=== block 1 ===
### src/rtl/vertex_projector_pkg.sv
// Shared graphics types for the vertex projection pipeline.
package vertex_projector_pkg;

    localparam int SCREEN_W  = 640;
    localparam int SCREEN_H  = 480;
    // Fractional bits of the Q1.7 sine/cosine values.
    localparam int TRIG_FRAC = 7;

    typedef struct packed {
        logic signed [9:0] x;
        logic signed [9:0] y;
        logic signed [9:0] z;
    } vertex_3d_t;

    typedef struct packed {
        logic        [9:0] x;
        logic        [9:0] y;
        logic signed [9:0] z;
    } vertex_2d_t;

    typedef enum logic [2:0] {
        StIdle,
        StLoad,
        StRotate,
        StStore,
        StSwap
    } proj_state_t;

    // Clamp a signed screen coordinate into 0..hi.
    function automatic logic [9:0] clamp_coord(input logic signed [13:0] v, input int hi);
        if (v < 0) begin
            return '0;
        end
        if (int'(v) > hi) begin
            return 10'(hi);
        end
        return v[9:0];
    endfunction

endpackage

### src/rtl/vertex_projector_trig.sv
// Combinational Q1.7 sine/cosine lookup; 256 angle units per full turn.
module trig_lut (
    input  logic        [7:0] i_angle,
    output logic signed [8:0] o_sin,
    output logic signed [8:0] o_cos
);

    // round(128 * sin(k * 2pi / 256)) for the first quadrant, k = 0..64.
    localparam logic [7:0] QSIN [65] = '{
          0,   3,   6,   9,  13,  16,  19,  22,  25,  28,  31,  34,  37,  40,  43,  46,
         49,  52,  55,  58,  60,  63,  66,  68,  71,  74,  76,  79,  81,  84,  86,  88,
         91,  93,  95,  97,  99, 101, 103, 105, 106, 108, 110, 111, 113, 114, 116, 117,
        118, 119, 121, 122, 122, 123, 124, 125, 126, 126, 127, 127, 127, 128, 128, 128,
        128
    };

    // Fold the angle into the first quadrant and restore the sign.
    function automatic logic signed [8:0] sin_q(input logic [7:0] a);
        logic [6:0] r;
        r = a[6] ? (7'd64 - {1'b0, a[5:0]}) : {1'b0, a[5:0]};
        return a[7] ? -$signed({1'b0, QSIN[r]}) : $signed({1'b0, QSIN[r]});
    endfunction

    // cos(a) is sin(a + quarter turn).
    always_comb begin
        o_sin = sin_q(i_angle);
        o_cos = sin_q(i_angle + 8'd64);
    end

endmodule

### src/rtl/vertex_projector.sv
// Per-frame Y-axis rotation and screen projection of a small vertex set.
// Results are built in a shadow buffer and published in a single cycle.
module vertex_projector
    import vertex_projector_pkg::*;
#(
    parameter int NUM_VERTS = 8,
    parameter int CENTER_X  = 320,
    parameter int CENTER_Y  = 240
) (
    input  logic       i_clk,
    input  logic       i_rst,
    input  logic       i_frame,
    input  logic       i_enable,
    input  logic [7:0] i_angle_step,
    input  vertex_3d_t i_vertices_3d [NUM_VERTS],
    output vertex_2d_t o_vertices_2d [NUM_VERTS],
    output logic       o_busy,
    output logic       o_done,
    output logic       o_overrun
);

    localparam int IdxW = (NUM_VERTS > 1) ? $clog2(NUM_VERTS) : 1;
    localparam logic [IdxW-1:0] LastIdx = IdxW'(NUM_VERTS - 1);
    localparam vertex_2d_t CenterVtx = '{x: 10'(CENTER_X), y: 10'(CENTER_Y), z: 10'd0};

    proj_state_t       r_state, w_state_d;
    logic [IdxW-1:0]   r_idx;
    logic [7:0]        r_angle;
    logic signed [9:0] r_vx, r_vy, r_vz;
    logic signed [8:0] r_sin, r_cos;
    logic signed [12:0] r_xr, r_zr;
    logic signed [9:0] r_yr;
    logic              r_done, r_overrun;
    vertex_2d_t        r_shadow   [NUM_VERTS];
    vertex_2d_t        r_vertices [NUM_VERTS];

    logic signed [8:0]  w_sin, w_cos;
    logic signed [18:0] w_xc, w_zs, w_zc, w_xs;
    logic signed [19:0] w_xsum, w_zsum;
    logic signed [13:0] w_sx, w_sy;
    vertex_2d_t         w_store;

    trig_lut u_trig (
        .i_angle (r_angle),
        .o_sin   (w_sin),
        .o_cos   (w_cos)
    );

    // State register.
    always_ff @(posedge i_clk or posedge i_rst) begin
        if (i_rst) begin
            r_state <= StIdle;
        end else begin
            r_state <= w_state_d;
        end
    end

    // Next-state decode and status outputs.
    always_comb begin
        w_state_d = r_state;
        o_busy    = (r_state != StIdle);
        case (r_state)
            StIdle:   if (i_frame) w_state_d = StLoad;
            StLoad:   w_state_d = StRotate;
            StRotate: w_state_d = StStore;
            StStore:  w_state_d = (r_idx == LastIdx) ? StSwap : StLoad;
            StSwap:   w_state_d = StIdle;
            default:  w_state_d = StIdle;
        endcase
    end

    // Rotation about Y and projection to screen space, with clamping.
    always_comb begin
        w_xc   = 19'(r_vx) * 19'(r_cos);
        w_zs   = 19'(r_vz) * 19'(r_sin);
        w_zc   = 19'(r_vz) * 19'(r_cos);
        w_xs   = 19'(r_vx) * 19'(r_sin);
        w_xsum = 20'(w_xc) + 20'(w_zs);
        w_zsum = 20'(w_zc) - 20'(w_xs);
        w_sx   = 14'(CENTER_X) + 14'(r_xr);
        w_sy   = 14'(CENTER_Y) - 14'(r_yr);
        w_store.x = clamp_coord(w_sx, SCREEN_W - 1);
        w_store.y = clamp_coord(w_sy, SCREEN_H - 1);
        if (r_zr > 13'sd511) begin
            w_store.z = 10'h1FF;
        end else if (r_zr < -13'sd512) begin
            w_store.z = 10'h200;
        end else begin
            w_store.z = r_zr[9:0];
        end
    end

    // Pass control, per-vertex operand capture and pulse outputs.
    always_ff @(posedge i_clk or posedge i_rst) begin
        if (i_rst) begin
            r_idx     <= '0;
            r_angle   <= '0;
            r_vx      <= '0;
            r_vy      <= '0;
            r_vz      <= '0;
            r_sin     <= '0;
            r_cos     <= '0;
            r_xr      <= '0;
            r_yr      <= '0;
            r_zr      <= '0;
            r_done    <= 1'b0;
            r_overrun <= 1'b0;
        end else begin
            r_done    <= (r_state == StSwap);
            // A frame during any non-idle state, SWAP included, is dropped.
            r_overrun <= i_frame && (r_state != StIdle);
            case (r_state)
                StIdle: begin
                    if (i_frame) begin
                        if (i_enable) r_angle <= r_angle + i_angle_step;
                        r_idx <= '0;
                    end
                end
                StLoad: begin
                    r_vx  <= i_vertices_3d[r_idx].x;
                    r_vy  <= i_vertices_3d[r_idx].y;
                    r_vz  <= i_vertices_3d[r_idx].z;
                    r_sin <= w_sin;
                    r_cos <= w_cos;
                end
                StRotate: begin
                    r_xr <= 13'(w_xsum >>> TRIG_FRAC);
                    r_yr <= r_vy;
                    r_zr <= 13'(w_zsum >>> TRIG_FRAC);
                end
                StStore: begin
                    if (r_idx != LastIdx) r_idx <= r_idx + 1'b1;
                end
                default: ;
            endcase
        end
    end

    // Shadow buffer written one vertex per STORE.
    always_ff @(posedge i_clk or posedge i_rst) begin
        if (i_rst) begin
            for (int i = 0; i < NUM_VERTS; i++) r_shadow[i] <= CenterVtx;
        end else if (r_state == StStore) begin
            r_shadow[r_idx] <= w_store;
        end
    end

    // Visible buffer updated atomically so the rasterizer never sees a mix.
    always_ff @(posedge i_clk or posedge i_rst) begin
        if (i_rst) begin
            for (int i = 0; i < NUM_VERTS; i++) r_vertices[i] <= CenterVtx;
        end else if (r_state == StSwap) begin
            r_vertices <= r_shadow;
        end
    end

    assign o_vertices_2d = r_vertices;
    assign o_done        = r_done;
    assign o_overrun     = r_overrun;

endmodule

### config.mk
export PLATFORM = sky130hd
export DESIGN_NAME = vertex_projector
export DESIGN_NICKNAME = d
export VERILOG_FILES = /design/src/rtl/vertex_projector_pkg.sv /design/src/rtl/vertex_projector_trig.sv /design/src/rtl/vertex_projector.sv
export SDC_FILE = /design/constraint.sdc
export NUM_CORES = 2
export LEC_CHECK = 0
export CORE_MARGIN = 3
export CORE_UTILIZATION = 25
export DETAILED_ROUTE_END_ITERATION = 8
export PLACE_DENSITY = 0.49
export SLEW_MARGIN = 20
export SYNTH_ARGS = -nofsm -noshare
export SYNTH_HDL_FRONTEND = slang
export SYNTH_SLANG_ARGS = --single-unit
### constraint.sdc
create_clock -name i_clk -period 19.21 [get_ports i_clk]
set_input_delay 3.842 -clock i_clk [delete_from_list [all_inputs] [get_ports i_clk]]
set_output_delay 3.842 -clock i_clk [all_outputs]
set_load 0.1 [all_outputs]
**Block 1: placement view**

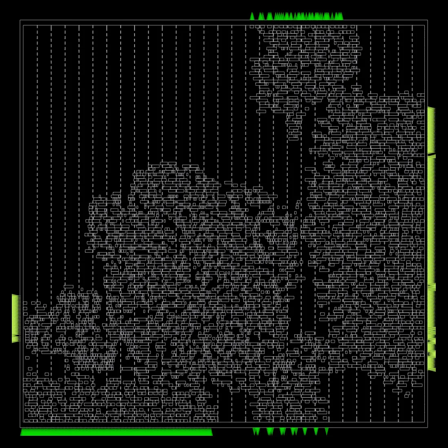
final cell count without fillers: 6,166
total number of placement rows: 145
tapcell count: 2,058
flop count: 580
Filler Cell Count: 16,100

==> impl_metrics.tcl <==
# metrics dict for downstream scripts
set metrics [dict create \
    synthTopLogicFamily "adder cells" \
    post-cts-setup-buffer-count 0 \
    fin_tns_setup_ns 0 \
    report.final.hold_viol_count 0 \
    grtUsageMet1_pct 22.2 \
    port_buffers 494 \
    floorplan.die.height_um 405 \
    timing.critical_path.fanout_max 17 \
    simple_gate_area_share_pct 10.3 \
    avgSynthCellArea_um2 10.9 \
    clock.fmax_mhz 136 \
    placed_inst_area_mm2 0.0469 \
    cts_buffer_depth 3 \
    use_met3_pct 2.29 \
    ffs_w_async_s_r_synth_pct 100 \
    synth_cell_types 82 \
    grt-ovfl-total 0 \
    floorplan.nets 4451 \
    final_net_count 4860 \
    stage_log_warnings 38 \
    fp-utilization_pct 25.3 \
    worst_slew_margin_rel_pct 19.9 \
    met3RoutedLength_um 5780 \
    required_ns 19.75 \
    hold_path.class "flip-flop to flip-flop" \
    cts.repair.resized 0 \
    critPathSlowestCell "clkinv_1" \
    run_status "finished clean" \
    cts_tree "done" \
    kind_of_cell_with_the_highest_combined_delay_on_the_critical_path "adder cells" \
    gpl.final_weighted_congestion 0.844 \
    drive_above_1_share_pct 16.0 \
    core_region_area_mm2 0.157 \
]
-- worst reg2reg max path: cells and delay by family (launching register included) --
family,cells,cell delay (ns)
XOR/XNOR,1,0.15
AND/OR/NAND/NOR,3,1.12
AND-OR/OR-AND,6,1.16
adder cells (fa/ha/maj),8,3.42
buffers and inverters,1,0.80
flip-flops,1,0.64
-- worst max-delay path by stage --
| stage | cells past startpoint | from | end |
|---|---|---|---|
| after floorplan | 1 | i_rst | o_done |
| after global placement | 6 | i_rst | o_vertices_2d[189] |
| after detailed placement | 6 | i_rst | o_vertices_2d[189] |
| after CTS | 19 | r_sin[8] | r_xr[12] |
| after global routing | 19 | r_sin[8] | r_xr[12] |
| final | 19 | r_sin[8] | r_xr[12] |
-- cell type report --
type / instances / area, um^2 / area share (%)
diodes: 2 / 5.00 / 0.0102
clock buffers: 95 / 2010 / 4.07
clock inverters: 34 / 290 / 0.589
inverters: 444 / 1670 / 3.39
multi-input cells: 2412 / 22800 / 46.2
flip-flops and latches: 580 / 14600 / 29.7
well taps: 2058 / 2570 / 5.22
repair buffers: 541 / 5340 / 10.8

=== block 2 ===
**Block 2: nets reached from selected ports**

(3 px per um)
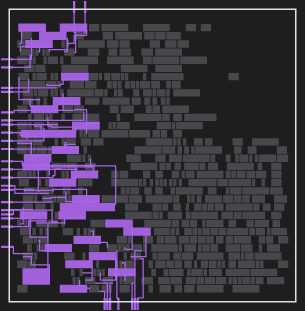
**Block 2: gate families picked out**

(4 px per um)
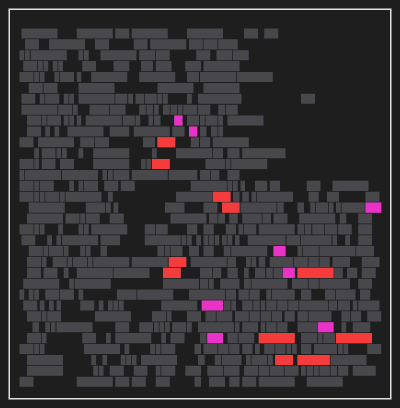
**Block 2: pin placement**

(4 px per um) Pins as bars across the die edge, other pins in gray.
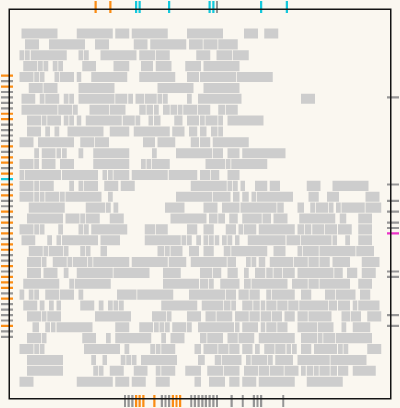
$ cat config.mk
export PLATFORM = sky130hd
export DESIGN_NAME = level_column_streamer
export DESIGN_NICKNAME = d
export VERILOG_FILES = /design/src/rtl/level_column_streamer.sv
export SDC_FILE = /design/constraint.sdc
export NUM_CORES = 1
export LEC_CHECK = 0
export CORE_AREA = 2 2 93 95
export DETAILED_ROUTE_END_ITERATION = 7
export DIE_AREA = 0 0 95 97
export PLACE_DENSITY = 0.74
export SYNTH_ARGS = -nofsm -noshare
export SYNTH_HDL_FRONTEND = slang
export SYNTH_SLANG_ARGS = --single-unit
$ cat constraint.sdc
create_clock -name Clk -period 2.9 [get_ports Clk]
set_clock_uncertainty 0.05 [all_clocks]
set_input_delay 0.435 -clock Clk [delete_from_list [all_inputs] [get_ports Clk]]
set_output_delay 0.435 -clock Clk [all_outputs]
set_load 0.01 [all_outputs]
$ cat src/rtl/level_column_streamer.sv
// Level column streamer: follows horizontal scroll from Mario's screen X and
// fetches 30-bit block columns from the level ROM for the block_array column store.
// Optional build macro LEVEL_WRAP_EN: wrap the level endlessly instead of freezing at its end.
`timescale 1ns/1ps

module level_column_streamer #(
  parameter logic [9:0] SCROLL_THRESH = 10'd320,
  parameter int          BLOCK_W      = 40,
  parameter int          MAX_STEP     = 4,
  parameter int          LEVEL_COLS   = 256,
  parameter int          ROM_LAT      = 2
) (
  input  logic        Clk,
  input  logic        Reset_n,
  input  logic        frame_tick,
  input  logic [9:0]  Mario_X_Pos,
  output logic [7:0]  rom_addr,
  output logic        rom_rd,
  input  logic [29:0] rom_data,
  output logic [29:0] new_block_id,
  output logic        Shift,
  output logic [5:0]  scroll_px,
  output logic [2:0]  mario_push,
  output logic        ready,
  output logic        at_end,
  output logic [2:0]  dbg_state_o
);

  typedef enum logic [2:0] {
    INIT_REQ   = 3'd0,
    INIT_WAIT  = 3'd1,
    INIT_LOAD  = 3'd2,
    RUN        = 3'd3,
    FETCH_REQ  = 3'd4,
    FETCH_WAIT = 3'd5,
    FETCH_LOAD = 3'd6
  } state_e;

  localparam logic [6:0] BLOCK_W7   = 7'(BLOCK_W);
  localparam logic [9:0] MAX_STEP10 = 10'(MAX_STEP);
  localparam logic [2:0] MAX_STEP3  = 3'(MAX_STEP);
  localparam logic [8:0] LAST_COL9  = 9'(LEVEL_COLS);
  localparam logic [3:0] WAIT_LAST  = 4'(ROM_LAT - 1);

  state_e      state_q;
  logic [8:0]  next_col_q;
  logic [3:0]  fill_q;
  logic [3:0]  wait_q;
  logic [7:0]  rom_addr_q;
  logic        rom_rd_q;
  logic [29:0] new_block_q;
  logic        shift_q;
  logic [5:0]  scroll_q;
  logic [2:0]  mario_push_q;
  logic        ready_q;
  logic        at_end_q;

  logic [9:0]  over_d;
  logic [2:0]  step_d;
  logic [6:0]  sum_d;
  logic [8:0]  col_inc_d;
  logic        col_end_d;
  logic        in_fetch_d;

  // Both rom_rd and Shift are single-cycle strobes with no back-pressure:
  // rom_rd qualifies rom_addr, rom_data is trusted exactly ROM_LAT cycles later,
  // and Shift qualifies new_block_id for exactly the cycle it is high.
  always_comb begin
    over_d     = Mario_X_Pos - SCROLL_THRESH;
    step_d     = 3'd0;
    if (ready_q && !at_end_q && (Mario_X_Pos > SCROLL_THRESH)) begin
      step_d = (over_d > MAX_STEP10) ? MAX_STEP3 : over_d[2:0];
    end
    sum_d      = {1'b0, scroll_q} + {4'd0, step_d};
    col_inc_d  = next_col_q + 9'd1;
    col_end_d  = (col_inc_d == LAST_COL9);
    in_fetch_d = (state_q == FETCH_REQ) || (state_q == FETCH_WAIT) ||
                 (state_q == FETCH_LOAD);
  end

  always_ff @(posedge Clk or negedge Reset_n) begin
    if (!Reset_n) begin
      state_q      <= INIT_REQ;
      next_col_q   <= 9'd0;
      fill_q       <= 4'd0;
      wait_q       <= 4'd0;
      rom_addr_q   <= 8'd0;
      rom_rd_q     <= 1'b0;
      new_block_q  <= 30'd0;
      shift_q      <= 1'b0;
      scroll_q     <= 6'd0;
      mario_push_q <= 3'd0;
      ready_q      <= 1'b0;
      at_end_q     <= 1'b0;
    end else begin
      rom_rd_q <= 1'b0;
      shift_q  <= 1'b0;
      case (state_q)
        INIT_REQ, FETCH_REQ: begin
          rom_addr_q <= next_col_q[7:0];
          rom_rd_q   <= 1'b1;
          wait_q     <= 4'd0;
          state_q    <= (state_q == INIT_REQ) ? INIT_WAIT : FETCH_WAIT;
        end
        INIT_WAIT, FETCH_WAIT: begin
          if (wait_q == WAIT_LAST) begin
            state_q <= (state_q == INIT_WAIT) ? INIT_LOAD : FETCH_LOAD;
          end else begin
            wait_q <= wait_q + 4'd1;
          end
        end
        INIT_LOAD, FETCH_LOAD: begin
          new_block_q <= rom_data;
          shift_q     <= 1'b1;
`ifdef LEVEL_WRAP_EN
          next_col_q  <= col_end_d ? 9'd0 : col_inc_d;
`else
          next_col_q  <= col_inc_d;
          if (col_end_d) begin
            at_end_q <= 1'b1;
          end
`endif
          if (state_q == FETCH_LOAD) begin
            state_q <= RUN;
          end else begin
            fill_q <= fill_q + 4'd1;
            if (fill_q == 4'd9) begin
              ready_q <= 1'b1;
              state_q <= RUN;
            end else begin
              state_q <= INIT_REQ;
            end
          end
        end
        RUN: begin
          if (frame_tick) begin
            mario_push_q <= step_d;
            // Crossing a block boundary keeps the remainder so no pixel is lost.
            if (sum_d >= BLOCK_W7) begin
              scroll_q <= 6'(sum_d - BLOCK_W7);
              state_q  <= FETCH_REQ;
            end else begin
              scroll_q <= sum_d[5:0];
            end
          end
        end
        default: state_q <= INIT_REQ;
      endcase
      if (frame_tick && in_fetch_d) begin
        mario_push_q <= 3'd0;
      end
    end
  end

  assign rom_addr     = rom_addr_q;
  assign rom_rd       = rom_rd_q;
  assign new_block_id = new_block_q;
  assign Shift        = shift_q;
  assign scroll_px    = scroll_q;
  assign mario_push   = mario_push_q;
  assign ready        = ready_q;
  assign at_end       = at_end_q;
  assign dbg_state_o  = state_q;

endmodule

==> impl_metrics.tcl <==
# metrics dict for downstream scripts
set metrics [dict create \
    run_status "complete, but fails checks" \
    violations "negative setup slack" \
    worst_setup_path_startpoint "Mario_X_Pos[7]" \
    muxShareOfSynthArea_pct 2.92 \
    detailedRoute.firstIterationViolations 158 \
    required_ns 3.07 \
    finish.cell_count_without_fillers 602 \
    final_util_pct 63.8 \
    period_minus_slack_ns 3.12 \
    holdBufCountCts 0 \
    multi_input_comb_area_mm2 0.00176 \
    floorplan.nets 418 \
    well_tap_count 105 \
    cts_buffer_depth 2 \
    grt_first_pass_wirelength_um 14600 \
    postLayoutSetupSlackWorst_ns -0.220 \
    die-area_mm2 0.00922 \
    critPathSlowestCell "or4bb_4" \
    combinationalPowerShare_pct 44.6 \
    net-switching-power_mw 1.51 \
    worst_hold_margin_ns 0.153 \
    comb_cell_power_mw 1.81 \
    cts-buffers-inserted 9 \
    simple_gate_area_share_pct 22.4 \
    drive_above_1_share_pct 21.9 \
    drv.max_cap_violation_count 0 \
    ctsRootBufferMaster "clkbuf_8" \
    timing.reg2reg.setup_slack_ns -0.11 \
    non_clock_buffer_count 134 \
    enable_flop_cells 0 \
    setup_viol 6 \
    grt_setup_unrepaired "yes" \
    powerSeq_mw 1.36 \
    mappedNetlistArea_mm2 0.00343 \
    crit_end "scroll_px[4]" \
    synth_top_cell_by_count "nand2_1" \
    gpl.final_weighted_congestion 0.850 \
    insertedDiodeCount 0 \
    crit_buf_inv 2 \
    grt-ovfl-total 0 \
    power.share.sequential_pct 33.5 \
    synthTopLogicFamily "simple AND/OR/NAND/NOR gates" \
    power_report.internal_total_mw 2.55 \
    comb-cell-share_pct 33.8 \
    horizontal_die_dimension_um 95 \
    grt_antenna_before_repair 0 \
    layout_buffering_overhead_excluding_clock_cells_pct 24.1 \
    crit_cells 18 \
    p_clk_share_pct 22.0 \
    avgSynthCellArea_um2 9.42 \
    synth-xor-area-share_pct 4.60 \
    seq-cell-share_pct 34.2 \
    layout.clock_buffers 11 \
]
About 'nets reached from selected ports' of block 2:
color	port	direction	edge	end cells	buffers	wire
purple	new_block_id	output	21 west, 7 south, 2 north	30	30	883 um

About 'gate families picked out' of block 2:
color	family	cells	most used
magenta	and/or cells	8	or2_4
red	fa/ha/maj cells	11	ha_1

About 'pin placement' of block 2:
color	port	pins	direction	edge
magenta	frame_tick	1	input	east
orange	new_block_id	30	output	21 west, 7 south, 2 north
cyan	rom_addr	8	output	7 north, 1 west
all pins by edge	49 west, 27 south, 11 east, 10 north

## worst reg2reg max path: cells and delay by family, from the launching register on
family / cells / cell delay (ns)
AND-OR/OR-AND: 6 / 0.69
adder cells (fa/ha/maj): 3 / 0.71
buffers and inverters: 1 / 0.03
flip-flops: 1 / 0.38
AND/OR/NAND/NOR: 7 / 1.03
## flip-flops by register name, summed over array words and instances (netlist names)
| signal | count |
|---|---|
| new_block_id | 30 |
| next_col_q | 9 |
| rom_addr | 8 |
| scroll_px | 6 |
| fill_q | 4 |
| wait_q | 4 |
| dbg_state_o | 3 |
| mario_push | 3 |
| Shift | 1 |
| at_end | 1 |
| ready | 1 |
| rom_rd | 1 |
## what timing repair did
action	CTS	global route
buffers inserted	13	5
pin swaps	16	19
resized	54	20
setup endpoints to repair	6	6
## metal layers
| layer | up-vias | routed length, um | global-route usage [%] |
|---|---|---|---|
| met5 | - | 0 | 0 |
| met4 | 0 | 196 | 7.36 |
| met3 | 18 | 697 | 6.15 |
| met2 | 112 | 4190 | 30.6 |
| met1 | 1433 | 3740 | 26.3 |
| li1 | 1458 | - | - |

=== block 3 ===
===== src/rtl/mem_port_arbiter_if.sv =====
// rtl/mem_port_arbiter_if.sv - signal bundle between the pipeline, the arbiter and external memory
//
// Purpose: groups the fetch request/response, data request/response and
// external memory request/response signals of mem_port_arbiter.
// Modports:
//   slave  - the arbiter's view (takes requests, drives memory request and responses)
//   master - the surrounding pipeline + memory model's view (the mirror image)
// Signal groups:
//   if_*   fetch requester: req_valid/req_addr in, req_ready/resp_valid/resp_data out
//   flush  flush_if discards the current or outstanding fetch
//   d_*    load/store requester: valid/addr/write_enable/write_data/width in,
//          req_ready/resp_valid/resp_data out
//   mem_*  external memory: registered request fields out, req_ready/resp_valid/resp_data in
//   bus_error  timeout abort pulse

interface mem_port_arbiter_if;
  logic        if_req_valid;
  logic [31:0] if_req_addr;
  logic        if_req_ready;
  logic        if_resp_valid;
  logic [31:0] if_resp_data;
  logic        flush_if;

  logic        d_req_valid;
  logic [31:0] d_req_addr;
  logic        d_req_write_enable;
  logic [31:0] d_req_write_data;
  logic [2:0]  d_req_width;
  logic        d_req_ready;
  logic        d_resp_valid;
  logic [31:0] d_resp_data;

  logic        mem_req_valid;
  logic [31:0] mem_req_addr;
  logic        mem_req_write_enable;
  logic [31:0] mem_req_write_data;
  logic [2:0]  mem_req_width;
  logic        mem_req_ready;
  logic        mem_resp_valid;
  logic [31:0] mem_resp_data;

  logic        bus_error;

  modport slave (
    input  if_req_valid, if_req_addr, flush_if,
    input  d_req_valid, d_req_addr, d_req_write_enable, d_req_write_data, d_req_width,
    input  mem_req_ready, mem_resp_valid, mem_resp_data,
    output if_req_ready, if_resp_valid, if_resp_data,
    output d_req_ready, d_resp_valid, d_resp_data,
    output mem_req_valid, mem_req_addr, mem_req_write_enable, mem_req_write_data, mem_req_width,
    output bus_error
  );

  modport master (
    output if_req_valid, if_req_addr, flush_if,
    output d_req_valid, d_req_addr, d_req_write_enable, d_req_write_data, d_req_width,
    output mem_req_ready, mem_resp_valid, mem_resp_data,
    input  if_req_ready, if_resp_valid, if_resp_data,
    input  d_req_ready, d_resp_valid, d_resp_data,
    input  mem_req_valid, mem_req_addr, mem_req_write_enable, mem_req_write_data, mem_req_width,
    input  bus_error
  );
endinterface


===== src/rtl/mem_port_arbiter.sv =====
// rtl/mem_port_arbiter.sv - shares one external memory port between fetch and load/store
//
// Purpose: arbitrates between the instruction-fetch and load/store requesters,
// keeps a single transaction outstanding, registers the request toward memory,
// routes the response back to its owner and aborts a transaction that takes
// longer than TIMEOUT_CYCLES (0 disables the timeout).
// Ports:
//   clk    clock
//   reset  asynchronous, active-low reset
//   bus    mem_port_arbiter_if.slave: fetch port (if_*, flush_if), data port (d_*),
//          external memory port (mem_*) and the bus_error abort pulse

module mem_port_arbiter #(
  parameter int unsigned TIMEOUT_CYCLES = 255
) (
  input  logic               clk,
  input  logic               reset,
  mem_port_arbiter_if.slave  bus
);

  localparam logic [31:0] TIMEOUT_LIM = TIMEOUT_CYCLES;
  localparam bit          TIMEOUT_EN  = (TIMEOUT_CYCLES != 0);
  localparam logic [2:0]  FETCH_WIDTH = 3'b010;

  typedef enum logic [1:0] {
    IDLE = 2'd0,
    REQ  = 2'd1,
    WAIT = 2'd2
  } state_t;

  state_t      state;
  state_t      state_next;

  // owner / last_grant: 0 = fetch, 1 = data
  logic        owner;
  logic        last_grant;
  logic        drop;
  logic [31:0] tmo_cnt;

  logic        fetch_elig;
  logic        grant_if;
  logic        grant_d;
  logic        busy;
  logic        resp_done;
  logic        tmo_hit;
  logic        fetch_dropped;

  logic        mem_req_valid_o;
  logic [31:0] mem_req_addr_q;
  logic        mem_req_we_q;
  logic [31:0] mem_req_wdata_q;
  logic [2:0]  mem_req_width_q;
  logic        if_resp_valid_q;
  logic [31:0] if_resp_data_q;
  logic        d_resp_valid_q;
  logic [31:0] d_resp_data_q;
  logic        bus_error_q;

  // Transaction events; none of these feed a mem_* output combinationally.
  assign busy          = (state == REQ) || (state == WAIT);
  assign resp_done     = (state == WAIT) && bus.mem_resp_valid;
  assign tmo_hit       = TIMEOUT_EN && busy && ((tmo_cnt + 32'd1) == TIMEOUT_LIM);
  // A flush arriving in the same cycle as the response still kills the fetch.
  assign fetch_dropped = drop || bus.flush_if;

  // ---------------------------------------------------------------------------
  // FSM: state register
  // ---------------------------------------------------------------------------
  always_ff @(posedge clk or negedge reset) begin
    if (!reset) begin
      state <= IDLE;
    end else begin
      state <= state_next;
    end
  end

  // ---------------------------------------------------------------------------
  // FSM: next state
  // ---------------------------------------------------------------------------
  always_comb begin
    state_next = state;
    case (state)
      IDLE: begin
        if (grant_if || grant_d) state_next = REQ;
      end
      REQ: begin
        // An abort wins over a late acceptance so the counter bound is exact.
        if (tmo_hit)                state_next = IDLE;
        else if (bus.mem_req_ready) state_next = WAIT;
      end
      WAIT: begin
        if (resp_done || tmo_hit) state_next = IDLE;
      end
      default: state_next = IDLE;
    endcase
  end

  // ---------------------------------------------------------------------------
  // FSM: outputs (arbitration and request valid)
  // ---------------------------------------------------------------------------
  always_comb begin
    fetch_elig      = 1'b0;
    grant_d         = 1'b0;
    grant_if        = 1'b0;
    mem_req_valid_o = 1'b0;
    // reset gates the grants so ready is 0 while reset is held.
    if (state == IDLE && reset) begin
      fetch_elig = bus.if_req_valid && !bus.flush_if;
      // Data wins unless it won last time and fetch is also eligible.
      grant_d    = bus.d_req_valid && (!fetch_elig || !last_grant);
      grant_if   = fetch_elig && !grant_d;
    end
    if (state == REQ) mem_req_valid_o = 1'b1;
  end

  // ---------------------------------------------------------------------------
  // Request latch, transaction bookkeeping and registered responses
  // ---------------------------------------------------------------------------
  always_ff @(posedge clk or negedge reset) begin
    if (!reset) begin
      owner           <= 1'b0;
      last_grant      <= 1'b0;
      drop            <= 1'b0;
      tmo_cnt         <= 32'd0;
      mem_req_addr_q  <= 32'd0;
      mem_req_we_q    <= 1'b0;
      mem_req_wdata_q <= 32'd0;
      mem_req_width_q <= 3'd0;
      if_resp_valid_q <= 1'b0;
      if_resp_data_q  <= 32'd0;
      d_resp_valid_q  <= 1'b0;
      d_resp_data_q   <= 32'd0;
      bus_error_q     <= 1'b0;
    end else begin
      if_resp_valid_q <= 1'b0;
      d_resp_valid_q  <= 1'b0;
      bus_error_q     <= 1'b0;

      if (grant_d) begin
        mem_req_addr_q  <= bus.d_req_addr;
        mem_req_we_q    <= bus.d_req_write_enable;
        mem_req_wdata_q <= bus.d_req_write_data;
        mem_req_width_q <= bus.d_req_width;
      end else if (grant_if) begin
        mem_req_addr_q  <= bus.if_req_addr;
        mem_req_we_q    <= 1'b0;
        mem_req_wdata_q <= 32'd0;
        mem_req_width_q <= FETCH_WIDTH;
      end

      if (grant_d || grant_if) begin
        owner      <= grant_d;
        last_grant <= grant_d;
        drop       <= 1'b0;
        tmo_cnt    <= 32'd0;
      end

      if (busy) begin
        if (TIMEOUT_EN) tmo_cnt <= tmo_cnt + 32'd1;
        if (!owner && bus.flush_if) drop <= 1'b1;

        // A real response in the abort cycle is delivered rather than discarded.
        if (resp_done) begin
          if (owner) begin
            d_resp_valid_q <= 1'b1;
            d_resp_data_q  <= bus.mem_resp_data;
          end else if (!fetch_dropped) begin
            if_resp_valid_q <= 1'b1;
            if_resp_data_q  <= bus.mem_resp_data;
          end
        end else if (tmo_hit) begin
          // bus_error fires even when the fetch-side pulse is suppressed.
          bus_error_q <= 1'b1;
          if (owner) begin
            d_resp_valid_q <= 1'b1;
            d_resp_data_q  <= 32'd0;
          end else if (!fetch_dropped) begin
            if_resp_valid_q <= 1'b1;
            if_resp_data_q  <= 32'd0;
          end
        end
      end
    end
  end

  assign bus.if_req_ready         = grant_if;
  assign bus.d_req_ready          = grant_d;
  assign bus.mem_req_valid        = mem_req_valid_o;
  assign bus.mem_req_addr         = mem_req_addr_q;
  assign bus.mem_req_write_enable = mem_req_we_q;
  assign bus.mem_req_write_data   = mem_req_wdata_q;
  assign bus.mem_req_width        = mem_req_width_q;
  assign bus.if_resp_valid        = if_resp_valid_q;
  assign bus.if_resp_data         = if_resp_data_q;
  assign bus.d_resp_valid         = d_resp_valid_q;
  assign bus.d_resp_data          = d_resp_data_q;
  assign bus.bus_error            = bus_error_q;

endmodule


===== src/flat_wrapper.sv =====
// flat-port wrapper written by rule: the top's interface ports become plain ports
module mem_port_arbiter_flat 
#(
  parameter int unsigned TIMEOUT_CYCLES = 255
)
  (clk, reset, bus_if_req_valid, bus_if_req_addr, bus_flush_if, bus_d_req_valid, bus_d_req_addr, bus_d_req_write_enable, bus_d_req_write_data, bus_d_req_width, bus_mem_req_ready, bus_mem_resp_valid, bus_mem_resp_data, bus_if_req_ready, bus_if_resp_valid, bus_if_resp_data, bus_d_req_ready, bus_d_resp_valid, bus_d_resp_data, bus_mem_req_valid, bus_mem_req_addr, bus_mem_req_write_enable, bus_mem_req_write_data, bus_mem_req_width, bus_bus_error);
  mem_port_arbiter_if bus_i ();
  input  logic clk;
  input  logic reset;
  input wire logic [$bits(bus_i.if_req_valid)-1:0] bus_if_req_valid;
  input wire logic [$bits(bus_i.if_req_addr)-1:0] bus_if_req_addr;
  input wire logic [$bits(bus_i.flush_if)-1:0] bus_flush_if;
  input wire logic [$bits(bus_i.d_req_valid)-1:0] bus_d_req_valid;
  input wire logic [$bits(bus_i.d_req_addr)-1:0] bus_d_req_addr;
  input wire logic [$bits(bus_i.d_req_write_enable)-1:0] bus_d_req_write_enable;
  input wire logic [$bits(bus_i.d_req_write_data)-1:0] bus_d_req_write_data;
  input wire logic [$bits(bus_i.d_req_width)-1:0] bus_d_req_width;
  input wire logic [$bits(bus_i.mem_req_ready)-1:0] bus_mem_req_ready;
  input wire logic [$bits(bus_i.mem_resp_valid)-1:0] bus_mem_resp_valid;
  input wire logic [$bits(bus_i.mem_resp_data)-1:0] bus_mem_resp_data;
  output wire logic [$bits(bus_i.if_req_ready)-1:0] bus_if_req_ready;
  output wire logic [$bits(bus_i.if_resp_valid)-1:0] bus_if_resp_valid;
  output wire logic [$bits(bus_i.if_resp_data)-1:0] bus_if_resp_data;
  output wire logic [$bits(bus_i.d_req_ready)-1:0] bus_d_req_ready;
  output wire logic [$bits(bus_i.d_resp_valid)-1:0] bus_d_resp_valid;
  output wire logic [$bits(bus_i.d_resp_data)-1:0] bus_d_resp_data;
  output wire logic [$bits(bus_i.mem_req_valid)-1:0] bus_mem_req_valid;
  output wire logic [$bits(bus_i.mem_req_addr)-1:0] bus_mem_req_addr;
  output wire logic [$bits(bus_i.mem_req_write_enable)-1:0] bus_mem_req_write_enable;
  output wire logic [$bits(bus_i.mem_req_write_data)-1:0] bus_mem_req_write_data;
  output wire logic [$bits(bus_i.mem_req_width)-1:0] bus_mem_req_width;
  output wire logic [$bits(bus_i.bus_error)-1:0] bus_bus_error;
  assign bus_i.if_req_valid = bus_if_req_valid;
  assign bus_i.if_req_addr = bus_if_req_addr;
  assign bus_i.flush_if = bus_flush_if;
  assign bus_i.d_req_valid = bus_d_req_valid;
  assign bus_i.d_req_addr = bus_d_req_addr;
  assign bus_i.d_req_write_enable = bus_d_req_write_enable;
  assign bus_i.d_req_write_data = bus_d_req_write_data;
  assign bus_i.d_req_width = bus_d_req_width;
  assign bus_i.mem_req_ready = bus_mem_req_ready;
  assign bus_i.mem_resp_valid = bus_mem_resp_valid;
  assign bus_i.mem_resp_data = bus_mem_resp_data;
  assign bus_if_req_ready = bus_i.if_req_ready;
  assign bus_if_resp_valid = bus_i.if_resp_valid;
  assign bus_if_resp_data = bus_i.if_resp_data;
  assign bus_d_req_ready = bus_i.d_req_ready;
  assign bus_d_resp_valid = bus_i.d_resp_valid;
  assign bus_d_resp_data = bus_i.d_resp_data;
  assign bus_mem_req_valid = bus_i.mem_req_valid;
  assign bus_mem_req_addr = bus_i.mem_req_addr;
  assign bus_mem_req_write_enable = bus_i.mem_req_write_enable;
  assign bus_mem_req_write_data = bus_i.mem_req_write_data;
  assign bus_mem_req_width = bus_i.mem_req_width;
  assign bus_bus_error = bus_i.bus_error;
  mem_port_arbiter #(.TIMEOUT_CYCLES(TIMEOUT_CYCLES)) u_core (.clk(clk), .reset(reset), .bus(bus_i));
endmodule

===== config.mk =====
export PLATFORM = sky130hd
export DESIGN_NAME = mem_port_arbiter_flat
export DESIGN_NICKNAME = d
export VERILOG_FILES = /design/src/rtl/mem_port_arbiter_if.sv /design/src/rtl/mem_port_arbiter.sv /design/src/flat_wrapper.sv
export SDC_FILE = /design/constraint.sdc
export NUM_CORES = 1
export LEC_CHECK = 0
export ABC_AREA = 1
export CORE_ASPECT_RATIO = 0.5
export CORE_MARGIN = 2
export CORE_UTILIZATION = 33
export DETAILED_ROUTE_END_ITERATION = 10
export PLACE_DENSITY = 0.7
export SLEW_MARGIN = 15
export SYNTH_ARGS = -nofsm -noshare
export SYNTH_HDL_FRONTEND = slang
export SYNTH_SLANG_ARGS = --single-unit

===== constraint.sdc =====
create_clock -name clk -period 2.4 [get_ports clk]
set_input_delay 0.36 -clock clk [delete_from_list [all_inputs] [get_ports clk]]
set_output_delay 0.36 -clock clk [all_outputs]
set_load 0.02 [all_outputs]

**Block 3: drive-strength map**

(3 px per um)
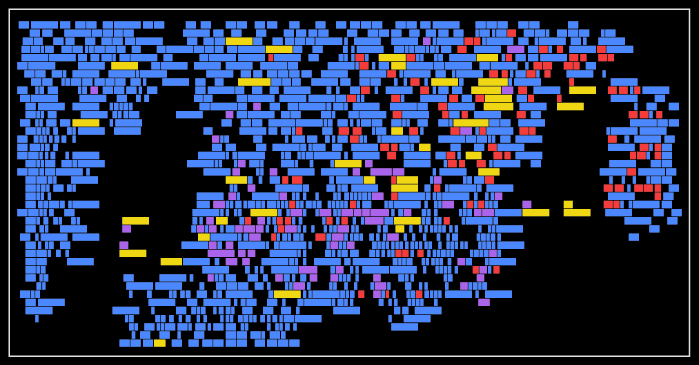
color	size	cells	share
red	_2 cells	108	8.5%
purple	_3 and _4 cells	73	5.7%
blue	_0 and _1 cells	1,054	83%
yellow	_6 and larger	38	3.0%

**Block 3: nets reached from selected ports**

(1.5 px per um)
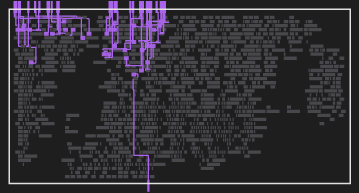
color	port	direction	edge	end cells	buffers	wire
purple	bus_d_req_write_data	input	31 north, 1 south	32	32	1,040 um

**Block 3: gate families picked out**

(3 px per um)
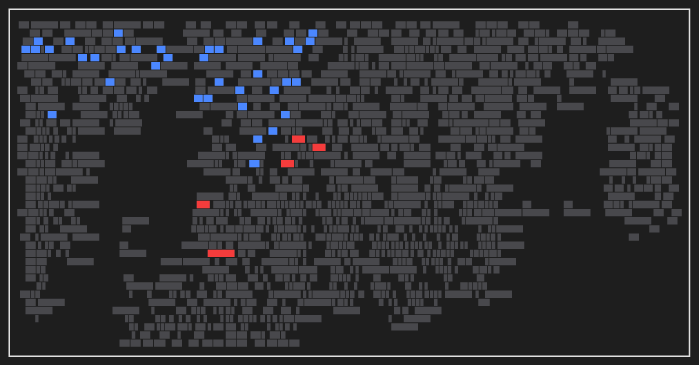
color	family	cells	most used
red	fa/ha/maj cells	5	ha_1
blue	non-inverting ao/oa cells	36	a22o_1
most frequent logic cell in the layout: clkdlybuf4s50_1
final cell count without fillers: 1,609
multi-input gate share of total cell area: 28.2%

## cell type report
class | count | area, um^2
fillers | 2208 | 11600
inverters | 92 | 348
well taps | 336 | 420
flip-flops and latches | 171 | 4280
multi-input cells | 645 | 3530
clock buffers | 18 | 439
clock inverters | 14 | 121
repair buffers | 333 | 3380
## worst max-delay path, delay by kind of cell, from the launching register on
family,cells,cell delay [ns]
and+or+nand+nor,13,1.49
buffers and inverters,4,0.51
DFF,1,0.43
AOI/OAI and AO/OA,1,0.05
## layer usage
layer	part of all wire, %	up-vias	wire [um]
li1	-	3684	-
met2	51	232	13000
met5	0	-	0
met1	42	3684	10900
met3	4.8	40	1240
met4	2.5	0	635
## metrics by stage
stage | utilization [%] | hold WS [ns]
after floorplan | - | 0.0644
after global placement | 47.6 | 0.225
after detailed placement | 47.6 | 0.226
after CTS | 51.0 | 0.303
after global routing | 51.9 | 0.330
final | 51.9 | 0.317
## timing repair
action | 4_1_cts | 5_1_grt
pin swaps | 2 | 10
hold buffers | 1 | 0
setup endpoints to repair | 69 | 69
hold endpoints to repair | 18 | 0
gates cloned | 4 | 1
gates resized | 31 | 48
buffers inserted | 5 | 1
==> impl_metrics.tcl <==
# metrics dict for downstream scripts
set metrics [dict create \
    violations "negative setup slack" \
    finalInstanceArea_mm2 0.0125 \
    clk_latency_ns 0.45 \
    postLayoutSetupSlackWorst_ns -0.192 \
    timing_max_transition_violations_final 0 \
    globalRouteTotalUtil_pct 19.9 \
    combinationalPowerShare_pct 40.3 \
    run_status "complete, but fails checks" \
    grt_setup_unrepaired "yes" \
    top_cells_by_count "nand2_1, dfrtp_1, inv_1" \
    most-common-layout-cells "clkdlybuf4s50_1, nand2_1, dfrtp_1, inv_1, o21ai_0" \
    grtUsageMet1_pct 24.8 \
    power.share.sequential_pct 35.7 \
    mappedNetlistArea_mm2 0.00815 \
    setup_viol 65 \
    powerSeq_mw 3.98 \
    detail_route.drc_violations 0 \
    worst_setup_path_startpoint "u_core.tmo_cnt[0]" \
    detailed_place_hpwl_um 18000 \
    cp_common_cell "nor2_4" \
]

=== block 4 ===
--- src/rtl/score_tracker_multi.sv ---
// Personal-best table for NUM_PLAYERS players plus the global best and its owner.
// One SUBMIT/QUERY/CLEAR request at a time over valid/ready, with a one-cycle response strobe.
module score_tracker_multi #(
    parameter int NUM_PLAYERS = 4,
    parameter int ID_W        = 2,
    parameter int SCORE_W     = 14
) (
    input  logic               clk,
    input  logic               rst,
    input  logic               req_valid,
    output logic               req_ready,
    input  logic [1:0]         req_op,
    input  logic [ID_W-1:0]    req_id,
    input  logic [SCORE_W-1:0] req_score,
    output logic               rsp_valid,
    output logic               rsp_err,
    output logic               personal_winner,
    output logic               global_winner,
    output logic [SCORE_W-1:0] rsp_score,
    output logic [SCORE_W-1:0] global_best,
    output logic [ID_W-1:0]    global_owner
);
    typedef enum logic [2:0] {IDLE, READ, EXEC, SCAN, RESP} state_t;

    localparam logic [1:0] OP_SUBMIT = 2'd0;
    localparam logic [1:0] OP_QUERY  = 2'd1;
    localparam logic [1:0] OP_CLEAR  = 2'd2;
    localparam logic [1:0] OP_RSVD   = 2'd3;
    localparam int         CNT_W     = $clog2(NUM_PLAYERS + 1);
    localparam logic [ID_W:0]  NP_ID  = (ID_W + 1)'(NUM_PLAYERS);
    localparam logic [CNT_W-1:0] NP_CNT = CNT_W'(NUM_PLAYERS);

    state_t             state, state_next;
    logic [SCORE_W-1:0] best_tab [NUM_PLAYERS];
    logic [1:0]         op_q;
    logic [ID_W-1:0]    id_q;
    logic [SCORE_W-1:0] score_q;
    logic               bad_q;
    logic [SCORE_W-1:0] cur;
    logic [CNT_W-1:0]   scan_idx;
    logic [SCORE_W-1:0] scan_best;
    logic [ID_W-1:0]    scan_owner;

    logic [SCORE_W-1:0] rd_cur;
    logic [SCORE_W-1:0] scan_val;
    logic               pw;
    logic               gw;
    logic               owner_hit;

    assign req_ready = (state == IDLE);
    assign pw        = score_q > cur;
    assign gw        = score_q > global_best;
    assign owner_hit = !bad_q && (op_q == OP_CLEAR) && (id_q == global_owner)
                       && (global_best != '0);

    always_comb begin
        rd_cur   = '0;
        scan_val = '0;
        for (int unsigned i = 0; i < NUM_PLAYERS; i++) begin
            if (id_q == ID_W'(i))
                rd_cur = best_tab[i];
            if (scan_idx == CNT_W'(i))
                scan_val = best_tab[i];
        end
    end

    always_comb begin
        state_next = state;
        case (state)
            IDLE: if (req_valid) state_next = READ;
            READ: state_next = EXEC;
            EXEC: state_next = owner_hit ? SCAN : RESP;
            // NUM_PLAYERS read cycles plus one commit cycle at scan_idx == NUM_PLAYERS
            SCAN: if (scan_idx == NP_CNT) state_next = RESP;
            RESP: state_next = IDLE;
            default: state_next = IDLE;
        endcase
    end

    always_ff @(posedge clk) begin
        if (rst) begin
            state           <= IDLE;
            op_q            <= '0;
            id_q            <= '0;
            score_q         <= '0;
            bad_q           <= 1'b0;
            cur             <= '0;
            scan_idx        <= '0;
            scan_best       <= '0;
            scan_owner      <= '0;
            rsp_valid       <= 1'b0;
            rsp_err         <= 1'b0;
            personal_winner <= 1'b0;
            global_winner   <= 1'b0;
            rsp_score       <= '0;
            global_best     <= '0;
            global_owner    <= '0;
            for (int unsigned i = 0; i < NUM_PLAYERS; i++)
                best_tab[i] <= '0;
        end else begin
            state     <= state_next;
            rsp_valid <= (state_next == RESP);
            case (state)
                IDLE: if (req_valid) begin
                    op_q    <= req_op;
                    id_q    <= req_id;
                    score_q <= req_score;
                    bad_q   <= ({1'b0, req_id} >= NP_ID) || (req_op == OP_RSVD);
                end
                READ: cur <= rd_cur;
                EXEC: begin
                    rsp_err         <= bad_q;
                    personal_winner <= 1'b0;
                    global_winner   <= 1'b0;
                    rsp_score       <= '0;
                    scan_idx        <= '0;
                    scan_best       <= '0;
                    scan_owner      <= '0;
                    if (!bad_q) begin
                        case (op_q)
                            OP_SUBMIT: begin
                                personal_winner <= pw;
                                global_winner   <= gw;
                                rsp_score       <= pw ? score_q : cur;
                                if (gw) begin
                                    global_best  <= score_q;
                                    global_owner <= id_q;
                                end
                            end
                            OP_QUERY: rsp_score <= cur;
                            default: ;
                        endcase
                        for (int unsigned i = 0; i < NUM_PLAYERS; i++) begin
                            if (id_q == ID_W'(i)) begin
                                if (op_q == OP_SUBMIT && pw)
                                    best_tab[i] <= score_q;
                                else if (op_q == OP_CLEAR)
                                    best_tab[i] <= '0;
                            end
                        end
                    end
                end
                SCAN: begin
                    if (scan_idx == NP_CNT) begin
                        global_best  <= scan_best;
                        global_owner <= scan_owner;
                    end else if (scan_val > scan_best) begin
                        // strict compare in ascending order keeps the lowest id on ties
                        scan_best  <= scan_val;
                        scan_owner <= ID_W'(scan_idx);
                    end
                    scan_idx <= scan_idx + 1'b1;
                end
                default: ;
            endcase
        end
    end
endmodule

--- config.mk ---
export PLATFORM = sky130hd
export DESIGN_NAME = score_tracker_multi
export DESIGN_NICKNAME = d
export VERILOG_FILES = /design/src/rtl/score_tracker_multi.sv
export SDC_FILE = /design/constraint.sdc
export NUM_CORES = 1
export LEC_CHECK = 0
export CORE_AREA = 2 2 116 118
export DETAILED_ROUTE_END_ITERATION = 7
export DIE_AREA = 0 0 118 120
export GPL_ROUTABILITY_DRIVEN = 1
export HOLD_SLACK_MARGIN = 0.08
export PLACE_DENSITY = 0.79
export SLEW_MARGIN = 5
export SYNTH_ARGS = -nofsm -noshare
export SYNTH_HDL_FRONTEND = slang
export SYNTH_SLANG_ARGS = --single-unit
export TNS_END_PERCENT = 5
--- constraint.sdc ---
create_clock -name clk -period 4.25 [get_ports clk]
set_clock_uncertainty 0.2 [all_clocks]
set_input_delay 0.85 -clock clk [delete_from_list [all_inputs] [get_ports clk]]
set_output_delay 0.85 -clock clk [all_outputs]
set_load 0.01 [all_outputs]
**Block 4: gate families picked out**

(4 px per um)
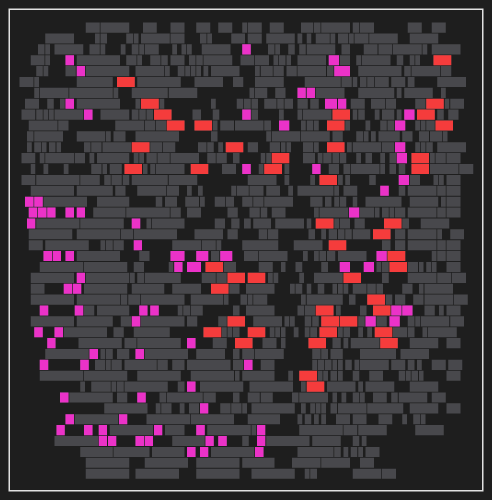
color	family	cells	most used
magenta	and/or cells	86	and2_1
red	fa/ha/maj cells	47	ha_1

**Block 4: drive-strength map**

(4 px per um)
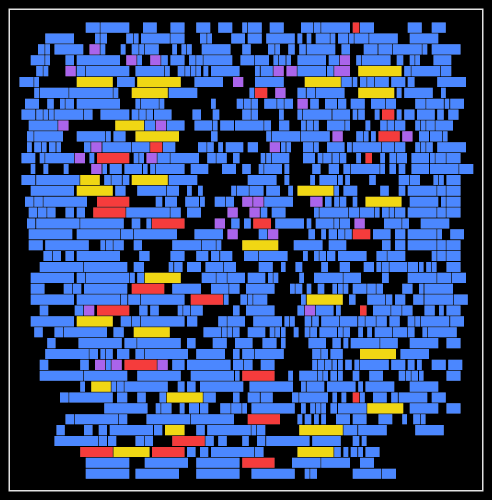
color	size	cells	share
purple	_3 and _4 cells	34	4.0%
red	_2 cells	24	2.8%
blue	_0 and _1 cells	763	90%
yellow	_6 and larger	26	3.1%

==> impl_metrics.tcl <==
# metrics dict for downstream scripts
set metrics [dict create \
    cellLeakagePower_nw 3.37 \
    clk_pin_slew_ns 0.06 \
    non_clock_inverter_count 50 \
    dpl.cell_count 991 \
    timing.hold.worst_path_depth 2 \
    stage_log_warnings 29 \
    grt_setup_unrepaired "no" \
    enable_flop_cells 56 \
    final_net_count 902 \
    worst_slew_margin_rel_pct 27.5 \
    avgSynthCellArea_um2 9.63 \
    met2_usage_pct 50.3 \
    worst_hold_margin_ns 0.252 \
    postSynth.topFlopCell "dfxtp_1" \
    setup.worst_path.class "flip-flop to flip-flop" \
    clock_sink_count 145 \
    grt-busiest-layer "met2" \
    fp-utilization_pct 57.5 \
    layout.area.top_class "combinational gates" \
    layout_buffering_overhead_excluding_clock_cells_pct 8.90 \
    layout.clock_buffers 23 \
    timing.critical_path.fanout_max 11 \
    grt_start_max_net_pins 45 \
    well_tap_count 176 \
    drv.max_cap_violation_count 0 \
    finalInstanceArea_mm2 0.00897 \
    comb-cell-share_pct 40.7 \
    ff_latch_area_mm2 0.00346 \
    synth_compound_gate_area_share_pct 16.0 \
    die-area_mm2 0.0142 \
    required_ns 4.25 \
    drive_above_1_share_pct 9.92 \
    run_status "finished clean" \
    peakVddDrop_v 0.000350 \
    tightestPinTransition_ns 1.08 \
    switching_share_of_power_pct 25.5 \
    synth_register_bits 145 \
    powerDensity_mw_per_mm2 414 \
    largest_register_by_flop_count "best_tab" \
    clockNetworkAreaShare_pct 7.26 \
    final.fill_count 1008 \
    power.share.sequential_pct 41.7 \
    seq-cell-share_pct 38.6 \
    netlist_instances 775 \
    grt_pass1_vias 6061 \
    holdBufCountCts 0 \
    ys_sh_adder_pct 7.88 \
    ys_area_mm2 0.00746 \
    floorplan.die.height_um 120 \
    clk_latency_ns 0.43 \
    gpl.final_weighted_congestion 1.02 \
    non_clock_buffer_count 87 \
    multi_input_comb_area_mm2 0.00365 \
    crit_reg_reg_endpoint "best_tab[3][11]" \
    placed_inst_area_mm2 0.00831 \
]
==> critical path, stage by stage, from the launching register on <==
cell and delay (ns):
dfxtp_1 0.42, inv_1 0.08, ha_1 0.32, a21oi_1 0.21
nand2_1 0.08, a221oi_1 0.53, a21oi_1 0.38, o21ai_0 0.74
o21ai_2 0.33, buf_12 0.24
==> Yosys cell counts, drive strengths merged (3+ instances only) <==
cell / count / area share [%]
a211oi: 3 / 0.30
a21o: 4 / 0.40
a21oi: 72 / 4.9
a22o: 13 / 1.5
a22oi: 17 / 1.7
a32o: 13 / 1.7
and2: 59 / 4.9
and3: 3 / 0.25
buf: 7 / 0.50
clkbuf: 40 / 2.0
dfxtp: 89 / 24
edfxtp: 56 / 23
ha: 47 / 7.9
inv: 50 / 2.5
mux2i: 17 / 2.3
mux4: 14 / 4.2
nand2: 111 / 5.6
nand2b: 5 / 0.42
nand3: 7 / 0.47
nand3b: 3 / 0.30
nand4: 11 / 0.92
nor2: 32 / 1.6
nor4: 6 / 0.50
o21ai: 38 / 2.5
o2bb2ai: 3 / 0.35
o31ai: 15 / 1.5
or3: 3 / 0.25
or4: 15 / 1.6

=== block 5 ===
File: config.mk
export PLATFORM = sky130hd
export DESIGN_NAME = fetch_buffer
export DESIGN_NICKNAME = d
export VERILOG_FILES = /design/src/rtl/fetch_buffer.sv
export SDC_FILE = /design/constraint.sdc
export NUM_CORES = 1
export LEC_CHECK = 0
export CAP_MARGIN = 20
export CORE_ASPECT_RATIO = 1.5
export CORE_MARGIN = 1
export CORE_UTILIZATION = 40
export CTS_CLUSTER_DIAMETER = 120
export DETAILED_ROUTE_END_ITERATION = 16
export DONT_BUFFER_PORTS = 1
export PLACE_DENSITY_LB_ADDON = 0.1
export SETUP_SLACK_MARGIN = 0.02
export SLEW_MARGIN = 10
export SYNTH_ARGS = -nofsm -noshare
export SYNTH_HDL_FRONTEND = slang
export SYNTH_SLANG_ARGS = --single-unit
File: constraint.sdc
create_clock -name clock_i -period 3.6 [get_ports clock_i]
set_input_delay 0.72 -clock clock_i [delete_from_list [all_inputs] [get_ports clock_i]]
set_output_delay 0.72 -clock clock_i [all_outputs]
set_load 0.01 [all_outputs]
File: src/rtl/fetch_buffer.sv
// fetch_buffer: instruction-fetch front end. Owns the PC, issues sequential ROM reads and
// queues {instr, pc} for Decode. Optional macro FETCH_BYPASS_EN forwards a response directly when empty.
module fetch_buffer #(
    parameter logic [31:0] RESET_PC = 32'h0,
    parameter int          DEPTH    = 4,
    parameter int          ROM_AW   = 10
) (
    input  logic              clock_i,
    input  logic              reset_i,
    output logic [ROM_AW-1:0] rom_address_o,
    output logic              rom_read_o,
    input  logic [31:0]       rom_data_i,
    output logic [31:0]       instr_o,
    output logic [31:0]       pc_o,
    output logic              valid_o,
    input  logic              ready_i,
    input  logic              redirect_i,
    input  logic [31:0]       redirect_target_i
);
    localparam int            AW      = $clog2(DEPTH);
    localparam logic [31:0]   NOP     = 32'h0000_0013;
    localparam logic [AW+1:0] DEPTH_C = (AW+2)'(DEPTH);

    logic [31:0]   fetch_pc_q, fetch_pc_d;
    logic [31:0]   issue_pc_q, issue_pc_d;
    logic [31:0]   inflight_pc_q, inflight_pc_d;
    logic          inflight_q, inflight_d;
    logic [AW:0]   count_q, count_d;
    logic [AW-1:0] rd_ptr_q, rd_ptr_d;
    logic [AW-1:0] wr_ptr_q, wr_ptr_d;
    logic [31:0]   mem_instr_q [DEPTH];
    logic [31:0]   mem_pc_q    [DEPTH];

    logic [AW+1:0] occupancy;
    logic          issue, resp, fifo_empty, bypass, push, pop;

    always_comb begin
        // A read in flight already owns a slot, so it counts against the depth.
        occupancy  = {1'b0, count_q} + {{(AW+1){1'b0}}, inflight_q};
        fifo_empty = (count_q == '0);
        issue      = reset_i & ~redirect_i & (occupancy < DEPTH_C);
        resp       = inflight_q & ~redirect_i;
`ifdef FETCH_BYPASS_EN
        bypass     = resp & fifo_empty;
`else
        bypass     = 1'b0;
`endif
        valid_o    = ~fifo_empty | bypass;
        instr_o    = NOP;
        pc_o       = issue_pc_q;
        if (!fifo_empty) begin
            instr_o = mem_instr_q[rd_ptr_q];
            pc_o    = mem_pc_q[rd_ptr_q];
        end
`ifdef FETCH_BYPASS_EN
        else if (bypass) begin
            instr_o = rom_data_i;
            pc_o    = inflight_pc_q;
        end
`endif
        push          = resp & ~(bypass & ready_i);
        pop           = ~fifo_empty & ready_i & ~redirect_i;
        rom_read_o    = issue;
        rom_address_o = fetch_pc_q[ROM_AW+1:2];
    end

    always_comb begin
        fetch_pc_d    = fetch_pc_q;
        issue_pc_d    = issue_pc_q;
        inflight_pc_d = inflight_pc_q;
        inflight_d    = issue;
        if (issue) begin
            fetch_pc_d    = fetch_pc_q + 32'd4;
            issue_pc_d    = fetch_pc_q;
            inflight_pc_d = fetch_pc_q;
        end
        rd_ptr_d = pop  ? rd_ptr_q + AW'(1) : rd_ptr_q;
        wr_ptr_d = push ? wr_ptr_q + AW'(1) : wr_ptr_q;
        count_d  = count_q + {{AW{1'b0}}, push} - {{AW{1'b0}}, pop};
        // Redirect flushes the queue and drops the response arriving this cycle.
        if (redirect_i) begin
            fetch_pc_d = {redirect_target_i[31:2], 2'b00};
            count_d    = '0;
            rd_ptr_d   = '0;
            wr_ptr_d   = '0;
            inflight_d = 1'b0;
        end
    end

    always_ff @(posedge clock_i) begin
        if (!reset_i) begin
            fetch_pc_q    <= RESET_PC;
            issue_pc_q    <= RESET_PC;
            inflight_pc_q <= RESET_PC;
            inflight_q    <= 1'b0;
            count_q       <= '0;
            rd_ptr_q      <= '0;
            wr_ptr_q      <= '0;
        end else begin
            fetch_pc_q    <= fetch_pc_d;
            issue_pc_q    <= issue_pc_d;
            inflight_pc_q <= inflight_pc_d;
            inflight_q    <= inflight_d;
            count_q       <= count_d;
            rd_ptr_q      <= rd_ptr_d;
            wr_ptr_q      <= wr_ptr_d;
        end
    end

    always_ff @(posedge clock_i) begin
        if (push) begin
            mem_instr_q[wr_ptr_q] <= rom_data_i;
            mem_pc_q[wr_ptr_q]    <= inflight_pc_q;
        end
    end
endmodule

**Block 5: placement view**

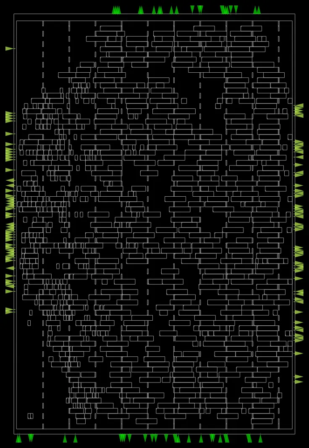
final cell count without fillers: 1,228
Filler Cell Count: 2,782
flop share of the area: 61.7%

==> impl_metrics.tcl <==
# metrics dict for downstream scripts
set metrics [dict create \
    run_status "finished clean" \
    cts.repair.resized 0 \
    hold_path.class "input port to flip-flop" \
    simple_gate_area_share_pct 7.48 \
    core.rowCount 79 \
    clk_latency_ns 0.55 \
    synth_stat.cells 803 \
    enable_flop_cells 248 \
    synth_compound_gate_area_share_pct 4.71 \
    drv.max_cap_violation_count 0 \
    ffs_w_async_s_r_synth_pct 0 \
    pg_clk_mw 3.39 \
    synth_register_bits 318 \
    clock_skew_ns 0.00979 \
    finalWirelength_um 26000 \
    die-area_mm2 0.0328 \
    ys_area_mm2 0.0128 \
    post-cts-setup-buffer-count 0 \
    cts_tree "done" \
    syn2layout_area_growth_pct 11.9 \
    dpl.cell_count 1172 \
    worstHoldStart "rom_data_i[10]" \
    ys_sh_adder_pct 0.937 \
    muxShareOfSynthArea_pct 13.7 \
    critical_path_arrival_ns 2.43 \
    worst_slew_margin_rel_pct 35.5 \
    drt_pass_1_iters 4 \
    final_net_count 876 \
    powerDensity_mw_per_mm2 536 \
    timing.hold.worst_path_depth 0 \
    cts-buffers-inserted 30 \
    holdBufCountCts 0 \
    detailedRoute.firstIterationViolations 249 \
    dominant_power_group "sequential cells" \
    cts.htree.levels 1 \
    crit_buf_inv 1 \
    synthesis.yosys.warnings 0 \
    timing.reg2reg.setup_slack_ns 0.99 \
]
## routing by layer
layer,vias up,track usage [%]
met2,172,28.6
met4,0,4.46
met3,31,3.44
li1,3033,-
met5,-,0
met1,3380,20.0
## state kept, by name (all words and copies together) (netlist names), named ones only
register,cells
inflight_q,1
mem_instr_q,128
mem_pc_q,120
inflight_pc_q,30
rd_ptr_q,2
count_q,3
wr_ptr_q,2
fetch_pc_q,30
## worst max path at each step
| stage | end | slack (ns) | start | cells past startpoint |
|---|---|---|---|---|
| floorplan | mem_instr_q[0][0] | 0.59 | redirect_i | 3 |
| global placement | pc_o[10] | 0.97 | flip-flop | 3 |
| detailed placement | pc_o[9] | 0.96 | flip-flop | 3 |
| CTS | pc_o[9] | 0.35 | flip-flop | 3 |
| global route | pc_o[11] | 0.28 | flip-flop | 3 |
| finish | pc_o[11] | 0.45 | flip-flop | 3 |
## cell type report
class / instances / area (um^2) / area share [%]
clock inverter: 18 / 245 / 1.71
multi-input combinational: 419 / 3690 / 25.7
clock buffer: 38 / 832 / 5.80
tap: 405 / 507 / 3.53
timing repair buffer: 18 / 173 / 1.20
sequential: 318 / 8850 / 61.7
inverter: 12 / 45.0 / 0.314

=== block 6 ===
**Block 6: gate families picked out**

(10 px per um)
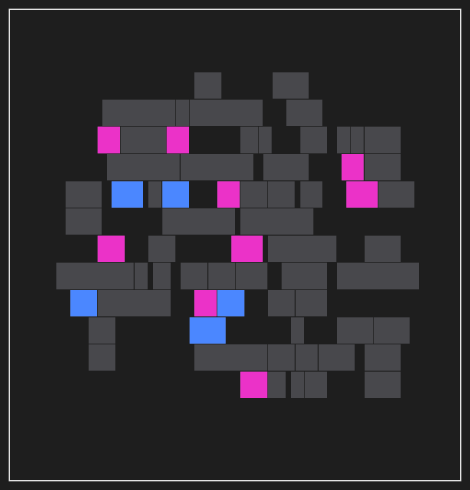
**Block 6: nets reached from selected ports**

(6 px per um)
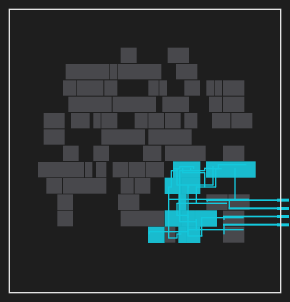
**Block 6: drive-strength map**

(10 px per um)
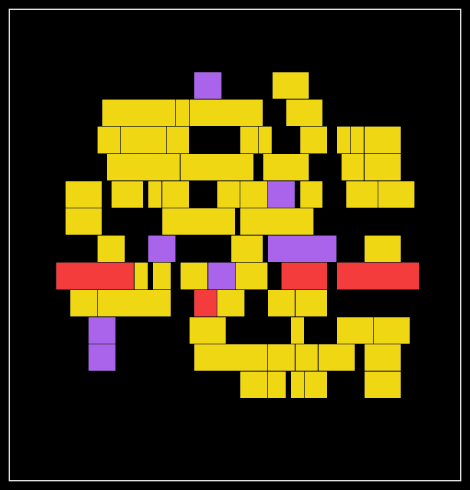
--- config.mk ---
export PLATFORM = sky130hd
export DESIGN_NAME = rr_arb_4
export DESIGN_NICKNAME = d
export VERILOG_FILES = /design/src/rtl/arb_pkg.sv /design/src/rtl/rr_arb_4_grant_decoder.sv /design/src/rtl/rr_arb_4.sv
export SDC_FILE = /design/constraint.sdc
export NUM_CORES = 1
export LEC_CHECK = 0
export CORE_AREA = 4 4 41 43
export CTS_BUF_LIST = sky130_fd_sc_hd__clkbuf_4
export CTS_CLUSTER_DIAMETER = 80
export CTS_CLUSTER_SIZE = 10
export DETAILED_ROUTE_END_ITERATION = 10
export DIE_AREA = 0 0 45 47
export PLACE_DENSITY_LB_ADDON = 0.3
export REMOVE_ABC_BUFFERS = 1
export SLEW_MARGIN = 0
export SYNTH_ARGS = -nofsm -noshare
export SYNTH_HDL_FRONTEND = slang
export SYNTH_SLANG_ARGS = --single-unit
--- constraint.sdc ---
create_clock -name clk -period 2 [get_ports clk]
set_input_delay 0.4 -clock clk [delete_from_list [all_inputs] [get_ports clk]]
set_output_delay 0.4 -clock clk [all_outputs]
set_load 0.02 [all_outputs]
--- src/rtl/arb_pkg.sv ---
// Shared types, sizes and the rotating-priority search used by the 4-way arbiter.
package arb_pkg;

   localparam int N_REQ        = 4;
   localparam int MAX_HOLD_DEF = 4;

   typedef enum logic {
      IDLE = 1'b0,
      BUSY = 1'b1
   } arb_state_e;

   // Returns {found, index} of the first set request starting at ptr and wrapping.
   // Scanning from the far end lets the nearest hit overwrite the others.
   function automatic logic [2:0] rr_pick(input logic [N_REQ-1:0] req,
                                          input logic [1:0]       ptr);
      logic [1:0] idx;
      rr_pick = 3'b000;
      for (int i = N_REQ - 1; i >= 0; i--) begin
         idx = ptr + 2'(i);
         if (req[idx]) begin
            rr_pick = {1'b1, idx};
         end
      end
   endfunction

endpackage

--- src/rtl/rr_arb_4_grant_decoder.sv ---
// 2-to-4 one-hot decoder with enable; turns the registered winner index into the grant bus.
module grant_decoder
   import arb_pkg::*;
(
   input  logic [1:0]       idx_i,
   input  logic             en_i,
   output logic [N_REQ-1:0] onehot_o
);

   genvar gi;
   generate
      for (gi = 0; gi < N_REQ; gi++) begin : g_dec
         assign onehot_o[gi] = en_i && (idx_i == 2'(gi));
      end
   endgenerate

endmodule

--- src/rtl/rr_arb_4.sv ---
// Four-requester round-robin arbiter with a hold limit and a one-cycle bubble between grants.
module rr_arb_4
   import arb_pkg::*;
#(
   parameter int MAX_HOLD = MAX_HOLD_DEF
)(
   input  logic             clk,
   input  logic             rst_n,
   input  logic             en,
   input  logic [N_REQ-1:0] req,
   output logic [N_REQ-1:0] grant,
   output logic [1:0]       grant_idx,
   output logic             grant_valid
);

   arb_state_e state_q, state_d;
   logic [1:0] ptr_q,   ptr_d;
   logic [3:0] hold_q,  hold_d;
   logic [1:0] idx_q,   idx_d;
   logic [2:0] pick;

   assign pick = rr_pick(req, ptr_q);

   always_comb begin
      state_d = state_q;
      ptr_d   = ptr_q;
      hold_d  = hold_q;
      idx_d   = idx_q;
      case (state_q)
         IDLE: begin
            hold_d = 4'd0;
            if (en && pick[2]) begin
               state_d = BUSY;
               idx_d   = pick[1:0];
               ptr_d   = pick[1:0] + 2'd1;
               hold_d  = 4'd1;
            end
         end
         BUSY: begin
            // Leaving BUSY always passes through IDLE, which forms the mandatory bubble.
            if (!en || !req[idx_q] || (hold_q >= 4'(MAX_HOLD))) begin
               state_d = IDLE;
               hold_d  = 4'd0;
            end else if (hold_q != 4'hF) begin
               hold_d = hold_q + 4'd1;
            end
         end
         default: begin
            state_d = IDLE;
            hold_d  = 4'd0;
         end
      endcase
   end

   always_ff @(posedge clk) begin
      if (!rst_n) begin
         state_q <= IDLE;
         ptr_q   <= 2'd0;
         hold_q  <= 4'd0;
         idx_q   <= 2'd0;
      end else begin
         state_q <= state_d;
         ptr_q   <= ptr_d;
         hold_q  <= hold_d;
         idx_q   <= idx_d;
      end
   end

   assign grant_valid = (state_q == BUSY);
   assign grant_idx   = idx_q;

   grant_decoder u_grant_decoder (
      .idx_i    (idx_q),
      .en_i     (grant_valid),
      .onehot_o (grant)
   );

endmodule

==> impl_metrics.tcl <==
# metrics dict for downstream scripts
set metrics [dict create \
    cts.htree.levels 1 \
    synthesis.yosys.warnings 0 \
    worst_path_cell_trace "and3b_1, clkdlybuf4s50_1" \
    detailedRoute.firstIterationViolations 14 \
    enable_flop_cells 0 \
    final.fill_count 123 \
    run_status "finished clean" \
    postSynth.topFlopCell "dfxtp_1" \
    synth_cell_types 32 \
    pg_clk_mw 0.150 \
    non_clock_buffer_count 15 \
    detailed_place_hpwl_um 725 \
    crit_cells 2 \
    dp_worst_setup_slack_ns -0.00853 \
    postLayoutSetupSlackWorst_ns 0.0838 \
    drt_pass_1_iters 4 \
    critical_path_arrival_ns 1.52 \
    hold-path-endpoint "hold_q[0]" \
    cts-buffers-inserted 3 \
    layout.clock_buffers 4 \
    drive_above_1_share_pct 16.2 \
    grt_setup_unrepaired "no" \
    holdBufCountCts 0 \
    report.final.hold_viol_count 0 \
    hold_path.class "flip-flop to flip-flop" \
    well_tap_count 15 \
    crit_reg_reg_endpoint "hold_q[0]" \
    cellLeakagePower_nw 0.301 \
    most-common-layout-cells "clkdlybuf4s50_1, dfxtp_1, clkbuf_4, nor3b_1, nand2_1" \
    finalPower_mw 0.450 \
    ys_area_um2 480 \
    p_clk_share_pct 33.4 \
    globalRouteTotalUtil_pct 10.5 \
    grt_antenna_before_repair 0 \
    stage_log_warnings 25 \
    clockNetworkAreaShare_pct 4.43 \
    core.rowCount 13 \
    final_net_count 77 \
    gpl.final_weighted_congestion 0.693 \
    final_util_pct 52.1 \
    fin_crit_sh_pct 95.8 \
    critPathSlowestCell "clkdlybuf4s50_1" \
    synth_stat.cells 49 \
    insertedDiodeCount 0 \
    detail-route-antenna-nets 0 \
    worstRegToRegCells 3 \
    powerDensity_mw_per_mm2 664 \
    worstSetupStartpointType "flip-flop" \
    ffs_w_async_s_r_synth_pct 0 \
    netlist_instances 49 \
    mappedNetlistArea_um2 480 \
    cts_buffer_depth 2 \
    non_clock_inverter_count 2 \
    worstHoldStart "hold_q[0]" \
    fin_tns_setup_ns 0 \
    powerSeq_mw 0.206 \
    synth_register_bits 9 \
    num-multi-input-gates 38 \
    required_ns 1.60 \
    worst_hold_margin_ns 0.502 \
]
## Picture notes: 'gate families picked out' of block 6
color	family	cells
blue	non-inverting ao/oa cells	5
magenta	and/or cells	9
multi-input gate share of total cell area: 43.2%
most frequent logic cell in the layout: clkdlybuf4s50_1

## Picture notes: 'nets reached from selected ports' of block 6
color	port	direction	edge	end cells	buffers	wire
cyan	req	input	east	11	4	183 um
top-level port count: 14
count of buffers inserted at the top-level ports: 13

## Picture notes: 'drive-strength map' of block 6
color	size	cells	share
yellow	_0 and _1 cells	57	84%
purple	_3 and _4 cells	7	10%
red	_2 cells	4	5.9%

## Yosys cell counts (2+ instances only)
cell type  number
dfxtp_1         9
nand2_1         3
nor3b_1         3
and2_1          2
and3_1          2
inv_1           2
nor2_1          2
o21a_1          2
## kinds of logic (layout without fill, tap and decap cells)
group                    after synthesis  count (layout)  share of synthesized area [%]
flip-flops                             9               9                           37.5
AND-OR/OR-AND                         12              12                           18.8
multiplexers                           2               2                           6.77
adder cells (fa/ha/maj)                1               1                           2.60
AND/OR/NAND/NOR                       22              22                           32.0
buffers and inverters                  2              21                           1.56
other                                  1               1                          0.781
## worst min-delay path, stage by stage, from the launching register on
cell and delay (ns):
dfxtp_1 0.31, inv_1 0.05, a22o_1 0.11
## metal layers
metal | vias to the layer above | global-route usage (%) | part of all wire [%]
li1 | 216 | - | -
met1 | 197 | 12.4 | 46
met2 | 16 | 14.7 | 42
met3 | 2 | 4.21 | 11
met4 | 0 | 8.77 | 1.2
met5 | - | 0 | 0
## flip-flops by register name, summed over array words and instances, names as in the netlist
register     count
hold_q           4
grant_idx        2
ptr_q            2
grant_valid      1

=== block 7 ===
### config.mk
export PLATFORM = sky130hd
export DESIGN_NAME = pipe_skid_stage
export DESIGN_NICKNAME = d
export VERILOG_FILES = /design/src/rtl/pipe_pkg.sv /design/src/rtl/sat_counter.sv /design/src/rtl/pipe_skid_stage.sv
export SDC_FILE = /design/constraint.sdc
export NUM_CORES = 1
export LEC_CHECK = 0
export CAP_MARGIN = 20
export CORE_ASPECT_RATIO = 1.1
export CORE_MARGIN = 1
export CORE_UTILIZATION = 34
export CTS_BUF_LIST = sky130_fd_sc_hd__clkbuf_8
export CTS_CLUSTER_SIZE = 24
export DETAILED_ROUTE_END_ITERATION = 10
export GPL_ROUTABILITY_DRIVEN = 0
export PLACE_DENSITY_LB_ADDON = 0.05
export SLEW_MARGIN = 0
export SYNTH_ARGS = -nofsm -noshare
export SYNTH_HDL_FRONTEND = slang
export SYNTH_SLANG_ARGS = --single-unit
### constraint.sdc
create_clock -name clk -period 1.8 [get_ports clk]
set_input_delay 0.36 -clock clk [delete_from_list [all_inputs] [get_ports clk]]
set_output_delay 0.36 -clock clk [all_outputs]
set_load 0.01 [all_outputs]
### src/rtl/pipe_pkg.sv
// Shared types for the elastic skid pipeline stage.
package pipe_pkg;

  localparam int OCC_W = 2;

  typedef enum logic [1:0] {
    EMPTY = 2'd0,
    HALF  = 2'd1,
    FULL  = 2'd2
  } skid_state_t;

  // Number of held entries implied by a state.
  function automatic logic [OCC_W-1:0] occ_of(skid_state_t s);
    case (s)
      HALF:    occ_of = OCC_W'(1);
      FULL:    occ_of = OCC_W'(2);
      default: occ_of = OCC_W'(0);
    endcase
  endfunction

endpackage

### src/rtl/sat_counter.sv
// Saturating up-counter: sticks at all-ones instead of wrapping.
module sat_counter #(
  parameter int W = 16
) (
  input  logic         clk,
  input  logic         reset,
  input  logic         inc,
  output logic [W-1:0] count
);

  // Count qualifying cycles, holding at the maximum value.
  always_ff @(posedge clk) begin
    if (!reset)                  count <= '0;
    else if (inc && count != '1) count <= count + W'(1);
  end

endmodule

### src/rtl/pipe_skid_stage.sv
// Elastic pipeline register with a 2-entry skid buffer. in_ready, out_valid
// and occupancy all come straight from flops, so downstream stalls never
// ripple combinationally back into upstream stages.
module pipe_skid_stage
  import pipe_pkg::*;
#(
  parameter int                DATA_W         = 32,
  parameter logic [DATA_W-1:0] RESET_DATA     = '0,
  parameter bit                CLEAR_ON_FLUSH = 1'b1,
  parameter int                CNT_W          = 16
) (
  input  logic              clk,
  input  logic              reset,
  input  logic              flush,
  input  logic              in_valid,
  output logic              in_ready,
  input  logic [DATA_W-1:0] in_data,
  output logic              out_valid,
  input  logic              out_ready,
  output logic [DATA_W-1:0] out_data,
  output logic [OCC_W-1:0]  occupancy,
  output logic [CNT_W-1:0]  stall_cnt
);

  skid_state_t       state_q, state_d;
  logic [DATA_W-1:0] main_q, main_d;
  logic [DATA_W-1:0] skid_q, skid_d;
  logic              in_ready_q, out_valid_q;
  logic [OCC_W-1:0]  occ_q;
  logic              accept, fire;

  assign accept    = in_valid & in_ready_q;
  assign fire      = out_valid_q & out_ready;

  assign in_ready  = in_ready_q;
  assign out_valid = out_valid_q;
  assign out_data  = main_q;
  assign occupancy = occ_q;

  // Next-state / next-entry selection; flush squashes everything held and
  // drops a same-cycle accept, while a same-cycle fire just consumes main.
  always_comb begin
    state_d = state_q;
    main_d  = main_q;
    skid_d  = skid_q;
    if (flush) begin
      state_d = EMPTY;
      if (CLEAR_ON_FLUSH) begin
        main_d = RESET_DATA;
        skid_d = RESET_DATA;
      end
    end else begin
      case (state_q)
        EMPTY: begin
          if (accept) begin
            main_d  = in_data;
            state_d = HALF;
          end
        end
        HALF: begin
          if (accept && fire) begin
            main_d  = in_data;
          end else if (accept) begin
            skid_d  = in_data;
            state_d = FULL;
          end else if (fire) begin
            state_d = EMPTY;
          end
        end
        FULL: begin
          if (fire) begin
            main_d  = skid_q;
            state_d = HALF;
          end
        end
        default: state_d = EMPTY;
      endcase
    end
  end

  // State, entries and the handshake outputs, all registered from next state.
  always_ff @(posedge clk) begin
    if (!reset) begin
      state_q     <= EMPTY;
      main_q      <= RESET_DATA;
      skid_q      <= RESET_DATA;
      in_ready_q  <= 1'b1;
      out_valid_q <= 1'b0;
      occ_q       <= '0;
    end else begin
      state_q     <= state_d;
      main_q      <= main_d;
      skid_q      <= skid_d;
      in_ready_q  <= (state_d != FULL);
      out_valid_q <= (state_d != EMPTY);
      occ_q       <= occ_of(state_d);
    end
  end

  sat_counter #(.W(CNT_W)) u_stall_cnt (
    .clk   (clk),
    .reset (reset),
    .inc   (out_valid_q & ~out_ready),
    .count (stall_cnt)
  );

endmodule

**Block 7: nets reached from selected ports**

(2 px per um)
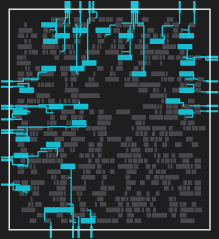
color	port	direction	edge	end cells	buffers	wire
cyan	out_data	output	12 north, 10 west, 6 east, 4 south	32	32	721 um

==> impl_metrics.tcl <==
# metrics dict for downstream scripts
set metrics [dict create \
    placed_inst_area_mm2 0.00482 \
    top_area_share_pct 48.2 \
    layout.sequential_cells 86 \
    hold_path.class "flip-flop to flip-flop" \
    clock.fmax_mhz 574 \
    most_frequent_logic_cell_in_the_layout "clkdlybuf4s50_1" \
    run_status "finished clean" \
    cts.htree.levels 3 \
    cts-buffers-inserted 9 \
    grt_setup_unrepaired "no" \
    timing.reg2reg.setup_slack_ns 0.14 \
    detailed_place_hpwl_um 5880 \
    stage_log_warnings 26 \
    powerDensity_mw_per_mm2 778 \
    insertedDiodeCount 0 \
    grt_pass1_vias 3073 \
    synth_cell_types 38 \
    cellLeakagePower_nw 1.99 \
    layout.clock_buffers 10 \
    most-common-layout-cells "clkdlybuf4s50_1, dfxtp_1, nand2_1, a21oi_1, nor2_1" \
    holdBufCountCts 0 \
    finalPower_mw 3.94 \
    required_ns 1.44 \
    globalRouteTotalUtil_pct 17.0 \
    hold-path-endpoint "skid_q[18]" \
    horizontal_die_dimension_um 99.7 \
    postLayoutSetupSlackWorst_ns 0.0583 \
    detail-route-antenna-nets 0 \
    ff_latch_area_mm2 0.00173 \
    ys_seq_share_pct 48.2 \
    fin_tns_setup_ns 0 \
    timing_max_transition_violations_final 0 \
    clockNetworkAreaShare_pct 4.40 \
    avgSynthCellArea_um2 8.79 \
    layout.area.top_class "registers" \
    port_buffers 88 \
    report.final.hold_viol_count 0 \
    ios 89 \
    crit_reg_reg_endpoint "u_stall_cnt.count[13]" \
    setup.worst_path.end_class "primary output" \
    worstRegToRegCells 4 \
    worst_path_cell_trace "buf_4, clkdlybuf4s50_1" \
    finalWirelength_um 8670 \
    grt_start_max_net_pins 45 \
    peakVddDrop_v 0.000453 \
    cts_tree "done" \
]
## cells in the mapped netlist, drive strengths merged (4+ instances only)
cell type	number
inv	7
a21oi	44
nor4	4
dfxtp	86
mux2i	37
nand2b	5
buf	7
o31ai	7
a211oi	32
or3	5
nand4	4
or4	7
nor2	38
nand2	75
clkbuf	20
o21ai	4
## logic make-up (layout without fill, tap and decap cells)
family	Yosys count	count (layout)	share of synthesized area, %
AOI/OAI and AO/OA	93	93	16.6
buffers and inverters	34	144	3.79
DFF	86	86	48.2
muxes	37	37	10.4
and+or+nand+nor	155	155	20.6
adders and majority gates	1	1	0.351
## metal layers
layer	wire (um)	vias to the layer above	global-route usage, %	part of all wire, %
li1	-	1639	-	-
met5	0	-	0	0
met3	424	8	3.56	4.9
met2	4070	66	28.1	47
met4	139	0	8.93	1.6
met1	4040	1515	20.9	47
## registers in the layout (all words and copies together), names as in the netlist
signal             cells
out_data              32
skid_q                32
u_stall_cnt.count     16
occupancy              2
state_q                2
in_ready               1
out_valid              1
## worst max-delay path: cells and delay by family (launching register included)
family | cells | cell delay, ns
DFF | 1 | 0.38
buffers and inverters | 2 | 0.65

=== block 8 ===
==> config.mk <==
export PLATFORM = sky130hd
export DESIGN_NAME = tx_framer
export DESIGN_NICKNAME = d
export VERILOG_FILES = /design/src/rtl/tx_framer.sv
export SDC_FILE = /design/constraint.sdc
export NUM_CORES = 1
export LEC_CHECK = 0
export CORE_MARGIN = 10
export CORE_UTILIZATION = 45
export DETAILED_ROUTE_END_ITERATION = 10
export PLACE_DENSITY = 0.63
export SYNTH_ARGS = -nofsm -noshare
export SYNTH_HDL_FRONTEND = slang
export SYNTH_SLANG_ARGS = --single-unit
==> constraint.sdc <==
create_clock -name clk -period 5 [get_ports clk]
set_clock_uncertainty 0.05 [all_clocks]
set_input_delay 0.75 -clock clk [delete_from_list [all_inputs] [get_ports clk]]
set_output_delay 0.75 -clock clk [all_outputs]
set_load 0.02 [all_outputs]
==> src/rtl/tx_framer.sv <==
// tx_framer: gathers PKT_BYTES payload bytes from the SPI slave, then sends
// preamble, payload (arrival order, MSB first) and an XOR checksum byte on
// tx_out, one bit per bit_en strobe.
module tx_framer #(
    parameter int          PKT_BYTES  = 3,
    parameter int          PRE_BITS   = 8,
    parameter logic [15:0] PREAMBLE   = 16'h00AA,
    parameter logic        IDLE_LEVEL = 1'b0
) (
    input  logic       clk,
    input  logic       rst,
    input  logic [7:0] byte_in,
    input  logic       byte_valid,
    output logic       byte_ready,
    input  logic       bit_en,
    output logic       tx_out,
    output logic       busy,
    output logic       done,
    output logic       overflow
);

    localparam int CNT_W   = $clog2(PKT_BYTES + 1);
    localparam int IDX_MAX = (PRE_BITS > 8) ? PRE_BITS : 8;
    localparam int BIT_W   = $clog2(IDX_MAX);
    localparam int BUF_W   = 8 * PKT_BYTES;

    localparam logic [CNT_W-1:0]      CNT_FULL = CNT_W'(PKT_BYTES);
    localparam logic [CNT_W-1:0]      CNT_LAST = CNT_W'(PKT_BYTES - 1);
    localparam logic [CNT_W-1:0]      CNT_ONE  = CNT_W'(1);
    localparam logic [BIT_W-1:0]      PRE_TOP  = BIT_W'(PRE_BITS - 1);
    localparam logic [BIT_W-1:0]      BYTE_TOP = BIT_W'(7);
    localparam logic [2**BIT_W-1:0]   PRE_PAT  = PREAMBLE[2**BIT_W-1:0];

    typedef enum logic [1:0] {
        S_COLLECT,
        S_PREAMBLE,
        S_DATA,
        S_CHECK
    } state_t;

    state_t           state_q, state_d;
    // Bytes stored while collecting; bytes still to send while in DATA.
    logic [CNT_W-1:0] cnt_q,   cnt_d;
    logic [BIT_W-1:0] bit_q,   bit_d;
    logic [7:0]       chk_q,   chk_d;
    logic [BUF_W-1:0] buf_q,   buf_d;
    logic             tx_q,    tx_d;
    logic             done_q,  done_d;
    logic             ovf_q,   ovf_d;

    logic             accept;
    logic [BIT_W-1:0] bit_dec;

    assign byte_ready = (state_q == S_COLLECT) && (cnt_q != CNT_FULL);
    assign accept     = byte_valid && byte_ready;
    assign bit_dec    = bit_q - 1'b1;

    assign tx_out   = tx_q;
    assign busy     = (state_q != S_COLLECT);
    assign done     = done_q;
    assign overflow = ovf_q;

    // Next-state and output logic. The payload buffer is a shift register:
    // bytes enter at the bottom, so the first byte ends up at the top and
    // the DATA phase simply shifts it out MSB first.
    always_comb begin
        state_d = state_q;
        cnt_d   = cnt_q;
        bit_d   = bit_q;
        chk_d   = chk_q;
        buf_d   = buf_q;
        tx_d    = tx_q;
        done_d  = 1'b0;
        ovf_d   = ovf_q | (byte_valid & ~byte_ready);

        case (state_q)
            S_COLLECT: begin
                tx_d = IDLE_LEVEL;
                if (accept) begin
                    buf_d      = buf_q << 8;
                    buf_d[7:0] = byte_in;
                    cnt_d      = cnt_q + 1'b1;
                    chk_d      = chk_q ^ byte_in;
                    if (cnt_q == CNT_LAST) begin
                        state_d = S_PREAMBLE;
                        bit_d   = PRE_TOP;
                        tx_d    = PRE_PAT[PRE_TOP];
                    end
                end
            end

            S_PREAMBLE: begin
                if (bit_en) begin
                    if (bit_q == '0) begin
                        state_d = S_DATA;
                        bit_d   = BYTE_TOP;
                        tx_d    = buf_q[BUF_W-1];
                    end else begin
                        bit_d = bit_dec;
                        tx_d  = PRE_PAT[bit_dec];
                    end
                end
            end

            S_DATA: begin
                if (bit_en) begin
                    if (bit_q == '0 && cnt_q == CNT_ONE) begin
                        state_d = S_CHECK;
                        bit_d   = BYTE_TOP;
                        tx_d    = chk_q[7];
                    end else begin
                        buf_d = buf_q << 1;
                        tx_d  = buf_q[BUF_W-2];
                        if (bit_q == '0) begin
                            bit_d = BYTE_TOP;
                            cnt_d = cnt_q - 1'b1;
                        end else begin
                            bit_d = bit_dec;
                        end
                    end
                end
            end

            S_CHECK: begin
                if (bit_en) begin
                    if (bit_q == '0) begin
                        state_d = S_COLLECT;
                        tx_d    = IDLE_LEVEL;
                        done_d  = 1'b1;
                        cnt_d   = '0;
                        chk_d   = '0;
                    end else begin
                        chk_d = chk_q << 1;
                        tx_d  = chk_q[6];
                        bit_d = bit_dec;
                    end
                end
            end

            default: begin
                state_d = S_COLLECT;
                tx_d    = IDLE_LEVEL;
            end
        endcase
    end

    // Control registers with synchronous reset; reset abandons any frame.
    always_ff @(posedge clk) begin
        if (rst) begin
            state_q <= S_COLLECT;
            cnt_q   <= '0;
            bit_q   <= '0;
            chk_q   <= '0;
            tx_q    <= IDLE_LEVEL;
            done_q  <= 1'b0;
            ovf_q   <= 1'b0;
        end else begin
            state_q <= state_d;
            cnt_q   <= cnt_d;
            bit_q   <= bit_d;
            chk_q   <= chk_d;
            tx_q    <= tx_d;
            done_q  <= done_d;
            ovf_q   <= ovf_d;
        end
    end

    // Payload buffer: pure data, its content only matters once the count is full.
    always_ff @(posedge clk) begin
        buf_q <= buf_d;
    end

endmodule

==> impl_metrics.tcl <==
# metrics dict for downstream scripts
set metrics [dict create \
    run_status "finished clean" \
    fp-utilization_pct 47.1 \
    wire_per_inst_um 15.2 \
    ios 17 \
    worstHoldStart "bit_q[0]" \
    finish.cell_count_without_fillers 287 \
    cts.repair.resized 0 \
    kind_of_cell_with_the_highest_combined_delay_on_the_critical_path "buffers and inverters" \
    ys_seq_share_pct 47.9 \
    insertedDiodeCount 0 \
    die-area_mm2 0.00824 \
    comb_cell_power_mw 0.524 \
    synth_compound_gate_area_share_pct 16.1 \
    muxShareOfSynthArea_pct 13.9 \
    grt_antenna_before_repair 0 \
    route.met2.wl_um 2090 \
    timing.reg2reg.setup_slack_ns 2.58 \
    ctsRootBufferMaster "clkbuf_8" \
    worst_path_cell_trace "inv_1, ha_1, nand2b_1, inv_1, clkdlybuf4s50_1" \
    detail_route.drc_violations 0 \
    drv.max_cap_violation_count 0 \
    worst_hold_margin_ns 0.436 \
    avgSynthCellArea_um2 11.0 \
    grt_start_max_net_pins 31 \
    gpl.final_weighted_congestion 0.768 \
    port_buffers 16 \
    timing.critical_path.fanout_max 10 \
    finalPower_mw 1.36 \
    switching_share_of_power_pct 34.7 \
    crit_cells 5 \
    detailedRoute.firstIterationViolations 114 \
    met3RoutedLength_um 252 \
    cts-buffers-inserted 5 \
    worst_slew_margin_rel_pct 29.9 \
    pg_clk_mw 0.216 \
    cellLeakagePower_nw 0.914 \
    grt_first_pass_wirelength_um 7470 \
    synth_stat.cells 205 \
    critical_path_arrival_ns 1.98 \
    final_net_count 240 \
    finalInstanceArea_mm2 0.00255 \
    most-common-layout-cells "mux2_2, edfxtp_1, nor2_1, dfxtp_1, a21oi_1" \
    netlist_instances 205 \
    tightestPinTransition_ns 1.05 \
    highest_layer "met4" \
    synth_top_cell_by_area "edfxtp_1" \
    crit_end "byte_ready" \
    detail-route-antenna-nets 0 \
    simple_gate_area_share_pct 13.0 \
    timing_max_transition_violations_final 0 \
    post-cts-setup-buffer-count 0 \
    met1_length_um 1930 \
    period_minus_slack_ns 2.78 \
    clock_sink_count 42 \
    top_area_share_pct 32.0 \
    ys_area_mm2 0.00225 \
    enable_flop_cells 24 \
    clock.fmax_mhz 359 \
    met2_usage_pct 18.1 \
    vias 1578 \
    detail_route.vias_per_cell 5.50 \
    cp_common_cell "inv_1" \
    synthTopLogicFamily "AND-OR/OR-AND gates" \
    worstSetupStartpointType "flip-flop" \
    setup_viol 0 \
    synth-xor-area-share_pct 0 \
    postSynth.topFlopCell "edfxtp_1" \
    cts_tree "done" \
]
## flip-flops by register name, summed over array words and instances (netlist names)
signal	cells
chk_q	8
done	1
tx_out	1
overflow	1
bit_q	3
buf_q	24
cnt_q	2
state_q	2
## cell families after synthesis
logic type,Yosys count
buf+inv,20
simple gates,56
fa+ha+maj,9
mux,28
compound gates,50
flops,42
## worst reg2reg max path, delay by kind of cell, from the launching register on
family,cells,cell delay (ns)
flops,1,0.37
buf+inv,2,0.41
mux,1,0.36
simple gates,1,0.36
compound gates,2,0.34
fa+ha+maj,1,0.43
## cells in the mapped netlist (2+ instances only)
library cell,instances
buf_2,7
nand3_1,2
edfxtp_1,24
mux2_2,25
or2_2,2
a21oi_1,17
nor3_1,2
nor2b_1,3
nor2_1,22
nand2b_1,6
inv_1,9
nand3b_1,3
nand2_1,8
mux2i_1,2
dfxtp_1,18
o21ai_0,9
clkbuf_1,3
a32o_1,5
o221ai_2,2
ha_1,9
a211o_1,2
and3_1,2
a21o_1,2
a211oi_1,2
nor3b_1,3
## area by class of cell
type	instances	area share (%)
multi-input cells	143	42.7
flip-flops and latches	42	42.4
repair buffers	18	6.88
well taps	67	3.29
clock buffers	6	2.85
inverters	9	1.33
clock inverters	2	0.540
**Block 8: placement view**

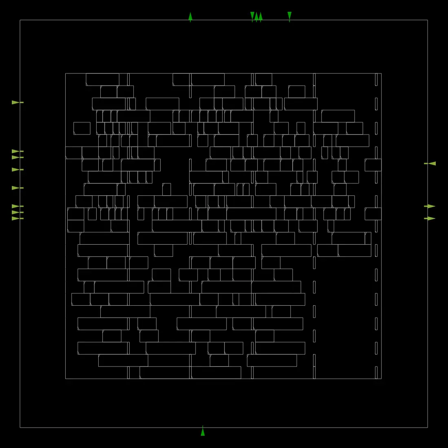
Filler Cell Count: 423
final core utilization: 53.2%
total number of placement rows: 25


=== block 9 ===
File: src/rtl/calc_pkg.sv
// Shared types and display constants for the calculator control unit.
package calc_pkg;

  typedef enum logic [2:0] {
    WAIT_A  = 3'd0,
    WAIT_B  = 3'd1,
    WAIT_OP = 3'd2,
    EXEC    = 3'd3,
    SHOW    = 3'd4,
    ERR     = 3'd5
  } calc_state_t;

  typedef enum logic [1:0] {
    OP_ADD = 2'd0,
    OP_SUB = 2'd1,
    OP_OR  = 2'd2,
    OP_AND = 2'd3
  } calc_op_t;

  localparam logic [3:0] LEDS_WAIT_A  = 4'b0000;
  localparam logic [3:0] LEDS_WAIT_B  = 4'b0001;
  localparam logic [3:0] LEDS_WAIT_OP = 4'b0011;
  localparam logic [3:0] LEDS_EXEC    = 4'b0111;
  localparam logic [3:0] LEDS_SHOW    = 4'b1111;
  localparam logic [3:0] LEDS_ERR     = 4'b1010;

  function automatic logic [3:0] leds_for_state(input calc_state_t s);
    case (s)
      WAIT_A:  return LEDS_WAIT_A;
      WAIT_B:  return LEDS_WAIT_B;
      WAIT_OP: return LEDS_WAIT_OP;
      EXEC:    return LEDS_EXEC;
      SHOW:    return LEDS_SHOW;
      ERR:     return LEDS_ERR;
      default: return LEDS_WAIT_A;
    endcase
  endfunction

endpackage

File: src/rtl/rise_pulse.sv
// One-cycle pulse on the rising edge of an already-debounced level input.
module rise_pulse (
  input  logic clk,
  input  logic rst,
  input  logic level,
  output logic pulse
);

  logic level_q;

  always_ff @(posedge clk) begin
    if (rst) level_q <= 1'b0;
    else     level_q <= level;
  end

  assign pulse = level & ~level_q;

endmodule

File: src/rtl/calc_sequencer.sv
// Calculator control unit: collects A, B and opcode from switches, runs the
// ALU via a start/done handshake, shows the result and supports undo.
module calc_sequencer
  import calc_pkg::*;
#(
  parameter int N       = 16,
  parameter int TIMEOUT = 255
) (
  input  logic         clk,
  input  logic         rst,
  input  logic         enter_btn,
  input  logic         undo_btn,
  input  logic [N-1:0] sw,
  input  logic         alu_done,
  input  logic [N-1:0] alu_result,
  input  logic [3:0]   alu_flags,
  output logic         alu_start,
  output logic [N-1:0] op_a,
  output logic [N-1:0] op_b,
  output logic [1:0]   op_code,
  output logic [N-1:0] result,
  output logic [3:0]   flags,
  output logic [2:0]   stage,
  output logic [3:0]   stage_leds,
  output logic [N-1:0] display_val,
  output logic         busy,
  output logic         error
);

  localparam int CW = $clog2(TIMEOUT + 1);
  localparam logic [CW-1:0] TIMEOUT_CNT = CW'(TIMEOUT);

  calc_state_t   state, state_n;
  logic [N-1:0]  op_a_n, op_b_n, result_n;
  logic [1:0]    op_code_n;
  logic [3:0]    flags_n;
  logic [CW-1:0] cnt, cnt_n;
  logic          enter_p, undo_p;

  rise_pulse u_enter (.clk(clk), .rst(rst), .level(enter_btn), .pulse(enter_p));
  rise_pulse u_undo  (.clk(clk), .rst(rst), .level(undo_btn),  .pulse(undo_p));

  always_ff @(posedge clk) begin
    if (rst) begin
      state   <= WAIT_A;
      op_a    <= '0;
      op_b    <= '0;
      op_code <= '0;
      result  <= '0;
      flags   <= '0;
      cnt     <= '0;
    end else begin
      state   <= state_n;
      op_a    <= op_a_n;
      op_b    <= op_b_n;
      op_code <= op_code_n;
      result  <= result_n;
      flags   <= flags_n;
      cnt     <= cnt_n;
    end
  end

  // Undo is tested before enter everywhere so a simultaneous press is an undo.
  always_comb begin
    state_n   = state;
    op_a_n    = op_a;
    op_b_n    = op_b;
    op_code_n = op_code;
    result_n  = result;
    flags_n   = flags;
    cnt_n     = cnt;
    alu_start = 1'b0;
    case (state)
      WAIT_A: begin
        if (enter_p && !undo_p) begin
          op_a_n  = sw;
          state_n = WAIT_B;
        end
      end
      WAIT_B: begin
        if (undo_p) begin
          state_n = WAIT_A;
        end else if (enter_p) begin
          op_b_n  = sw;
          state_n = WAIT_OP;
        end
      end
      WAIT_OP: begin
        if (undo_p) begin
          state_n = WAIT_B;
        end else if (enter_p) begin
          op_code_n = sw[1:0];
          alu_start = 1'b1;
          cnt_n     = '0;
          state_n   = EXEC;
        end
      end
      EXEC: begin
        // A done arriving on the final counted cycle still completes normally.
        cnt_n = cnt + 1'b1;
        if (alu_done) begin
          result_n = alu_result;
          flags_n  = alu_flags;
          state_n  = SHOW;
        end else if (cnt_n == TIMEOUT_CNT) begin
          state_n = ERR;
        end
      end
      SHOW: begin
        if (undo_p) begin
          state_n = WAIT_OP;
        end else if (enter_p) begin
          op_a_n    = '0;
          op_b_n    = '0;
          op_code_n = '0;
          state_n   = WAIT_A;
        end
      end
      ERR: begin
        if (enter_p || undo_p) begin
          op_a_n    = '0;
          op_b_n    = '0;
          op_code_n = '0;
          result_n  = '0;
          flags_n   = '0;
          cnt_n     = '0;
          state_n   = WAIT_A;
        end
      end
      default: state_n = WAIT_A;
    endcase
  end

  always_comb begin
    display_val = sw;
    case (state)
      EXEC:    display_val = op_b;
      SHOW:    display_val = result;
      ERR:     display_val = '1;
      default: display_val = sw;
    endcase
  end

  assign stage      = state;
  assign stage_leds = leds_for_state(state);
  assign busy       = (state == EXEC);
  assign error      = (state == ERR);

endmodule

File: config.mk
export PLATFORM = sky130hd
export DESIGN_NAME = calc_sequencer
export DESIGN_NICKNAME = d
export VERILOG_FILES = /design/src/rtl/calc_pkg.sv /design/src/rtl/rise_pulse.sv /design/src/rtl/calc_sequencer.sv
export SDC_FILE = /design/constraint.sdc
export NUM_CORES = 1
export LEC_CHECK = 0
export CORE_UTILIZATION = 46
export CTS_CLUSTER_DIAMETER = 80
export CTS_CLUSTER_SIZE = 28
export DETAILED_ROUTE_END_ITERATION = 8
export HOLD_SLACK_MARGIN = 0.02
export PLACE_DENSITY = 0.79
export SLEW_MARGIN = 20
export SYNTH_ARGS = -nofsm -noshare
export SYNTH_HDL_FRONTEND = slang
export SYNTH_HIERARCHICAL = 1
export SYNTH_SLANG_ARGS = --single-unit
File: constraint.sdc
create_clock -name clk -period 1.7 [get_ports clk]
set_input_delay 0.255 -clock clk [delete_from_list [all_inputs] [get_ports clk]]
set_output_delay 0.255 -clock clk [all_outputs]
set_load 0.05 [all_outputs]
**Block 9: drive-strength map**

(4 px per um)
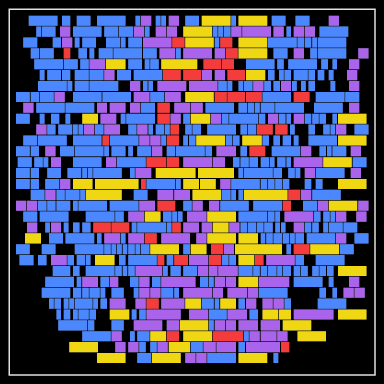
color	size	cells	share
red	_2 cells	41	6.6%
purple	_3 and _4 cells	147	24%
blue	_0 and _1 cells	374	60%
yellow	_6 and larger	58	9.4%
cell area after layout: 0.00617 mm^2
post-layout worst setup margin: -0.330 ns

==> impl_metrics.tcl <==
# metrics dict for downstream scripts
set metrics [dict create \
    core_region_area_mm2 0.00769 \
    grtUsageMet1_pct 36.3 \
    critical_path_arrival_ns 1.78 \
    insertedDiodeCount 0 \
    use_met3_pct 6.11 \
    met3RoutedLength_um 1210 \
    detailedRoute.firstIterationViolations 407 \
    worst_path_cell_trace "nand2b_4, buf_16, nor2_4, a21oi_2, o221a_4, buf_12" \
    dp_worst_setup_slack_ns -0.289 \
    mappedNetlistArea_mm2 0.00365 \
    cts.htree.levels 3 \
    drt_pass_1_iters 5 \
    synthesis.yosys.warnings 6 \
    timing_max_transition_violations_final 0 \
    run_status "complete, but fails checks" \
    detail_route.vias_per_cell 5.95 \
    setup.worst_path.end_class "primary output" \
    clock_sink_count 67 \
    holdBufCountCts 0 \
    syn2layout_area_growth_pct 69.1 \
    synth_stat.cells 464 \
    setup_viol 28 \
    clk_latency_ns 0.37 \
    worstSetupStartpointType "flip-flop" \
    cts_buffer_depth 2 \
    finish.cell_count_without_fillers 722 \
    detail-route-antenna-nets 0 \
    vias 4298 \
    violations "negative setup slack" \
    postLayoutSetupSlackWorst_ns -0.330 \
]
**Block 9: nets reached from selected ports**

(3 px per um)
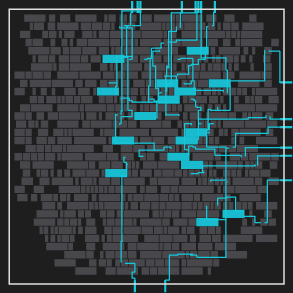
color	port	direction	edge	end cells	buffers	wire
cyan	op_b	output	8 north, 6 east, 2 south	16	16	881 um
count of buffers inserted at the top-level ports: 120
top-level port count: 121

## worst reg2reg max path: stages, from the launching register on
cell	delay, ns
dfxtp_4	0.42
buf_6	0.14
buf_6	0.11
and2_4	0.15
o21ai_2	0.05
a21oi_2	0.24
buf_4	0.17
clkbuf_16	0.14
nand3_1	0.11
a21oi_1	0.22
## power breakdown
part | internal, mW | total, mW | switching [mW]
logic | 0.480 | 1.07 | 0.592
registers | 1.61 | 1.64 | 0.0297
clock network | 0.831 | 1.52 | 0.685
total | 2.92 | 4.23 | 1.31
## flip-flops by register name, indices dropped and copies added (netlist names)
name,count
op_a,16
op_b,16
result,16
cnt,8
flags,4
stage,3
op_code,2
u_enter/level_q,1
u_undo/level_q,1
## path summary, 6_finish.rpt
check	from	endpoint	slack [ns]
min reg2reg	op_a[6]	op_a[6]	0.46
max reg2reg	stage[2]	op_b[13]	-0.13
max	stage[1]	display_val[0]	-0.33
min	undo_btn	u_undo/level_q	0.17
## final cells by class
type	instances	area (um^2)	area share [%]
Inverter	22	95.1	1.54
Timing Repair Buffer	176	1900	30.8
Tap cell	102	128	2.07
Sequential cell	67	1350	21.9
Multi-Input combinational cell	339	2480	40.2
Clock inverter	6	86.3	1.40
Clock buffer	10	128	2.07

=== block 10 ===
**Block 10: nets reached from selected ports**

(2 px per um)
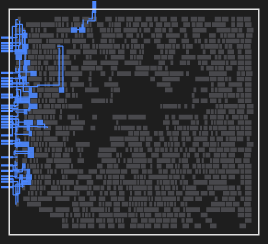
`src/rtl/mem_stage.sv`:
```
`default_nettype none
// ============================================================================
//  Module      : mem_stage
//  Description : MEM pipeline stage. Accepts one instruction from EX over a
//                give/get handshake, performs the load or store on the data
//                memory bus, then offers the instruction and its result to WB
//                over a second give/get handshake. One instruction in flight.
//
//  Ports
//    clk                   clock, all state on the rising edge
//    rst_i                 synchronous reset, active-high
//    EX_MEM_give_i         EX offers an instruction
//    MEM_EX_get_o          MEM can accept from EX
//    EX_MEM_instruction_i  instruction word
//    EX_MEM_result_i       ALU result / effective address
//    EX_MEM_rs2_i          store data
//    dmem_req_o            memory request valid
//    dmem_we_o             1 = store, 0 = load
//    dmem_addr_o           word-aligned address
//    dmem_wdata_o          store data, lane-replicated
//    dmem_be_o             byte enables (all ones on loads)
//    dmem_ack_i            request completed; rdata valid in the same cycle
//    dmem_rdata_i          load data word
//    WB_MEM_get_i          WB can accept
//    MEM_WB_give_o         MEM offers a result
//    MEM_WB_instruction_o  instruction to WB
//    MEM_WB_result_o       load data or passed-through result
//    misaligned_o          offered instruction was a misaligned access
//
//  Revision    : 1.0  initial release
// ============================================================================
module mem_stage #(
    parameter int BITSIZE = 32
) (
    input  logic               clk,
    input  logic               rst_i,
    input  logic               EX_MEM_give_i,
    output logic               MEM_EX_get_o,
    input  logic [31:0]        EX_MEM_instruction_i,
    input  logic [BITSIZE-1:0] EX_MEM_result_i,
    input  logic [BITSIZE-1:0] EX_MEM_rs2_i,
    output logic               dmem_req_o,
    output logic               dmem_we_o,
    output logic [31:0]        dmem_addr_o,
    output logic [31:0]        dmem_wdata_o,
    output logic [3:0]         dmem_be_o,
    input  logic               dmem_ack_i,
    input  logic [31:0]        dmem_rdata_i,
    input  logic               WB_MEM_get_i,
    output logic               MEM_WB_give_o,
    output logic [31:0]        MEM_WB_instruction_o,
    output logic [BITSIZE-1:0] MEM_WB_result_o,
    output logic               misaligned_o
);

    localparam logic [6:0] c_OPC_LOAD  = 7'b0000011;
    localparam logic [6:0] c_OPC_STORE = 7'b0100011;

    // Access size encoding
    localparam logic [1:0] c_SZ_BYTE = 2'd0;
    localparam logic [1:0] c_SZ_HALF = 2'd1;
    localparam logic [1:0] c_SZ_WORD = 2'd2;

    localparam logic [1:0] S_GET_INSTR   = 2'd0;
    localparam logic [1:0] S_MEM_ACCESS  = 2'd1;
    localparam logic [1:0] S_GIVE_RESULT = 2'd2;

    // Loads and stores decode funct3 differently: LBU/LHU (100/101) are
    // narrow loads, whereas any store funct3 other than SB/SH is a word.
    function automatic logic [1:0] f_size(input logic is_load, input logic [2:0] f3);
        logic [1:0] sz;
        sz = c_SZ_WORD;
        if (is_load) begin
            case (f3)
                3'b000, 3'b100: sz = c_SZ_BYTE;
                3'b001, 3'b101: sz = c_SZ_HALF;
                default:        sz = c_SZ_WORD;
            endcase
        end else begin
            case (f3)
                3'b000:  sz = c_SZ_BYTE;
                3'b001:  sz = c_SZ_HALF;
                default: sz = c_SZ_WORD;
            endcase
        end
        return sz;
    endfunction

    logic [1:0]         r_state;
    logic [1:0]         w_next_state;
    logic [31:0]        r_instr;
    logic [BITSIZE-1:0] r_result;
    logic [BITSIZE-1:0] r_rs2;
    logic               r_misaligned;

    // ------------------------------------------------------------------
    // Decode of the instruction being offered by EX
    // ------------------------------------------------------------------
    logic       w_in_load;
    logic       w_in_store;
    logic [1:0] w_in_size;
    logic       w_in_mis;
    logic       w_in_mem_ok;

    always_comb begin
        w_in_load  = (EX_MEM_instruction_i[6:0] == c_OPC_LOAD);
        w_in_store = (EX_MEM_instruction_i[6:0] == c_OPC_STORE);
        w_in_size  = f_size(w_in_load, EX_MEM_instruction_i[14:12]);
        w_in_mis   = 1'b0;
        if (w_in_load || w_in_store) begin
            if (w_in_size == c_SZ_HALF)
                w_in_mis = EX_MEM_result_i[0];
            else if (w_in_size == c_SZ_WORD)
                w_in_mis = |EX_MEM_result_i[1:0];
        end
        w_in_mem_ok = (w_in_load || w_in_store) && !w_in_mis;
    end

    // ------------------------------------------------------------------
    // Decode of the latched instruction
    // ------------------------------------------------------------------
    logic       w_is_load;
    logic       w_is_store;
    logic [1:0] w_size;
    logic [1:0] w_lane;
    logic       w_signed;

    always_comb begin
        w_is_load  = (r_instr[6:0] == c_OPC_LOAD);
        w_is_store = (r_instr[6:0] == c_OPC_STORE);
        w_size     = f_size(w_is_load, r_instr[14:12]);
        w_lane     = r_result[1:0];
        w_signed   = ~r_instr[14];
    end

    // ------------------------------------------------------------------
    // FSM
    // ------------------------------------------------------------------
    always_ff @(posedge clk) begin
        if (rst_i)
            r_state <= S_GET_INSTR;
        else
            r_state <= w_next_state;
    end

    always_comb begin
        w_next_state = r_state;
        case (r_state)
            S_GET_INSTR:
                if (EX_MEM_give_i)
                    w_next_state = w_in_mem_ok ? S_MEM_ACCESS : S_GIVE_RESULT;
            S_MEM_ACCESS:
                if (dmem_ack_i)
                    w_next_state = S_GIVE_RESULT;
            S_GIVE_RESULT:
                if (WB_MEM_get_i)
                    w_next_state = S_GET_INSTR;
            default:
                w_next_state = S_GET_INSTR;
        endcase
    end

    // ------------------------------------------------------------------
    // Load data lane extraction and extension
    // ------------------------------------------------------------------
    logic [7:0]         w_byte;
    logic [15:0]        w_half;
    logic [BITSIZE-1:0] w_load_data;

    always_comb begin
        case (w_lane)
            2'd0:    w_byte = dmem_rdata_i[7:0];
            2'd1:    w_byte = dmem_rdata_i[15:8];
            2'd2:    w_byte = dmem_rdata_i[23:16];
            default: w_byte = dmem_rdata_i[31:24];
        endcase
        w_half = w_lane[1] ? dmem_rdata_i[31:16] : dmem_rdata_i[15:0];
        case (w_size)
            c_SZ_BYTE: w_load_data = {{24{w_signed & w_byte[7]}}, w_byte};
            c_SZ_HALF: w_load_data = {{16{w_signed & w_half[15]}}, w_half};
            default:   w_load_data = dmem_rdata_i;
        endcase
    end

    // ------------------------------------------------------------------
    // Datapath registers
    // ------------------------------------------------------------------
    always_ff @(posedge clk) begin
        if (rst_i) begin
            r_instr      <= '0;
            r_result     <= '0;
            r_rs2        <= '0;
            r_misaligned <= 1'b0;
        end else begin
            if (r_state == S_GET_INSTR && EX_MEM_give_i) begin
                r_instr      <= EX_MEM_instruction_i;
                r_result     <= EX_MEM_result_i;
                r_rs2        <= EX_MEM_rs2_i;
                r_misaligned <= w_in_mis;
            end
            // A store keeps its address as the result.
            if (r_state == S_MEM_ACCESS && dmem_ack_i && w_is_load)
                r_result <= w_load_data;
        end
    end

    // ------------------------------------------------------------------
    // Memory bus: only driven while the request is outstanding, which
    // keeps every field stable from first request cycle to ack.
    // ------------------------------------------------------------------
    logic w_in_mem;
    assign w_in_mem = (r_state == S_MEM_ACCESS);

    always_comb begin
        dmem_req_o   = w_in_mem;
        dmem_we_o    = w_in_mem & w_is_store;
        dmem_addr_o  = w_in_mem ? {r_result[31:2], 2'b00} : 32'd0;
        dmem_be_o    = 4'b0000;
        dmem_wdata_o = 32'd0;
        if (w_in_mem) begin
            if (w_is_store) begin
                case (w_size)
                    c_SZ_BYTE: begin
                        dmem_be_o    = 4'b0001 << w_lane;
                        dmem_wdata_o = {4{r_rs2[7:0]}};
                    end
                    c_SZ_HALF: begin
                        dmem_be_o    = w_lane[1] ? 4'b1100 : 4'b0011;
                        dmem_wdata_o = {2{r_rs2[15:0]}};
                    end
                    default: begin
                        dmem_be_o    = 4'b1111;
                        dmem_wdata_o = r_rs2;
                    end
                endcase
            end else begin
                dmem_be_o = 4'b1111;
            end
        end
    end

    // ------------------------------------------------------------------
    // Handshake outputs. get is masked during reset so that every output
    // reads 0 while rst_i is held.
    // ------------------------------------------------------------------
    assign MEM_EX_get_o         = (r_state == S_GET_INSTR) & ~rst_i;
    assign MEM_WB_give_o        = (r_state == S_GIVE_RESULT);
    assign MEM_WB_instruction_o = r_instr;
    assign MEM_WB_result_o      = r_result;
    assign misaligned_o         = (r_state == S_GIVE_RESULT) & r_misaligned;

endmodule
`default_nettype wire

```
`config.mk`:
```
export PLATFORM = sky130hd
export DESIGN_NAME = mem_stage
export DESIGN_NICKNAME = d
export VERILOG_FILES = /design/src/rtl/mem_stage.sv
export SDC_FILE = /design/constraint.sdc
export NUM_CORES = 1
export LEC_CHECK = 0
export CORE_ASPECT_RATIO = 0.9
export CORE_MARGIN = 2
export CORE_UTILIZATION = 40
export CTS_CLUSTER_SIZE = 8
export DETAILED_ROUTE_END_ITERATION = 8
export PLACE_DENSITY = 0.92
export SKIP_LAST_GASP = 1
export SLEW_MARGIN = 0
export SYNTH_ARGS = -nofsm -noshare
export SYNTH_HDL_FRONTEND = slang
export SYNTH_SLANG_ARGS = --single-unit
```
`constraint.sdc`:
```
create_clock -name clk -period 2.62 [get_ports clk]
set_clock_uncertainty 0.2 [all_clocks]
set_input_delay 0.262 -clock clk [delete_from_list [all_inputs] [get_ports clk]]
set_output_delay 0.262 -clock clk [all_outputs]
set_load 0.01 [all_outputs]
```
==> impl_metrics.tcl <==
# metrics dict for downstream scripts
set metrics [dict create \
    ffs_w_async_s_r_synth_pct 0 \
    core.rowCount 39 \
    p_clk_share_pct 33.1 \
    core_region_area_mm2 0.0127 \
    critical_path_arrival_ns 2.31 \
    simple_gate_area_share_pct 24.8 \
    worst_slew_margin_rel_pct 42.5 \
    grt_pass1_vias 5914 \
    holdBufCountCts 0 \
    dominant_power_group "sequential cells" \
    vias 6094 \
    wire_per_inst_um 17.9 \
    required_ns 2.16 \
    finalInstanceArea_mm2 0.00859 \
    peakVddDrop_v 0.000264 \
    clk_pin_slew_ns 0.07 \
    synthesis.yosys.warnings 0 \
    violations "negative setup slack" \
    floorplan.die.height_um 112 \
    netlist_instances 687 \
    net-switching-power_mw 1.15 \
    crit_buf_inv 4 \
    worstHoldStart "rst_i" \
    worst_setup_path_startpoint "MEM_WB_instruction_o[2]" \
    grt_start_max_net_pins 69 \
    drv.max_cap_violation_count 0 \
    postLayoutSetupSlackWorst_ns -0.147 \
    top_cells_by_count "nand2_1, a21oi_1, dfxtp_1" \
    worstSetupStartpointType "flip-flop" \
    setup.worst_path.class "flip-flop to primary output" \
    stage_log_warnings 28 \
    synth_top_cell_by_count "nand2_1" \
    synth_register_bits 99 \
    finalWirelength_um 20200 \
    comb_cell_power_mw 0.943 \
    worst_hold_margin_ns 0.163 \
    clock.fmax_mhz 361 \
    fin_tns_setup_ns -2.39 \
    cp_common_cell "buf_6" \
    grt_antenna_before_repair 0 \
    pg_clk_mw 1.30 \
    cts_tree "done" \
    drive_above_1_share_pct 16.7 \
    detail_route.drc_violations 0 \
    most-common-layout-cells "clkdlybuf4s50_1, nand2_1, a21oi_1, dfxtp_1, buf_4" \
    setup_viol 34 \
    cellLeakagePower_nw 3.34 \
    most_frequent_logic_cell_in_the_layout "clkdlybuf4s50_1" \
    enable_flop_cells 0 \
    run_status "complete, but fails checks" \
    detailedRoute.firstIterationViolations 515 \
    cts_buffer_depth 2 \
    ys_area_mm2 0.00519 \
    fin_crit_sh_pct 106 \
    muxShareOfSynthArea_pct 9.02 \
    postSynth.topFlopCell "dfxtp_1" \
    synth_cell_types 54 \
]
About 'nets reached from selected ports' of block 10:
color	port	direction	edge	end cells	buffers	wire
blue	dmem_wdata_o	output	30 west, 2 north	32	32	600 um
top-level port count: 270
count of buffers inserted at the top-level ports: 267

metal layers:
layer,vias up,global-route usage [%],share of wire [%]
met4,0,12.7,3.5
met5,-,0,0
met3,51,7.27,9.2
met1,2805,32.0,37
met2,319,49.6,50
li1,2919,-,-
registers in the layout, indices dropped and copies added (netlist names):
signal / flops
MEM_WB_instruction_o: 32
MEM_WB_result_o: 32
r_misaligned: 1
r_rs2: 32
r_state: 2
worst paths after layout:
| path | endpoint | slack, ns | cells past startpoint |
|---|---|---|---|
| max | dmem_wdata_o[4] | -0.15 | 8 |
| min | MEM_WB_result_o[0] | 0.16 | 2 |
| max reg2reg | MEM_WB_result_o[16] | 0.28 | 6 |
| min reg2reg | MEM_WB_instruction_o[19] | 0.25 | 2 |
final cells by class:
type                            count  area [um^2]
Fill cell                        1041         4100
Timing Repair Buffer              321         3050
Multi-Input combinational cell    523         3030
Sequential cell                    99         1990
Clock buffer                       10          229
Tap cell                          164          205
Clock inverter                      6         56.3
Inverter                            5         22.5
Timing Repair inverter              1         7.51
what timing repair did:
item / in CTS / in global routing
buffers inserted: 9 / 4
endpoints found under the setup margin: 37 / 53
gates resized: 147 / 38
cloned: 2 / 0
pin swaps: 2 / 3

=== block 11 ===
**Block 11: drive-strength map**

(6 px per um)
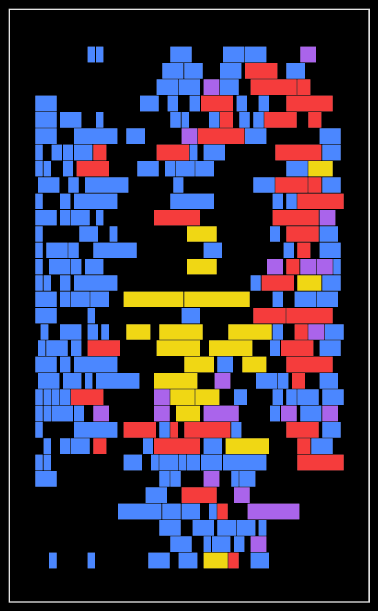
**Block 11: nets reached from selected ports**

(4 px per um)
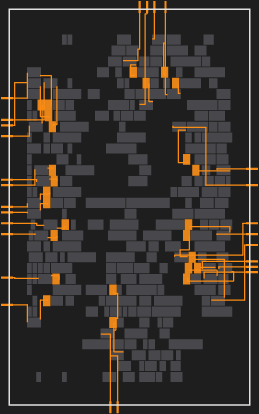
**Block 11: gate families picked out**

(6 px per um)
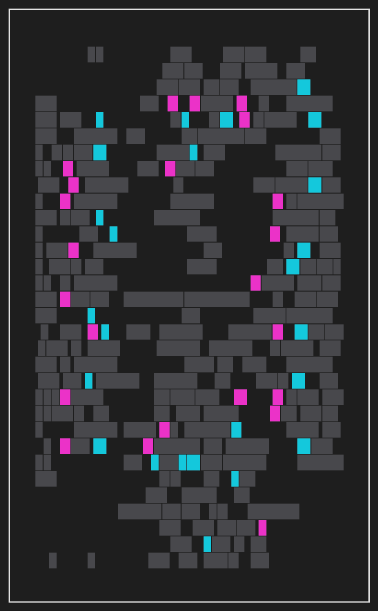
File: src/rtl/vram_arb_pkg.sv
// Shared types and constants for the VRAM write-port arbiter.
package vram_arb_pkg;

  typedef enum logic [1:0] {
    IDLE,
    ISSUE,
    CLEAR
  } arb_state_t;

  localparam int VRAM_BITS_WIDTH = 32;
  localparam int CLR_INDEX_WIDTH = 4;

  // The video controller's write word carries one byte in its low bits.
  function automatic logic [VRAM_BITS_WIDTH-1:0] pack_bits(input logic [7:0] data);
    return {{(VRAM_BITS_WIDTH-8){1'b0}}, data};
  endfunction

endpackage

File: src/rtl/rr_picker.sv
// Combinational round-robin pick: first set bit of valid scanning upward from ptr, with wrap.
module rr_picker #(
  parameter int NUM_REQ  = 2,
  parameter int ID_WIDTH = 1
) (
  input  logic [NUM_REQ-1:0]  valid,
  input  logic [ID_WIDTH-1:0] ptr,
  output logic                found,
  output logic [ID_WIDTH-1:0] idx
);

  logic [ID_WIDTH-1:0] cand;

  // Scan from the farthest offset down so the nearest valid index wins.
  always_comb begin
    found = 1'b0;
    idx   = '0;
    cand  = '0;
    for (int i = NUM_REQ - 1; i >= 0; i--) begin
      cand = ID_WIDTH'((int'(ptr) + i) % NUM_REQ);
      if (valid[cand]) begin
        found = 1'b1;
        idx   = cand;
      end
    end
  end

endmodule

File: src/rtl/vram_write_arbiter.sv
// Round-robin arbiter sharing the single VRAM byte-write port among NUM_REQ requesters.
// Define VRAM_ARB_CLEAR_EN to build the whole-VRAM clear engine.
module vram_write_arbiter
  import vram_arb_pkg::*;
#(
  parameter int NUM_REQ    = 2,
  parameter int ADDR_WIDTH = 13,
  parameter int VRAM_BYTES = 8192,
  parameter int ID_WIDTH   = (NUM_REQ > 1) ? $clog2(NUM_REQ) : 1
) (
  input  logic                          i_clk,
  input  logic                          i_rst,
  input  logic [NUM_REQ-1:0]            i_req_valid,
  output logic [NUM_REQ-1:0]            o_req_ready,
  input  logic [NUM_REQ*ADDR_WIDTH-1:0] i_req_adr,
  input  logic [NUM_REQ*8-1:0]          i_req_data,
  output logic                          o_vram_valid,
  input  logic                          i_vram_ready,
  output logic [VRAM_BITS_WIDTH-1:0]    o_vram_bits,
  output logic [ADDR_WIDTH-1:0]         o_vram_adr,
  output logic [ID_WIDTH-1:0]           o_grant_id,
  output logic                          o_busy,
  input  logic                          i_clr_start,
  input  logic [CLR_INDEX_WIDTH-1:0]    i_clr_index,
  output logic                          o_clr_busy
);

  arb_state_t          state;
  logic [ID_WIDTH-1:0] rr_ptr;
  logic [ID_WIDTH-1:0] pick_idx;
  logic                pick_found;
  logic [7:0]          vram_data;

  rr_picker #(
    .NUM_REQ  (NUM_REQ),
    .ID_WIDTH (ID_WIDTH)
  ) u_picker (
    .valid (i_req_valid),
    .ptr   (rr_ptr),
    .found (pick_found),
    .idx   (pick_idx)
  );

  function automatic logic [ID_WIDTH-1:0] next_ptr(input logic [ID_WIDTH-1:0] g);
    if (int'(g) >= NUM_REQ - 1) return '0;
    return g + 1'b1;
  endfunction

`ifdef VRAM_ARB_CLEAR_EN
  localparam logic [ADDR_WIDTH-1:0] CLR_LAST = ADDR_WIDTH'(VRAM_BYTES - 1);
  logic [ADDR_WIDTH-1:0] clr_cnt;
`else
  logic unused_clr;
  assign unused_clr = ^{i_clr_start, i_clr_index};
`endif

  assign o_vram_bits = pack_bits(vram_data);

  // Acceptance is reported in the same cycle the controller takes the write.
  always_comb begin
    o_req_ready = '0;
    if (state == ISSUE && i_vram_ready) o_req_ready[o_grant_id] = 1'b1;
  end

  always_ff @(posedge i_clk) begin
    if (i_rst) begin
      state        <= IDLE;
      rr_ptr       <= '0;
      o_vram_valid <= 1'b0;
      o_vram_adr   <= '0;
      vram_data    <= '0;
      o_grant_id   <= '0;
      o_busy       <= 1'b0;
      o_clr_busy   <= 1'b0;
`ifdef VRAM_ARB_CLEAR_EN
      clr_cnt      <= '0;
`endif
    end else begin
      case (state)
        IDLE: begin
`ifdef VRAM_ARB_CLEAR_EN
          if (i_clr_start) begin
            state        <= CLEAR;
            clr_cnt      <= '0;
            o_vram_adr   <= '0;
            vram_data    <= {i_clr_index, i_clr_index};
            o_vram_valid <= 1'b1;
            o_busy       <= 1'b1;
            o_clr_busy   <= 1'b1;
          end else
`endif
          if (pick_found) begin
            state        <= ISSUE;
            o_grant_id   <= pick_idx;
            o_vram_adr   <= i_req_adr[pick_idx*ADDR_WIDTH +: ADDR_WIDTH];
            vram_data    <= i_req_data[pick_idx*8 +: 8];
            o_vram_valid <= 1'b1;
            o_busy       <= 1'b1;
          end
        end
        ISSUE: begin
          if (i_vram_ready) begin
            state        <= IDLE;
            rr_ptr       <= next_ptr(o_grant_id);
            o_vram_valid <= 1'b0;
            o_busy       <= 1'b0;
          end
        end
`ifdef VRAM_ARB_CLEAR_EN
        // Each clear write is followed by one idle cycle before the next address.
        CLEAR: begin
          if (o_vram_valid && i_vram_ready) begin
            o_vram_valid <= 1'b0;
            if (clr_cnt == CLR_LAST) begin
              state      <= IDLE;
              o_busy     <= 1'b0;
              o_clr_busy <= 1'b0;
            end else begin
              clr_cnt <= clr_cnt + 1'b1;
            end
          end else if (!o_vram_valid) begin
            o_vram_valid <= 1'b1;
            o_vram_adr   <= clr_cnt;
          end
        end
`endif
        default: state <= IDLE;
      endcase
    end
  end

endmodule

File: config.mk
export PLATFORM = sky130hd
export DESIGN_NAME = vram_write_arbiter
export DESIGN_NICKNAME = d
export VERILOG_FILES = /design/src/rtl/vram_arb_pkg.sv /design/src/rtl/rr_picker.sv /design/src/rtl/vram_write_arbiter.sv
export SDC_FILE = /design/constraint.sdc
export NUM_CORES = 1
export LEC_CHECK = 0
export CORE_ASPECT_RATIO = 1.75
export CORE_MARGIN = 4
export CORE_UTILIZATION = 30
export CTS_CLUSTER_SIZE = 20
export DETAILED_ROUTE_END_ITERATION = 10
export GPL_ROUTABILITY_DRIVEN = 0
export PLACE_DENSITY = 0.8
export SYNTH_ARGS = -nofsm -noshare
export SYNTH_HDL_FRONTEND = slang
export SYNTH_SLANG_ARGS = --single-unit
File: constraint.sdc
create_clock -name i_clk -period 1.3 [get_ports i_clk]
set_clock_uncertainty 0.05 [all_clocks]
set_input_delay 0.26 -clock i_clk [delete_from_list [all_inputs] [get_ports i_clk]]
set_output_delay 0.26 -clock i_clk [all_outputs]
set_load 0.005 [all_outputs]
==> impl_metrics.tcl <==
# metrics dict for downstream scripts
set metrics [dict create \
    num-multi-input-gates 121 \
    grt-ovfl-total 0 \
    top_cells_by_count "buf_4, dfxtp_1, nand3_1" \
    critical_path_arrival_ns 1.49 \
    timing_max_transition_violations_final 0 \
    combinationalPowerShare_pct 33.8 \
    violations "negative setup slack" \
    comb_cell_power_mw 0.779 \
    layout.sequential_cells 24 \
    dpl.cell_count 284 \
    finalWirelength_um 4540 \
    ys_sh_adder_pct 0 \
    detail_route.drc_violations 0 \
    detail_route.vias_per_cell 4.96 \
    mappedNetlistArea_mm2 0.00141 \
    die-area_mm2 0.00589 \
    run_status "complete, but fails checks" \
    non_clock_buffer_count 104 \
    seq-cell-share_pct 20.3 \
    peakVddDrop_v 0.000546 \
    postLayoutSetupSlackWorst_ns -0.0731 \
    setup_viol 21 \
    holdBufCountCts 0 \
    critPathSlowestCell "dfxtp_4" \
    kind_of_cell_with_the_highest_combined_delay_on_the_critical_path "AND-OR/OR-AND gates" \
    finish.cell_count_without_fillers 306 \
]
Notes on 'drive-strength map' of block 11 above:
color	size	cells	share
blue	_0 and _1 cells	176	69%
purple	_3 and _4 cells	19	7.5%
red	_2 cells	41	16%
yellow	_6 and larger	19	7.5%

Notes on 'nets reached from selected ports' of block 11 above:
color	port	direction	edge	end cells	buffers	wire
orange	i_req_adr	input	12 west, 8 east, 4 north, 2 south	26	26	529 um
count of buffers inserted at the top-level ports: 72
top-level port count: 103

Notes on 'gate families picked out' of block 11 above:
color	family	cells	most used
magenta	nand cells	23	nand3_1
cyan	nor cells	25	nor2_1
multi-input gate share of total cell area: 31.4%
most frequent logic cell in the layout: clkdlybuf4s50_1

-- layout by cell type (no fill, tap or decap), types with 2 or more instances in the layout --
cell	synthesis	final
conb_1	1	25
clkdlybuf4s50_1	0	43
dfxtp_2	0	12
o21ai_0	20	18
buf_4	27	17
o21ai_1	1	3
buf_6	3	8
nor2_2	9	11
a311oi_1	12	7
buf_12	0	6
clkbuf_8	0	3
a311oi_2	9	14
nor2_1	14	12
buf_2	6	2
nand3_1	21	21
dlygate4sd2_1	0	26
dfxtp_1	24	11
-- routing by layer --
layer / share of wire, % / vias to the layer above / track usage, %
met3: 8.1 / 6 / 2.10
met4: 2.0 / 0 / 6.83
met1: 34 / 711 / 15.7
met2: 56 / 74 / 28.4
li1: - / 727 / -
met5: 0 / - / 0
-- repair_timing --
item                                    CTS  global route
pin swaps                                 9            10
gates cloned                              3             0
resized                                  62            10
setup buffers                            15             2
endpoints found under the setup margin   48            24
-- worst paths after layout --
check | startpoint | end | slack (ns) | cells past startpoint
hold / removal | i_vram_ready | o_busy | 0.28 | 2
setup / recovery | o_busy | o_grant_id | -0.07 | 6
hold reg to reg | o_vram_adr[11] | o_vram_adr[11] | 0.45 | 2
setup reg to reg | o_busy | o_grant_id | -0.07 | 6

=== block 12 ===
**config.mk**
```make
export PLATFORM = sky130hd
export DESIGN_NAME = multicycle_control
export DESIGN_NICKNAME = d
export VERILOG_FILES = /design/src/rtl/multicycle_control.sv
export SDC_FILE = /design/constraint.sdc
export NUM_CORES = 1
export LEC_CHECK = 0
export ABC_AREA = 1
export CAP_MARGIN = 20
export CORE_AREA = 3 3 48 50
export DETAILED_ROUTE_END_ITERATION = 8
export DIE_AREA = 0 0 51 53
export PLACE_DENSITY = 0.73
export SLEW_MARGIN = 20
export SYNTH_ARGS = -nofsm -noshare
export SYNTH_HDL_FRONTEND = slang
export SYNTH_SLANG_ARGS = --single-unit
```
**constraint.sdc**
```tcl
create_clock -name CLK -period 1.18 [get_ports CLK]
set_input_delay 0.236 -clock CLK [delete_from_list [all_inputs] [get_ports CLK]]
set_output_delay 0.236 -clock CLK [all_outputs]
set_load 0.005 [all_outputs]
```
**src/rtl/multicycle_control.sv**
```systemverilog
// rtl/multicycle_control.sv - multi-cycle MIPS control unit: state FSM plus IR-field strobe decode
module multicycle_control #(
    parameter logic [5:0] HALT_OP = 6'b111111
) (
    input  logic       CLK,
    input  logic       RST,
    input  logic [5:0] opcode,
    input  logic [5:0] funct,
    input  logic       zero,
    output logic [2:0] state,
    output logic       halted,
    output logic       PCWre,
    output logic       IRWre,
    output logic       RegWre,
    output logic [1:0] RegDst,
    output logic       WrRegDSrc,
    output logic       DBDataSrc,
    output logic       ALUSrcB,
    output logic       ExtSel,
    output logic [2:0] ALUOp,
    output logic       mRD,
    output logic       mWR,
    output logic [1:0] PCSrc
);

    typedef enum logic [2:0] {
        S_IF     = 3'b000,
        S_ID     = 3'b001,
        S_EXE_LS = 3'b010,
        S_MEM    = 3'b011,
        S_WB_LD  = 3'b100,
        S_EXE_BR = 3'b101,
        S_EXE_AL = 3'b110,
        S_WB_AL  = 3'b111
    } stateT;

    localparam logic [5:0] OP_RTYPE = 6'b000000;
    localparam logic [5:0] OP_ADDI  = 6'b001000;
    localparam logic [5:0] OP_ORI   = 6'b001101;
    localparam logic [5:0] OP_LW    = 6'b100011;
    localparam logic [5:0] OP_SW    = 6'b101011;
    localparam logic [5:0] OP_BEQ   = 6'b000100;
    localparam logic [5:0] OP_J     = 6'b000010;
    localparam logic [5:0] OP_JAL   = 6'b000011;

    localparam logic [5:0] FN_ADD = 6'b100000;
    localparam logic [5:0] FN_SUB = 6'b100010;
    localparam logic [5:0] FN_AND = 6'b100100;
    localparam logic [5:0] FN_OR  = 6'b100101;
    localparam logic [5:0] FN_SLT = 6'b101010;
    localparam logic [5:0] FN_JR  = 6'b001000;

    localparam logic [2:0] ALU_ADD = 3'b000;
    localparam logic [2:0] ALU_SUB = 3'b001;
    localparam logic [2:0] ALU_AND = 3'b010;
    localparam logic [2:0] ALU_OR  = 3'b011;
    localparam logic [2:0] ALU_SLT = 3'b100;

    stateT curState;
    stateT idNext;

    logic isRType, isRAlu, isJr, isAddi, isOri, isLw, isSw, isBeq, isJ, isJal, isHalt;
    logic isNop;

    always_comb begin
        isRType = (opcode == OP_RTYPE);
        isJr    = isRType && (funct == FN_JR);
        isRAlu  = isRType && ((funct == FN_ADD) || (funct == FN_SUB) || (funct == FN_AND) ||
                              (funct == FN_OR)  || (funct == FN_SLT));
        isAddi  = (opcode == OP_ADDI);
        isOri   = (opcode == OP_ORI);
        isLw    = (opcode == OP_LW);
        isSw    = (opcode == OP_SW);
        isBeq   = (opcode == OP_BEQ);
        isJ     = (opcode == OP_J);
        isJal   = (opcode == OP_JAL);
        isHalt  = (opcode == HALT_OP);
        // Anything not recognised, including R-type with an unknown funct, retires in ID as a NOP
        isNop   = !(isRAlu || isJr || isAddi || isOri || isLw || isSw ||
                    isBeq || isJ || isJal || isHalt);
    end

    always_comb begin
        if (isJ || isJal || isJr || isHalt || isNop)
            idNext = S_IF;
        else if (isLw || isSw)
            idNext = S_EXE_LS;
        else if (isBeq)
            idNext = S_EXE_BR;
        else
            idNext = S_EXE_AL;
    end

    always_ff @(posedge CLK or negedge RST) begin
        if (!RST) begin
            curState <= S_IF;
            halted   <= 1'b0;
        end else if (halted) begin
            curState <= S_IF;
        end else begin
            case (curState)
                S_IF:     curState <= S_ID;
                S_ID: begin
                    if (isHalt)
                        halted <= 1'b1;
                    curState <= idNext;
                end
                S_EXE_LS: curState <= S_MEM;
                S_MEM:    curState <= isLw ? S_WB_LD : S_IF;
                S_EXE_AL: curState <= S_WB_AL;
                default:  curState <= S_IF;
            endcase
        end
    end

    assign state = curState;

    // Selectors follow the latched opcode for the whole instruction; write strobes are state-gated
    always_comb begin
        PCWre     = 1'b0;
        IRWre     = 1'b0;
        RegWre    = 1'b0;
        RegDst    = 2'b01;
        WrRegDSrc = 1'b1;
        DBDataSrc = 1'b0;
        ALUSrcB   = 1'b0;
        ExtSel    = 1'b1;
        ALUOp     = ALU_ADD;
        mRD       = 1'b0;
        mWR       = 1'b0;
        PCSrc     = 2'b00;

        if (isJal)
            RegDst = 2'b00;
        else if (isRType)
            RegDst = 2'b10;

        WrRegDSrc = !isJal;
        DBDataSrc = isLw;
        ALUSrcB   = isAddi || isOri || isLw || isSw;
        ExtSel    = !isOri;

        if (isBeq)
            ALUOp = ALU_SUB;
        else if (isOri)
            ALUOp = ALU_OR;
        else if (isRType) begin
            case (funct)
                FN_SUB:  ALUOp = ALU_SUB;
                FN_AND:  ALUOp = ALU_AND;
                FN_OR:   ALUOp = ALU_OR;
                FN_SLT:  ALUOp = ALU_SLT;
                default: ALUOp = ALU_ADD;
            endcase
        end

        if (isJ || isJal)
            PCSrc = 2'b11;
        else if (isJr)
            PCSrc = 2'b10;
        else if (curState == S_EXE_BR && zero)
            PCSrc = 2'b01;

        if (!halted) begin
            case (curState)
                S_IF: IRWre = 1'b1;
                S_ID: begin
                    PCWre  = isJ || isJal || isJr || isNop;
                    RegWre = isJal;
                end
                S_EXE_BR: PCWre = 1'b1;
                S_MEM: begin
                    mRD   = isLw;
                    mWR   = isSw;
                    PCWre = isSw;
                end
                S_WB_LD: begin
                    PCWre  = 1'b1;
                    RegWre = 1'b1;
                end
                S_WB_AL: begin
                    PCWre  = 1'b1;
                    RegWre = 1'b1;
                end
                default: ;
            endcase
        end

        // Reset aborts the instruction: nothing may drive the datapath while it is held
        if (!RST) begin
            PCWre     = 1'b0;
            IRWre     = 1'b0;
            RegWre    = 1'b0;
            RegDst    = 2'b00;
            WrRegDSrc = 1'b0;
            DBDataSrc = 1'b0;
            ALUSrcB   = 1'b0;
            ExtSel    = 1'b0;
            ALUOp     = ALU_ADD;
            mRD       = 1'b0;
            mWR       = 1'b0;
            PCSrc     = 2'b00;
        end
    end

endmodule

```
**Block 12: pin placement**

(10 px per um) Pins as bars across the die edge, other pins in gray.
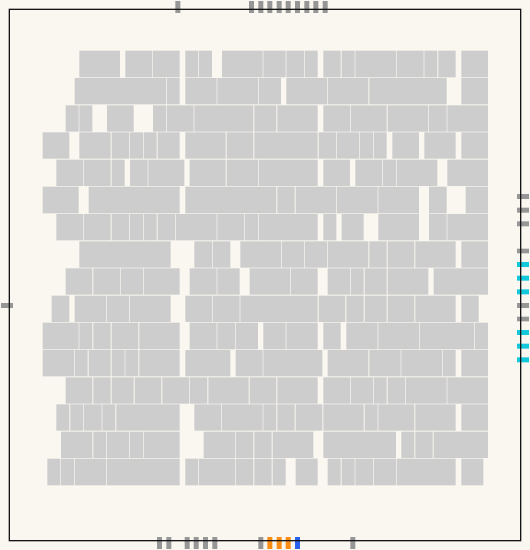
color	port	pins	direction	edge
cyan	opcode	6	input	east
orange	ALUOp	3	output	south
blue	ExtSel	1	output	south
all pins by edge	12 south, 12 east, 10 north, 1 west

**Block 12: drive-strength map**

(10 px per um)
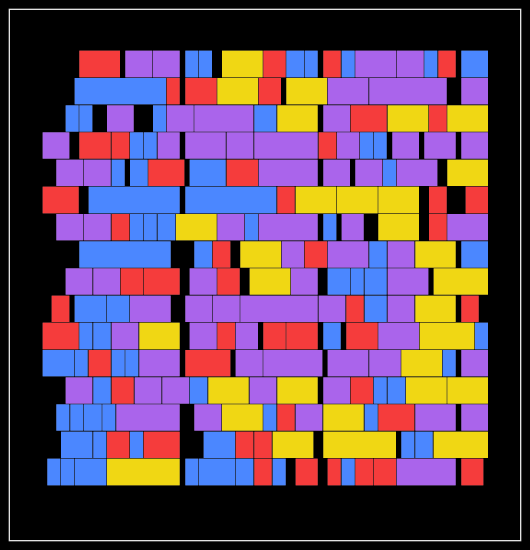
color	size	cells	share
yellow	_6 and larger	30	14%
blue	_0 and _1 cells	70	32%
purple	_3 and _4 cells	67	31%
red	_2 cells	49	23%

**Block 12: placement view**

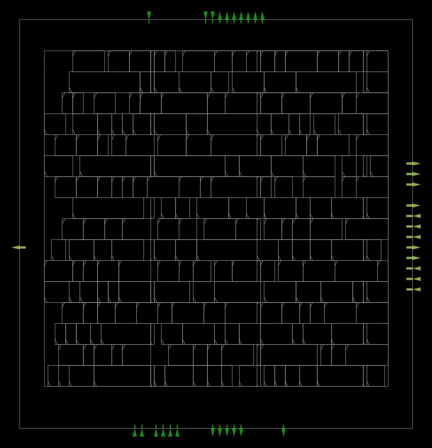
final cell count without fillers: 243
flop count: 4

## logic make-up (layout without fill, tap and decap cells)
logic type	count (synthesis)	after routing	synth area share [%]
AND/OR/NAND/NOR	75	75	56.9
buffers and inverters	28	122	15.8
flip-flops	4	4	15.1
AND-OR/OR-AND	15	15	12.2
## worst max path at each step
| stage | endpoint | slack, ns | depth (start not counted) | startpoint |
|---|---|---|---|---|
| after detailed placement | ALUOp[0] | -1.22 | 10 | opcode[0] |
| after global placement | ALUOp[0] | -1.18 | 10 | opcode[0] |
| after CTS | PCWre | -0.47 | 12 | opcode[3] |
| after global routing | PCWre | -0.71 | 6 | state[2] |
| final | PCWre | -0.72 | 6 | state[2] |
| after floorplan | PCWre | -0.08 | 9 | opcode[2] |
## state kept, by name, indices dropped and copies added, names as in the netlist
signal	flops
state	3
halted	1
## where the power goes
group | switching, mW | internal (mW) | leakage (nW)
clock | 0.0782 | 0.115 | 0.0138
sequential | 0 | 0.138 | 0.0507
combinational | 0.147 | 0.137 | 0.837
total | 0.225 | 0.390 | 0.901
## layer usage
layer	global-route usage (%)	share of wire, %
met1	32.0	40
met2	54.3	50
met3	5.07	6.2
met4	16.6	4.3
met5	0	0
==> impl_metrics.tcl <==
# metrics dict for downstream scripts
set metrics [dict create \
    run_status "complete, but fails checks" \
    violations "negative setup slack" \
    dpl.cell_count 218 \
    hold_path.class "input port to asynchronous set/reset pin" \
    final_net_count 233 \
    timing_max_transition_violations_final 0 \
    post_synth_main_area_contributors "dfrtp_1, inv_1, nor2_1" \
    worst_slew_margin_rel_pct 80.8 \
    clk_pin_slew_ns 0.04 \
    drive_above_1_share_pct 67.6 \
    postLayoutSetupSlackWorst_ns -0.722 \
    fin_crit_sh_pct 161 \
    stage_log_warnings 29 \
    worst_hold_margin_ns 0.0160 \
    fin_tns_setup_ns -6.86 \
    crit_reg_reg_endpoint "state[1]" \
    synthesis.yosys.warnings 0 \
    gpl.final_weighted_congestion 0.901 \
    num-multi-input-gates 90 \
    core_region_area_mm2 0.00194 \
    holdBufCountCts 0 \
    multi_input_comb_area_um2 723 \
    postSynth.topFlopCell "dfrtp_1" \
    grt-ovfl-total 0 \
    required_ns 0.94 \
    insertedDiodeCount 0 \
    setup_viol 21 \
    cpPeakStageDelay_ns 0.42 \
    synth_cell_types 22 \
    floorplan.die.height_um 53 \
    ys_area_um2 664 \
    critPathSlowestCell "dfrtp_1" \
    avgSynthCellArea_um2 5.45 \
    fp-utilization_pct 34.2 \
    timing.critical_path.fanout_max 2 \
    grt_antenna_before_repair 0 \
    top_cells_by_count "inv_1, nor2_1, nand2_1" \
]

=== block 13 ===
## config.mk

```make
export PLATFORM = sky130hd
export DESIGN_NAME = mux2_pc_jump
export DESIGN_NICKNAME = d
export VERILOG_FILES = /design/src/rtl/mux2_pc_jump_pkg.sv /design/src/rtl/mux2_pc_jump.sv
export SDC_FILE = /design/constraint.sdc
export NUM_CORES = 1
export LEC_CHECK = 0
export ABC_AREA = 1
export CELL_PAD_IN_SITES_DETAIL_PLACEMENT = 0
export CELL_PAD_IN_SITES_GLOBAL_PLACEMENT = 1
export CORE_MARGIN = 3
export CORE_UTILIZATION = 23
export CTS_BUF_LIST = sky130_fd_sc_hd__clkbuf_4 sky130_fd_sc_hd__clkbuf_8 sky130_fd_sc_hd__clkbuf_16
export CTS_CLUSTER_DIAMETER = 50
export DETAILED_ROUTE_END_ITERATION = 8
export PLACE_DENSITY_LB_ADDON = 0.25
export SYNTH_ARGS = -nofsm -noshare
export SYNTH_HDL_FRONTEND = slang
export SYNTH_SLANG_ARGS = --single-unit
```

## constraint.sdc

```tcl
create_clock -name clk -period 2.2 [get_ports clk]
set_input_delay 0.22 -clock clk [delete_from_list [all_inputs] [get_ports clk]]
set_output_delay 0.22 -clock clk [all_outputs]
set_load 0.1 [all_outputs]
```

## src/rtl/mux2_pc_jump_pkg.sv

```systemverilog
// Shared RISC-V constants: program-counter width and reset vector.
package mux2_pc_jump_pkg;

    localparam int          PC_WIDTH        = 32;
    localparam logic [31:0] PC_RESET_VECTOR = 32'h0000_0000;

endpackage

```

## src/rtl/mux2_pc_jump.sv

```systemverilog
// Next-PC select: Out_Mux is combinational (0 cycles); Out_Reg/Jump_Taken load one cycle later when en=1.
// No flow control: en=0 simply holds the registered outputs.
module mux2_pc_jump
    import mux2_pc_jump_pkg::*;
#(
    parameter int               WIDTH       = PC_WIDTH,
    parameter logic [WIDTH-1:0] RESET_VALUE = WIDTH'(PC_RESET_VECTOR)
) (
    input  logic             clk,
    input  logic             rst,
    input  logic             SEL,
    input  logic [WIDTH-1:0] Dato1,
    input  logic [WIDTH-1:0] Dato2,
    input  logic             en,
    output logic [WIDTH-1:0] Out_Mux,
    output logic [WIDTH-1:0] Out_Reg,
    output logic             Jump_Taken
);

    // An unknown select poisons the whole word in simulation rather than silently picking a side.
    always_comb begin
        case (SEL)
            1'b0:    Out_Mux = Dato1;
            1'b1:    Out_Mux = Dato2;
            default: Out_Mux = 'x;
        endcase
    end

    always_ff @(posedge clk) begin
        if (rst) begin
            Out_Reg    <= RESET_VALUE;
            Jump_Taken <= 1'b0;
        end else if (en) begin
            Out_Reg    <= Out_Mux;
            Jump_Taken <= SEL;
        end
    end

endmodule

```

**Block 13: drive-strength map**

(4 px per um)
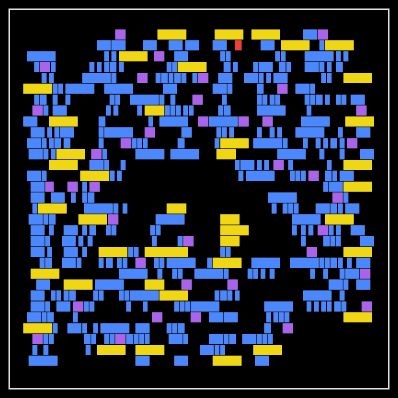
color	size	cells	share
yellow	_6 and larger	40	9.2%
red	_2 cells	1	0.23%
blue	_0 and _1 cells	357	82%
purple	_3 and _4 cells	38	8.7%
total of plain and repair buffers excluding clock buffers: 136
post-layout worst setup margin: 0.523 ns

**Block 13: pin placement**

(4 px per um) Pins as bars across the die edge, other pins in gray.
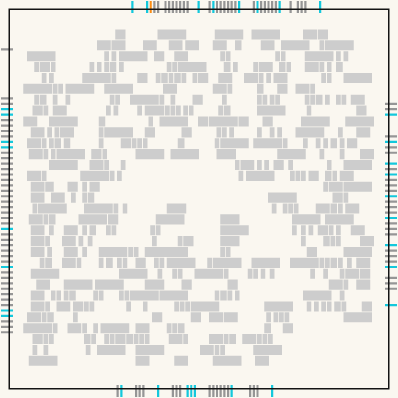
color	port	pins	direction	edge
cyan	Out_Reg	32	output	9 east, 8 north, 8 west, 7 south
orange	rst	1	input	north
count of buffers inserted at the top-level ports: 132
die outline height: 94.5 um
horizontal die dimension: 94.5 um

==> impl_metrics.tcl <==
# metrics dict for downstream scripts
set metrics [dict create \
    detail_route.drc_violations 0 \
    synth_register_bits 33 \
    grt-ovfl-total 0 \
    combinationalPowerShare_pct 50.0 \
    ios 133 \
    vias 2164 \
    drt_pass_1_iters 4 \
    synth_stat.cells 310 \
    finalInstanceArea_mm2 0.00352 \
    hold_path.class "input port to flip-flop" \
    gpl.final_weighted_congestion 0.728 \
    avgSynthCellArea_um2 5.81 \
    detailed_place_hpwl_um 4630 \
    run_status "finished clean" \
    biggestRegsByFlops "Out_Reg: 32 flops, Jump_Taken: 1 flops" \
    muxShareOfSynthArea_pct 0 \
    clock_skew_ns 0 \
    met2_usage_pct 22.3 \
    report.final.hold_viol_count 0 \
    detailedRoute.firstIterationViolations 37 \
    synth-xor-area-share_pct 0 \
    ys_seq_share_pct 36.7 \
    mappedNetlistArea_mm2 0.00180 \
    placed_inst_area_mm2 0.00340 \
    core.rowCount 31 \
    detail_route.vias_per_cell 4.04 \
    grtUsageMet1_pct 16.6 \
    most-common-layout-cells "nand2_1, clkdlybuf4s50_1, nor2_1, buf_4" \
    met3RoutedLength_um 642 \
    cts.htree.levels 2 \
    worstSetupStartpointType "input port" \
    synthesis.yosys.warnings 0 \
    simple_gate_area_share_pct 48.9 \
    cts_tree "done" \
    period_minus_slack_ns 1.68 \
    synth_cell_types 12 \
    netlist_instances 310 \
    worstRegToRegCells 4 \
    timing.reg2reg.setup_slack_ns 1.53 \
    tightestPinTransition_ns 0.535 \
    setup.worst_path.class "input port to primary output" \
    fin_crit_sh_pct 76.2 \
    crit_cells 5 \
    p_clk_share_pct 23.9 \
    clock_sink_count 33 \
    setup_viol 0 \
    timing.critical_path.fanout_max 33 \
    kind_of_cell_with_the_highest_combined_delay_on_the_critical_path "buffers and inverters" \
    die-area_mm2 0.00893 \
]
worst min path at each step:
| stage | from | to | slack, ns | depth (start not counted) |
|---|---|---|---|---|
| global route | en | Out_Reg[11] | 0.50 | 4 |
| CTS | en | Out_Reg[1] | 0.48 | 4 |
| floorplan | Dato1[0] | Out_Reg[0] | 0.43 | 4 |
| finish | en | Out_Reg[1] | 0.48 | 4 |
| detailed placement | Jump_Taken | Jump_Taken | 0.51 | 2 |
| global placement | Jump_Taken | Jump_Taken | 0.49 | 2 |
area by class of cell:
cell class | count | area (um^2) | share of cell area [%]
repair buffers | 136 | 1600 | 45.3
multi-input cells | 226 | 893 | 25.4
flip-flops and latches | 33 | 661 | 18.8
inverters | 33 | 126 | 3.59
well taps | 99 | 124 | 3.52
clock buffers | 7 | 90.1 | 2.56
clock inverters | 1 | 30.0 | 0.853
Yosys cell counts:
cell / count / area, um^2
inv_4: 1 / 6.26
buf_4: 3 / 22.5
clkbuf_1: 1 / 3.75
o21bai_1: 1 / 7.51
a21oi_1: 1 / 5.00
nand2_1: 128 / 480
buf_6: 4 / 45.0
buf_2: 10 / 50.1
nor2_1: 64 / 240
inv_1: 32 / 120
dfxtp_1: 33 / 661
nand3_1: 32 / 160

=== block 14 ===
**Block 14: gate families picked out**

(10 px per um)
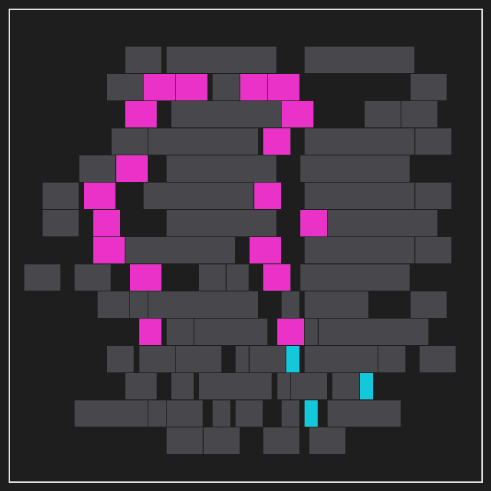
**Block 14: placement view**

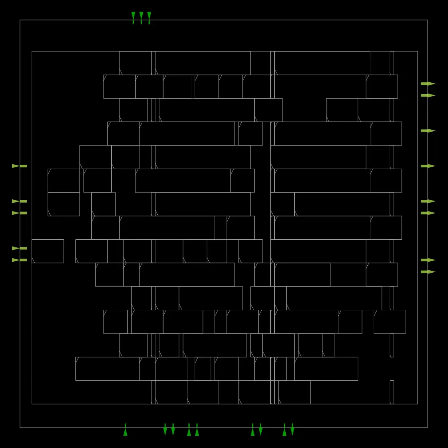
`config.mk`:
```
export PLATFORM = sky130hd
export DESIGN_NAME = pipe_register
export DESIGN_NICKNAME = d
export VERILOG_FILES = /design/src/rtl/pipe_register.sv
export SDC_FILE = /design/constraint.sdc
export NUM_CORES = 1
export LEC_CHECK = 0
export CAP_MARGIN = 20
export CORE_UTILIZATION = 45
export DETAILED_ROUTE_END_ITERATION = 7
export PLACE_DENSITY = 0.85
export SYNTH_ARGS = -nofsm -noshare
export SYNTH_HDL_FRONTEND = slang
export SYNTH_SLANG_ARGS = --single-unit
```
`constraint.sdc`:
```
create_clock -name i_clk -period 2.11 [get_ports i_clk]
set_input_delay 0.422 -clock i_clk [delete_from_list [all_inputs] [get_ports i_clk]]
set_output_delay 0.422 -clock i_clk [all_outputs]
set_load 0.005 [all_outputs]
```
`src/rtl/pipe_register.sv`:
```
// Elastic valid/ready pipeline register, STAGES deep, with a synchronous flush; skid slot enabled by PIPE_REGISTER_SKID_EN.
// Latency: a word accepted at edge n is on o_data after edge n+STAGES-1; one word per cycle at full rate.
// Backpressure: bubbles collapse; o_ready is combinational from i_ready, or registered (~skid occupied) with the skid slot.
module pipe_register #(
  parameter int DATA_WIDTH = 8,
  parameter int STAGES     = 2
) (
  input  logic                        i_clk,
  input  logic                        i_rst,
  input  logic                        i_clr,
  input  logic                        i_valid,
  output logic                        o_ready,
  input  logic [DATA_WIDTH-1:0]       i_data,
  output logic                        o_valid,
  input  logic                        i_ready,
  output logic [DATA_WIDTH-1:0]       o_data,
  output logic [$clog2(STAGES+2)-1:0] o_level
);

  localparam int LW = $clog2(STAGES + 2);
`ifdef PIPE_REGISTER_SKID_EN
  localparam int CAP = STAGES + 1;
`else
  localparam int CAP = STAGES;
`endif

  logic [STAGES-1:0]     stg_vld;
  logic [DATA_WIDTH-1:0] stg_dat [STAGES];
  logic [STAGES-1:0]     stg_rdy;
  logic                  src_vld;
  logic [DATA_WIDTH-1:0] src_dat;
  logic                  push;
  logic                  pop;
  logic [LW-1:0]         level_q;

  // A stage is ready unless it and every stage after it are occupied while the sink stalls.
  always_comb begin : ready_chain
    logic tail_full;
    tail_full = 1'b1;
    stg_rdy   = '0;
    for (int k = STAGES - 1; k >= 0; k--) begin
      tail_full  = tail_full & stg_vld[k];
      stg_rdy[k] = ~tail_full | i_ready;
    end
  end

`ifdef PIPE_REGISTER_SKID_EN
  logic                  skid_vld;
  logic [DATA_WIDTH-1:0] skid_dat;

  always_ff @(posedge i_clk) begin
    if (i_rst || i_clr) begin
      skid_vld <= 1'b0;
      skid_dat <= '0;
    end else if (skid_vld) begin
      if (stg_rdy[0]) skid_vld <= 1'b0;
    end else if (i_valid && !stg_rdy[0]) begin
      skid_vld <= 1'b1;
      skid_dat <= i_data;
    end
  end

  // While the skid slot is occupied no new word is accepted, so it alone feeds stage 0.
  assign o_ready = ~skid_vld;
  assign src_vld = skid_vld | i_valid;
  assign src_dat = skid_vld ? skid_dat : i_data;
`else
  assign o_ready = stg_rdy[0];
  assign src_vld = i_valid;
  assign src_dat = i_data;
`endif

  always_ff @(posedge i_clk) begin
    if (i_rst || i_clr) begin
      stg_vld <= '0;
      for (int k = 0; k < STAGES; k++) stg_dat[k] <= '0;
    end else begin
      if (stg_rdy[0]) begin
        stg_vld[0] <= src_vld;
        if (src_vld) stg_dat[0] <= src_dat;
      end
      for (int k = 1; k < STAGES; k++) begin
        if (stg_rdy[k]) begin
          stg_vld[k] <= stg_vld[k-1];
          if (stg_vld[k-1]) stg_dat[k] <= stg_dat[k-1];
        end
      end
    end
  end

  assign push = i_valid & o_ready;
  assign pop  = o_valid & i_ready;

  always_ff @(posedge i_clk) begin
    if (i_rst || i_clr) begin
      level_q <= '0;
    end else if (push && !pop) begin
      level_q <= level_q + LW'(1);
    end else if (pop && !push) begin
      level_q <= level_q - LW'(1);
    end
    if (!i_rst) assert (level_q <= LW'(CAP));
  end

  assign o_valid = stg_vld[STAGES-1];
  assign o_data  = stg_dat[STAGES-1];
  assign o_level = level_q;

endmodule

```
==> impl_metrics.tcl <==
# metrics dict for downstream scripts
set metrics [dict create \
    run_status "finished clean" \
    clockNetworkAreaShare_pct 2.27 \
    ys_area_um2 917 \
    crit_buf_inv 2 \
    worstRegToRegCells 5 \
    net-switching-power_mw 0.141 \
    syn2layout_area_growth_pct 26.3 \
    drive_above_1_share_pct 28.7 \
    hold-path-endpoint "o_level[1]" \
    floorplan.nets 80 \
    clock_skew_ns 0.00425 \
    worst_hold_margin_ns 0.531 \
    horizontal_die_dimension_um 47.1 \
    switching_share_of_power_pct 19.9 \
    postLayoutSetupSlackWorst_ns 0.0894 \
    critPathSlowestCell "clkdlybuf4s50_1" \
    power.share.sequential_pct 63.7 \
    clk_pin_slew_ns 0.10 \
    cts-buffers-inserted 3 \
    cts.repair.resized 0 \
    top_area_share_pct 52.4 \
    grt_first_pass_wirelength_um 1790 \
    layout_buffering_overhead_excluding_clock_cells_pct 22.0 \
    ffs_w_async_s_r_synth_pct 0 \
    holdBufCountCts 0 \
    peakVddDrop_v 0.000298 \
    grt-busiest-layer "met2" \
    floorplan.die.height_um 47.1 \
    gpl.final_weighted_congestion 0.756 \
    seq-cell-share_pct 48.4 \
    comb_cell_power_mw 0.0826 \
    vias 505 \
    grt_pass1_vias 435 \
    grt-ovfl-total 0 \
    hold_path.class "flip-flop to flip-flop" \
    final_net_count 102 \
    report.final.hold_viol_count 0 \
    setup.worst_path.end_class "primary output" \
    ff_latch_area_um2 561 \
    setup_viol 0 \
    highest_layer "met4" \
    cts.htree.levels 1 \
    insertedDiodeCount 0 \
    num-multi-input-gates 34 \
    grt_start_max_net_pins 17 \
    required_ns 1.69 \
    synth_top_cell_by_area "edfxtp_1" \
    grtUsageMet1_pct 15.3 \
    worst_slew_margin_rel_pct 77.0 \
    top_cells_by_count "edfxtp_1, and2_4, buf_4" \
    worst_r2r_start "stg_vld[0]" \
    grt_setup_unrepaired "no" \
    pg_clk_mw 0.176 \
    synth_cell_types 19 \
    powerDensity_mw_per_mm2 615 \
    comb-cell-share_pct 23.7 \
    synth_top_cell_by_count "edfxtp_1" \
    met1_length_um 454 \
    mappedNetlistArea_um2 917 \
    ios 25 \
    period_minus_slack_ns 2.02 \
    cpPeakStageDelay_ns 0.52 \
    fp-utilization_pct 50.4 \
]
About 'gate families picked out' of block 14:
color	family	cells	most used
cyan	inv cells	3	inv_1
magenta	and/or cells	18	and2_4

About 'placement view' of block 14:
core footprint: 0.00182 mm^2
final core utilization: 63.6%
total number of placement rows: 15
flop count: 20
Filler Cell Count: 149

worst max path at each step:
stage,startpoint,end,slack [ns],depth (start not counted)
2_1_floorplan,i_ready,o_level[1],0.44,5
3_3_place_gp,i_ready,o_level[1],-0.002,6
3_5_place_dp,i_ready,o_level[1],-0.07,6
4_1_cts,i_ready,o_ready,0.08,3
5_1_grt,i_ready,o_ready,0.04,3
6_report,i_ready,o_ready,0.09,3
tightest hold or removal path: stages, from the launching register on:
cell and delay [ns]:
dfxtp_1 0.34, o21ai_0 0.08, a21boi_0 0.08
through the flow:
stage / instances / power, mW
after floorplan: 66 / 0.506
after global placement: 108 / 0.543
after detailed placement: 108 / 0.546
after CTS: 112 / 0.719
after global routing: 112 / 0.750
final: 112 / 0.712
registers in the layout, indices dropped and copies added (netlist names):
name / count
stg_dat: 16
o_level: 2
stg_vld: 2
logic make-up after synthesis:
family / Yosys count / share of synthesized area [%]
AND-OR/OR-AND: 6 / 5.18
XOR/XNOR: 2 / 1.91
adder cells (fa/ha/maj): 1 / 1.36
buffers and inverters: 12 / 9.00
flip-flops: 20 / 61.1
AND/OR/NAND/NOR: 25 / 21.4

=== block 15 ===
===== config.mk =====
export PLATFORM = sky130hd
export DESIGN_NAME = fifo_stream_reader
export DESIGN_NICKNAME = d
export VERILOG_FILES = /design/src/rtl/fifo_pkg.sv /design/src/rtl/stream_buf2.sv /design/src/rtl/fifo_stream_reader.sv
export SDC_FILE = /design/constraint.sdc
export NUM_CORES = 1
export LEC_CHECK = 0
export CORE_MARGIN = 3
export CORE_UTILIZATION = 50
export CTS_BUF_LIST = sky130_fd_sc_hd__clkbuf_4 sky130_fd_sc_hd__clkbuf_8 sky130_fd_sc_hd__clkbuf_16
export CTS_CLUSTER_SIZE = 16
export DETAILED_ROUTE_END_ITERATION = 7
export GPL_TIMING_DRIVEN = 1
export PLACE_DENSITY = 0.78
export SLEW_MARGIN = 20
export SYNTH_ARGS = -nofsm -noshare
export SYNTH_HDL_FRONTEND = slang
export SYNTH_HIERARCHICAL = 1
export SYNTH_SLANG_ARGS = --single-unit

===== constraint.sdc =====
create_clock -name clk -period 4.9 [get_ports clk]
set_clock_uncertainty 0.2 [all_clocks]
set_input_delay 0.98 -clock clk [delete_from_list [all_inputs] [get_ports clk]]
set_output_delay 0.98 -clock clk [all_outputs]
set_load 0.05 [all_outputs]

===== src/rtl/fifo_pkg.sv =====
// Constants and helpers shared by the FIFO memory and its read-side stream engine.
package fifo_pkg;

  localparam int unsigned BUF_DEPTH = 2;
  localparam int unsigned RD_LAT    = 1;

  typedef enum logic [1:0] {
    OCC_EMPTY = 2'd0,
    OCC_ONE   = 2'd1,
    OCC_FULL  = 2'd2
  } occ_e;

  // A read may be issued only if buffered + in-flight words, after this cycle's pop, leave a free slot.
  function automatic logic room_for_read(input occ_e buf_cnt, input logic inflight, input logic pop);
    logic [2:0] occ;
    occ = {1'b0, buf_cnt} + {2'b00, inflight} - {2'b00, pop};
    return (occ < 3'(BUF_DEPTH));
  endfunction

endpackage


===== src/rtl/stream_buf2.sv =====
// Two-entry ordered buffer: the head register drives the stream data directly.
module stream_buf2
  import fifo_pkg::*;
#(
  parameter int unsigned DATA_WIDTH = 8
) (
  input  logic                  clk,
  input  logic                  rst,
  input  logic                  clear,
  input  logic                  push,
  input  logic                  pop,
  input  logic [DATA_WIDTH-1:0] push_data,
  output logic [DATA_WIDTH-1:0] head_data,
  output occ_e                  count,
  output logic                  valid
);

  occ_e                  cnt_q, cnt_d;
  logic [DATA_WIDTH-1:0] head_q, head_d;
  logic [DATA_WIDTH-1:0] tail_q, tail_d;
  logic                  valid_q;

  // Next-state for occupancy and the two data slots; clear wins over push.
  always_comb begin
    cnt_d  = cnt_q;
    head_d = head_q;
    tail_d = tail_q;
    if (clear) begin
      cnt_d = OCC_EMPTY;
    end else begin
      case (cnt_q)
        OCC_EMPTY: begin
          if (push) begin
            head_d = push_data;
            cnt_d  = OCC_ONE;
          end else begin
            cnt_d = OCC_EMPTY;
          end
        end
        OCC_ONE: begin
          if (push && pop) begin
            head_d = push_data;
          end else if (push) begin
            tail_d = push_data;
            cnt_d  = OCC_FULL;
          end else if (pop) begin
            cnt_d = OCC_EMPTY;
          end else begin
            cnt_d = OCC_ONE;
          end
        end
        OCC_FULL: begin
          if (pop) begin
            head_d = tail_q;
            if (push) begin
              tail_d = push_data;
            end else begin
              cnt_d = OCC_ONE;
            end
          end else begin
            cnt_d = OCC_FULL;
          end
        end
        default: cnt_d = OCC_EMPTY;
      endcase
    end
  end

  // State registers; valid is registered from the next occupancy so it always tracks cnt_q.
  always_ff @(posedge clk) begin
    if (rst) begin
      cnt_q   <= OCC_EMPTY;
      head_q  <= '0;
      tail_q  <= '0;
      valid_q <= 1'b0;
    end else begin
      cnt_q   <= cnt_d;
      head_q  <= head_d;
      tail_q  <= tail_d;
      valid_q <= (cnt_d != OCC_EMPTY);
    end
  end

  assign head_data = head_q;
  assign count     = cnt_q;
  assign valid     = valid_q;

endmodule


===== src/rtl/fifo_stream_reader.sv =====
// Drains a FIFO read port (one-cycle latency) into a valid/ready stream with 2-word prefetch.
module fifo_stream_reader
  import fifo_pkg::*;
#(
  parameter int unsigned DATA_WIDTH = 8,
  parameter int unsigned CNT_WIDTH  = 16
) (
  input  logic                  clk,
  input  logic                  rst,
  input  logic                  fifo_empty,
  output logic                  fifo_r_en,
  input  logic [DATA_WIDTH-1:0] fifo_rdata,
  output logic                  m_valid,
  input  logic                  m_ready,
  output logic [DATA_WIDTH-1:0] m_data,
  input  logic                  flush,
  output logic [CNT_WIDTH-1:0]  word_cnt
);

  logic [RD_LAT-1:0]    inflight_q, inflight_d;
  logic [CNT_WIDTH-1:0] word_cnt_q, word_cnt_d;
  occ_e                 buf_cnt;
  logic                 pop;

  assign pop = m_valid & m_ready;

  // Occupancy counts the in-flight word so the buffer can never be pushed while full.
  assign fifo_r_en = ~rst & ~flush & ~fifo_empty & room_for_read(buf_cnt, inflight_q[0], pop);

  // Next-state for the read pipeline and the delivered-word counter.
  always_comb begin
    inflight_d = RD_LAT'(fifo_r_en);
    if (pop) begin
      word_cnt_d = word_cnt_q + {{(CNT_WIDTH-1){1'b0}}, 1'b1};
    end else begin
      word_cnt_d = word_cnt_q;
    end
  end

  // Read-pipeline and counter registers.
  always_ff @(posedge clk) begin
    if (rst) begin
      inflight_q <= '0;
      word_cnt_q <= '0;
    end else begin
      inflight_q <= inflight_d;
      word_cnt_q <= word_cnt_d;
    end
  end

  stream_buf2 #(
    .DATA_WIDTH(DATA_WIDTH)
  ) u_buf (
    .clk      (clk),
    .rst      (rst),
    .clear    (flush),
    .push     (inflight_q[0]),
    .pop      (pop),
    .push_data(fifo_rdata),
    .head_data(m_data),
    .count    (buf_cnt),
    .valid    (m_valid)
  );

  assign word_cnt = word_cnt_q;

endmodule


**Block 15: drive-strength map**

(8 px per um)
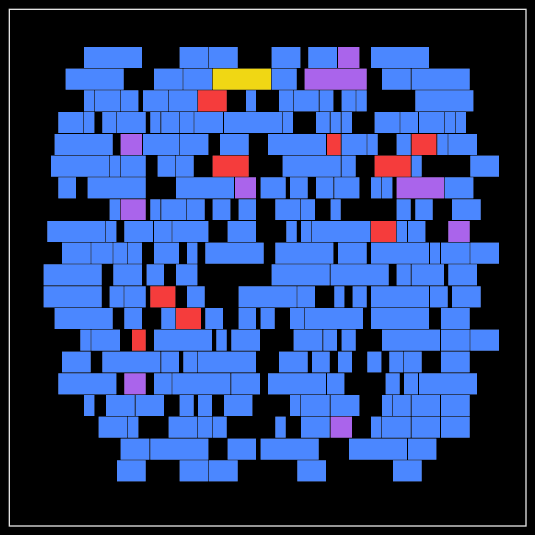
color	size	cells	share
blue	_0 and _1 cells	204	91%
yellow	_6 and larger	1	0.45%
red	_2 cells	9	4.0%
purple	_3 and _4 cells	9	4.0%

**Block 15: nets reached from selected ports**

(4 px per um)
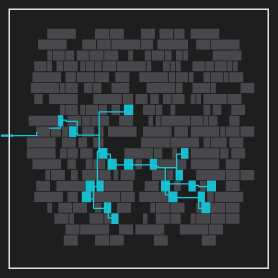
color	port	direction	edge	end cells	buffers	wire
cyan	flush	input	west	20	1	131 um
count of buffers inserted at the top-level ports: 38
top-level port count: 39

==> impl_metrics.tcl <==
# metrics dict for downstream scripts
set metrics [dict create \
    run_status "finished clean" \
    clk_latency_ns 0.34 \
    worstRegToRegCells 6 \
    postSynth.topFlopCell "dfxtp_1" \
    ys_seq_share_pct 42.3 \
    most-common-layout-cells "clkdlybuf4s50_1, dfxtp_1, nor2_1, mux2i_1, a21oi_1" \
    fp-utilization_pct 54.1 \
    gpl.final_weighted_congestion 0.828 \
    avgSynthCellArea_um2 9.22 \
    cts.htree.levels 2 \
    stage_log_warnings 26 \
    critPathSlowestCell "clkdlybuf4s50_1" \
    vias 1447 \
    crit_end "fifo_r_en" \
    holdBufCountCts 0 \
    grt_start_max_net_pins 40 \
    powerDensity_mw_per_mm2 228 \
    required_ns 3.72 \
    finalInstanceArea_mm2 0.00218 \
    detail_route.vias_per_cell 5.42 \
    clock_sink_count 36 \
    mappedNetlistArea_mm2 0.00171 \
    critical_path_arrival_ns 3.39 \
    synth_register_bits 36 \
    cellLeakagePower_nw 0.882 \
]
cell families after synthesis:
| logic type | count (synthesis) | share of synthesized area [%] |
|---|---|---|
| fa+ha+maj | 3 | 2.64 |
| simple gates | 73 | 24.1 |
| buf+inv | 14 | 3.74 |
| flops | 36 | 42.3 |
| compound gates | 28 | 9.91 |
| xor+xnor | 12 | 6.16 |
| mux | 19 | 11.2 |
synthesized netlist by cell type, types with 2 or more instances:
master	count	share of area, %
or3_1	8	2.9
and3_1	2	0.73
mux2i_1	18	11
nand3_1	4	1.2
inv_1	5	1.1
nor4_1	4	1.5
nand2b_1	6	2.2
xnor2_1	9	4.6
clkbuf_1	5	1.1
xor2_1	3	1.5
dfxtp_1	36	42
nor3_1	6	1.8
a21oi_1	12	3.5
buf_1	2	0.44
nor2b_1	3	1.1
nor2_1	27	5.9
o21ai_0	8	2.3
a31o_2	2	1.0
nand4_1	3	1.1
nand2_1	2	0.44
ha_1	2	1.5
cell type report:
class                           instances  area share, %
Multi-Input combinational cell        135           42.6
Sequential cell                        36           33.1
Timing Repair Buffer                   39           18.3
Tap cell                               44           2.53
Clock buffer                            5           1.73
Clock inverter                          3          0.863
Inverter                                5          0.863

=== block 16 ===
### src/rtl/inters_seq_gen_pkg.sv
// Shared types and constants for the intersect-style frame stimulus generator.
// Contents: FSM state enum, error-injection mode enum, the frame output bundle,
// and a helper that maps a state onto the frame signals it drives.
package inters_pkg;

   localparam int unsigned DIV_MAX = 16;
   localparam int unsigned TICK_W  = $clog2(DIV_MAX);

   typedef enum logic [2:0] {
      IDLE   = 3'd0,
      HEAD   = 3'd1,
      WAIT_C = 3'd2,
      TAIL   = 3'd3,
      GAP    = 3'd4
   } state_t;

   typedef enum logic [1:0] {
      MODE_LEGAL  = 2'd0,
      MODE_DROP_B = 2'd1,
      MODE_DROP_D = 2'd2,
      MODE_DROP_C = 2'd3
   } mode_t;

   typedef struct packed {
      logic e;
      logic a;
      logic b;
      logic c;
      logic d;
      logic f;
   } frame_t;

   // Frame signals for the cycle spent in state st; tick is that cycle's strobe.
   function automatic frame_t frame_for(state_t st, logic tick, mode_t m);
      frame_t fr;
      fr = '0;
      case (st)
         HEAD: begin
            fr.e = 1'b1;
            fr.a = 1'b1;
         end
         WAIT_C: fr.c = tick && (m != MODE_DROP_C);
         TAIL: begin
            fr.b = (m != MODE_DROP_B);
            fr.d = (m != MODE_DROP_D);
            fr.f = (m != MODE_LEGAL);
         end
         default: fr = '0;
      endcase
      return fr;
   endfunction

endpackage

### src/rtl/inters_seq_gen_if.sv
// Control and frame signal group of the stimulus generator.
// master: the generator (takes start/mode/gap/num_txn, drives status and frame).
// slave : the requester / monitor side.
interface inters_seq_gen_if
   import inters_pkg::*;
#(
   parameter int unsigned GAP_W = 4,
   parameter int unsigned CNT_W = 16
);

   logic             start;
   mode_t            mode;
   logic [GAP_W-1:0] gap;
   logic [CNT_W-1:0] num_txn;
   logic             busy;
   logic             done;
   logic [CNT_W-1:0] txn_cnt;
   logic             clk2_tick;
   logic             e;
   logic             a;
   logic             b;
   logic             c;
   logic             d;
   logic             f;

   modport master (
      input  start, mode, gap, num_txn,
      output busy, done, txn_cnt, clk2_tick, e, a, b, c, d, f
   );

   modport slave (
      output start, mode, gap, num_txn,
      input  busy, done, txn_cnt, clk2_tick, e, a, b, c, d, f
   );

endinterface

### src/rtl/inters_seq_gen_tick_div.sv
// Free-running modulo-DIV counter producing the slow-domain strobe.
// Ports: clk, rst (async, active-high);
//        tick       - registered strobe, high when the count is DIV-1;
//        tick_nxt_c - combinational value tick takes after the next edge.
module inters_tick_div
   import inters_pkg::*;
#(
   parameter int unsigned DIV = 3
) (
   input  logic clk,
   input  logic rst,
   output logic tick,
   output logic tick_nxt_c
);

   localparam logic [TICK_W-1:0] LAST = TICK_W'(DIV - 1);

   logic [TICK_W-1:0] cnt_q;
   logic [TICK_W-1:0] cnt_nxt;

   // Next count and look-ahead strobe (lets the FSM register c in the tick cycle).
   always_comb begin
      cnt_nxt    = (cnt_q == LAST) ? '0 : cnt_q + TICK_W'(1);
      tick_nxt_c = (cnt_nxt == LAST);
   end

   always_ff @(posedge clk or posedge rst) begin
      if (rst) begin
         cnt_q <= '0;
         tick  <= 1'b0;
      end else begin
         cnt_q <= cnt_nxt;
         tick  <= tick_nxt_c;
      end
   end

endmodule

### src/rtl/inters_seq_gen.sv
// Registered frame stimulus generator for the intersect-style checkers.
// Drives bursts of e/a -> c (on a slow tick) -> b/d frames with optional
// single-signal drops flagged on f.
// Ports: clk, rst (async, active-high);
//        bus (master): start/mode/gap/num_txn in; busy/done/txn_cnt/clk2_tick
//                      and frame signals e/a/b/c/d/f out, all registered.
module inters_seq_gen
   import inters_pkg::*;
#(
   parameter int unsigned DIV   = 3,
   parameter int unsigned GAP_W = 4,
   parameter int unsigned CNT_W = 16
) (
   input  logic                  clk,
   input  logic                  rst,
   inters_seq_gen_if.master      bus
);

   localparam logic [CNT_W-1:0] TXN_MAX = {CNT_W{1'b1}};

   logic             tick;
   logic             tick_nxt_c;

   state_t           state_q, state_d;
   mode_t            mode_q, mode_d;
   logic [GAP_W-1:0] gap_q, gap_d;
   logic [GAP_W-1:0] gcnt_q, gcnt_d;
   logic [CNT_W-1:0] rem_q, rem_d;
   logic [CNT_W-1:0] txn_q, txn_d;
   logic             busy_q, busy_d;
   logic             done_q, done_d;
   frame_t           frm_q, frm_d;

   inters_tick_div #(.DIV(DIV)) u_tick (
      .clk        (clk),
      .rst        (rst),
      .tick       (tick),
      .tick_nxt_c (tick_nxt_c)
   );

   // Next-state, burst bookkeeping and next-cycle outputs.
   always_comb begin
      state_d = state_q;
      mode_d  = mode_q;
      gap_d   = gap_q;
      gcnt_d  = gcnt_q;
      rem_d   = rem_q;
      txn_d   = txn_q;
      done_d  = 1'b0;

      case (state_q)
         IDLE: begin
            if (bus.start) begin
               txn_d = '0;
               if (bus.num_txn != '0) begin
                  mode_d  = bus.mode;
                  gap_d   = bus.gap;
                  rem_d   = bus.num_txn;
                  state_d = HEAD;
               end else begin
                  done_d = 1'b1;
               end
            end
         end
         HEAD: state_d = WAIT_C;
         // tick is this cycle's strobe: c was already driven, move on.
         WAIT_C: begin
            if (tick) state_d = TAIL;
         end
         TAIL: begin
            txn_d = (txn_q == TXN_MAX) ? txn_q : txn_q + CNT_W'(1);
            rem_d = rem_q - CNT_W'(1);
            if (rem_q == CNT_W'(1)) begin
               state_d = IDLE;
               done_d  = 1'b1;
            end else if (gap_q == '0) begin
               state_d = HEAD;
            end else begin
               gcnt_d  = gap_q - GAP_W'(1);
               state_d = GAP;
            end
         end
         GAP: begin
            if (gcnt_q == '0) state_d = HEAD;
            else              gcnt_d  = gcnt_q - GAP_W'(1);
         end
         default: state_d = IDLE;
      endcase

      busy_d = (state_d != IDLE);
      frm_d  = frame_for(state_d, tick_nxt_c, mode_d);
   end

   always_ff @(posedge clk or posedge rst) begin
      if (rst) begin
         state_q <= IDLE;
         mode_q  <= MODE_LEGAL;
         gap_q   <= '0;
         gcnt_q  <= '0;
         rem_q   <= '0;
         txn_q   <= '0;
         busy_q  <= 1'b0;
         done_q  <= 1'b0;
         frm_q   <= '0;
      end else begin
         state_q <= state_d;
         mode_q  <= mode_d;
         gap_q   <= gap_d;
         gcnt_q  <= gcnt_d;
         rem_q   <= rem_d;
         txn_q   <= txn_d;
         busy_q  <= busy_d;
         done_q  <= done_d;
         frm_q   <= frm_d;
      end
   end

   assign bus.busy      = busy_q;
   assign bus.done      = done_q;
   assign bus.txn_cnt   = txn_q;
   assign bus.clk2_tick = tick;
   assign bus.e         = frm_q.e;
   assign bus.a         = frm_q.a;
   assign bus.b         = frm_q.b;
   assign bus.c         = frm_q.c;
   assign bus.d         = frm_q.d;
   assign bus.f         = frm_q.f;

endmodule

### src/flat_wrapper.sv
// flat-port wrapper written by rule: the top's interface ports become plain ports
module inters_seq_gen_flat import inters_pkg::*;
#(
   parameter int unsigned DIV   = 3,
   parameter int unsigned GAP_W = 4,
   parameter int unsigned CNT_W = 16
)
  (clk, rst, bus_start, bus_mode, bus_gap, bus_num_txn, bus_busy, bus_done, bus_txn_cnt, bus_clk2_tick, bus_e, bus_a, bus_b, bus_c, bus_d, bus_f);
  inters_seq_gen_if #(.GAP_W(GAP_W), .CNT_W(CNT_W)) bus_i ();
  input  logic clk;
  input  logic rst;
  input wire logic [$bits(bus_i.start)-1:0] bus_start;
  input wire logic [$bits(bus_i.mode)-1:0] bus_mode;
  input wire logic [$bits(bus_i.gap)-1:0] bus_gap;
  input wire logic [$bits(bus_i.num_txn)-1:0] bus_num_txn;
  output wire logic [$bits(bus_i.busy)-1:0] bus_busy;
  output wire logic [$bits(bus_i.done)-1:0] bus_done;
  output wire logic [$bits(bus_i.txn_cnt)-1:0] bus_txn_cnt;
  output wire logic [$bits(bus_i.clk2_tick)-1:0] bus_clk2_tick;
  output wire logic [$bits(bus_i.e)-1:0] bus_e;
  output wire logic [$bits(bus_i.a)-1:0] bus_a;
  output wire logic [$bits(bus_i.b)-1:0] bus_b;
  output wire logic [$bits(bus_i.c)-1:0] bus_c;
  output wire logic [$bits(bus_i.d)-1:0] bus_d;
  output wire logic [$bits(bus_i.f)-1:0] bus_f;
  assign bus_i.start = bus_start;
  assign bus_i.mode = bus_mode;
  assign bus_i.gap = bus_gap;
  assign bus_i.num_txn = bus_num_txn;
  assign bus_busy = bus_i.busy;
  assign bus_done = bus_i.done;
  assign bus_txn_cnt = bus_i.txn_cnt;
  assign bus_clk2_tick = bus_i.clk2_tick;
  assign bus_e = bus_i.e;
  assign bus_a = bus_i.a;
  assign bus_b = bus_i.b;
  assign bus_c = bus_i.c;
  assign bus_d = bus_i.d;
  assign bus_f = bus_i.f;
  inters_seq_gen #(.DIV(DIV), .GAP_W(GAP_W), .CNT_W(CNT_W)) u_core (.clk(clk), .rst(rst), .bus(bus_i));
endmodule
### config.mk
export PLATFORM = sky130hd
export DESIGN_NAME = inters_seq_gen_flat
export DESIGN_NICKNAME = d
export VERILOG_FILES = /design/src/rtl/inters_seq_gen_pkg.sv /design/src/rtl/inters_seq_gen_if.sv /design/src/rtl/inters_seq_gen_tick_div.sv /design/src/rtl/inters_seq_gen.sv /design/src/flat_wrapper.sv
export SDC_FILE = /design/constraint.sdc
export NUM_CORES = 1
export LEC_CHECK = 0
export ABC_AREA = 1
export CELL_PAD_IN_SITES_DETAIL_PLACEMENT = 0
export CELL_PAD_IN_SITES_GLOBAL_PLACEMENT = 1
export CORE_ASPECT_RATIO = 2
export CORE_MARGIN = 3
export CORE_UTILIZATION = 36
export DETAILED_ROUTE_END_ITERATION = 8
export GPL_ROUTABILITY_DRIVEN = 0
export PLACE_DENSITY = 0.74
export SETUP_SLACK_MARGIN = 0.05
export SYNTH_ARGS = -nofsm -noshare
export SYNTH_HDL_FRONTEND = slang
export SYNTH_SLANG_ARGS = --single-unit
### constraint.sdc
create_clock -name clk -period 1.88 [get_ports clk]
set_input_delay 0.376 -clock clk [delete_from_list [all_inputs] [get_ports clk]]
set_output_delay 0.376 -clock clk [all_outputs]
set_load 0.02 [all_outputs]
**Block 16: nets reached from selected ports**

(2 px per um)
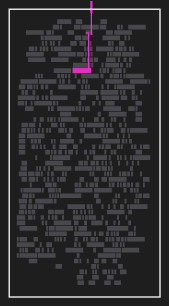
color	port	direction	edge	end cells	buffers	wire
magenta	bus_c	output	north	1	1	32.6 um

**Block 16: drive-strength map**

(4 px per um)
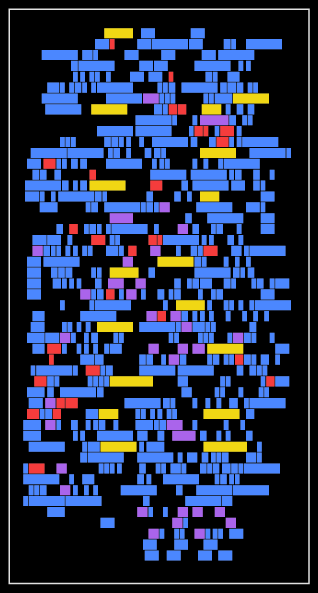
color	size	cells	share
yellow	_6 and larger	17	3.1%
red	_2 cells	30	5.6%
purple	_3 and _4 cells	35	6.5%
blue	_0 and _1 cells	458	85%

**Block 16: gate families picked out**

(4 px per um)
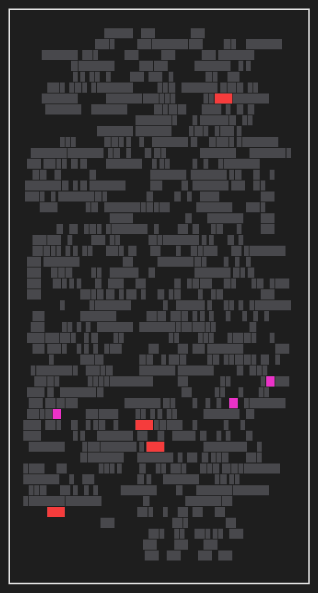
color	family	cells	most used
red	fa/ha/maj cells	4	ha_1
magenta	and/or cells	3	or2_2
multi-input gate share of total cell area: 37.5%
most frequent logic cell in the layout: nand2_1
final cell count without fillers: 642

[routing by layer]
layer	routed length (um)	track usage [%]	part of all wire [%]
met1	3560	20.1	39
met2	5080	35.0	55
met3	288	3.74	3.1
met4	272	10.1	3.0
met5	0	0	0
[cells by family (layout without fill, tap and decap cells)]
group	Yosys count	count (layout)	share of synthesized area (%)
DFF	57	57	42.1
adders and majority gates	4	4	1.48
AOI/OAI and AO/OA	57	57	9.72
and+or+nand+nor	268	268	36.2
buffers and inverters	62	145	8.16
xor gates and xnor gates	9	9	2.33
[how the worst max path moves through the flow]
stage	from	end	depth (start not counted)
floorplan	rst	u_core.bus.a	1
global placement	bus_num_txn[7]	u_core.bus.busy	10
detailed placement	bus_num_txn[7]	u_core.rem_q[1]	10
CTS	u_core.bus.txn_cnt[0]	bus_txn_cnt[0]	2
global route	u_core.bus.txn_cnt[8]	bus_txn_cnt[8]	1
finish	u_core.bus.txn_cnt[8]	bus_txn_cnt[8]	1
[power breakdown]
part | total [mW] | internal [mW] | switching, mW
clock | 1.84 | 1.27 | 0.573
sequential | 1.23 | 1.23 | 0.00161
combinational | 0.130 | 0.0736 | 0.0567
==> impl_metrics.tcl <==
# metrics dict for downstream scripts
set metrics [dict create \
    wire_per_inst_um 14.3 \
    clock.fmax_mhz 565 \
    layout_buffering_overhead_excluding_clock_cells_pct 16.6 \
    timing_max_transition_violations_final 0 \
    vias 3207 \
    period_minus_slack_ns 1.77 \
    finalInstanceArea_mm2 0.00453 \
    seq-cell-share_pct 31.5 \
    clockNetworkAreaShare_pct 7.51 \
    ff_latch_area_mm2 0.00143 \
    worst_r2r_start "u_core.bus.txn_cnt[0]" \
    worst_slew_margin_rel_pct 65.6 \
    drt_pass_1_iters 4 \
    dp_worst_setup_slack_ns -0.109 \
    enable_flop_cells 0 \
    timing.critical_path.fanout_max 5 \
    floorplan.nets 486 \
    die-area_mm2 0.0107 \
    run_status "finished clean" \
    dpl.cell_count 626 \
    worstSetupStartpointType "flip-flop" \
    finalPower_mw 3.20 \
    setup.worst_path.class "flip-flop to primary output" \
    stage_log_warnings 27 \
    required_ns 1.50 \
    multi_input_comb_area_mm2 0.00170 \
    critPathSlowestCell "clkdlybuf4s50_1" \
    drive_above_1_share_pct 15.2 \
    clock_skew_ns 0.00518 \
    mappedNetlistArea_mm2 0.00339 \
    fp-utilization_pct 37.3 \
    fin_tns_setup_ns 0 \
]

=== block 17 ===
**Block 17: gate families picked out**

(6 px per um)
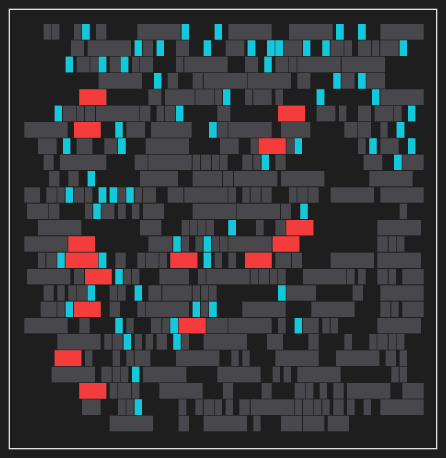
**Block 17: nets reached from selected ports**

(4 px per um)
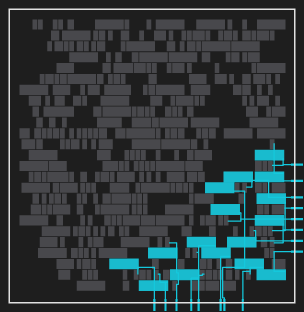
**Block 17: drive-strength map**

(6 px per um)
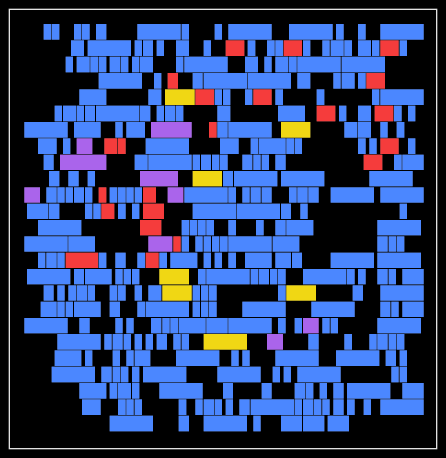
## config.mk

```make
export PLATFORM = sky130hd
export DESIGN_NAME = heap_sort_controller
export DESIGN_NICKNAME = d
export VERILOG_FILES = /design/src/rtl/heap_sort_controller.sv
export SDC_FILE = /design/constraint.sdc
export NUM_CORES = 1
export LEC_CHECK = 0
export ABC_AREA = 1
export CORE_AREA = 2 2 69 71
export CTS_CLUSTER_SIZE = 8
export DETAILED_ROUTE_END_ITERATION = 6
export DIE_AREA = 0 0 71 73
export DONT_BUFFER_PORTS = 1
export PLACE_DENSITY_LB_ADDON = 0.15
export SYNTH_ARGS = -nofsm -noshare
export SYNTH_HDL_FRONTEND = slang
export SYNTH_SLANG_ARGS = --single-unit
```

## constraint.sdc

```tcl
create_clock -name clk -period 1.9 [get_ports clk]
set_clock_uncertainty 0.05 [all_clocks]
set_input_delay 0.19 -clock clk [delete_from_list [all_inputs] [get_ports clk]]
set_output_delay 0.19 -clock clk [all_outputs]
set_load 0.02 [all_outputs]
```

## src/rtl/heap_sort_controller.sv

```systemverilog
// heap_sort_controller
//   Sequencer sitting above the level-0 root record of a pipelined heapsort
//   array. After reset (or a finished batch) it holds the sorting nodes in
//   clear, then streams a batch into the heap root with replace-top
//   operations paced to the node step period. Finally it drains the heap by
//   replacing the root with all-ones sentinels and emits the batch in
//   ascending order.
//
// Ports
//   clk, rst              clock, synchronous active-high reset
//   in_data/valid/last    input word stream; in_ready is the acceptance qualifier
//   out_data/valid/ready  sorted output stream
//   root_q                root record read data (1-cycle latency, address 0)
//   root_data/addr/wren   root record write port
//   initialize            level enable for all sorting nodes (0 = clear)
//   update_out            one-cycle pulse into the level-1 node update_in
//   address_updated_out   root index, always 0
//   sort_done             one-cycle pulse after the last output handshake
//
// state   | meaning
// --------+-----------------------------------------------------------
// S_CLEAR | initialize low, node memories clearing for CLEAR_CYCLES
// S_LOAD  | accepting input words, one replace-top per ISSUE_GAP
// S_DRAIN | replacing root with sentinels, emitting popped words
module heap_sort_controller #(
  parameter int WIDTH        = 15,
  parameter int LEVELS       = 2,
  parameter int CLEAR_CYCLES = 8,
  parameter int ISSUE_GAP    = 4
) (
  input  logic           clk,
  input  logic           rst,
  input  logic [WIDTH:0] in_data,
  input  logic           in_valid,
  input  logic           in_last,
  output logic           in_ready,
  output logic [WIDTH:0] out_data,
  output logic           out_valid,
  input  logic           out_ready,
  input  logic [WIDTH:0] root_q,
  output logic [WIDTH:0] root_data,
  output logic           root_addr,
  output logic           root_wren,
  output logic           initialize,
  output logic           update_out,
  output logic           address_updated_out,
  output logic           sort_done
);

  localparam int CAPACITY = 2 ** (LEVELS + 1) - 1;
  localparam int CNT_W    = $clog2(CAPACITY + 1);
  localparam int CLR_W    = $clog2(CLEAR_CYCLES + 1);
  localparam int GAP_W    = $clog2(ISSUE_GAP + 1);

  localparam logic [CNT_W-1:0] CAP_C      = CNT_W'(CAPACITY);
  localparam logic [CNT_W-1:0] CAP_M1     = CNT_W'(CAPACITY - 1);
  localparam logic [CLR_W-1:0] CLR_TC     = CLR_W'(CLEAR_CYCLES - 1);
  localparam logic [GAP_W-1:0] GAP_RELOAD = GAP_W'(ISSUE_GAP - 1);

  typedef enum logic [1:0] {
    S_CLEAR = 2'd0,
    S_LOAD  = 2'd1,
    S_DRAIN = 2'd2
  } state_t;

  state_t           r_state;
  logic [CLR_W-1:0] r_clr_cnt;
  logic [CNT_W-1:0] r_load_cnt;
  logic [CNT_W-1:0] r_drain_cnt;
  logic [CNT_W-1:0] r_n;
  logic [GAP_W-1:0] r_gap_cnt;
  logic             r_keep;
  logic [WIDTH:0]   r_out_data;
  logic             r_out_valid;
  logic [WIDTH:0]   r_root_data;
  logic             r_root_wren;
  logic             r_update;
  logic             r_initialize;
  logic             r_sort_done;

  logic w_in_ready;
  logic w_accept;
  logic w_drain_issue;
  logic w_out_hs;

  assign w_in_ready    = (r_state == S_LOAD) && (r_gap_cnt == '0);
  assign w_accept      = w_in_ready && in_valid;
  assign w_out_hs      = r_out_valid && out_ready;
  // A drain op may only be launched once the previous word is gone (or
  // leaving this cycle) so that its pop never overwrites a pending output.
  assign w_drain_issue = (r_state == S_DRAIN) && (r_gap_cnt == '0) &&
                         (!r_out_valid || out_ready) && (r_drain_cnt != CAP_C);

  always_ff @(posedge clk) begin
    if (rst) begin
      r_state      <= S_CLEAR;
      r_clr_cnt    <= '0;
      r_load_cnt   <= '0;
      r_drain_cnt  <= '0;
      r_n          <= '0;
      r_gap_cnt    <= '0;
      r_keep       <= 1'b0;
      r_out_data   <= '0;
      r_out_valid  <= 1'b0;
      r_root_data  <= '0;
      r_root_wren  <= 1'b0;
      r_update     <= 1'b0;
      r_initialize <= 1'b0;
      r_sort_done  <= 1'b0;
    end else begin
      r_root_wren <= 1'b0;
      r_update    <= 1'b0;
      r_sort_done <= 1'b0;

      if (r_gap_cnt != '0) begin
        r_gap_cnt <= r_gap_cnt - 1'b1;
      end

      if (w_out_hs) begin
        r_out_valid <= 1'b0;
      end

      // Issue cycle of a kept drain op: root_q holds the current minimum.
      if (r_root_wren && r_keep) begin
        r_out_data  <= root_q;
        r_out_valid <= 1'b1;
      end

      case (r_state)
        S_CLEAR: begin
          if (r_clr_cnt == CLR_TC) begin
            r_clr_cnt    <= '0;
            r_initialize <= 1'b1;
            r_load_cnt   <= '0;
            r_gap_cnt    <= '0;
            r_state      <= S_LOAD;
          end else begin
            r_clr_cnt <= r_clr_cnt + 1'b1;
          end
        end

        S_LOAD: begin
          if (w_accept) begin
            r_root_data <= in_data;
            r_root_wren <= 1'b1;
            r_update    <= 1'b1;
            r_gap_cnt   <= GAP_RELOAD;
            r_keep      <= 1'b0;
            r_load_cnt  <= r_load_cnt + 1'b1;
            if (in_last || (r_load_cnt == CAP_M1)) begin
              r_n         <= r_load_cnt + 1'b1;
              r_drain_cnt <= '0;
              r_state     <= S_DRAIN;
            end
          end
        end

        S_DRAIN: begin
          if (w_drain_issue) begin
            r_root_data <= '1;
            r_root_wren <= 1'b1;
            r_update    <= 1'b1;
            r_gap_cnt   <= GAP_RELOAD;
            // The first CAPACITY-N pops are the zero pads from clear.
            r_keep      <= (r_drain_cnt >= (CAP_C - r_n));
            r_drain_cnt <= r_drain_cnt + 1'b1;
          end
          // Once all ops are issued, the only word that can be pending is
          // the last one, so its handshake ends the batch.
          if (w_out_hs && (r_drain_cnt == CAP_C)) begin
            r_sort_done  <= 1'b1;
            r_initialize <= 1'b0;
            r_keep       <= 1'b0;
            r_clr_cnt    <= '0;
            r_state      <= S_CLEAR;
          end
        end

        default: begin
          r_state <= S_CLEAR;
        end
      endcase
    end
  end

  assign in_ready            = w_in_ready;
  assign out_data            = r_out_data;
  assign out_valid           = r_out_valid;
  assign root_data           = r_root_data;
  assign root_addr           = 1'b0;
  assign root_wren           = r_root_wren;
  assign initialize          = r_initialize;
  assign update_out          = r_update;
  assign address_updated_out = 1'b0;
  assign sort_done           = r_sort_done;

endmodule

```

==> impl_metrics.tcl <==
# metrics dict for downstream scripts
set metrics [dict create \
    seq-cell-share_pct 38.0 \
    cts.htree.levels 2 \
    core_region_area_mm2 0.00454 \
    clock.fmax_mhz 573 \
    grt_first_pass_wirelength_um 8990 \
    fin_crit_sh_pct 91.9 \
    finalInstanceArea_mm2 0.00290 \
    run_status "finished clean" \
    critical_path_arrival_ns 1.51 \
    grt_setup_unrepaired "no" \
    grt_start_max_net_pins 34 \
    detail_route.drc_violations 0 \
    ctsRootBufferMaster "clkbuf_8" \
    detailedRoute.firstIterationViolations 66 \
    setup_viol 0 \
    post-cts-setup-buffer-count 0 \
    enable_flop_cells 0 \
    drv.max_cap_violation_count 0 \
    power.share.sequential_pct 57.1 \
    kind_of_cell_with_the_highest_combined_delay_on_the_critical_path "buffers and inverters" \
    grt_antenna_before_repair 0 \
    cts.repair.resized 0 \
    period_minus_slack_ns 1.75 \
    required_ns 1.66 \
    drive_above_1_share_pct 10.4 \
    cts_tree "done" \
    synth_cell_types 29 \
    crit_end "in_ready" \
    wire_per_inst_um 12.4 \
    cts_buffer_depth 2 \
    detail-route-antenna-nets 0 \
]
## Picture notes: 'gate families picked out' of block 17
color	family	cells	most used
red	fa/ha/maj cells	15	ha_1
cyan	inv cells	64	inv_1
most frequent logic cell in the layout: inv_1
final cell count without fillers: 421

## Picture notes: 'nets reached from selected ports' of block 17
color	port	direction	edge	end cells	buffers	wire
cyan	out_data	output	8 east, 8 south	16	0	231 um
count of buffers inserted at the top-level ports: 0
top-level port count: 77

## Picture notes: 'drive-strength map' of block 17
color	size	cells	share
blue	_0 and _1 cells	329	90%
purple	_3 and _4 cells	9	2.5%
red	_2 cells	22	6.0%
yellow	_6 and larger	7	1.9%

[sequential cells by signal, indices dropped and copies added (netlist names)]
register	flops
r_drain_cnt	3
r_clr_cnt	4
initialize	1
r_n	3
sort_done	1
root_data	16
r_load_cnt	3
out_data	16
out_valid	1
update_out	1
r_state	2
r_gap_cnt	3
r_keep	1
[per-layer routing]
layer  vias to the layer above  wire length, um  global-route usage [%]
met5                         -                0                       0
met4                         0               44                    5.66
met3                         6              272                    6.22
met2                        54             2600                    37.8
met1                       975             2310                    25.3
li1                       1139                -                       -
[how the worst min path moves through the flow]
| stage | to | from | slack [ns] |
|---|---|---|---|
| floorplan | out_data[0] | root_q[0] | 0.31 |
| global placement | r_gap_cnt[1] | rst | 0.21 |
| detailed placement | r_gap_cnt[1] | rst | 0.21 |
| CTS | out_data[13] | root_q[13] | 0.004 |
| global route | out_data[6] | root_q[6] | 0.02 |
| finish | out_data[14] | root_q[14] | 0.005 |
[cells by family after synthesis]
group | after synthesis | share of synthesized area [%]
buf+inv | 81 | 12.9
flops | 55 | 40.9
compound gates | 58 | 13.0
simple gates | 147 | 24.9
xor+xnor | 4 | 1.30
other cells | 1 | 0.139
fa+ha+maj | 15 | 6.96

=== block 18 ===
**Block 18: pin placement**

(4 px per um) Pins as bars across the die edge, other pins in gray.
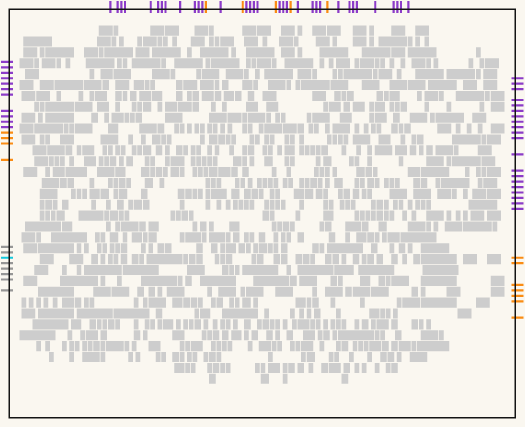
**Block 18: nets reached from selected ports**

(2 px per um)
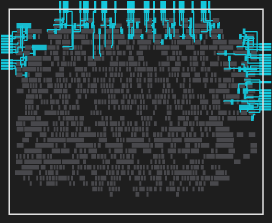
==> src/rtl/node_integrator.sv <==
// Per-node charge integrator: sums signed branch currents, integrates them into a
// clamped node voltage, and derives a hysteresis logic level and a settle flag.
module node_integrator #(
  parameter int W          = 16,
  parameter int N          = 4,
  parameter int CAP_SHIFT  = 1,
  parameter int VHI        = 16384,
  parameter int VLO        = -16384,
  parameter int INIT       = -16384,
  parameter int TH_HI      = 4096,
  parameter int TH_LO      = -4096,
  parameter int EPS        = 2,
  parameter int SETTLE_CNT = 8
) (
  input  logic                eclk,
  input  logic                erst,
  input  logic                en,
  input  logic                clr_settle,
  input  logic [N*W-1:0]      i_in,
  output logic signed [W-1:0] v,
  output logic                logic_o,
  output logic                settled,
  output logic                sat_hi,
  output logic                sat_lo
);

  localparam int SW = W + $clog2(N) + 1;
  localparam int VW = SW + 1;
  localparam int CW = $clog2(SETTLE_CNT + 1);

  localparam logic signed [VW-1:0] VHI_X  = VW'(VHI);
  localparam logic signed [VW-1:0] VLO_X  = VW'(VLO);
  localparam logic signed [VW-1:0] EPS_X  = VW'(EPS);
  localparam logic signed [W-1:0]  INIT_W = W'(INIT);
  localparam logic signed [W-1:0]  THH_W  = W'(TH_HI);
  localparam logic signed [W-1:0]  THL_W  = W'(TH_LO);
  localparam logic [CW-1:0]        CMAX   = CW'(SETTLE_CNT);
  localparam logic                 LOGIC_INIT = (INIT > TH_HI);

  logic signed [W-1:0]  v_q, v_d;
  logic                 logic_q, logic_d;
  logic                 settled_q, settled_d;
  logic                 sat_hi_q, sat_hi_d;
  logic                 sat_lo_q, sat_lo_d;
  logic [CW-1:0]        cnt_q, cnt_d;

  logic signed [SW-1:0] sum;
  logic signed [SW-1:0] delta;
  logic signed [VW-1:0] nv;
  logic signed [VW-1:0] applied;
  logic                 quiet;

  always_comb begin
    sum = '0;
    for (int unsigned k = 0; k < N; k++) begin
      sum = sum + SW'($signed(i_in[k*W +: W]));
    end
    delta = sum >>> CAP_SHIFT;
  end

  always_comb begin
    v_d      = v_q;
    logic_d  = logic_q;
    sat_hi_d = sat_hi_q;
    sat_lo_d = sat_lo_q;
    nv       = VW'(v_q) + VW'(delta);
    if (en) begin
      sat_hi_d = 1'b0;
      sat_lo_d = 1'b0;
      if (nv > VHI_X) begin
        v_d      = W'(VHI_X);
        sat_hi_d = 1'b1;
      end else if (nv < VLO_X) begin
        v_d      = W'(VLO_X);
        sat_lo_d = 1'b1;
      end else begin
        v_d = W'(nv);
      end
      if (v_d > THH_W) begin
        logic_d = 1'b1;
      end else if (v_d < THL_W) begin
        logic_d = 1'b0;
      end
    end
  end

  // Quiet is judged on the post-clamp step, so a node pinned at a rail still settles.
  always_comb begin
    applied   = VW'(v_d) - VW'(v_q);
    quiet     = (applied <= EPS_X) && (applied >= -EPS_X);
    cnt_d     = cnt_q;
    if (clr_settle) begin
      cnt_d = '0;
    end else if (en) begin
      if (quiet) begin
        cnt_d = (cnt_q == CMAX) ? CMAX : cnt_q + CW'(1);
      end else begin
        cnt_d = '0;
      end
    end
    settled_d = (cnt_d == CMAX);
  end

  always_ff @(posedge eclk or posedge erst) begin
    if (erst) begin
      v_q       <= INIT_W;
      logic_q   <= LOGIC_INIT;
      settled_q <= 1'b0;
      sat_hi_q  <= 1'b0;
      sat_lo_q  <= 1'b0;
      cnt_q     <= '0;
    end else begin
      v_q       <= v_d;
      logic_q   <= logic_d;
      settled_q <= settled_d;
      sat_hi_q  <= sat_hi_d;
      sat_lo_q  <= sat_lo_d;
      cnt_q     <= cnt_d;
    end
  end

  assign v       = v_q;
  assign logic_o = logic_q;
  assign settled = settled_q;
  assign sat_hi  = sat_hi_q;
  assign sat_lo  = sat_lo_q;

endmodule

==> config.mk <==
export PLATFORM = sky130hd
export DESIGN_NAME = node_integrator
export DESIGN_NICKNAME = d
export VERILOG_FILES = /design/src/rtl/node_integrator.sv
export SDC_FILE = /design/constraint.sdc
export NUM_CORES = 1
export LEC_CHECK = 0
export ABC_AREA = 1
export CORE_ASPECT_RATIO = 0.8
export CORE_MARGIN = 2
export CORE_UTILIZATION = 45
export DETAILED_ROUTE_END_ITERATION = 7
export GPL_TIMING_DRIVEN = 0
export MAX_ROUTING_LAYER = met4
export PLACE_DENSITY = 0.72
export SLEW_MARGIN = 25
export SYNTH_ARGS = -nofsm -noshare
export SYNTH_HDL_FRONTEND = slang
export SYNTH_SLANG_ARGS = --single-unit
==> constraint.sdc <==
create_clock -name eclk -period 10.1 [get_ports eclk]
set_input_delay 2.02 -clock eclk [delete_from_list [all_inputs] [get_ports eclk]]
set_output_delay 2.02 -clock eclk [all_outputs]
set_load 0.02 [all_outputs]
==> impl_metrics.tcl <==
# metrics dict for downstream scripts
set metrics [dict create \
    gpl.final_weighted_congestion 0.925 \
    synth_cell_types 44 \
    setup.worst_path.end_class "flip-flop" \
    most_frequent_logic_cell_in_the_layout "nand2_1" \
    synth_top_cell_by_count "nand2_1" \
    ys_area_mm2 0.00537 \
    cts_buffer_depth 2 \
    holdBufCountCts 0 \
    detailedRoute.firstIterationViolations 450 \
    drive_above_1_share_pct 4.17 \
    multi_input_comb_area_mm2 0.00392 \
    worst_slew_margin_rel_pct 39.1 \
    synthesis.yosys.warnings 0 \
    grt-ovfl-total 0 \
    detail_route.drc_violations 0 \
    synth_top_cell_by_area "nand2_1" \
    kind_of_cell_with_the_highest_combined_delay_on_the_critical_path "simple AND/OR/NAND/NOR gates" \
    timing_max_transition_violations_final 0 \
    detailed_place_hpwl_um 11200 \
    ctsRootBufferMaster "clkbuf_16" \
    postLayoutSetupSlackWorst_ns 0.700 \
    syn2layout_area_growth_pct 21.9 \
    ffs_w_async_s_r_synth_pct 100 \
    placed_inst_area_mm2 0.00643 \
    ff_latch_area_um2 603 \
    clk_pin_slew_ns 0.06 \
    grt_start_max_net_pins 25 \
    port_buffers 87 \
    fin_crit_sh_pct 93.1 \
    tightestPinTransition_ns 0.912 \
    setup_viol 0 \
    required_ns 10.30 \
    detail_route.vias_per_cell 4.81 \
    clk_latency_ns 0.26 \
    floorplan.die.height_um 102 \
    detail-route-antenna-nets 0 \
    ys_seq_share_pct 11.2 \
    avgSynthCellArea_um2 6.19 \
    timing.critical_path.fanout_max 10 \
    final_net_count 1117 \
    netlist_instances 868 \
    finalWirelength_um 12800 \
    synth_register_bits 24 \
    final_util_pct 56.6 \
    post_synth_main_area_contributors "nand2_1, inv_1, fa_1" \
    critPathSlowestCell "fa_1" \
    dpl.cell_count 1103 \
    run_status "finished clean" \
    die-area_mm2 0.0128 \
    clock_skew_ns 0.00292 \
    final.fill_count 1180 \
    cts.htree.levels 1 \
    cp_common_cell "nand2_1" \
    ios 88 \
    clock_sink_count 24 \
    grt_first_pass_wirelength_um 21600 \
    top_cells_by_count "nand2_1, inv_1, nand3_1" \
    core.rowCount 35 \
    period_minus_slack_ns 9.40 \
]
About 'pin placement' of block 18:
color	port	pins	direction	edge
purple	i_in	64	input	33 north, 20 east, 11 west
cyan	erst	1	input	west
orange	v	16	output	7 east, 5 north, 4 west

About 'nets reached from selected ports' of block 18:
color	port	direction	edge	end cells	buffers	wire
cyan	i_in	input	33 north, 20 east, 11 west	60	64	952 um

-- cell families (layout without fill, tap and decap cells) --
family                   count (synthesis)  in the layout  synth area share, %
buffers and inverters                  229            321                 16.3
flip-flops                              24             24                 11.2
AND-OR/OR-AND                          101            101                 10.7
XOR/XNOR                                29             29                 4.73
adder cells (fa/ha/maj)                 88             88                 25.4
AND/OR/NAND/NOR                        397            397                 31.7
-- metal layers --
layer	vias to the layer above	track usage, %	share of wire (%)
li1	2843	-	-
met1	2319	32.0	52
met2	165	29.8	40
met3	6	3.49	7.6
met4	0	2.03	0.34
met5	-	-	0
-- timing repair --
item | in CTS | in global routing
gates resized | 0 | 13
endpoints found under the setup margin | 0 | 5
buffers inserted | 0 | 1
-- final timing paths --
kind	from	to	slack, ns	depth (start not counted)
min reg2reg	sat_hi	sat_hi	0.49	1
max reg2reg	v[0]	settled	4.88	34
max	i_in[1]	settled	0.70	47
max in group asynchronous	erst	v[3]	7.29	2
min	sat_hi	sat_hi	0.49	1
min in group asynchronous	erst	logic_o	2.26	2
-- final cells by class --
class	instances	share of cell area, %
timing repair buffer	88	13.4
multi-input combinational	615	59.8
tap	148	2.83
clock buffer	4	1.36
inverter	221	12.7
sequential	24	9.21
buffer	8	0.707

=== block 19 ===
`src/rtl/alu_ctrl_pkg.sv`:
```
// Shared definitions for the arbitrated ALU sequencer: opcode encodings,
// opcode width and the sequencer FSM state type.
package alu_ctrl_pkg;

    localparam int unsigned OPW = 3;

    localparam logic [OPW-1:0] OP_NOT = 3'b000;
    localparam logic [OPW-1:0] OP_AND = 3'b001;
    localparam logic [OPW-1:0] OP_OR  = 3'b010;
    localparam logic [OPW-1:0] OP_XOR = 3'b011;
    localparam logic [OPW-1:0] OP_ADD = 3'b100;
    localparam logic [OPW-1:0] OP_SUB = 3'b101;

    typedef enum logic [1:0] {
        StIdle = 2'b00,
        StExec = 2'b01,
        StResp = 2'b10
    } state_e;

endpackage

```
`src/rtl/alu_core.sv`:
```
// Combinational ALU core: a, b, op -> c, co, err.
// Build option: define ALU_SUB_EN to make opcode 101 a subtract (co = borrow);
// otherwise 101 is reported as illegal like 110 and 111.
module alu_core
    import alu_ctrl_pkg::*;
#(
    parameter int unsigned WIDTH = 4
) (
    input  logic [WIDTH-1:0] a,
    input  logic [WIDTH-1:0] b,
    input  logic [OPW-1:0]   op,
    output logic [WIDTH-1:0] c,
    output logic             co,
    output logic             err
);

    logic [WIDTH:0] sum;

    // Decode the opcode; carry is only produced by the arithmetic ops
    always_comb begin
        c   = '0;
        co  = 1'b0;
        err = 1'b0;
        sum = '0;
        case (op)
            OP_NOT: c = ~a;
            OP_AND: c = a & b;
            OP_OR:  c = a | b;
            OP_XOR: c = a ^ b;
            OP_ADD: begin
                sum = {1'b0, a} + {1'b0, b};
                c   = sum[WIDTH-1:0];
                co  = sum[WIDTH];
            end
`ifdef ALU_SUB_EN
            OP_SUB: begin
                // Top bit of the widened difference is the borrow (a < b)
                sum = {1'b0, a} - {1'b0, b};
                c   = sum[WIDTH-1:0];
                co  = sum[WIDTH];
            end
`endif
            default: err = 1'b1;
        endcase
    end

endmodule

```
`src/rtl/alu_arb_seq.sv`:
```
// Round-robin arbitrated front end for a shared ALU: one operation in flight,
// IDLE -> EXEC -> RESP, result held until the owning requester takes it.
// Build option: ALU_SUB_EN (passed through to alu_core) enables opcode 101.
module alu_arb_seq
    import alu_ctrl_pkg::*;
#(
    parameter int unsigned WIDTH = 4,
    parameter int unsigned OPW   = alu_ctrl_pkg::OPW,
    parameter int unsigned NREQ  = 2
) (
    input  logic                  clk,
    input  logic                  rst_n,
    input  logic [NREQ-1:0]       req_valid,
    output logic [NREQ-1:0]       req_ready,
    input  logic [NREQ*WIDTH-1:0] req_a,
    input  logic [NREQ*WIDTH-1:0] req_b,
    input  logic [NREQ*OPW-1:0]   req_op,
    output logic [NREQ-1:0]       rsp_valid,
    input  logic [NREQ-1:0]       rsp_ready,
    output logic [WIDTH-1:0]      rsp_c,
    output logic                  rsp_co,
    output logic                  rsp_err,
    output logic                  busy
);

    localparam int unsigned IW = (NREQ > 1) ? $clog2(NREQ) : 1;

    state_e state_q, state_d;

    logic [IW-1:0]    ptr_q, owner_q, winner;
    logic             found, accept, exec;
    logic [WIDTH-1:0] a_q, b_q, sel_a, sel_b;
    logic [OPW-1:0]   op_q, sel_op;
    logic [WIDTH-1:0] alu_c, c_q;
    logic             alu_co, alu_err, co_q, err_q;

    // Round-robin search: first valid requester after the last winner
    always_comb begin
        found  = 1'b0;
        winner = '0;
        for (int unsigned k = 1; k <= NREQ; k++) begin
            for (int unsigned i = 0; i < NREQ; i++) begin
                if (!found && req_valid[i] && (i == (int'(ptr_q) + k) % NREQ)) begin
                    found  = 1'b1;
                    winner = IW'(i);
                end
            end
        end
    end

    // Route the winner's operands to the capture registers
    always_comb begin
        sel_a  = '0;
        sel_b  = '0;
        sel_op = '0;
        for (int unsigned i = 0; i < NREQ; i++) begin
            if (IW'(i) == winner) begin
                sel_a  = req_a[i*WIDTH +: WIDTH];
                sel_b  = req_b[i*WIDTH +: WIDTH];
                sel_op = req_op[i*OPW +: OPW];
            end
        end
    end

    // FSM next state and handshake outputs
    always_comb begin
        state_d   = state_q;
        req_ready = '0;
        rsp_valid = '0;
        accept    = 1'b0;
        exec      = 1'b0;
        unique case (state_q)
            StIdle: begin
                if (found) begin
                    // Gated by rst_n so no grant is visible while reset is held
                    for (int unsigned i = 0; i < NREQ; i++) begin
                        if (IW'(i) == winner) req_ready[i] = rst_n;
                    end
                    accept  = 1'b1;
                    state_d = StExec;
                end
            end
            StExec: begin
                exec    = 1'b1;
                state_d = StResp;
            end
            StResp: begin
                // Only the owner's rsp_ready can release the result
                for (int unsigned i = 0; i < NREQ; i++) begin
                    if (IW'(i) == owner_q) begin
                        rsp_valid[i] = 1'b1;
                        if (rsp_ready[i]) state_d = StIdle;
                    end
                end
            end
            default: state_d = StIdle;
        endcase
    end

    // FSM state register
    always_ff @(posedge clk or negedge rst_n) begin
        if (!rst_n) state_q <= StIdle;
        else        state_q <= state_d;
    end

    // Operand/owner capture on accept, result capture in EXEC
    always_ff @(posedge clk or negedge rst_n) begin
        if (!rst_n) begin
            ptr_q   <= IW'(NREQ - 1);
            owner_q <= '0;
            a_q     <= '0;
            b_q     <= '0;
            op_q    <= '0;
            c_q     <= '0;
            co_q    <= 1'b0;
            err_q   <= 1'b0;
        end else begin
            if (accept) begin
                ptr_q   <= winner;
                owner_q <= winner;
                a_q     <= sel_a;
                b_q     <= sel_b;
                op_q    <= sel_op;
            end
            if (exec) begin
                c_q   <= alu_c;
                co_q  <= alu_co;
                err_q <= alu_err;
            end
        end
    end

    alu_core #(
        .WIDTH(WIDTH)
    ) u_alu_core (
        .a  (a_q),
        .b  (b_q),
        .op (op_q),
        .c  (alu_c),
        .co (alu_co),
        .err(alu_err)
    );

    assign rsp_c   = c_q;
    assign rsp_co  = co_q;
    assign rsp_err = err_q;
    assign busy    = (state_q != StIdle);

endmodule

```
`config.mk`:
```
export PLATFORM = sky130hd
export DESIGN_NAME = alu_arb_seq
export DESIGN_NICKNAME = d
export VERILOG_FILES = /design/src/rtl/alu_ctrl_pkg.sv /design/src/rtl/alu_core.sv /design/src/rtl/alu_arb_seq.sv
export SDC_FILE = /design/constraint.sdc
export NUM_CORES = 1
export LEC_CHECK = 0
export CAP_MARGIN = 10
export CELL_PAD_IN_SITES_DETAIL_PLACEMENT = 1
export CELL_PAD_IN_SITES_GLOBAL_PLACEMENT = 2
export CORE_AREA = 2 2 90 66
export CTS_CLUSTER_DIAMETER = 30
export DETAILED_ROUTE_END_ITERATION = 6
export DIE_AREA = 0 0 92 68
export PLACE_DENSITY = 0.79
export SETUP_SLACK_MARGIN = 0.3
export SLEW_MARGIN = 25
export SYNTH_ARGS = -nofsm -noshare
export SYNTH_HDL_FRONTEND = slang
export SYNTH_SLANG_ARGS = --single-unit
```
`constraint.sdc`:
```
create_clock -name clk -period 1.8 [get_ports clk]
set_input_delay 0.27 -clock clk [delete_from_list [all_inputs] [get_ports clk]]
set_output_delay 0.27 -clock clk [all_outputs]
set_load 0.01 [all_outputs]
```
**Block 19: pin placement**

(4 px per um) Pins as bars across the die edge, other pins in gray.
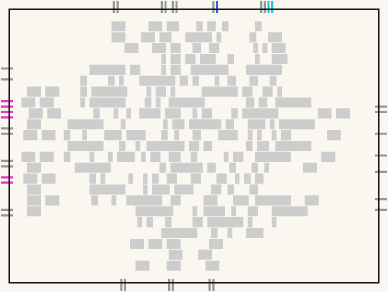
color	port	pins	direction	edge
blue	busy	1	output	north
cyan	rsp_ready	2	input	north
magenta	req_op	6	input	west
all pins by edge	14 west, 12 north, 7 east, 6 south
horizontal die dimension: 92 um
count of buffers inserted at the top-level ports: 38
die outline height: 68 um

**Block 19: gate families picked out**

(4 px per um)
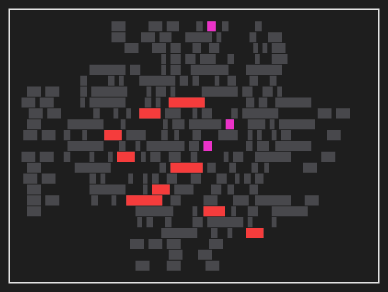
color	family	cells	most used
magenta	and/or cells	3	or3_1
red	fa/ha/maj cells	9	ha_1
multi-input gate share of total cell area: 37.9%
final cell count without fillers: 269
most frequent logic cell in the layout: clkdlybuf4s50_1

==> impl_metrics.tcl <==
# metrics dict for downstream scripts
set metrics [dict create \
    run_status "finished clean" \
    clockNetworkAreaShare_pct 2.31 \
    finalWirelength_um 3290 \
    postLayoutSetupSlackWorst_ns 0.101 \
    period_minus_slack_ns 1.70 \
    grt_antenna_before_repair 0 \
    cellLeakagePower_nw 0.874 \
    detail_route.drc_violations 0 \
    post-cts-setup-buffer-count 8 \
    dp_worst_setup_slack_ns -0.174 \
    peakVddDrop_v 0.000452 \
    finalInstanceArea_mm2 0.00195 \
    wire_per_inst_um 12.2 \
    synth_top_cell_by_area "dfrtp_1" \
    cts.repair.resized 14 \
    muxShareOfSynthArea_pct 13.8 \
    clk_latency_ns 0.26 \
    power.share.sequential_pct 30.2 \
    die-area_mm2 0.00626 \
    clock_sink_count 21 \
    hold_path.class "input port to flip-flop" \
    ctsRootBufferMaster "clkbuf_8" \
    syn2layout_area_growth_pct 48.3 \
    tightestPinTransition_ns 0.418 \
    clk_pin_slew_ns 0.07 \
    setup_viol 0 \
    worst_hold_margin_ns 0.412 \
    switching_share_of_power_pct 41.0 \
]
-- per-layer routing --
metal / track usage, % / vias to the layer above
li1: - / 581
met1: 14.8 / 539
met5: 0 / -
met3: 3.30 / 4
met2: 17.2 / 24
met4: 3.36 / 0
-- power groups by stage --
| stage | sequential [mW] | clock [mW] | combinational (mW) |
|---|---|---|---|
| after floorplan | 0.902 | 0 | 1.16 |
| after global routing | 1.02 | 0.335 | 2.19 |
| after detailed placement | 0.985 | 0 | 1.68 |
| final | 0.977 | 0.307 | 1.95 |
| after global placement | 0.976 | 0 | 1.64 |
| after CTS | 0.970 | 0.322 | 1.82 |
-- cells in the final DEF, fill, tap and decap left out, types with 2 or more instances in the layout --
cell type        instances
mux2i_1                 11
or3_1                    2
a21oi_1                 17
buf_6                    2
clkdlybuf4s50_1         31
a31oi_1                  2
ha_1                     4
dfrtp_1                 19
inv_2                    2
nand2b_1                 4
dlygate4sd2_1            2
o21ai_1                  2
nor2_1                  22
inv_4                    2
nand2_1                  7
xnor2_1                  2
ha_4                     2
buf_4                   15
inv_1                   10
mux2_2                   2
a21o_1                   2
clkbuf_2                 4
ha_2                     2
o21ai_0                  6
clkbuf_8                 3

=== block 20 ===
File: src/rtl/mem_arbiter.sv
// Two-port (fetch/data) arbiter in front of a single fixed-latency memory.
// Round-robin on ties; misaligned data accesses are answered locally with an error.
module mem_arbiter #(
    parameter int MEM_LAT = 1
) (
    input  logic        clk,
    input  logic        rst,
    input  logic        i_req,
    input  logic [31:0] i_addr,
    output logic        i_gnt,
    output logic        i_rvalid,
    output logic [31:0] i_rdata,
    input  logic        d_req,
    input  logic [31:0] d_addr,
    input  logic [2:0]  d_we,
    input  logic [31:0] d_wdata,
    output logic        d_gnt,
    output logic        d_rvalid,
    output logic [31:0] d_rdata,
    output logic        d_err,
    output logic        m_en,
    output logic [31:0] m_addr,
    output logic [2:0]  m_we,
    output logic [31:0] m_wdata,
    input  logic [31:0] m_rdata
);

    typedef enum logic {IDLE, BUSY} state_t;

    localparam logic [1:0] LAST_CNT = 2'(MEM_LAT - 1);

    state_t      state_reg, state_next;
    logic [1:0]  cnt_reg;
    logic        fetch_last_reg;
    logic        port_reg;
    logic [2:0]  we_reg;
    logic [31:0] addr_reg, wdata_reg;
    logic        i_rvalid_reg, d_rvalid_reg, d_err_reg;
    logic [31:0] i_rdata_reg, d_rdata_reg;
    logic        d_misaligned, last_busy;

    assign d_misaligned = (d_we[0] && (d_addr[1:0] != 2'b00)) || (d_we[1] && d_addr[0]);
    assign last_busy    = (state_reg == BUSY) && (cnt_reg == LAST_CNT);

    always_ff @(posedge clk or posedge rst) begin
        if (rst) state_reg <= IDLE;
        else     state_reg <= state_next;
    end

    always_comb begin
        state_next = state_reg;
        i_gnt      = 1'b0;
        d_gnt      = 1'b0;
        m_en       = 1'b0;
        m_we       = 3'b000;
        case (state_reg)
            IDLE: begin
                // Grants are gated by rst so nothing is offered while reset is held.
                if (!rst) begin
                    if (d_req && (!i_req || fetch_last_reg)) d_gnt = 1'b1;
                    else if (i_req)                          i_gnt = 1'b1;
                end
                if (i_gnt || (d_gnt && !d_misaligned)) state_next = BUSY;
            end
            BUSY: begin
                m_en = 1'b1;
                if (cnt_reg == 2'd0) m_we = we_reg;
                if (last_busy) state_next = IDLE;
            end
            default: state_next = IDLE;
        endcase
    end

    always_ff @(posedge clk or posedge rst) begin
        if (rst) begin
            cnt_reg        <= 2'd0;
            fetch_last_reg <= 1'b1;
            port_reg       <= 1'b0;
            we_reg         <= 3'b000;
            addr_reg       <= 32'd0;
            wdata_reg      <= 32'd0;
            i_rvalid_reg   <= 1'b0;
            d_rvalid_reg   <= 1'b0;
            d_err_reg      <= 1'b0;
            i_rdata_reg    <= 32'd0;
            d_rdata_reg    <= 32'd0;
        end else begin
            i_rvalid_reg <= 1'b0;
            d_rvalid_reg <= 1'b0;
            d_err_reg    <= 1'b0;
            if (state_reg == BUSY) cnt_reg <= cnt_reg + 2'd1;
            else                   cnt_reg <= 2'd0;
            if (i_gnt || d_gnt) fetch_last_reg <= i_gnt;
            if (i_gnt) begin
                port_reg <= 1'b0;
                addr_reg <= i_addr;
                we_reg   <= 3'b000;
            end
            if (d_gnt) begin
                // A misaligned access never reaches memory, so m_addr/m_wdata keep their values.
                if (d_misaligned) begin
                    d_rvalid_reg <= 1'b1;
                    d_err_reg    <= 1'b1;
                    d_rdata_reg  <= 32'd0;
                end else begin
                    port_reg  <= 1'b1;
                    addr_reg  <= d_addr;
                    we_reg    <= d_we;
                    wdata_reg <= d_wdata;
                end
            end
            if (last_busy) begin
                if (port_reg) begin
                    d_rvalid_reg <= 1'b1;
                    d_rdata_reg  <= m_rdata;
                end else begin
                    i_rvalid_reg <= 1'b1;
                    i_rdata_reg  <= m_rdata;
                end
            end
        end
    end

    assign m_addr   = addr_reg;
    assign m_wdata  = wdata_reg;
    assign i_rvalid = i_rvalid_reg;
    assign i_rdata  = i_rdata_reg;
    assign d_rvalid = d_rvalid_reg;
    assign d_rdata  = d_rdata_reg;
    assign d_err    = d_err_reg;

endmodule

File: config.mk
export PLATFORM = sky130hd
export DESIGN_NAME = mem_arbiter
export DESIGN_NICKNAME = d
export VERILOG_FILES = /design/src/rtl/mem_arbiter.sv
export SDC_FILE = /design/constraint.sdc
export NUM_CORES = 1
export LEC_CHECK = 0
export CAP_MARGIN = 25
export CORE_MARGIN = 2
export CORE_UTILIZATION = 30
export CTS_CLUSTER_DIAMETER = 150
export DETAILED_ROUTE_END_ITERATION = 7
export HOLD_SLACK_MARGIN = 0.05
export PLACE_DENSITY = 0.65
export SLEW_MARGIN = 20
export SYNTH_ARGS = -nofsm -noshare
export SYNTH_HDL_FRONTEND = slang
export SYNTH_SLANG_ARGS = --single-unit
File: constraint.sdc
create_clock -name clk -period 7.2 [get_ports clk]
set_clock_uncertainty 0.1 [all_clocks]
set_input_delay 1.8 -clock clk [delete_from_list [all_inputs] [get_ports clk]]
set_output_delay 1.8 -clock clk [all_outputs]
set_load 0.02 [all_outputs]
**Block 20: drive-strength map**

(3 px per um)
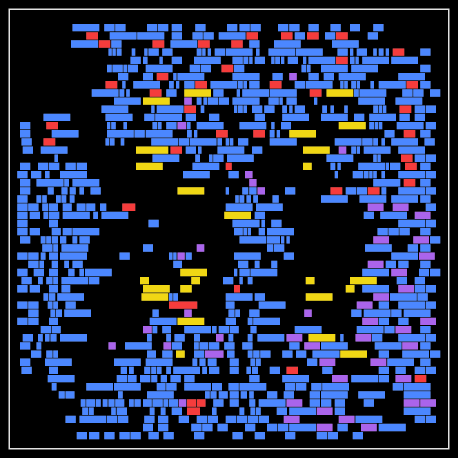
color	size	cells	share
blue	_0 and _1 cells	668	86%
yellow	_6 and larger	25	3.2%
red	_2 cells	41	5.2%
purple	_3 and _4 cells	47	6.0%
cell area after layout: 0.00947 mm^2
total of plain and repair buffers excluding clock buffers: 281
synth-to-layout area growth: 56.7%
post-layout worst setup margin: 1.19 ns

final timing paths:
kind	start	end	slack, ns	depth (start not counted)
min in group asynchronous	rst	i_rdata[6]	2.01	2
max reg2reg	state_reg	m_wdata[6]	4.57	4
min	cnt_reg[0]	cnt_reg[0]	0.33	1
max in group asynchronous	rst	m_wdata[18]	3.91	3
max	rst	i_gnt	1.19	4
min reg2reg	cnt_reg[0]	cnt_reg[0]	0.33	1
cell families (layout without fill, tap and decap cells):
logic type | count (synthesis) | in the layout | share of synthesized area [%]
flops | 139 | 139 | 57.5
mux | 67 | 67 | 14.3
buf+inv | 59 | 321 | 5.15
other cells | 0 | 1 | 0
fa+ha+maj | 1 | 1 | 0.207
simple gates | 117 | 117 | 8.75
compound gates | 136 | 136 | 14.1
critical path, stage by stage:
cell             delay (ns)
clkdlybuf4s50_1        0.57
or3b_2                 0.88
nor2_1                 0.20
clkdlybuf4s50_1        0.66
power by group:
part / switching (mW) / internal, mW / total, mW
sequential: 0.198 / 1.15 / 1.35
clock: 0.361 / 0.484 / 0.845
combinational: 0.987 / 1.00 / 1.99
metal layers:
layer	up-vias	GRT usage [%]
met4	0	7.67
met3	34	4.11
met1	2509	23.0
li1	2387	-
met2	229	29.0
met5	-	0
==> impl_metrics.tcl <==
# metrics dict for downstream scripts
set metrics [dict create \
    core_region_area_mm2 0.0196 \
    peakVddDrop_v 0.000167 \
    gpl.final_weighted_congestion 0.792 \
    ys_seq_share_pct 57.5 \
    cellLeakagePower_nw 3.89 \
    fin_crit_sh_pct 83.5 \
    worst_slew_margin_rel_pct 34.0 \
    top_area_share_pct 57.1 \
    report.final.hold_viol_count 0 \
    post_synth_main_area_contributors "dfrtp_1, mux2_4, mux2_2" \
    final.fill_count 1839 \
    num-multi-input-gates 321 \
    synth_top_cell_by_area "dfrtp_1" \
    mappedNetlistArea_mm2 0.00605 \
    synth_top_cell_by_count "dfrtp_1" \
    critical_path_arrival_ns 4.11 \
    tightestPinTransition_ns 0.990 \
    cts.htree.levels 4 \
    grt_setup_unrepaired "no" \
    drt_pass_1_iters 4 \
    fp-utilization_pct 30.9 \
    timing_max_transition_violations_final 0 \
    cts.repair.resized 0 \
    highest_layer "met4" \
    run_status "finished clean" \
    grt_antenna_before_repair 1 \
    detailed_place_hpwl_um 12800 \
    top_cells_by_count "dfrtp_1, o21ai_0, nand2_1" \
    die-area_mm2 0.0213 \
    synth_cell_types 30 \
    finalPower_mw 4.18 \
    clockNetworkAreaShare_pct 5.97 \
    detail_route.drc_violations 0 \
    cts_tree "done" \
    layout.clock_buffers 19 \
    final_util_pct 48.4 \
    multi_input_comb_area_mm2 0.00227 \
    floorplan.nets 655 \
    clk_latency_ns 0.41 \
    floorplan.die.height_um 146 \
    ffs_w_async_s_r_synth_pct 100 \
    detailedRoute.firstIterationViolations 301 \
    synthesis.yosys.warnings 0 \
    post-cts-setup-buffer-count 0 \
    ios 272 \
    required_ns 5.30 \
    period_minus_slack_ns 6.01 \
    enable_flop_cells 0 \
    most-common-layout-cells "clkdlybuf4s50_1, dfrtp_1, o21ai_0, nand2_1, mux2_2" \
    setup.worst_path.end_class "primary output" \
]

=== block 21 ===
**Block 21: nets reached from selected ports**

(2 px per um)
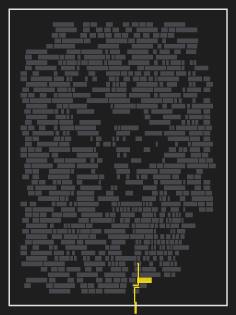
**Block 21: drive-strength map**

(3 px per um)
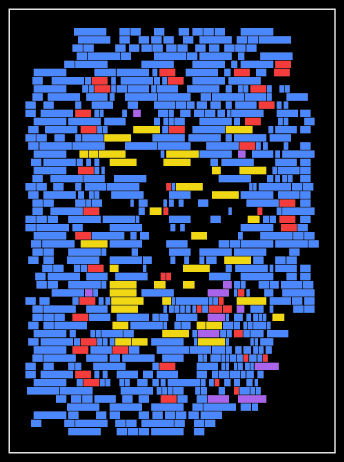
**Block 21: gate families picked out**

(3 px per um)
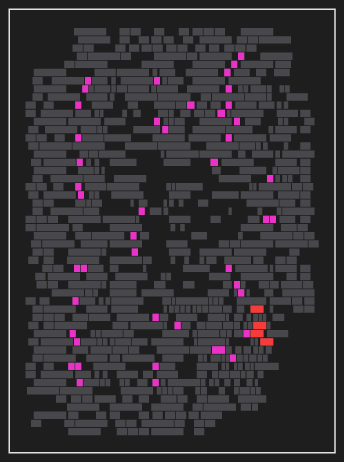
### config.mk
export PLATFORM = sky130hd
export DESIGN_NAME = regfile_wb_arbiter
export DESIGN_NICKNAME = d
export VERILOG_FILES = /design/src/rtl/regfile_wb_arbiter_pkg.sv /design/src/rtl/regfile_wb_arbiter_rr_arbiter.sv /design/src/rtl/regfile_wb_arbiter.sv
export SDC_FILE = /design/constraint.sdc
export NUM_CORES = 1
export LEC_CHECK = 0
export CAP_MARGIN = 20
export CORE_ASPECT_RATIO = 1.4
export CORE_MARGIN = 5
export CORE_UTILIZATION = 45
export DETAILED_ROUTE_END_ITERATION = 6
export GPL_TIMING_DRIVEN = 0
export PLACE_DENSITY = 0.84
export SYNTH_ARGS = -nofsm -noshare
export SYNTH_HDL_FRONTEND = slang
export SYNTH_SLANG_ARGS = --single-unit
### constraint.sdc
create_clock -name clk -period 11.94 [get_ports clk]
set_input_delay 2.388 -clock clk [delete_from_list [all_inputs] [get_ports clk]]
set_output_delay 2.388 -clock clk [all_outputs]
set_load 0.01 [all_outputs]
### src/rtl/regfile_wb_arbiter_pkg.sv
// ---------------------------------------------------------------------------
// regfile_wb_arbiter_pkg : shared constants and types for the writeback arbiter
// rev 1.0
// ---------------------------------------------------------------------------
`default_nettype none

package regfile_wb_arbiter_pkg;

   localparam int DEF_DEPTH = 32;
   localparam int DEF_WIDTH = 32;
   localparam int DEF_AW    = $clog2(DEF_DEPTH);

   // Register x0 is hardwired; writes aimed at it are dropped on accept.
   localparam int X0_ADDR = 0;

   typedef struct packed {
      logic [DEF_AW-1:0]    addr;
      logic [DEF_WIDTH-1:0] data;
   } wb_req_t;

   function automatic int addr_width(input int depth);
      return (depth > 1) ? $clog2(depth) : 1;
   endfunction

endpackage

`default_nettype wire

### src/rtl/regfile_wb_arbiter_rr_arbiter.sv
// ---------------------------------------------------------------------------
// rr_arbiter : one-hot round-robin grant with registered priority pointer
// rev 1.0
// ---------------------------------------------------------------------------
`default_nettype none

module rr_arbiter #(
   parameter  int N  = 3,
   localparam int PW = (N > 1) ? $clog2(N) : 1
) (
   input  logic          clk,
   input  logic          rst,
   input  logic [N-1:0]  req,
   input  logic          adv,
   output logic [N-1:0]  grant,
   output logic [PW-1:0] ptr
);

   logic [PW:0]   scan_idx;
   logic          found;
   logic [PW-1:0] winner;
   logic [PW-1:0] next_ptr;

   // Scan starts at ptr and wraps; the extra scan_idx bit absorbs ptr+k overflow.
   always_comb begin
      grant    = '0;
      found    = 1'b0;
      winner   = '0;
      scan_idx = '0;
      for (int k = 0; k < N; k++) begin
         scan_idx = {1'b0, ptr} + (PW+1)'(k);
         if (scan_idx >= (PW+1)'(N)) begin
            scan_idx = scan_idx - (PW+1)'(N);
         end
         if (!found && req[scan_idx[PW-1:0]]) begin
            found                   = 1'b1;
            grant[scan_idx[PW-1:0]] = 1'b1;
            winner                  = scan_idx[PW-1:0];
         end
      end
   end

   assign next_ptr = (winner == PW'(N-1)) ? '0 : winner + 1'b1;

   always_ff @(posedge clk) begin
      if (rst) begin
         ptr <= '0;
      end else if (adv && found) begin
         ptr <= next_ptr;
      end
   end

endmodule

`default_nettype wire

### src/rtl/regfile_wb_arbiter.sv
// ---------------------------------------------------------------------------
// regfile_wb_arbiter : buffers per-source writeback results and serialises
// them round-robin onto the register-file write port.  rev 1.0
// ---------------------------------------------------------------------------
`default_nettype none

module regfile_wb_arbiter
   import regfile_wb_arbiter_pkg::*;
#(
   parameter  int N_SRC = 3,
   parameter  int DEPTH = DEF_DEPTH,
   parameter  int WIDTH = DEF_WIDTH,
   localparam int AW    = addr_width(DEPTH),
   localparam int PW    = $clog2(N_SRC)
) (
   input  logic                   clk,
   input  logic                   rst,
   input  logic                   flush,
   input  logic [N_SRC-1:0]       src_valid,
   output logic [N_SRC-1:0]       src_ready,
   input  logic [N_SRC*AW-1:0]    src_waddr,
   input  logic [N_SRC*WIDTH-1:0] src_data,
   output logic                   wb_we,
   output logic [AW-1:0]          wb_waddr,
   output logic [WIDTH-1:0]       wb_data,
   output logic                   idle
);

   typedef struct packed {
      logic [AW-1:0]    addr;
      logic [WIDTH-1:0] data;
   } req_t;

   logic [N_SRC-1:0] hold_v;
   req_t             hold_q [N_SRC];
   logic [N_SRC-1:0] grant;
   logic [N_SRC-1:0] capture;
   logic             any_grant;
   req_t             issue_req;
   logic [PW-1:0]    rr_ptr_unused;

   rr_arbiter #(
      .N (N_SRC)
   ) u_rr (
      .clk   (clk),
      .rst   (rst),
      .req   (hold_v),
      .adv   (~flush),
      .grant (grant),
      .ptr   (rr_ptr_unused)
   );

   assign any_grant = |grant;

   // Ready uses only registered state plus rst/flush, so valid never loops back.
   for (genvar i = 0; i < N_SRC; i++) begin : g_src
      assign src_ready[i] = ~rst & ~flush & (~hold_v[i] | grant[i]);
      assign capture[i]   = src_valid[i] & src_ready[i]
                            & (src_waddr[i*AW +: AW] != AW'(X0_ADDR));
   end

   always_ff @(posedge clk) begin
      if (rst || flush) begin
         hold_v <= '0;
      end else begin
         hold_v <= capture | (hold_v & ~grant);
      end
      for (int i = 0; i < N_SRC; i++) begin
         if (capture[i]) begin
            hold_q[i] <= {src_waddr[i*AW +: AW], src_data[i*WIDTH +: WIDTH]};
         end
      end
   end

   always_comb begin
      issue_req = '0;
      for (int i = 0; i < N_SRC; i++) begin
         if (grant[i]) begin
            issue_req = hold_q[i];
         end
      end
   end

   // Address/data keep their last value when no write is presented.
   always_ff @(posedge clk) begin
      if (rst) begin
         wb_we    <= 1'b0;
         wb_waddr <= '0;
         wb_data  <= '0;
      end else if (flush) begin
         wb_we    <= 1'b0;
      end else if (any_grant) begin
         wb_we    <= 1'b1;
         wb_waddr <= issue_req.addr;
         wb_data  <= issue_req.data;
      end else begin
         wb_we    <= 1'b0;
      end
   end

   assign idle = ~|hold_v & ~wb_we;

endmodule

`default_nettype wire

==> impl_metrics.tcl <==
# metrics dict for downstream scripts
set metrics [dict create \
    ys_area_mm2 0.00606 \
    grt-busiest-layer "met2" \
    setup.worst_path.end_class "primary output" \
    syn2layout_area_growth_pct 41.9 \
    drt_pass_1_iters 5 \
    simple_gate_area_share_pct 7.22 \
    critical_path_arrival_ns 4.29 \
    holdBufCountCts 0 \
    critPathSlowestCell "clkdlybuf4s50_1" \
    final_net_count 722 \
    largest_register_by_flop_count "hold_q" \
    worstHoldStart "wb_data[31]" \
    hold_path.class "flip-flop to flip-flop" \
    grt_setup_unrepaired "no" \
    grt_pass1_vias 4661 \
    cp_common_cell "clkdlybuf4s50_1" \
    clock.fmax_mhz 150 \
    met3RoutedLength_um 870 \
    kind_of_cell_with_the_highest_combined_delay_on_the_critical_path "buffers and inverters" \
    ys_seq_share_pct 69.2 \
    horizontal_die_dimension_um 108 \
    synthesis.yosys.warnings 0 \
    run_status "finished clean" \
    synth_cell_types 44 \
    timing.critical_path.fanout_max 10 \
    top_cells_by_count "edfxtp_1, a21oi_1, dfxtp_1" \
    worst_r2r_start "u_rr.ptr[1]" \
    core.rowCount 50 \
    globalRouteTotalUtil_pct 20.3 \
    detailedRoute.firstIterationViolations 176 \
    powerDensity_mw_per_mm2 158 \
]
About 'nets reached from selected ports' of block 21:
color	port	direction	edge	end cells	buffers	wire
yellow	wb_we	output	south	1	1	31.6 um

About 'drive-strength map' of block 21:
color	size	cells	share
blue	_0 and _1 cells	522	85%
purple	_3 and _4 cells	11	1.8%
yellow	_6 and larger	36	5.9%
red	_2 cells	45	7.3%

About 'gate families picked out' of block 21:
color	family	cells	most used
red	fa/ha/maj cells	4	ha_1
magenta	and/or cells	44	and3_1

==> per-stage QoR <==
stage / setup WS [ns] / hold WS [ns] / util (%) / total power [mW] / std cells
after global routing: 5.19 / 0.536 / 64.5 / 1.41 / 796
after floorplan: 5.81 / 0.511 / - / 0.727 / 418
after global placement: 3.41 / 0.459 / 59.1 / 0.830 / 758
final: 5.27 / 0.489 / 64.5 / 1.36 / 796
after CTS: 5.26 / 0.486 / 64.5 / 1.37 / 796
after detailed placement: 5.28 / 0.472 / 60.1 / 0.840 / 764
==> area by class of cell <==
cell class	count	area, um^2
buffer	32	168
fill	996	4730
sequential	154	4190
timing repair buffer	164	1680
clock inverter	14	159
tap	182	228
clock buffer	18	429
inverter	4	15.0
multi-input combinational	228	1720
==> report_power, final <==
part / switching [mW] / internal [mW]
sequential: 0.0155 / 0.605
combinational: 0.0988 / 0.109
clock: 0.220 / 0.313
==> how the worst max path moves through the flow <==
stage	endpoint	slack (ns)	depth (start not counted)
global route	src_ready[2]	5.19	5
finish	src_ready[0]	5.27	5
floorplan	hold_q[0][100]	5.81	3
global placement	hold_q[0][82]	3.41	4
CTS	src_ready[0]	5.26	5
detailed placement	src_ready[0]	5.28	5

=== block 22 ===
**Block 22: gate families picked out**

(10 px per um)
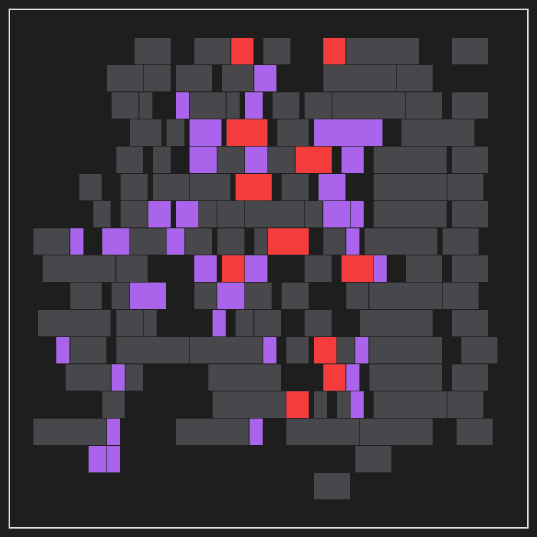
**Block 22: drive-strength map**

(10 px per um)
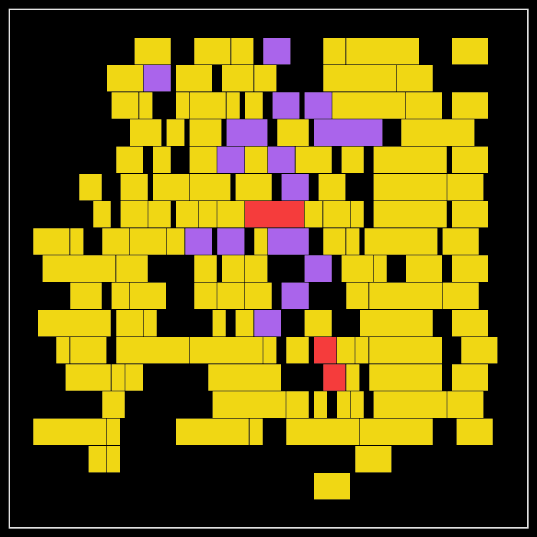
===== config.mk =====
export PLATFORM = sky130hd
export DESIGN_NAME = sequencer_ws
export DESIGN_NICKNAME = d
export VERILOG_FILES = /design/src/rtl/cpu_pkg.sv /design/src/rtl/mem_wait_timer.sv /design/src/rtl/sequencer_ws.sv
export SDC_FILE = /design/constraint.sdc
export NUM_CORES = 1
export LEC_CHECK = 0
export CAP_MARGIN = 20
export CORE_MARGIN = 2
export CORE_UTILIZATION = 48
export DETAILED_ROUTE_END_ITERATION = 6
export PLACE_DENSITY = 0.85
export RECOVER_POWER = 25
export SLEW_MARGIN = 15
export SYNTH_ARGS = -nofsm -noshare
export SYNTH_HDL_FRONTEND = slang
export SYNTH_SLANG_ARGS = --single-unit

===== constraint.sdc =====
create_clock -name clock -period 2.75 [get_ports clock]
set_input_delay 0.4125 -clock clock [delete_from_list [all_inputs] [get_ports clock]]
set_output_delay 0.4125 -clock clock [all_outputs]
set_load 0.01 [all_outputs]

===== src/rtl/cpu_pkg.sv =====
// Shared opcode map, sequencer state encoding and control-strobe bundle
// for the accumulator processor control path.
package cpu_pkg;

  localparam int unsigned OPC_NOP   = 0;
  localparam int unsigned OPC_LOAD  = 1;
  localparam int unsigned OPC_STORE = 2;
  localparam int unsigned OPC_ADD   = 3;
  localparam int unsigned OPC_SUB   = 4;
  localparam int unsigned OPC_AND   = 5;
  localparam int unsigned OPC_OR    = 6;
  localparam int unsigned OPC_BNE   = 7;
  localparam int unsigned OPC_BEQ   = 8;
  localparam int unsigned OPC_JMP   = 9;
  localparam int unsigned OPC_HALT  = 15;

  typedef enum logic [3:0] {
    ST_FETCH_A,
    ST_FETCH_M,
    ST_FETCH_I,
    ST_DECODE,
    ST_RD_A,
    ST_RD_M,
    ST_EXEC,
    ST_WR_D,
    ST_WR_M0,
    ST_WR_M,
    ST_BRANCH,
    ST_HALT,
    ST_ERROR
  } seq_state_t;

  typedef enum logic [1:0] {
    ALU_ADD = 2'b00,
    ALU_SUB = 2'b01,
    ALU_AND = 2'b10,
    ALU_OR  = 2'b11
  } alu_op_t;

  typedef struct packed {
    logic    acc_bus;
    logic    load_acc;
    logic    pc_bus;
    logic    load_pc;
    logic    inc_pc;
    logic    load_ir;
    logic    load_mar;
    logic    mdr_bus;
    logic    load_mdr;
    logic    addr_bus;
    logic    alu_acc;
    alu_op_t alu_op;
    logic    cs;
    logic    r_nw;
    logic    halted;
    logic    bus_error;
  } ctrl_t;

endpackage


===== src/rtl/mem_wait_timer.sv =====
// Counts consecutive not-ready cycles of one memory access and flags the
// cycle on which one more wait would exceed MAX_WAIT.
module mem_wait_timer #(
  parameter int MAX_WAIT = 15
) (
  input  logic clock,
  input  logic reset,
  input  logic active,
  input  logic ready,
  output logic timeout
);

  localparam int CNT_W = $clog2(MAX_WAIT + 1);

  logic [CNT_W-1:0] r_cnt;

  // Any cycle outside a memory state, or a completed access, restarts the count.
  always_ff @(posedge clock) begin
    if (reset || !active || ready) begin
      r_cnt <= '0;
    end else if (r_cnt != CNT_W'(MAX_WAIT)) begin
      r_cnt <= r_cnt + 1'b1;
    end
  end

  assign timeout = active && !ready && (r_cnt == CNT_W'(MAX_WAIT));

endmodule


===== src/rtl/sequencer_ws.sv =====
// Control sequencer with wait-state memory handshake. Strobes are registered
// from the next state, so they always match the current state after the first post-reset cycle.
module sequencer_ws
  import cpu_pkg::*;
#(
  parameter int OP_W     = 4,
  parameter int MAX_WAIT = 15
) (
  input  logic            clock,
  input  logic            reset,
  input  logic [OP_W-1:0] op,
  input  logic            z_flag,
  input  logic            mem_ready,
  output logic            ACC_bus,
  output logic            load_ACC,
  output logic            PC_bus,
  output logic            load_PC,
  output logic            INC_PC,
  output logic            load_IR,
  output logic            load_MAR,
  output logic            MDR_bus,
  output logic            load_MDR,
  output logic            Addr_bus,
  output logic            ALU_ACC,
  output logic [1:0]      ALU_op,
  output logic            CS,
  output logic            R_NW,
  output logic            halted,
  output logic            bus_error
);

  seq_state_t r_state;
  seq_state_t w_next;
  ctrl_t      r_ctrl;
  logic       w_mem_active;
  logic       w_timeout;

  function automatic logic op_is(input logic [OP_W-1:0] o, input int unsigned code);
    return o == OP_W'(code);
  endfunction

  function automatic logic is_alu(input logic [OP_W-1:0] o);
    return op_is(o, OPC_ADD) || op_is(o, OPC_SUB) || op_is(o, OPC_AND) || op_is(o, OPC_OR);
  endfunction

  function automatic alu_op_t alu_sel(input logic [OP_W-1:0] o);
    if (op_is(o, OPC_SUB)) return ALU_SUB;
    if (op_is(o, OPC_AND)) return ALU_AND;
    if (op_is(o, OPC_OR))  return ALU_OR;
    return ALU_ADD;
  endfunction

  function automatic ctrl_t decode_ctrl(input seq_state_t s, input logic [OP_W-1:0] o);
    ctrl_t c;
    c = '0;
    case (s)
      ST_FETCH_A: begin c.pc_bus = 1'b1; c.load_mar = 1'b1; c.inc_pc = 1'b1; c.load_pc = 1'b1; end
      ST_FETCH_M: begin c.cs = 1'b1; c.r_nw = 1'b1; end
      ST_FETCH_I: begin c.mdr_bus = 1'b1; c.load_ir = 1'b1; end
      ST_RD_A:    begin c.addr_bus = 1'b1; c.load_mar = 1'b1; end
      ST_RD_M:    begin c.cs = 1'b1; c.r_nw = 1'b1; end
      ST_EXEC: begin
        c.mdr_bus  = 1'b1;
        c.load_acc = 1'b1;
        if (is_alu(o)) begin
          c.alu_acc = 1'b1;
          c.alu_op  = alu_sel(o);
        end
      end
      ST_WR_D:    begin c.addr_bus = 1'b1; c.load_mar = 1'b1; end
      ST_WR_M0:   begin c.acc_bus = 1'b1; c.load_mdr = 1'b1; end
      ST_WR_M:    c.cs = 1'b1;
      ST_BRANCH:  begin c.addr_bus = 1'b1; c.load_pc = 1'b1; end
      ST_HALT:    c.halted = 1'b1;
      ST_ERROR:   c.bus_error = 1'b1;
      default:    c = '0;
    endcase
    return c;
  endfunction

  assign w_mem_active = (r_state == ST_FETCH_M) || (r_state == ST_RD_M) || (r_state == ST_WR_M);

  mem_wait_timer #(.MAX_WAIT(MAX_WAIT)) u_timer (
    .clock   (clock),
    .reset   (reset),
    .active  (w_mem_active),
    .ready   (mem_ready),
    .timeout (w_timeout)
  );

  always_comb begin
    w_next = r_state;
    case (r_state)
      ST_FETCH_A: w_next = ST_FETCH_M;
      ST_FETCH_M: w_next = w_timeout ? ST_ERROR : (mem_ready ? ST_FETCH_I : ST_FETCH_M);
      ST_FETCH_I: w_next = ST_DECODE;
      ST_DECODE: begin
        if (op_is(op, OPC_HALT))
          w_next = ST_HALT;
        else if (op_is(op, OPC_JMP) || (op_is(op, OPC_BNE) && !z_flag) || (op_is(op, OPC_BEQ) && z_flag))
          w_next = ST_BRANCH;
        else if (op_is(op, OPC_LOAD) || is_alu(op))
          w_next = ST_RD_A;
        else if (op_is(op, OPC_STORE))
          w_next = ST_WR_D;
        else
          w_next = ST_FETCH_A;
      end
      ST_RD_A:    w_next = ST_RD_M;
      ST_RD_M:    w_next = w_timeout ? ST_ERROR : (mem_ready ? ST_EXEC : ST_RD_M);
      ST_EXEC:    w_next = ST_FETCH_A;
      ST_WR_D:    w_next = ST_WR_M0;
      ST_WR_M0:   w_next = ST_WR_M;
      ST_WR_M:    w_next = w_timeout ? ST_ERROR : (mem_ready ? ST_FETCH_A : ST_WR_M);
      ST_BRANCH:  w_next = ST_FETCH_A;
      ST_HALT:    w_next = ST_HALT;
      ST_ERROR:   w_next = ST_ERROR;
      default:    w_next = ST_FETCH_A;
    endcase
  end

  // Reset clears the strobes too, so the first FETCH_A after reset is quiet.
  always_ff @(posedge clock) begin
    if (reset) begin
      r_state <= ST_FETCH_A;
      r_ctrl  <= '0;
    end else begin
      r_state <= w_next;
      r_ctrl  <= decode_ctrl(w_next, op);
    end
  end

  assign ACC_bus   = r_ctrl.acc_bus;
  assign load_ACC  = r_ctrl.load_acc;
  assign PC_bus    = r_ctrl.pc_bus;
  assign load_PC   = r_ctrl.load_pc;
  assign INC_PC    = r_ctrl.inc_pc;
  assign load_IR   = r_ctrl.load_ir;
  assign load_MAR  = r_ctrl.load_mar;
  assign MDR_bus   = r_ctrl.mdr_bus;
  assign load_MDR  = r_ctrl.load_mdr;
  assign Addr_bus  = r_ctrl.addr_bus;
  assign ALU_ACC   = r_ctrl.alu_acc;
  assign ALU_op    = r_ctrl.alu_op;
  assign CS        = r_ctrl.cs;
  assign R_NW      = r_ctrl.r_nw;
  assign halted    = r_ctrl.halted;
  assign bus_error = r_ctrl.bus_error;

endmodule


==> impl_metrics.tcl <==
# metrics dict for downstream scripts
set metrics [dict create \
    most_frequent_logic_cell_in_the_layout "dfxtp_1" \
    grt_pass1_vias 779 \
    holdBufCountCts 0 \
    timing_max_transition_violations_final 0 \
    synth_register_bits 23 \
    run_status "finished clean" \
    top_area_share_pct 42.2 \
    met1_length_um 892 \
    peakVddDrop_v 0.000275 \
    kind_of_cell_with_the_highest_combined_delay_on_the_critical_path "simple AND/OR/NAND/NOR gates" \
    synth_top_cell_by_count "dfxtp_1" \
    cts-buffers-inserted 3 \
    tightestPinTransition_ns 0.522 \
    met3RoutedLength_um 119 \
    cts_buffer_depth 2 \
    insertedDiodeCount 0 \
    timing.critical_path.fanout_max 5 \
    report.final.hold_viol_count 0 \
    cellLeakagePower_nw 0.545 \
    layout.clock_buffers 3 \
    enable_flop_cells 0 \
    required_ns 3.01 \
    floorplan.die.height_um 51.7 \
    period_minus_slack_ns 2.42 \
    clk_pin_slew_ns 0.12 \
]
Notes on 'gate families picked out' of block 22 above:
color	family	cells	most used
red	and/or cells	11	and3_1
purple	nor cells	33	nor2_1

Notes on 'drive-strength map' of block 22 above:
color	size	cells	share
purple	_3 and _4 cells	15	10%
yellow	_0 and _1 cells	125	87%
red	_2 cells	3	2.1%
cell area after layout: 0.00138 mm^2
total of plain and repair buffers excluding clock buffers: 32
post-layout worst setup margin: 0.332 ns
synth-to-layout area growth: 26.7%

how the worst min path moves through the flow:
stage,endpoint,startpoint,cells after the start,slack [ns]
after floorplan,u_timer.r_cnt[3],u_timer.r_cnt[3],1,0.46
after global placement,u_timer.r_cnt[3],u_timer.r_cnt[3],1,0.48
after detailed placement,u_timer.r_cnt[3],u_timer.r_cnt[3],1,0.49
after CTS,u_timer.r_cnt[3],u_timer.r_cnt[3],1,0.52
after global routing,u_timer.r_cnt[3],u_timer.r_cnt[3],1,0.54
final,u_timer.r_cnt[3],u_timer.r_cnt[3],1,0.52
power groups by stage:
stage / registers, mW / clock network (mW) / logic (mW)
CTS: 0.367 / 0.156 / 0.146
global route: 0.369 / 0.168 / 0.156
floorplan: 0.373 / 0 / 0.0848
global placement: 0.374 / 0 / 0.143
finish: 0.366 / 0.154 / 0.143
detailed placement: 0.374 / 0 / 0.146
logic make-up after synthesis:
family / Yosys count / synth area share (%)
simple gates: 59 / 33.8
flops: 23 / 42.2
compound gates: 16 / 10.4
buf+inv: 13 / 7.44
xor+xnor: 4 / 3.21
mux: 2 / 1.83
fa+ha+maj: 1 / 1.15

=== block 23 ===
<file path="src/rtl/io_pkg.sv">
// Shared constants and types for the buffered I/O port controller.
package io_pkg;

   localparam int IO_WIDTH       = 16;
   localparam int IO_DEPTH       = 4;
   localparam int IO_INT_HOLDOFF = 6;

   typedef enum logic [1:0] {
      IDLE  = 2'd0,
      PULSE = 2'd1,
      HOLD  = 2'd2
   } int_state_e;

endpackage

</file>
<file path="src/rtl/io_fifo.sv">
// Synchronous FIFO with zero-latency head read and an explicit occupancy count.
// A push while full is accepted when a pop happens in the same cycle.
module io_fifo #(
   parameter int WIDTH = 16,
   parameter int DEPTH = 4
) (
   input  logic                     clk,
   input  logic                     reset,
   input  logic                     push,
   input  logic                     pop,
   input  logic [WIDTH-1:0]         wdata,
   output logic [WIDTH-1:0]         rdata,
   output logic                     full,
   output logic                     empty,
   output logic [$clog2(DEPTH):0]   count
);

   localparam int PW = $clog2(DEPTH);
   localparam int CW = PW + 1;

   logic [WIDTH-1:0] mem_q [DEPTH];
   logic [WIDTH-1:0] mem_d [DEPTH];
   logic [PW-1:0]    wr_ptr_q, wr_ptr_d;
   logic [PW-1:0]    rd_ptr_q, rd_ptr_d;
   logic [CW-1:0]    count_q, count_d;
   logic             push_ok;
   logic             pop_ok;

   assign full  = (count_q == CW'(DEPTH));
   assign empty = (count_q == '0);
   assign count = count_q;
   // Head is masked to zero while empty so stale storage never leaks out.
   assign rdata = empty ? '0 : mem_q[rd_ptr_q];

   // Accept/advance decisions; pointers wrap naturally since DEPTH is a power of two.
   always_comb begin
      pop_ok   = pop & ~empty;
      push_ok  = push & (~full | pop_ok);
      mem_d    = mem_q;
      wr_ptr_d = wr_ptr_q;
      rd_ptr_d = rd_ptr_q;
      if (push_ok) begin
         mem_d[wr_ptr_q] = wdata;
         wr_ptr_d        = wr_ptr_q + 1'b1;
      end
      if (pop_ok) begin
         rd_ptr_d = rd_ptr_q + 1'b1;
      end
      count_d = count_q + CW'(push_ok) - CW'(pop_ok);
   end

   // Control state: pointers and occupancy, cleared asynchronously.
   always_ff @(posedge clk or posedge reset) begin
      if (reset) begin
         wr_ptr_q <= '0;
         rd_ptr_q <= '0;
         count_q  <= '0;
      end else begin
         wr_ptr_q <= wr_ptr_d;
         rd_ptr_q <= rd_ptr_d;
         count_q  <= count_d;
      end
   end

   // Storage array; contents are unreachable after reset because count is 0.
   always_ff @(posedge clk) begin
      mem_q <= mem_d;
   end

endmodule

</file>
<file path="src/rtl/io_port_ctrl.sv">
// Buffered I/O peripheral: output FIFO fed by OUT, input FIFO drained by IN,
// and an edge interrupt with a hold-off window that coalesces bursts.
module io_port_ctrl
   import io_pkg::*;
#(
   parameter int DEPTH       = IO_DEPTH,
   parameter int INT_HOLDOFF = IO_INT_HOLDOFF
) (
   input  logic                     clk,
   input  logic                     reset,
   input  logic                     out_wr,
   input  logic [IO_WIDTH-1:0]      out_port_data,
   output logic [IO_WIDTH-1:0]      ext_out_data,
   output logic                     ext_out_valid,
   input  logic                     ext_out_ready,
   input  logic [IO_WIDTH-1:0]      ext_in_data,
   input  logic                     ext_in_valid,
   output logic                     ext_in_ready,
   input  logic                     in_rd,
   output logic [IO_WIDTH-1:0]      in_port,
   input  logic                     int_en,
   output logic                     int_req,
   output logic [$clog2(DEPTH):0]   in_count,
   output logic                     out_ovf
);

   localparam int HW = $clog2(INT_HOLDOFF + 1);

   logic             out_full, out_empty;
   logic             in_full, in_empty;
   logic [$clog2(DEPTH):0] out_count;
   logic             in_push_acc;
   logic             out_drop;
   logic             unused_fifo;

   int_state_e       state_q, state_d;
   logic [HW-1:0]    hold_cnt_q, hold_cnt_d;
   logic             pending_q, pending_d;
   logic             int_req_q, int_req_d;
   logic             out_ovf_q, out_ovf_d;
   logic             enter_pulse;

   assign ext_in_ready  = ~in_full;
   assign ext_out_valid = ~out_empty;
   assign in_push_acc   = ext_in_valid & ~in_full;
   // A full output FIFO still takes the word when the consumer pops this cycle.
   assign out_drop      = out_wr & out_full & ~ext_out_ready;
   assign int_req       = int_req_q;
   assign out_ovf       = out_ovf_q;
   assign unused_fifo   = ^{out_count, in_empty};

   io_fifo #(.WIDTH(IO_WIDTH), .DEPTH(DEPTH)) u_out_fifo (
      .clk   (clk),
      .reset (reset),
      .push  (out_wr),
      .pop   (ext_out_ready),
      .wdata (out_port_data),
      .rdata (ext_out_data),
      .full  (out_full),
      .empty (out_empty),
      .count (out_count)
   );

   io_fifo #(.WIDTH(IO_WIDTH), .DEPTH(DEPTH)) u_in_fifo (
      .clk   (clk),
      .reset (reset),
      .push  (in_push_acc),
      .pop   (in_rd),
      .wdata (ext_in_data),
      .rdata (in_port),
      .full  (in_full),
      .empty (in_empty),
      .count (in_count)
   );

   // Interrupt FSM next state, pending bookkeeping and sticky overflow.
   always_comb begin
      state_d     = state_q;
      hold_cnt_d  = hold_cnt_q;
      enter_pulse = 1'b0;
      case (state_q)
         IDLE: begin
            if (pending_q & int_en) begin
               state_d     = PULSE;
               enter_pulse = 1'b1;
            end
         end
         PULSE: begin
            state_d    = HOLD;
            hold_cnt_d = HW'(INT_HOLDOFF - 1);
         end
         HOLD: begin
            if (hold_cnt_q == '0) begin
               state_d = IDLE;
            end else begin
               hold_cnt_d = hold_cnt_q - 1'b1;
            end
         end
         default: state_d = IDLE;
      endcase
      // A push on the same edge as pulse entry stays pending for the next pulse.
      pending_d = (pending_q & ~enter_pulse) | in_push_acc;
      int_req_d = (state_d == PULSE);
      out_ovf_d = out_ovf_q | out_drop;
   end

   // Interrupt and overflow state registers.
   always_ff @(posedge clk or posedge reset) begin
      if (reset) begin
         state_q    <= IDLE;
         hold_cnt_q <= '0;
         pending_q  <= 1'b0;
         int_req_q  <= 1'b0;
         out_ovf_q  <= 1'b0;
      end else begin
         state_q    <= state_d;
         hold_cnt_q <= hold_cnt_d;
         pending_q  <= pending_d;
         int_req_q  <= int_req_d;
         out_ovf_q  <= out_ovf_d;
      end
   end

endmodule

</file>
<file path="config.mk">
export PLATFORM = sky130hd
export DESIGN_NAME = io_port_ctrl
export DESIGN_NICKNAME = d
export VERILOG_FILES = /design/src/rtl/io_pkg.sv /design/src/rtl/io_fifo.sv /design/src/rtl/io_port_ctrl.sv
export SDC_FILE = /design/constraint.sdc
export NUM_CORES = 1
export LEC_CHECK = 0
export CORE_UTILIZATION = 35
export CTS_CLUSTER_SIZE = 20
export DETAILED_ROUTE_END_ITERATION = 6
export SYNTH_ARGS = -nofsm -noshare
export SYNTH_HDL_FRONTEND = slang
export SYNTH_HIERARCHICAL = 1
export SYNTH_SLANG_ARGS = --single-unit
</file>
<file path="constraint.sdc">
create_clock -name clk -period 3.8 [get_ports clk]
set_input_delay 0.38 -clock clk [delete_from_list [all_inputs] [get_ports clk]]
set_output_delay 0.38 -clock clk [all_outputs]
set_load 0.005 [all_outputs]
</file>
**Block 23: nets reached from selected ports**

(2 px per um)
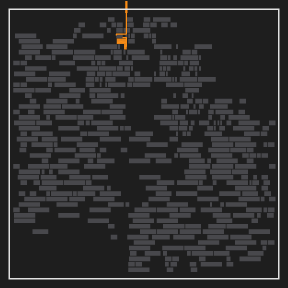
color	port	direction	edge	end cells	buffers	wire
orange	in_rd	input	north	3	1	30.3 um

**Block 23: placement view**

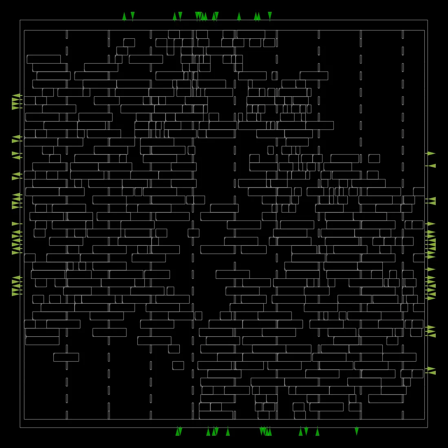
flop count: 150
Filler Cell Count: 1,457
final core utilization: 45.8%
total number of placement rows: 47
tapcell count: 220

==> impl_metrics.tcl <==
# metrics dict for downstream scripts
set metrics [dict create \
    run_status "finished clean" \
    most-common-layout-cells "edfxtp_1, clkdlybuf4s50_1, nor2b_1, mux4_2, dfrtp_1" \
    ffs_w_async_s_r_synth_pct 14.7 \
    synth_register_bits 150 \
    dpl.cell_count 609 \
    drive_above_1_share_pct 17.4 \
    worst_slew_margin_rel_pct 36.9 \
    grt_first_pass_wirelength_um 16900 \
    detailedRoute.firstIterationViolations 121 \
    clock_sink_count 150 \
    avgSynthCellArea_um2 19.1 \
    clk_pin_slew_ns 0.06 \
    timing.critical_path.fanout_max 17 \
    ios 78 \
    use_met3_pct 5.29 \
    grt-ovfl-total 0 \
    clock_skew_ns 0.00890 \
    cellLeakagePower_nw 2.73 \
    detailed_place_hpwl_um 6670 \
    clock.fmax_mhz 361 \
    crit_cells 3 \
    cts.htree.levels 4 \
    detail_route.vias_per_cell 4.68 \
    stage_log_warnings 33 \
    peakVddDrop_v 0.000393 \
    muxShareOfSynthArea_pct 12.3 \
    synth_top_cell_by_area "edfxtp_1" \
    netlist_instances 319 \
    finalWirelength_um 10700 \
    synthTopLogicFamily "multiplexers" \
    insertedDiodeCount 0 \
    grt_start_max_net_pins 20 \
    critical_path_arrival_ns 2.39 \
]
**Block 23: gate families picked out**

(4 px per um)
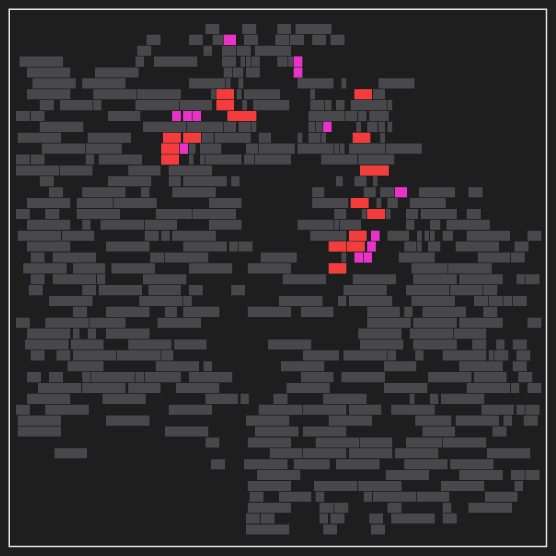
color	family	cells	most used
magenta	and/or cells	13	and2_1
red	fa/ha/maj cells	16	ha_1
most frequent logic cell in the layout: edfxtp_1
multi-input gate share of total cell area: 20.0%
final cell count without fillers: 639

## power groups by stage
| stage | sequential (mW) | combinational (mW) | clock (mW) |
|---|---|---|---|
| finish | 2.45 | 2.09 | 1.72 |
| global placement | 2.47 | 2.10 | 0 |
| detailed placement | 2.49 | 2.13 | 0 |
| CTS | 2.46 | 2.14 | 1.76 |
| global route | 2.49 | 2.31 | 1.82 |
| floorplan | 2.35 | 1.31 | 0 |
## area by class of cell
cell class,instances,area (um^2)
fillers,1457,9110
repair buffers,81,801
multi-input cells,135,1540
clock inverters,13,183
well taps,220,275
inverters,23,86.3
clock buffers,17,425
flip-flops and latches,150,4390
## per-stage QoR
| step | util (%) | hold slack, ns | cell area (um^2) |
|---|---|---|---|
| 2_1_floorplan | - | 0.183 | 6090 |
| 3_3_place_gp | 42.2 | 0.485 | 7100 |
| 3_5_place_dp | 42.2 | 0.478 | 7100 |
| 4_1_cts | 45.8 | 0.285 | 7700 |
| 5_1_grt | 45.8 | 0.321 | 7700 |
| 6_report | 45.8 | 0.298 | 7700 |


==> layout pictures side by side <==
Nets reached from selected ports.
shot_01.png
(6 px per um)
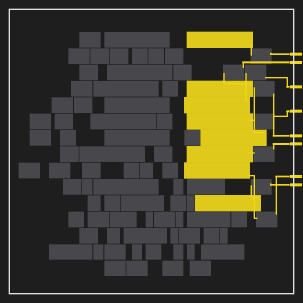
shot_02.png
(3 px per um)
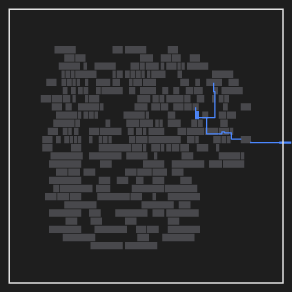
shot_03.png
(6 px per um)
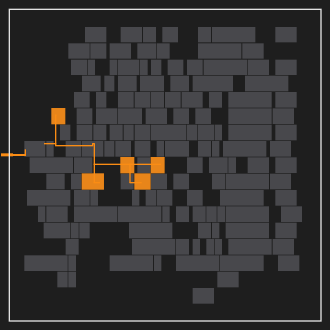
shot_04.png
(2 px per um)
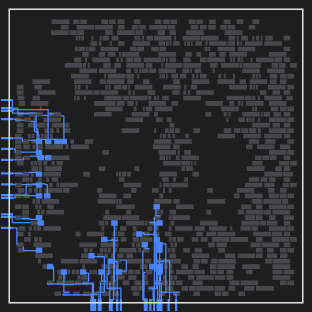
shot_05.png
(3 px per um)
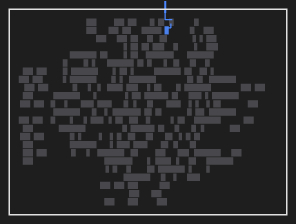
shot_06.png
(3 px per um)
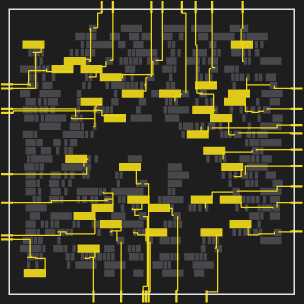
Of these, most cells: shot_04.png
Of these, smallest die: shot_01.png
block 20 -> shot_04.png
block 8 -> shot_02.png
block 22 -> shot_03.png
block 14 -> shot_01.png
block 19 -> shot_05.png
block 13 -> shot_06.png

Key to shot_06.png:
color	port	direction	edge	end cells	buffers	wire
yellow	Out_Reg	output	9 east, 8 north, 8 west, 7 south	32	32	940 um


## Gallery

Gate families picked out.
picture 1
(10 px per um)
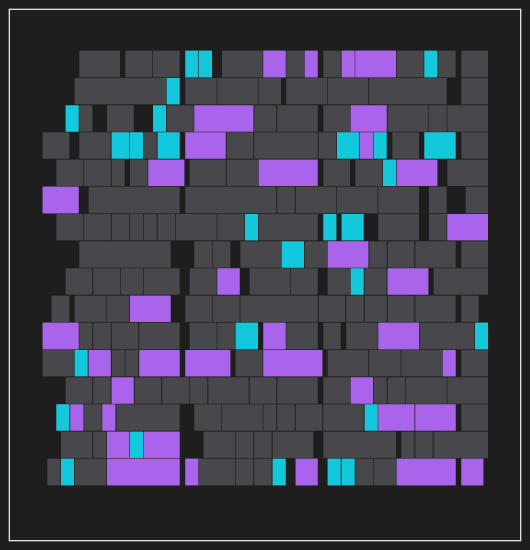
picture 2
(3 px per um)
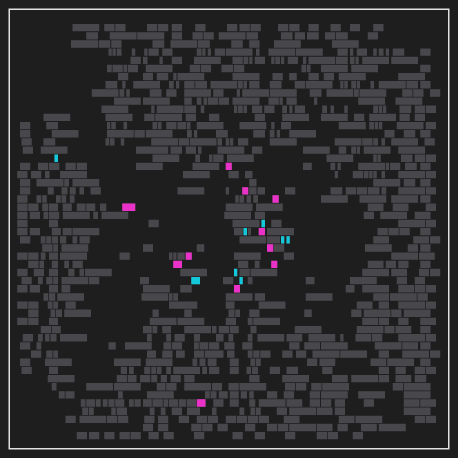
picture 3
(4 px per um)
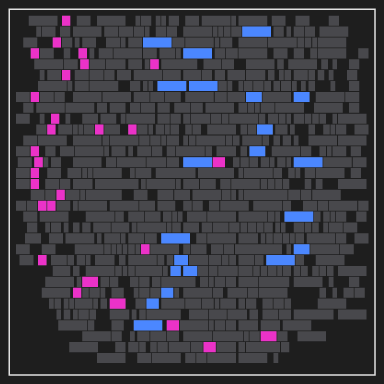
picture 4
(4 px per um)
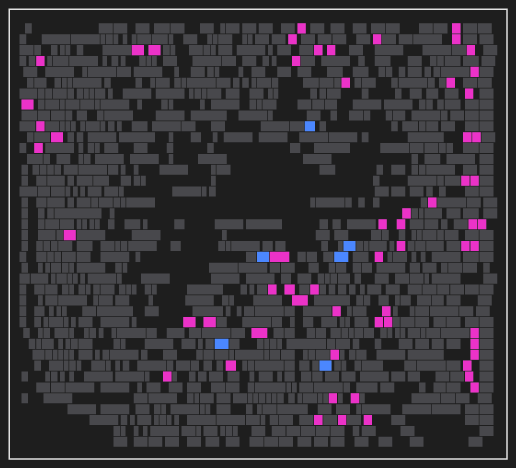
picture 5
(4 px per um)
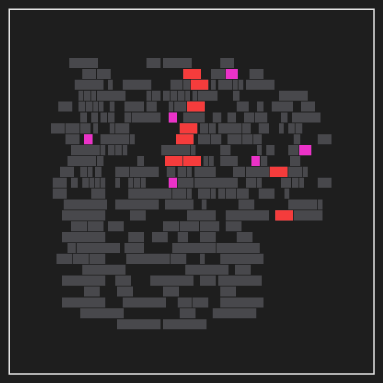
picture 6
(4 px per um)
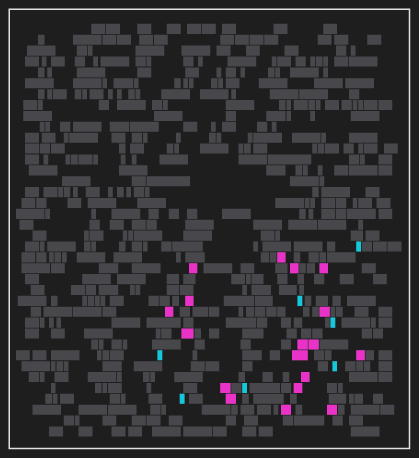
Picture 2 is block 20.
Picture 3 is block 9.
Picture 5 is block 8.
Picture 4 is block 10.
Picture 1 is block 12.
Picture 6 is block 7.
Of these, smallest die: picture 1
Of these, largest die: picture 2

No activity file was given, so power comes from the tool's default toggle rates.
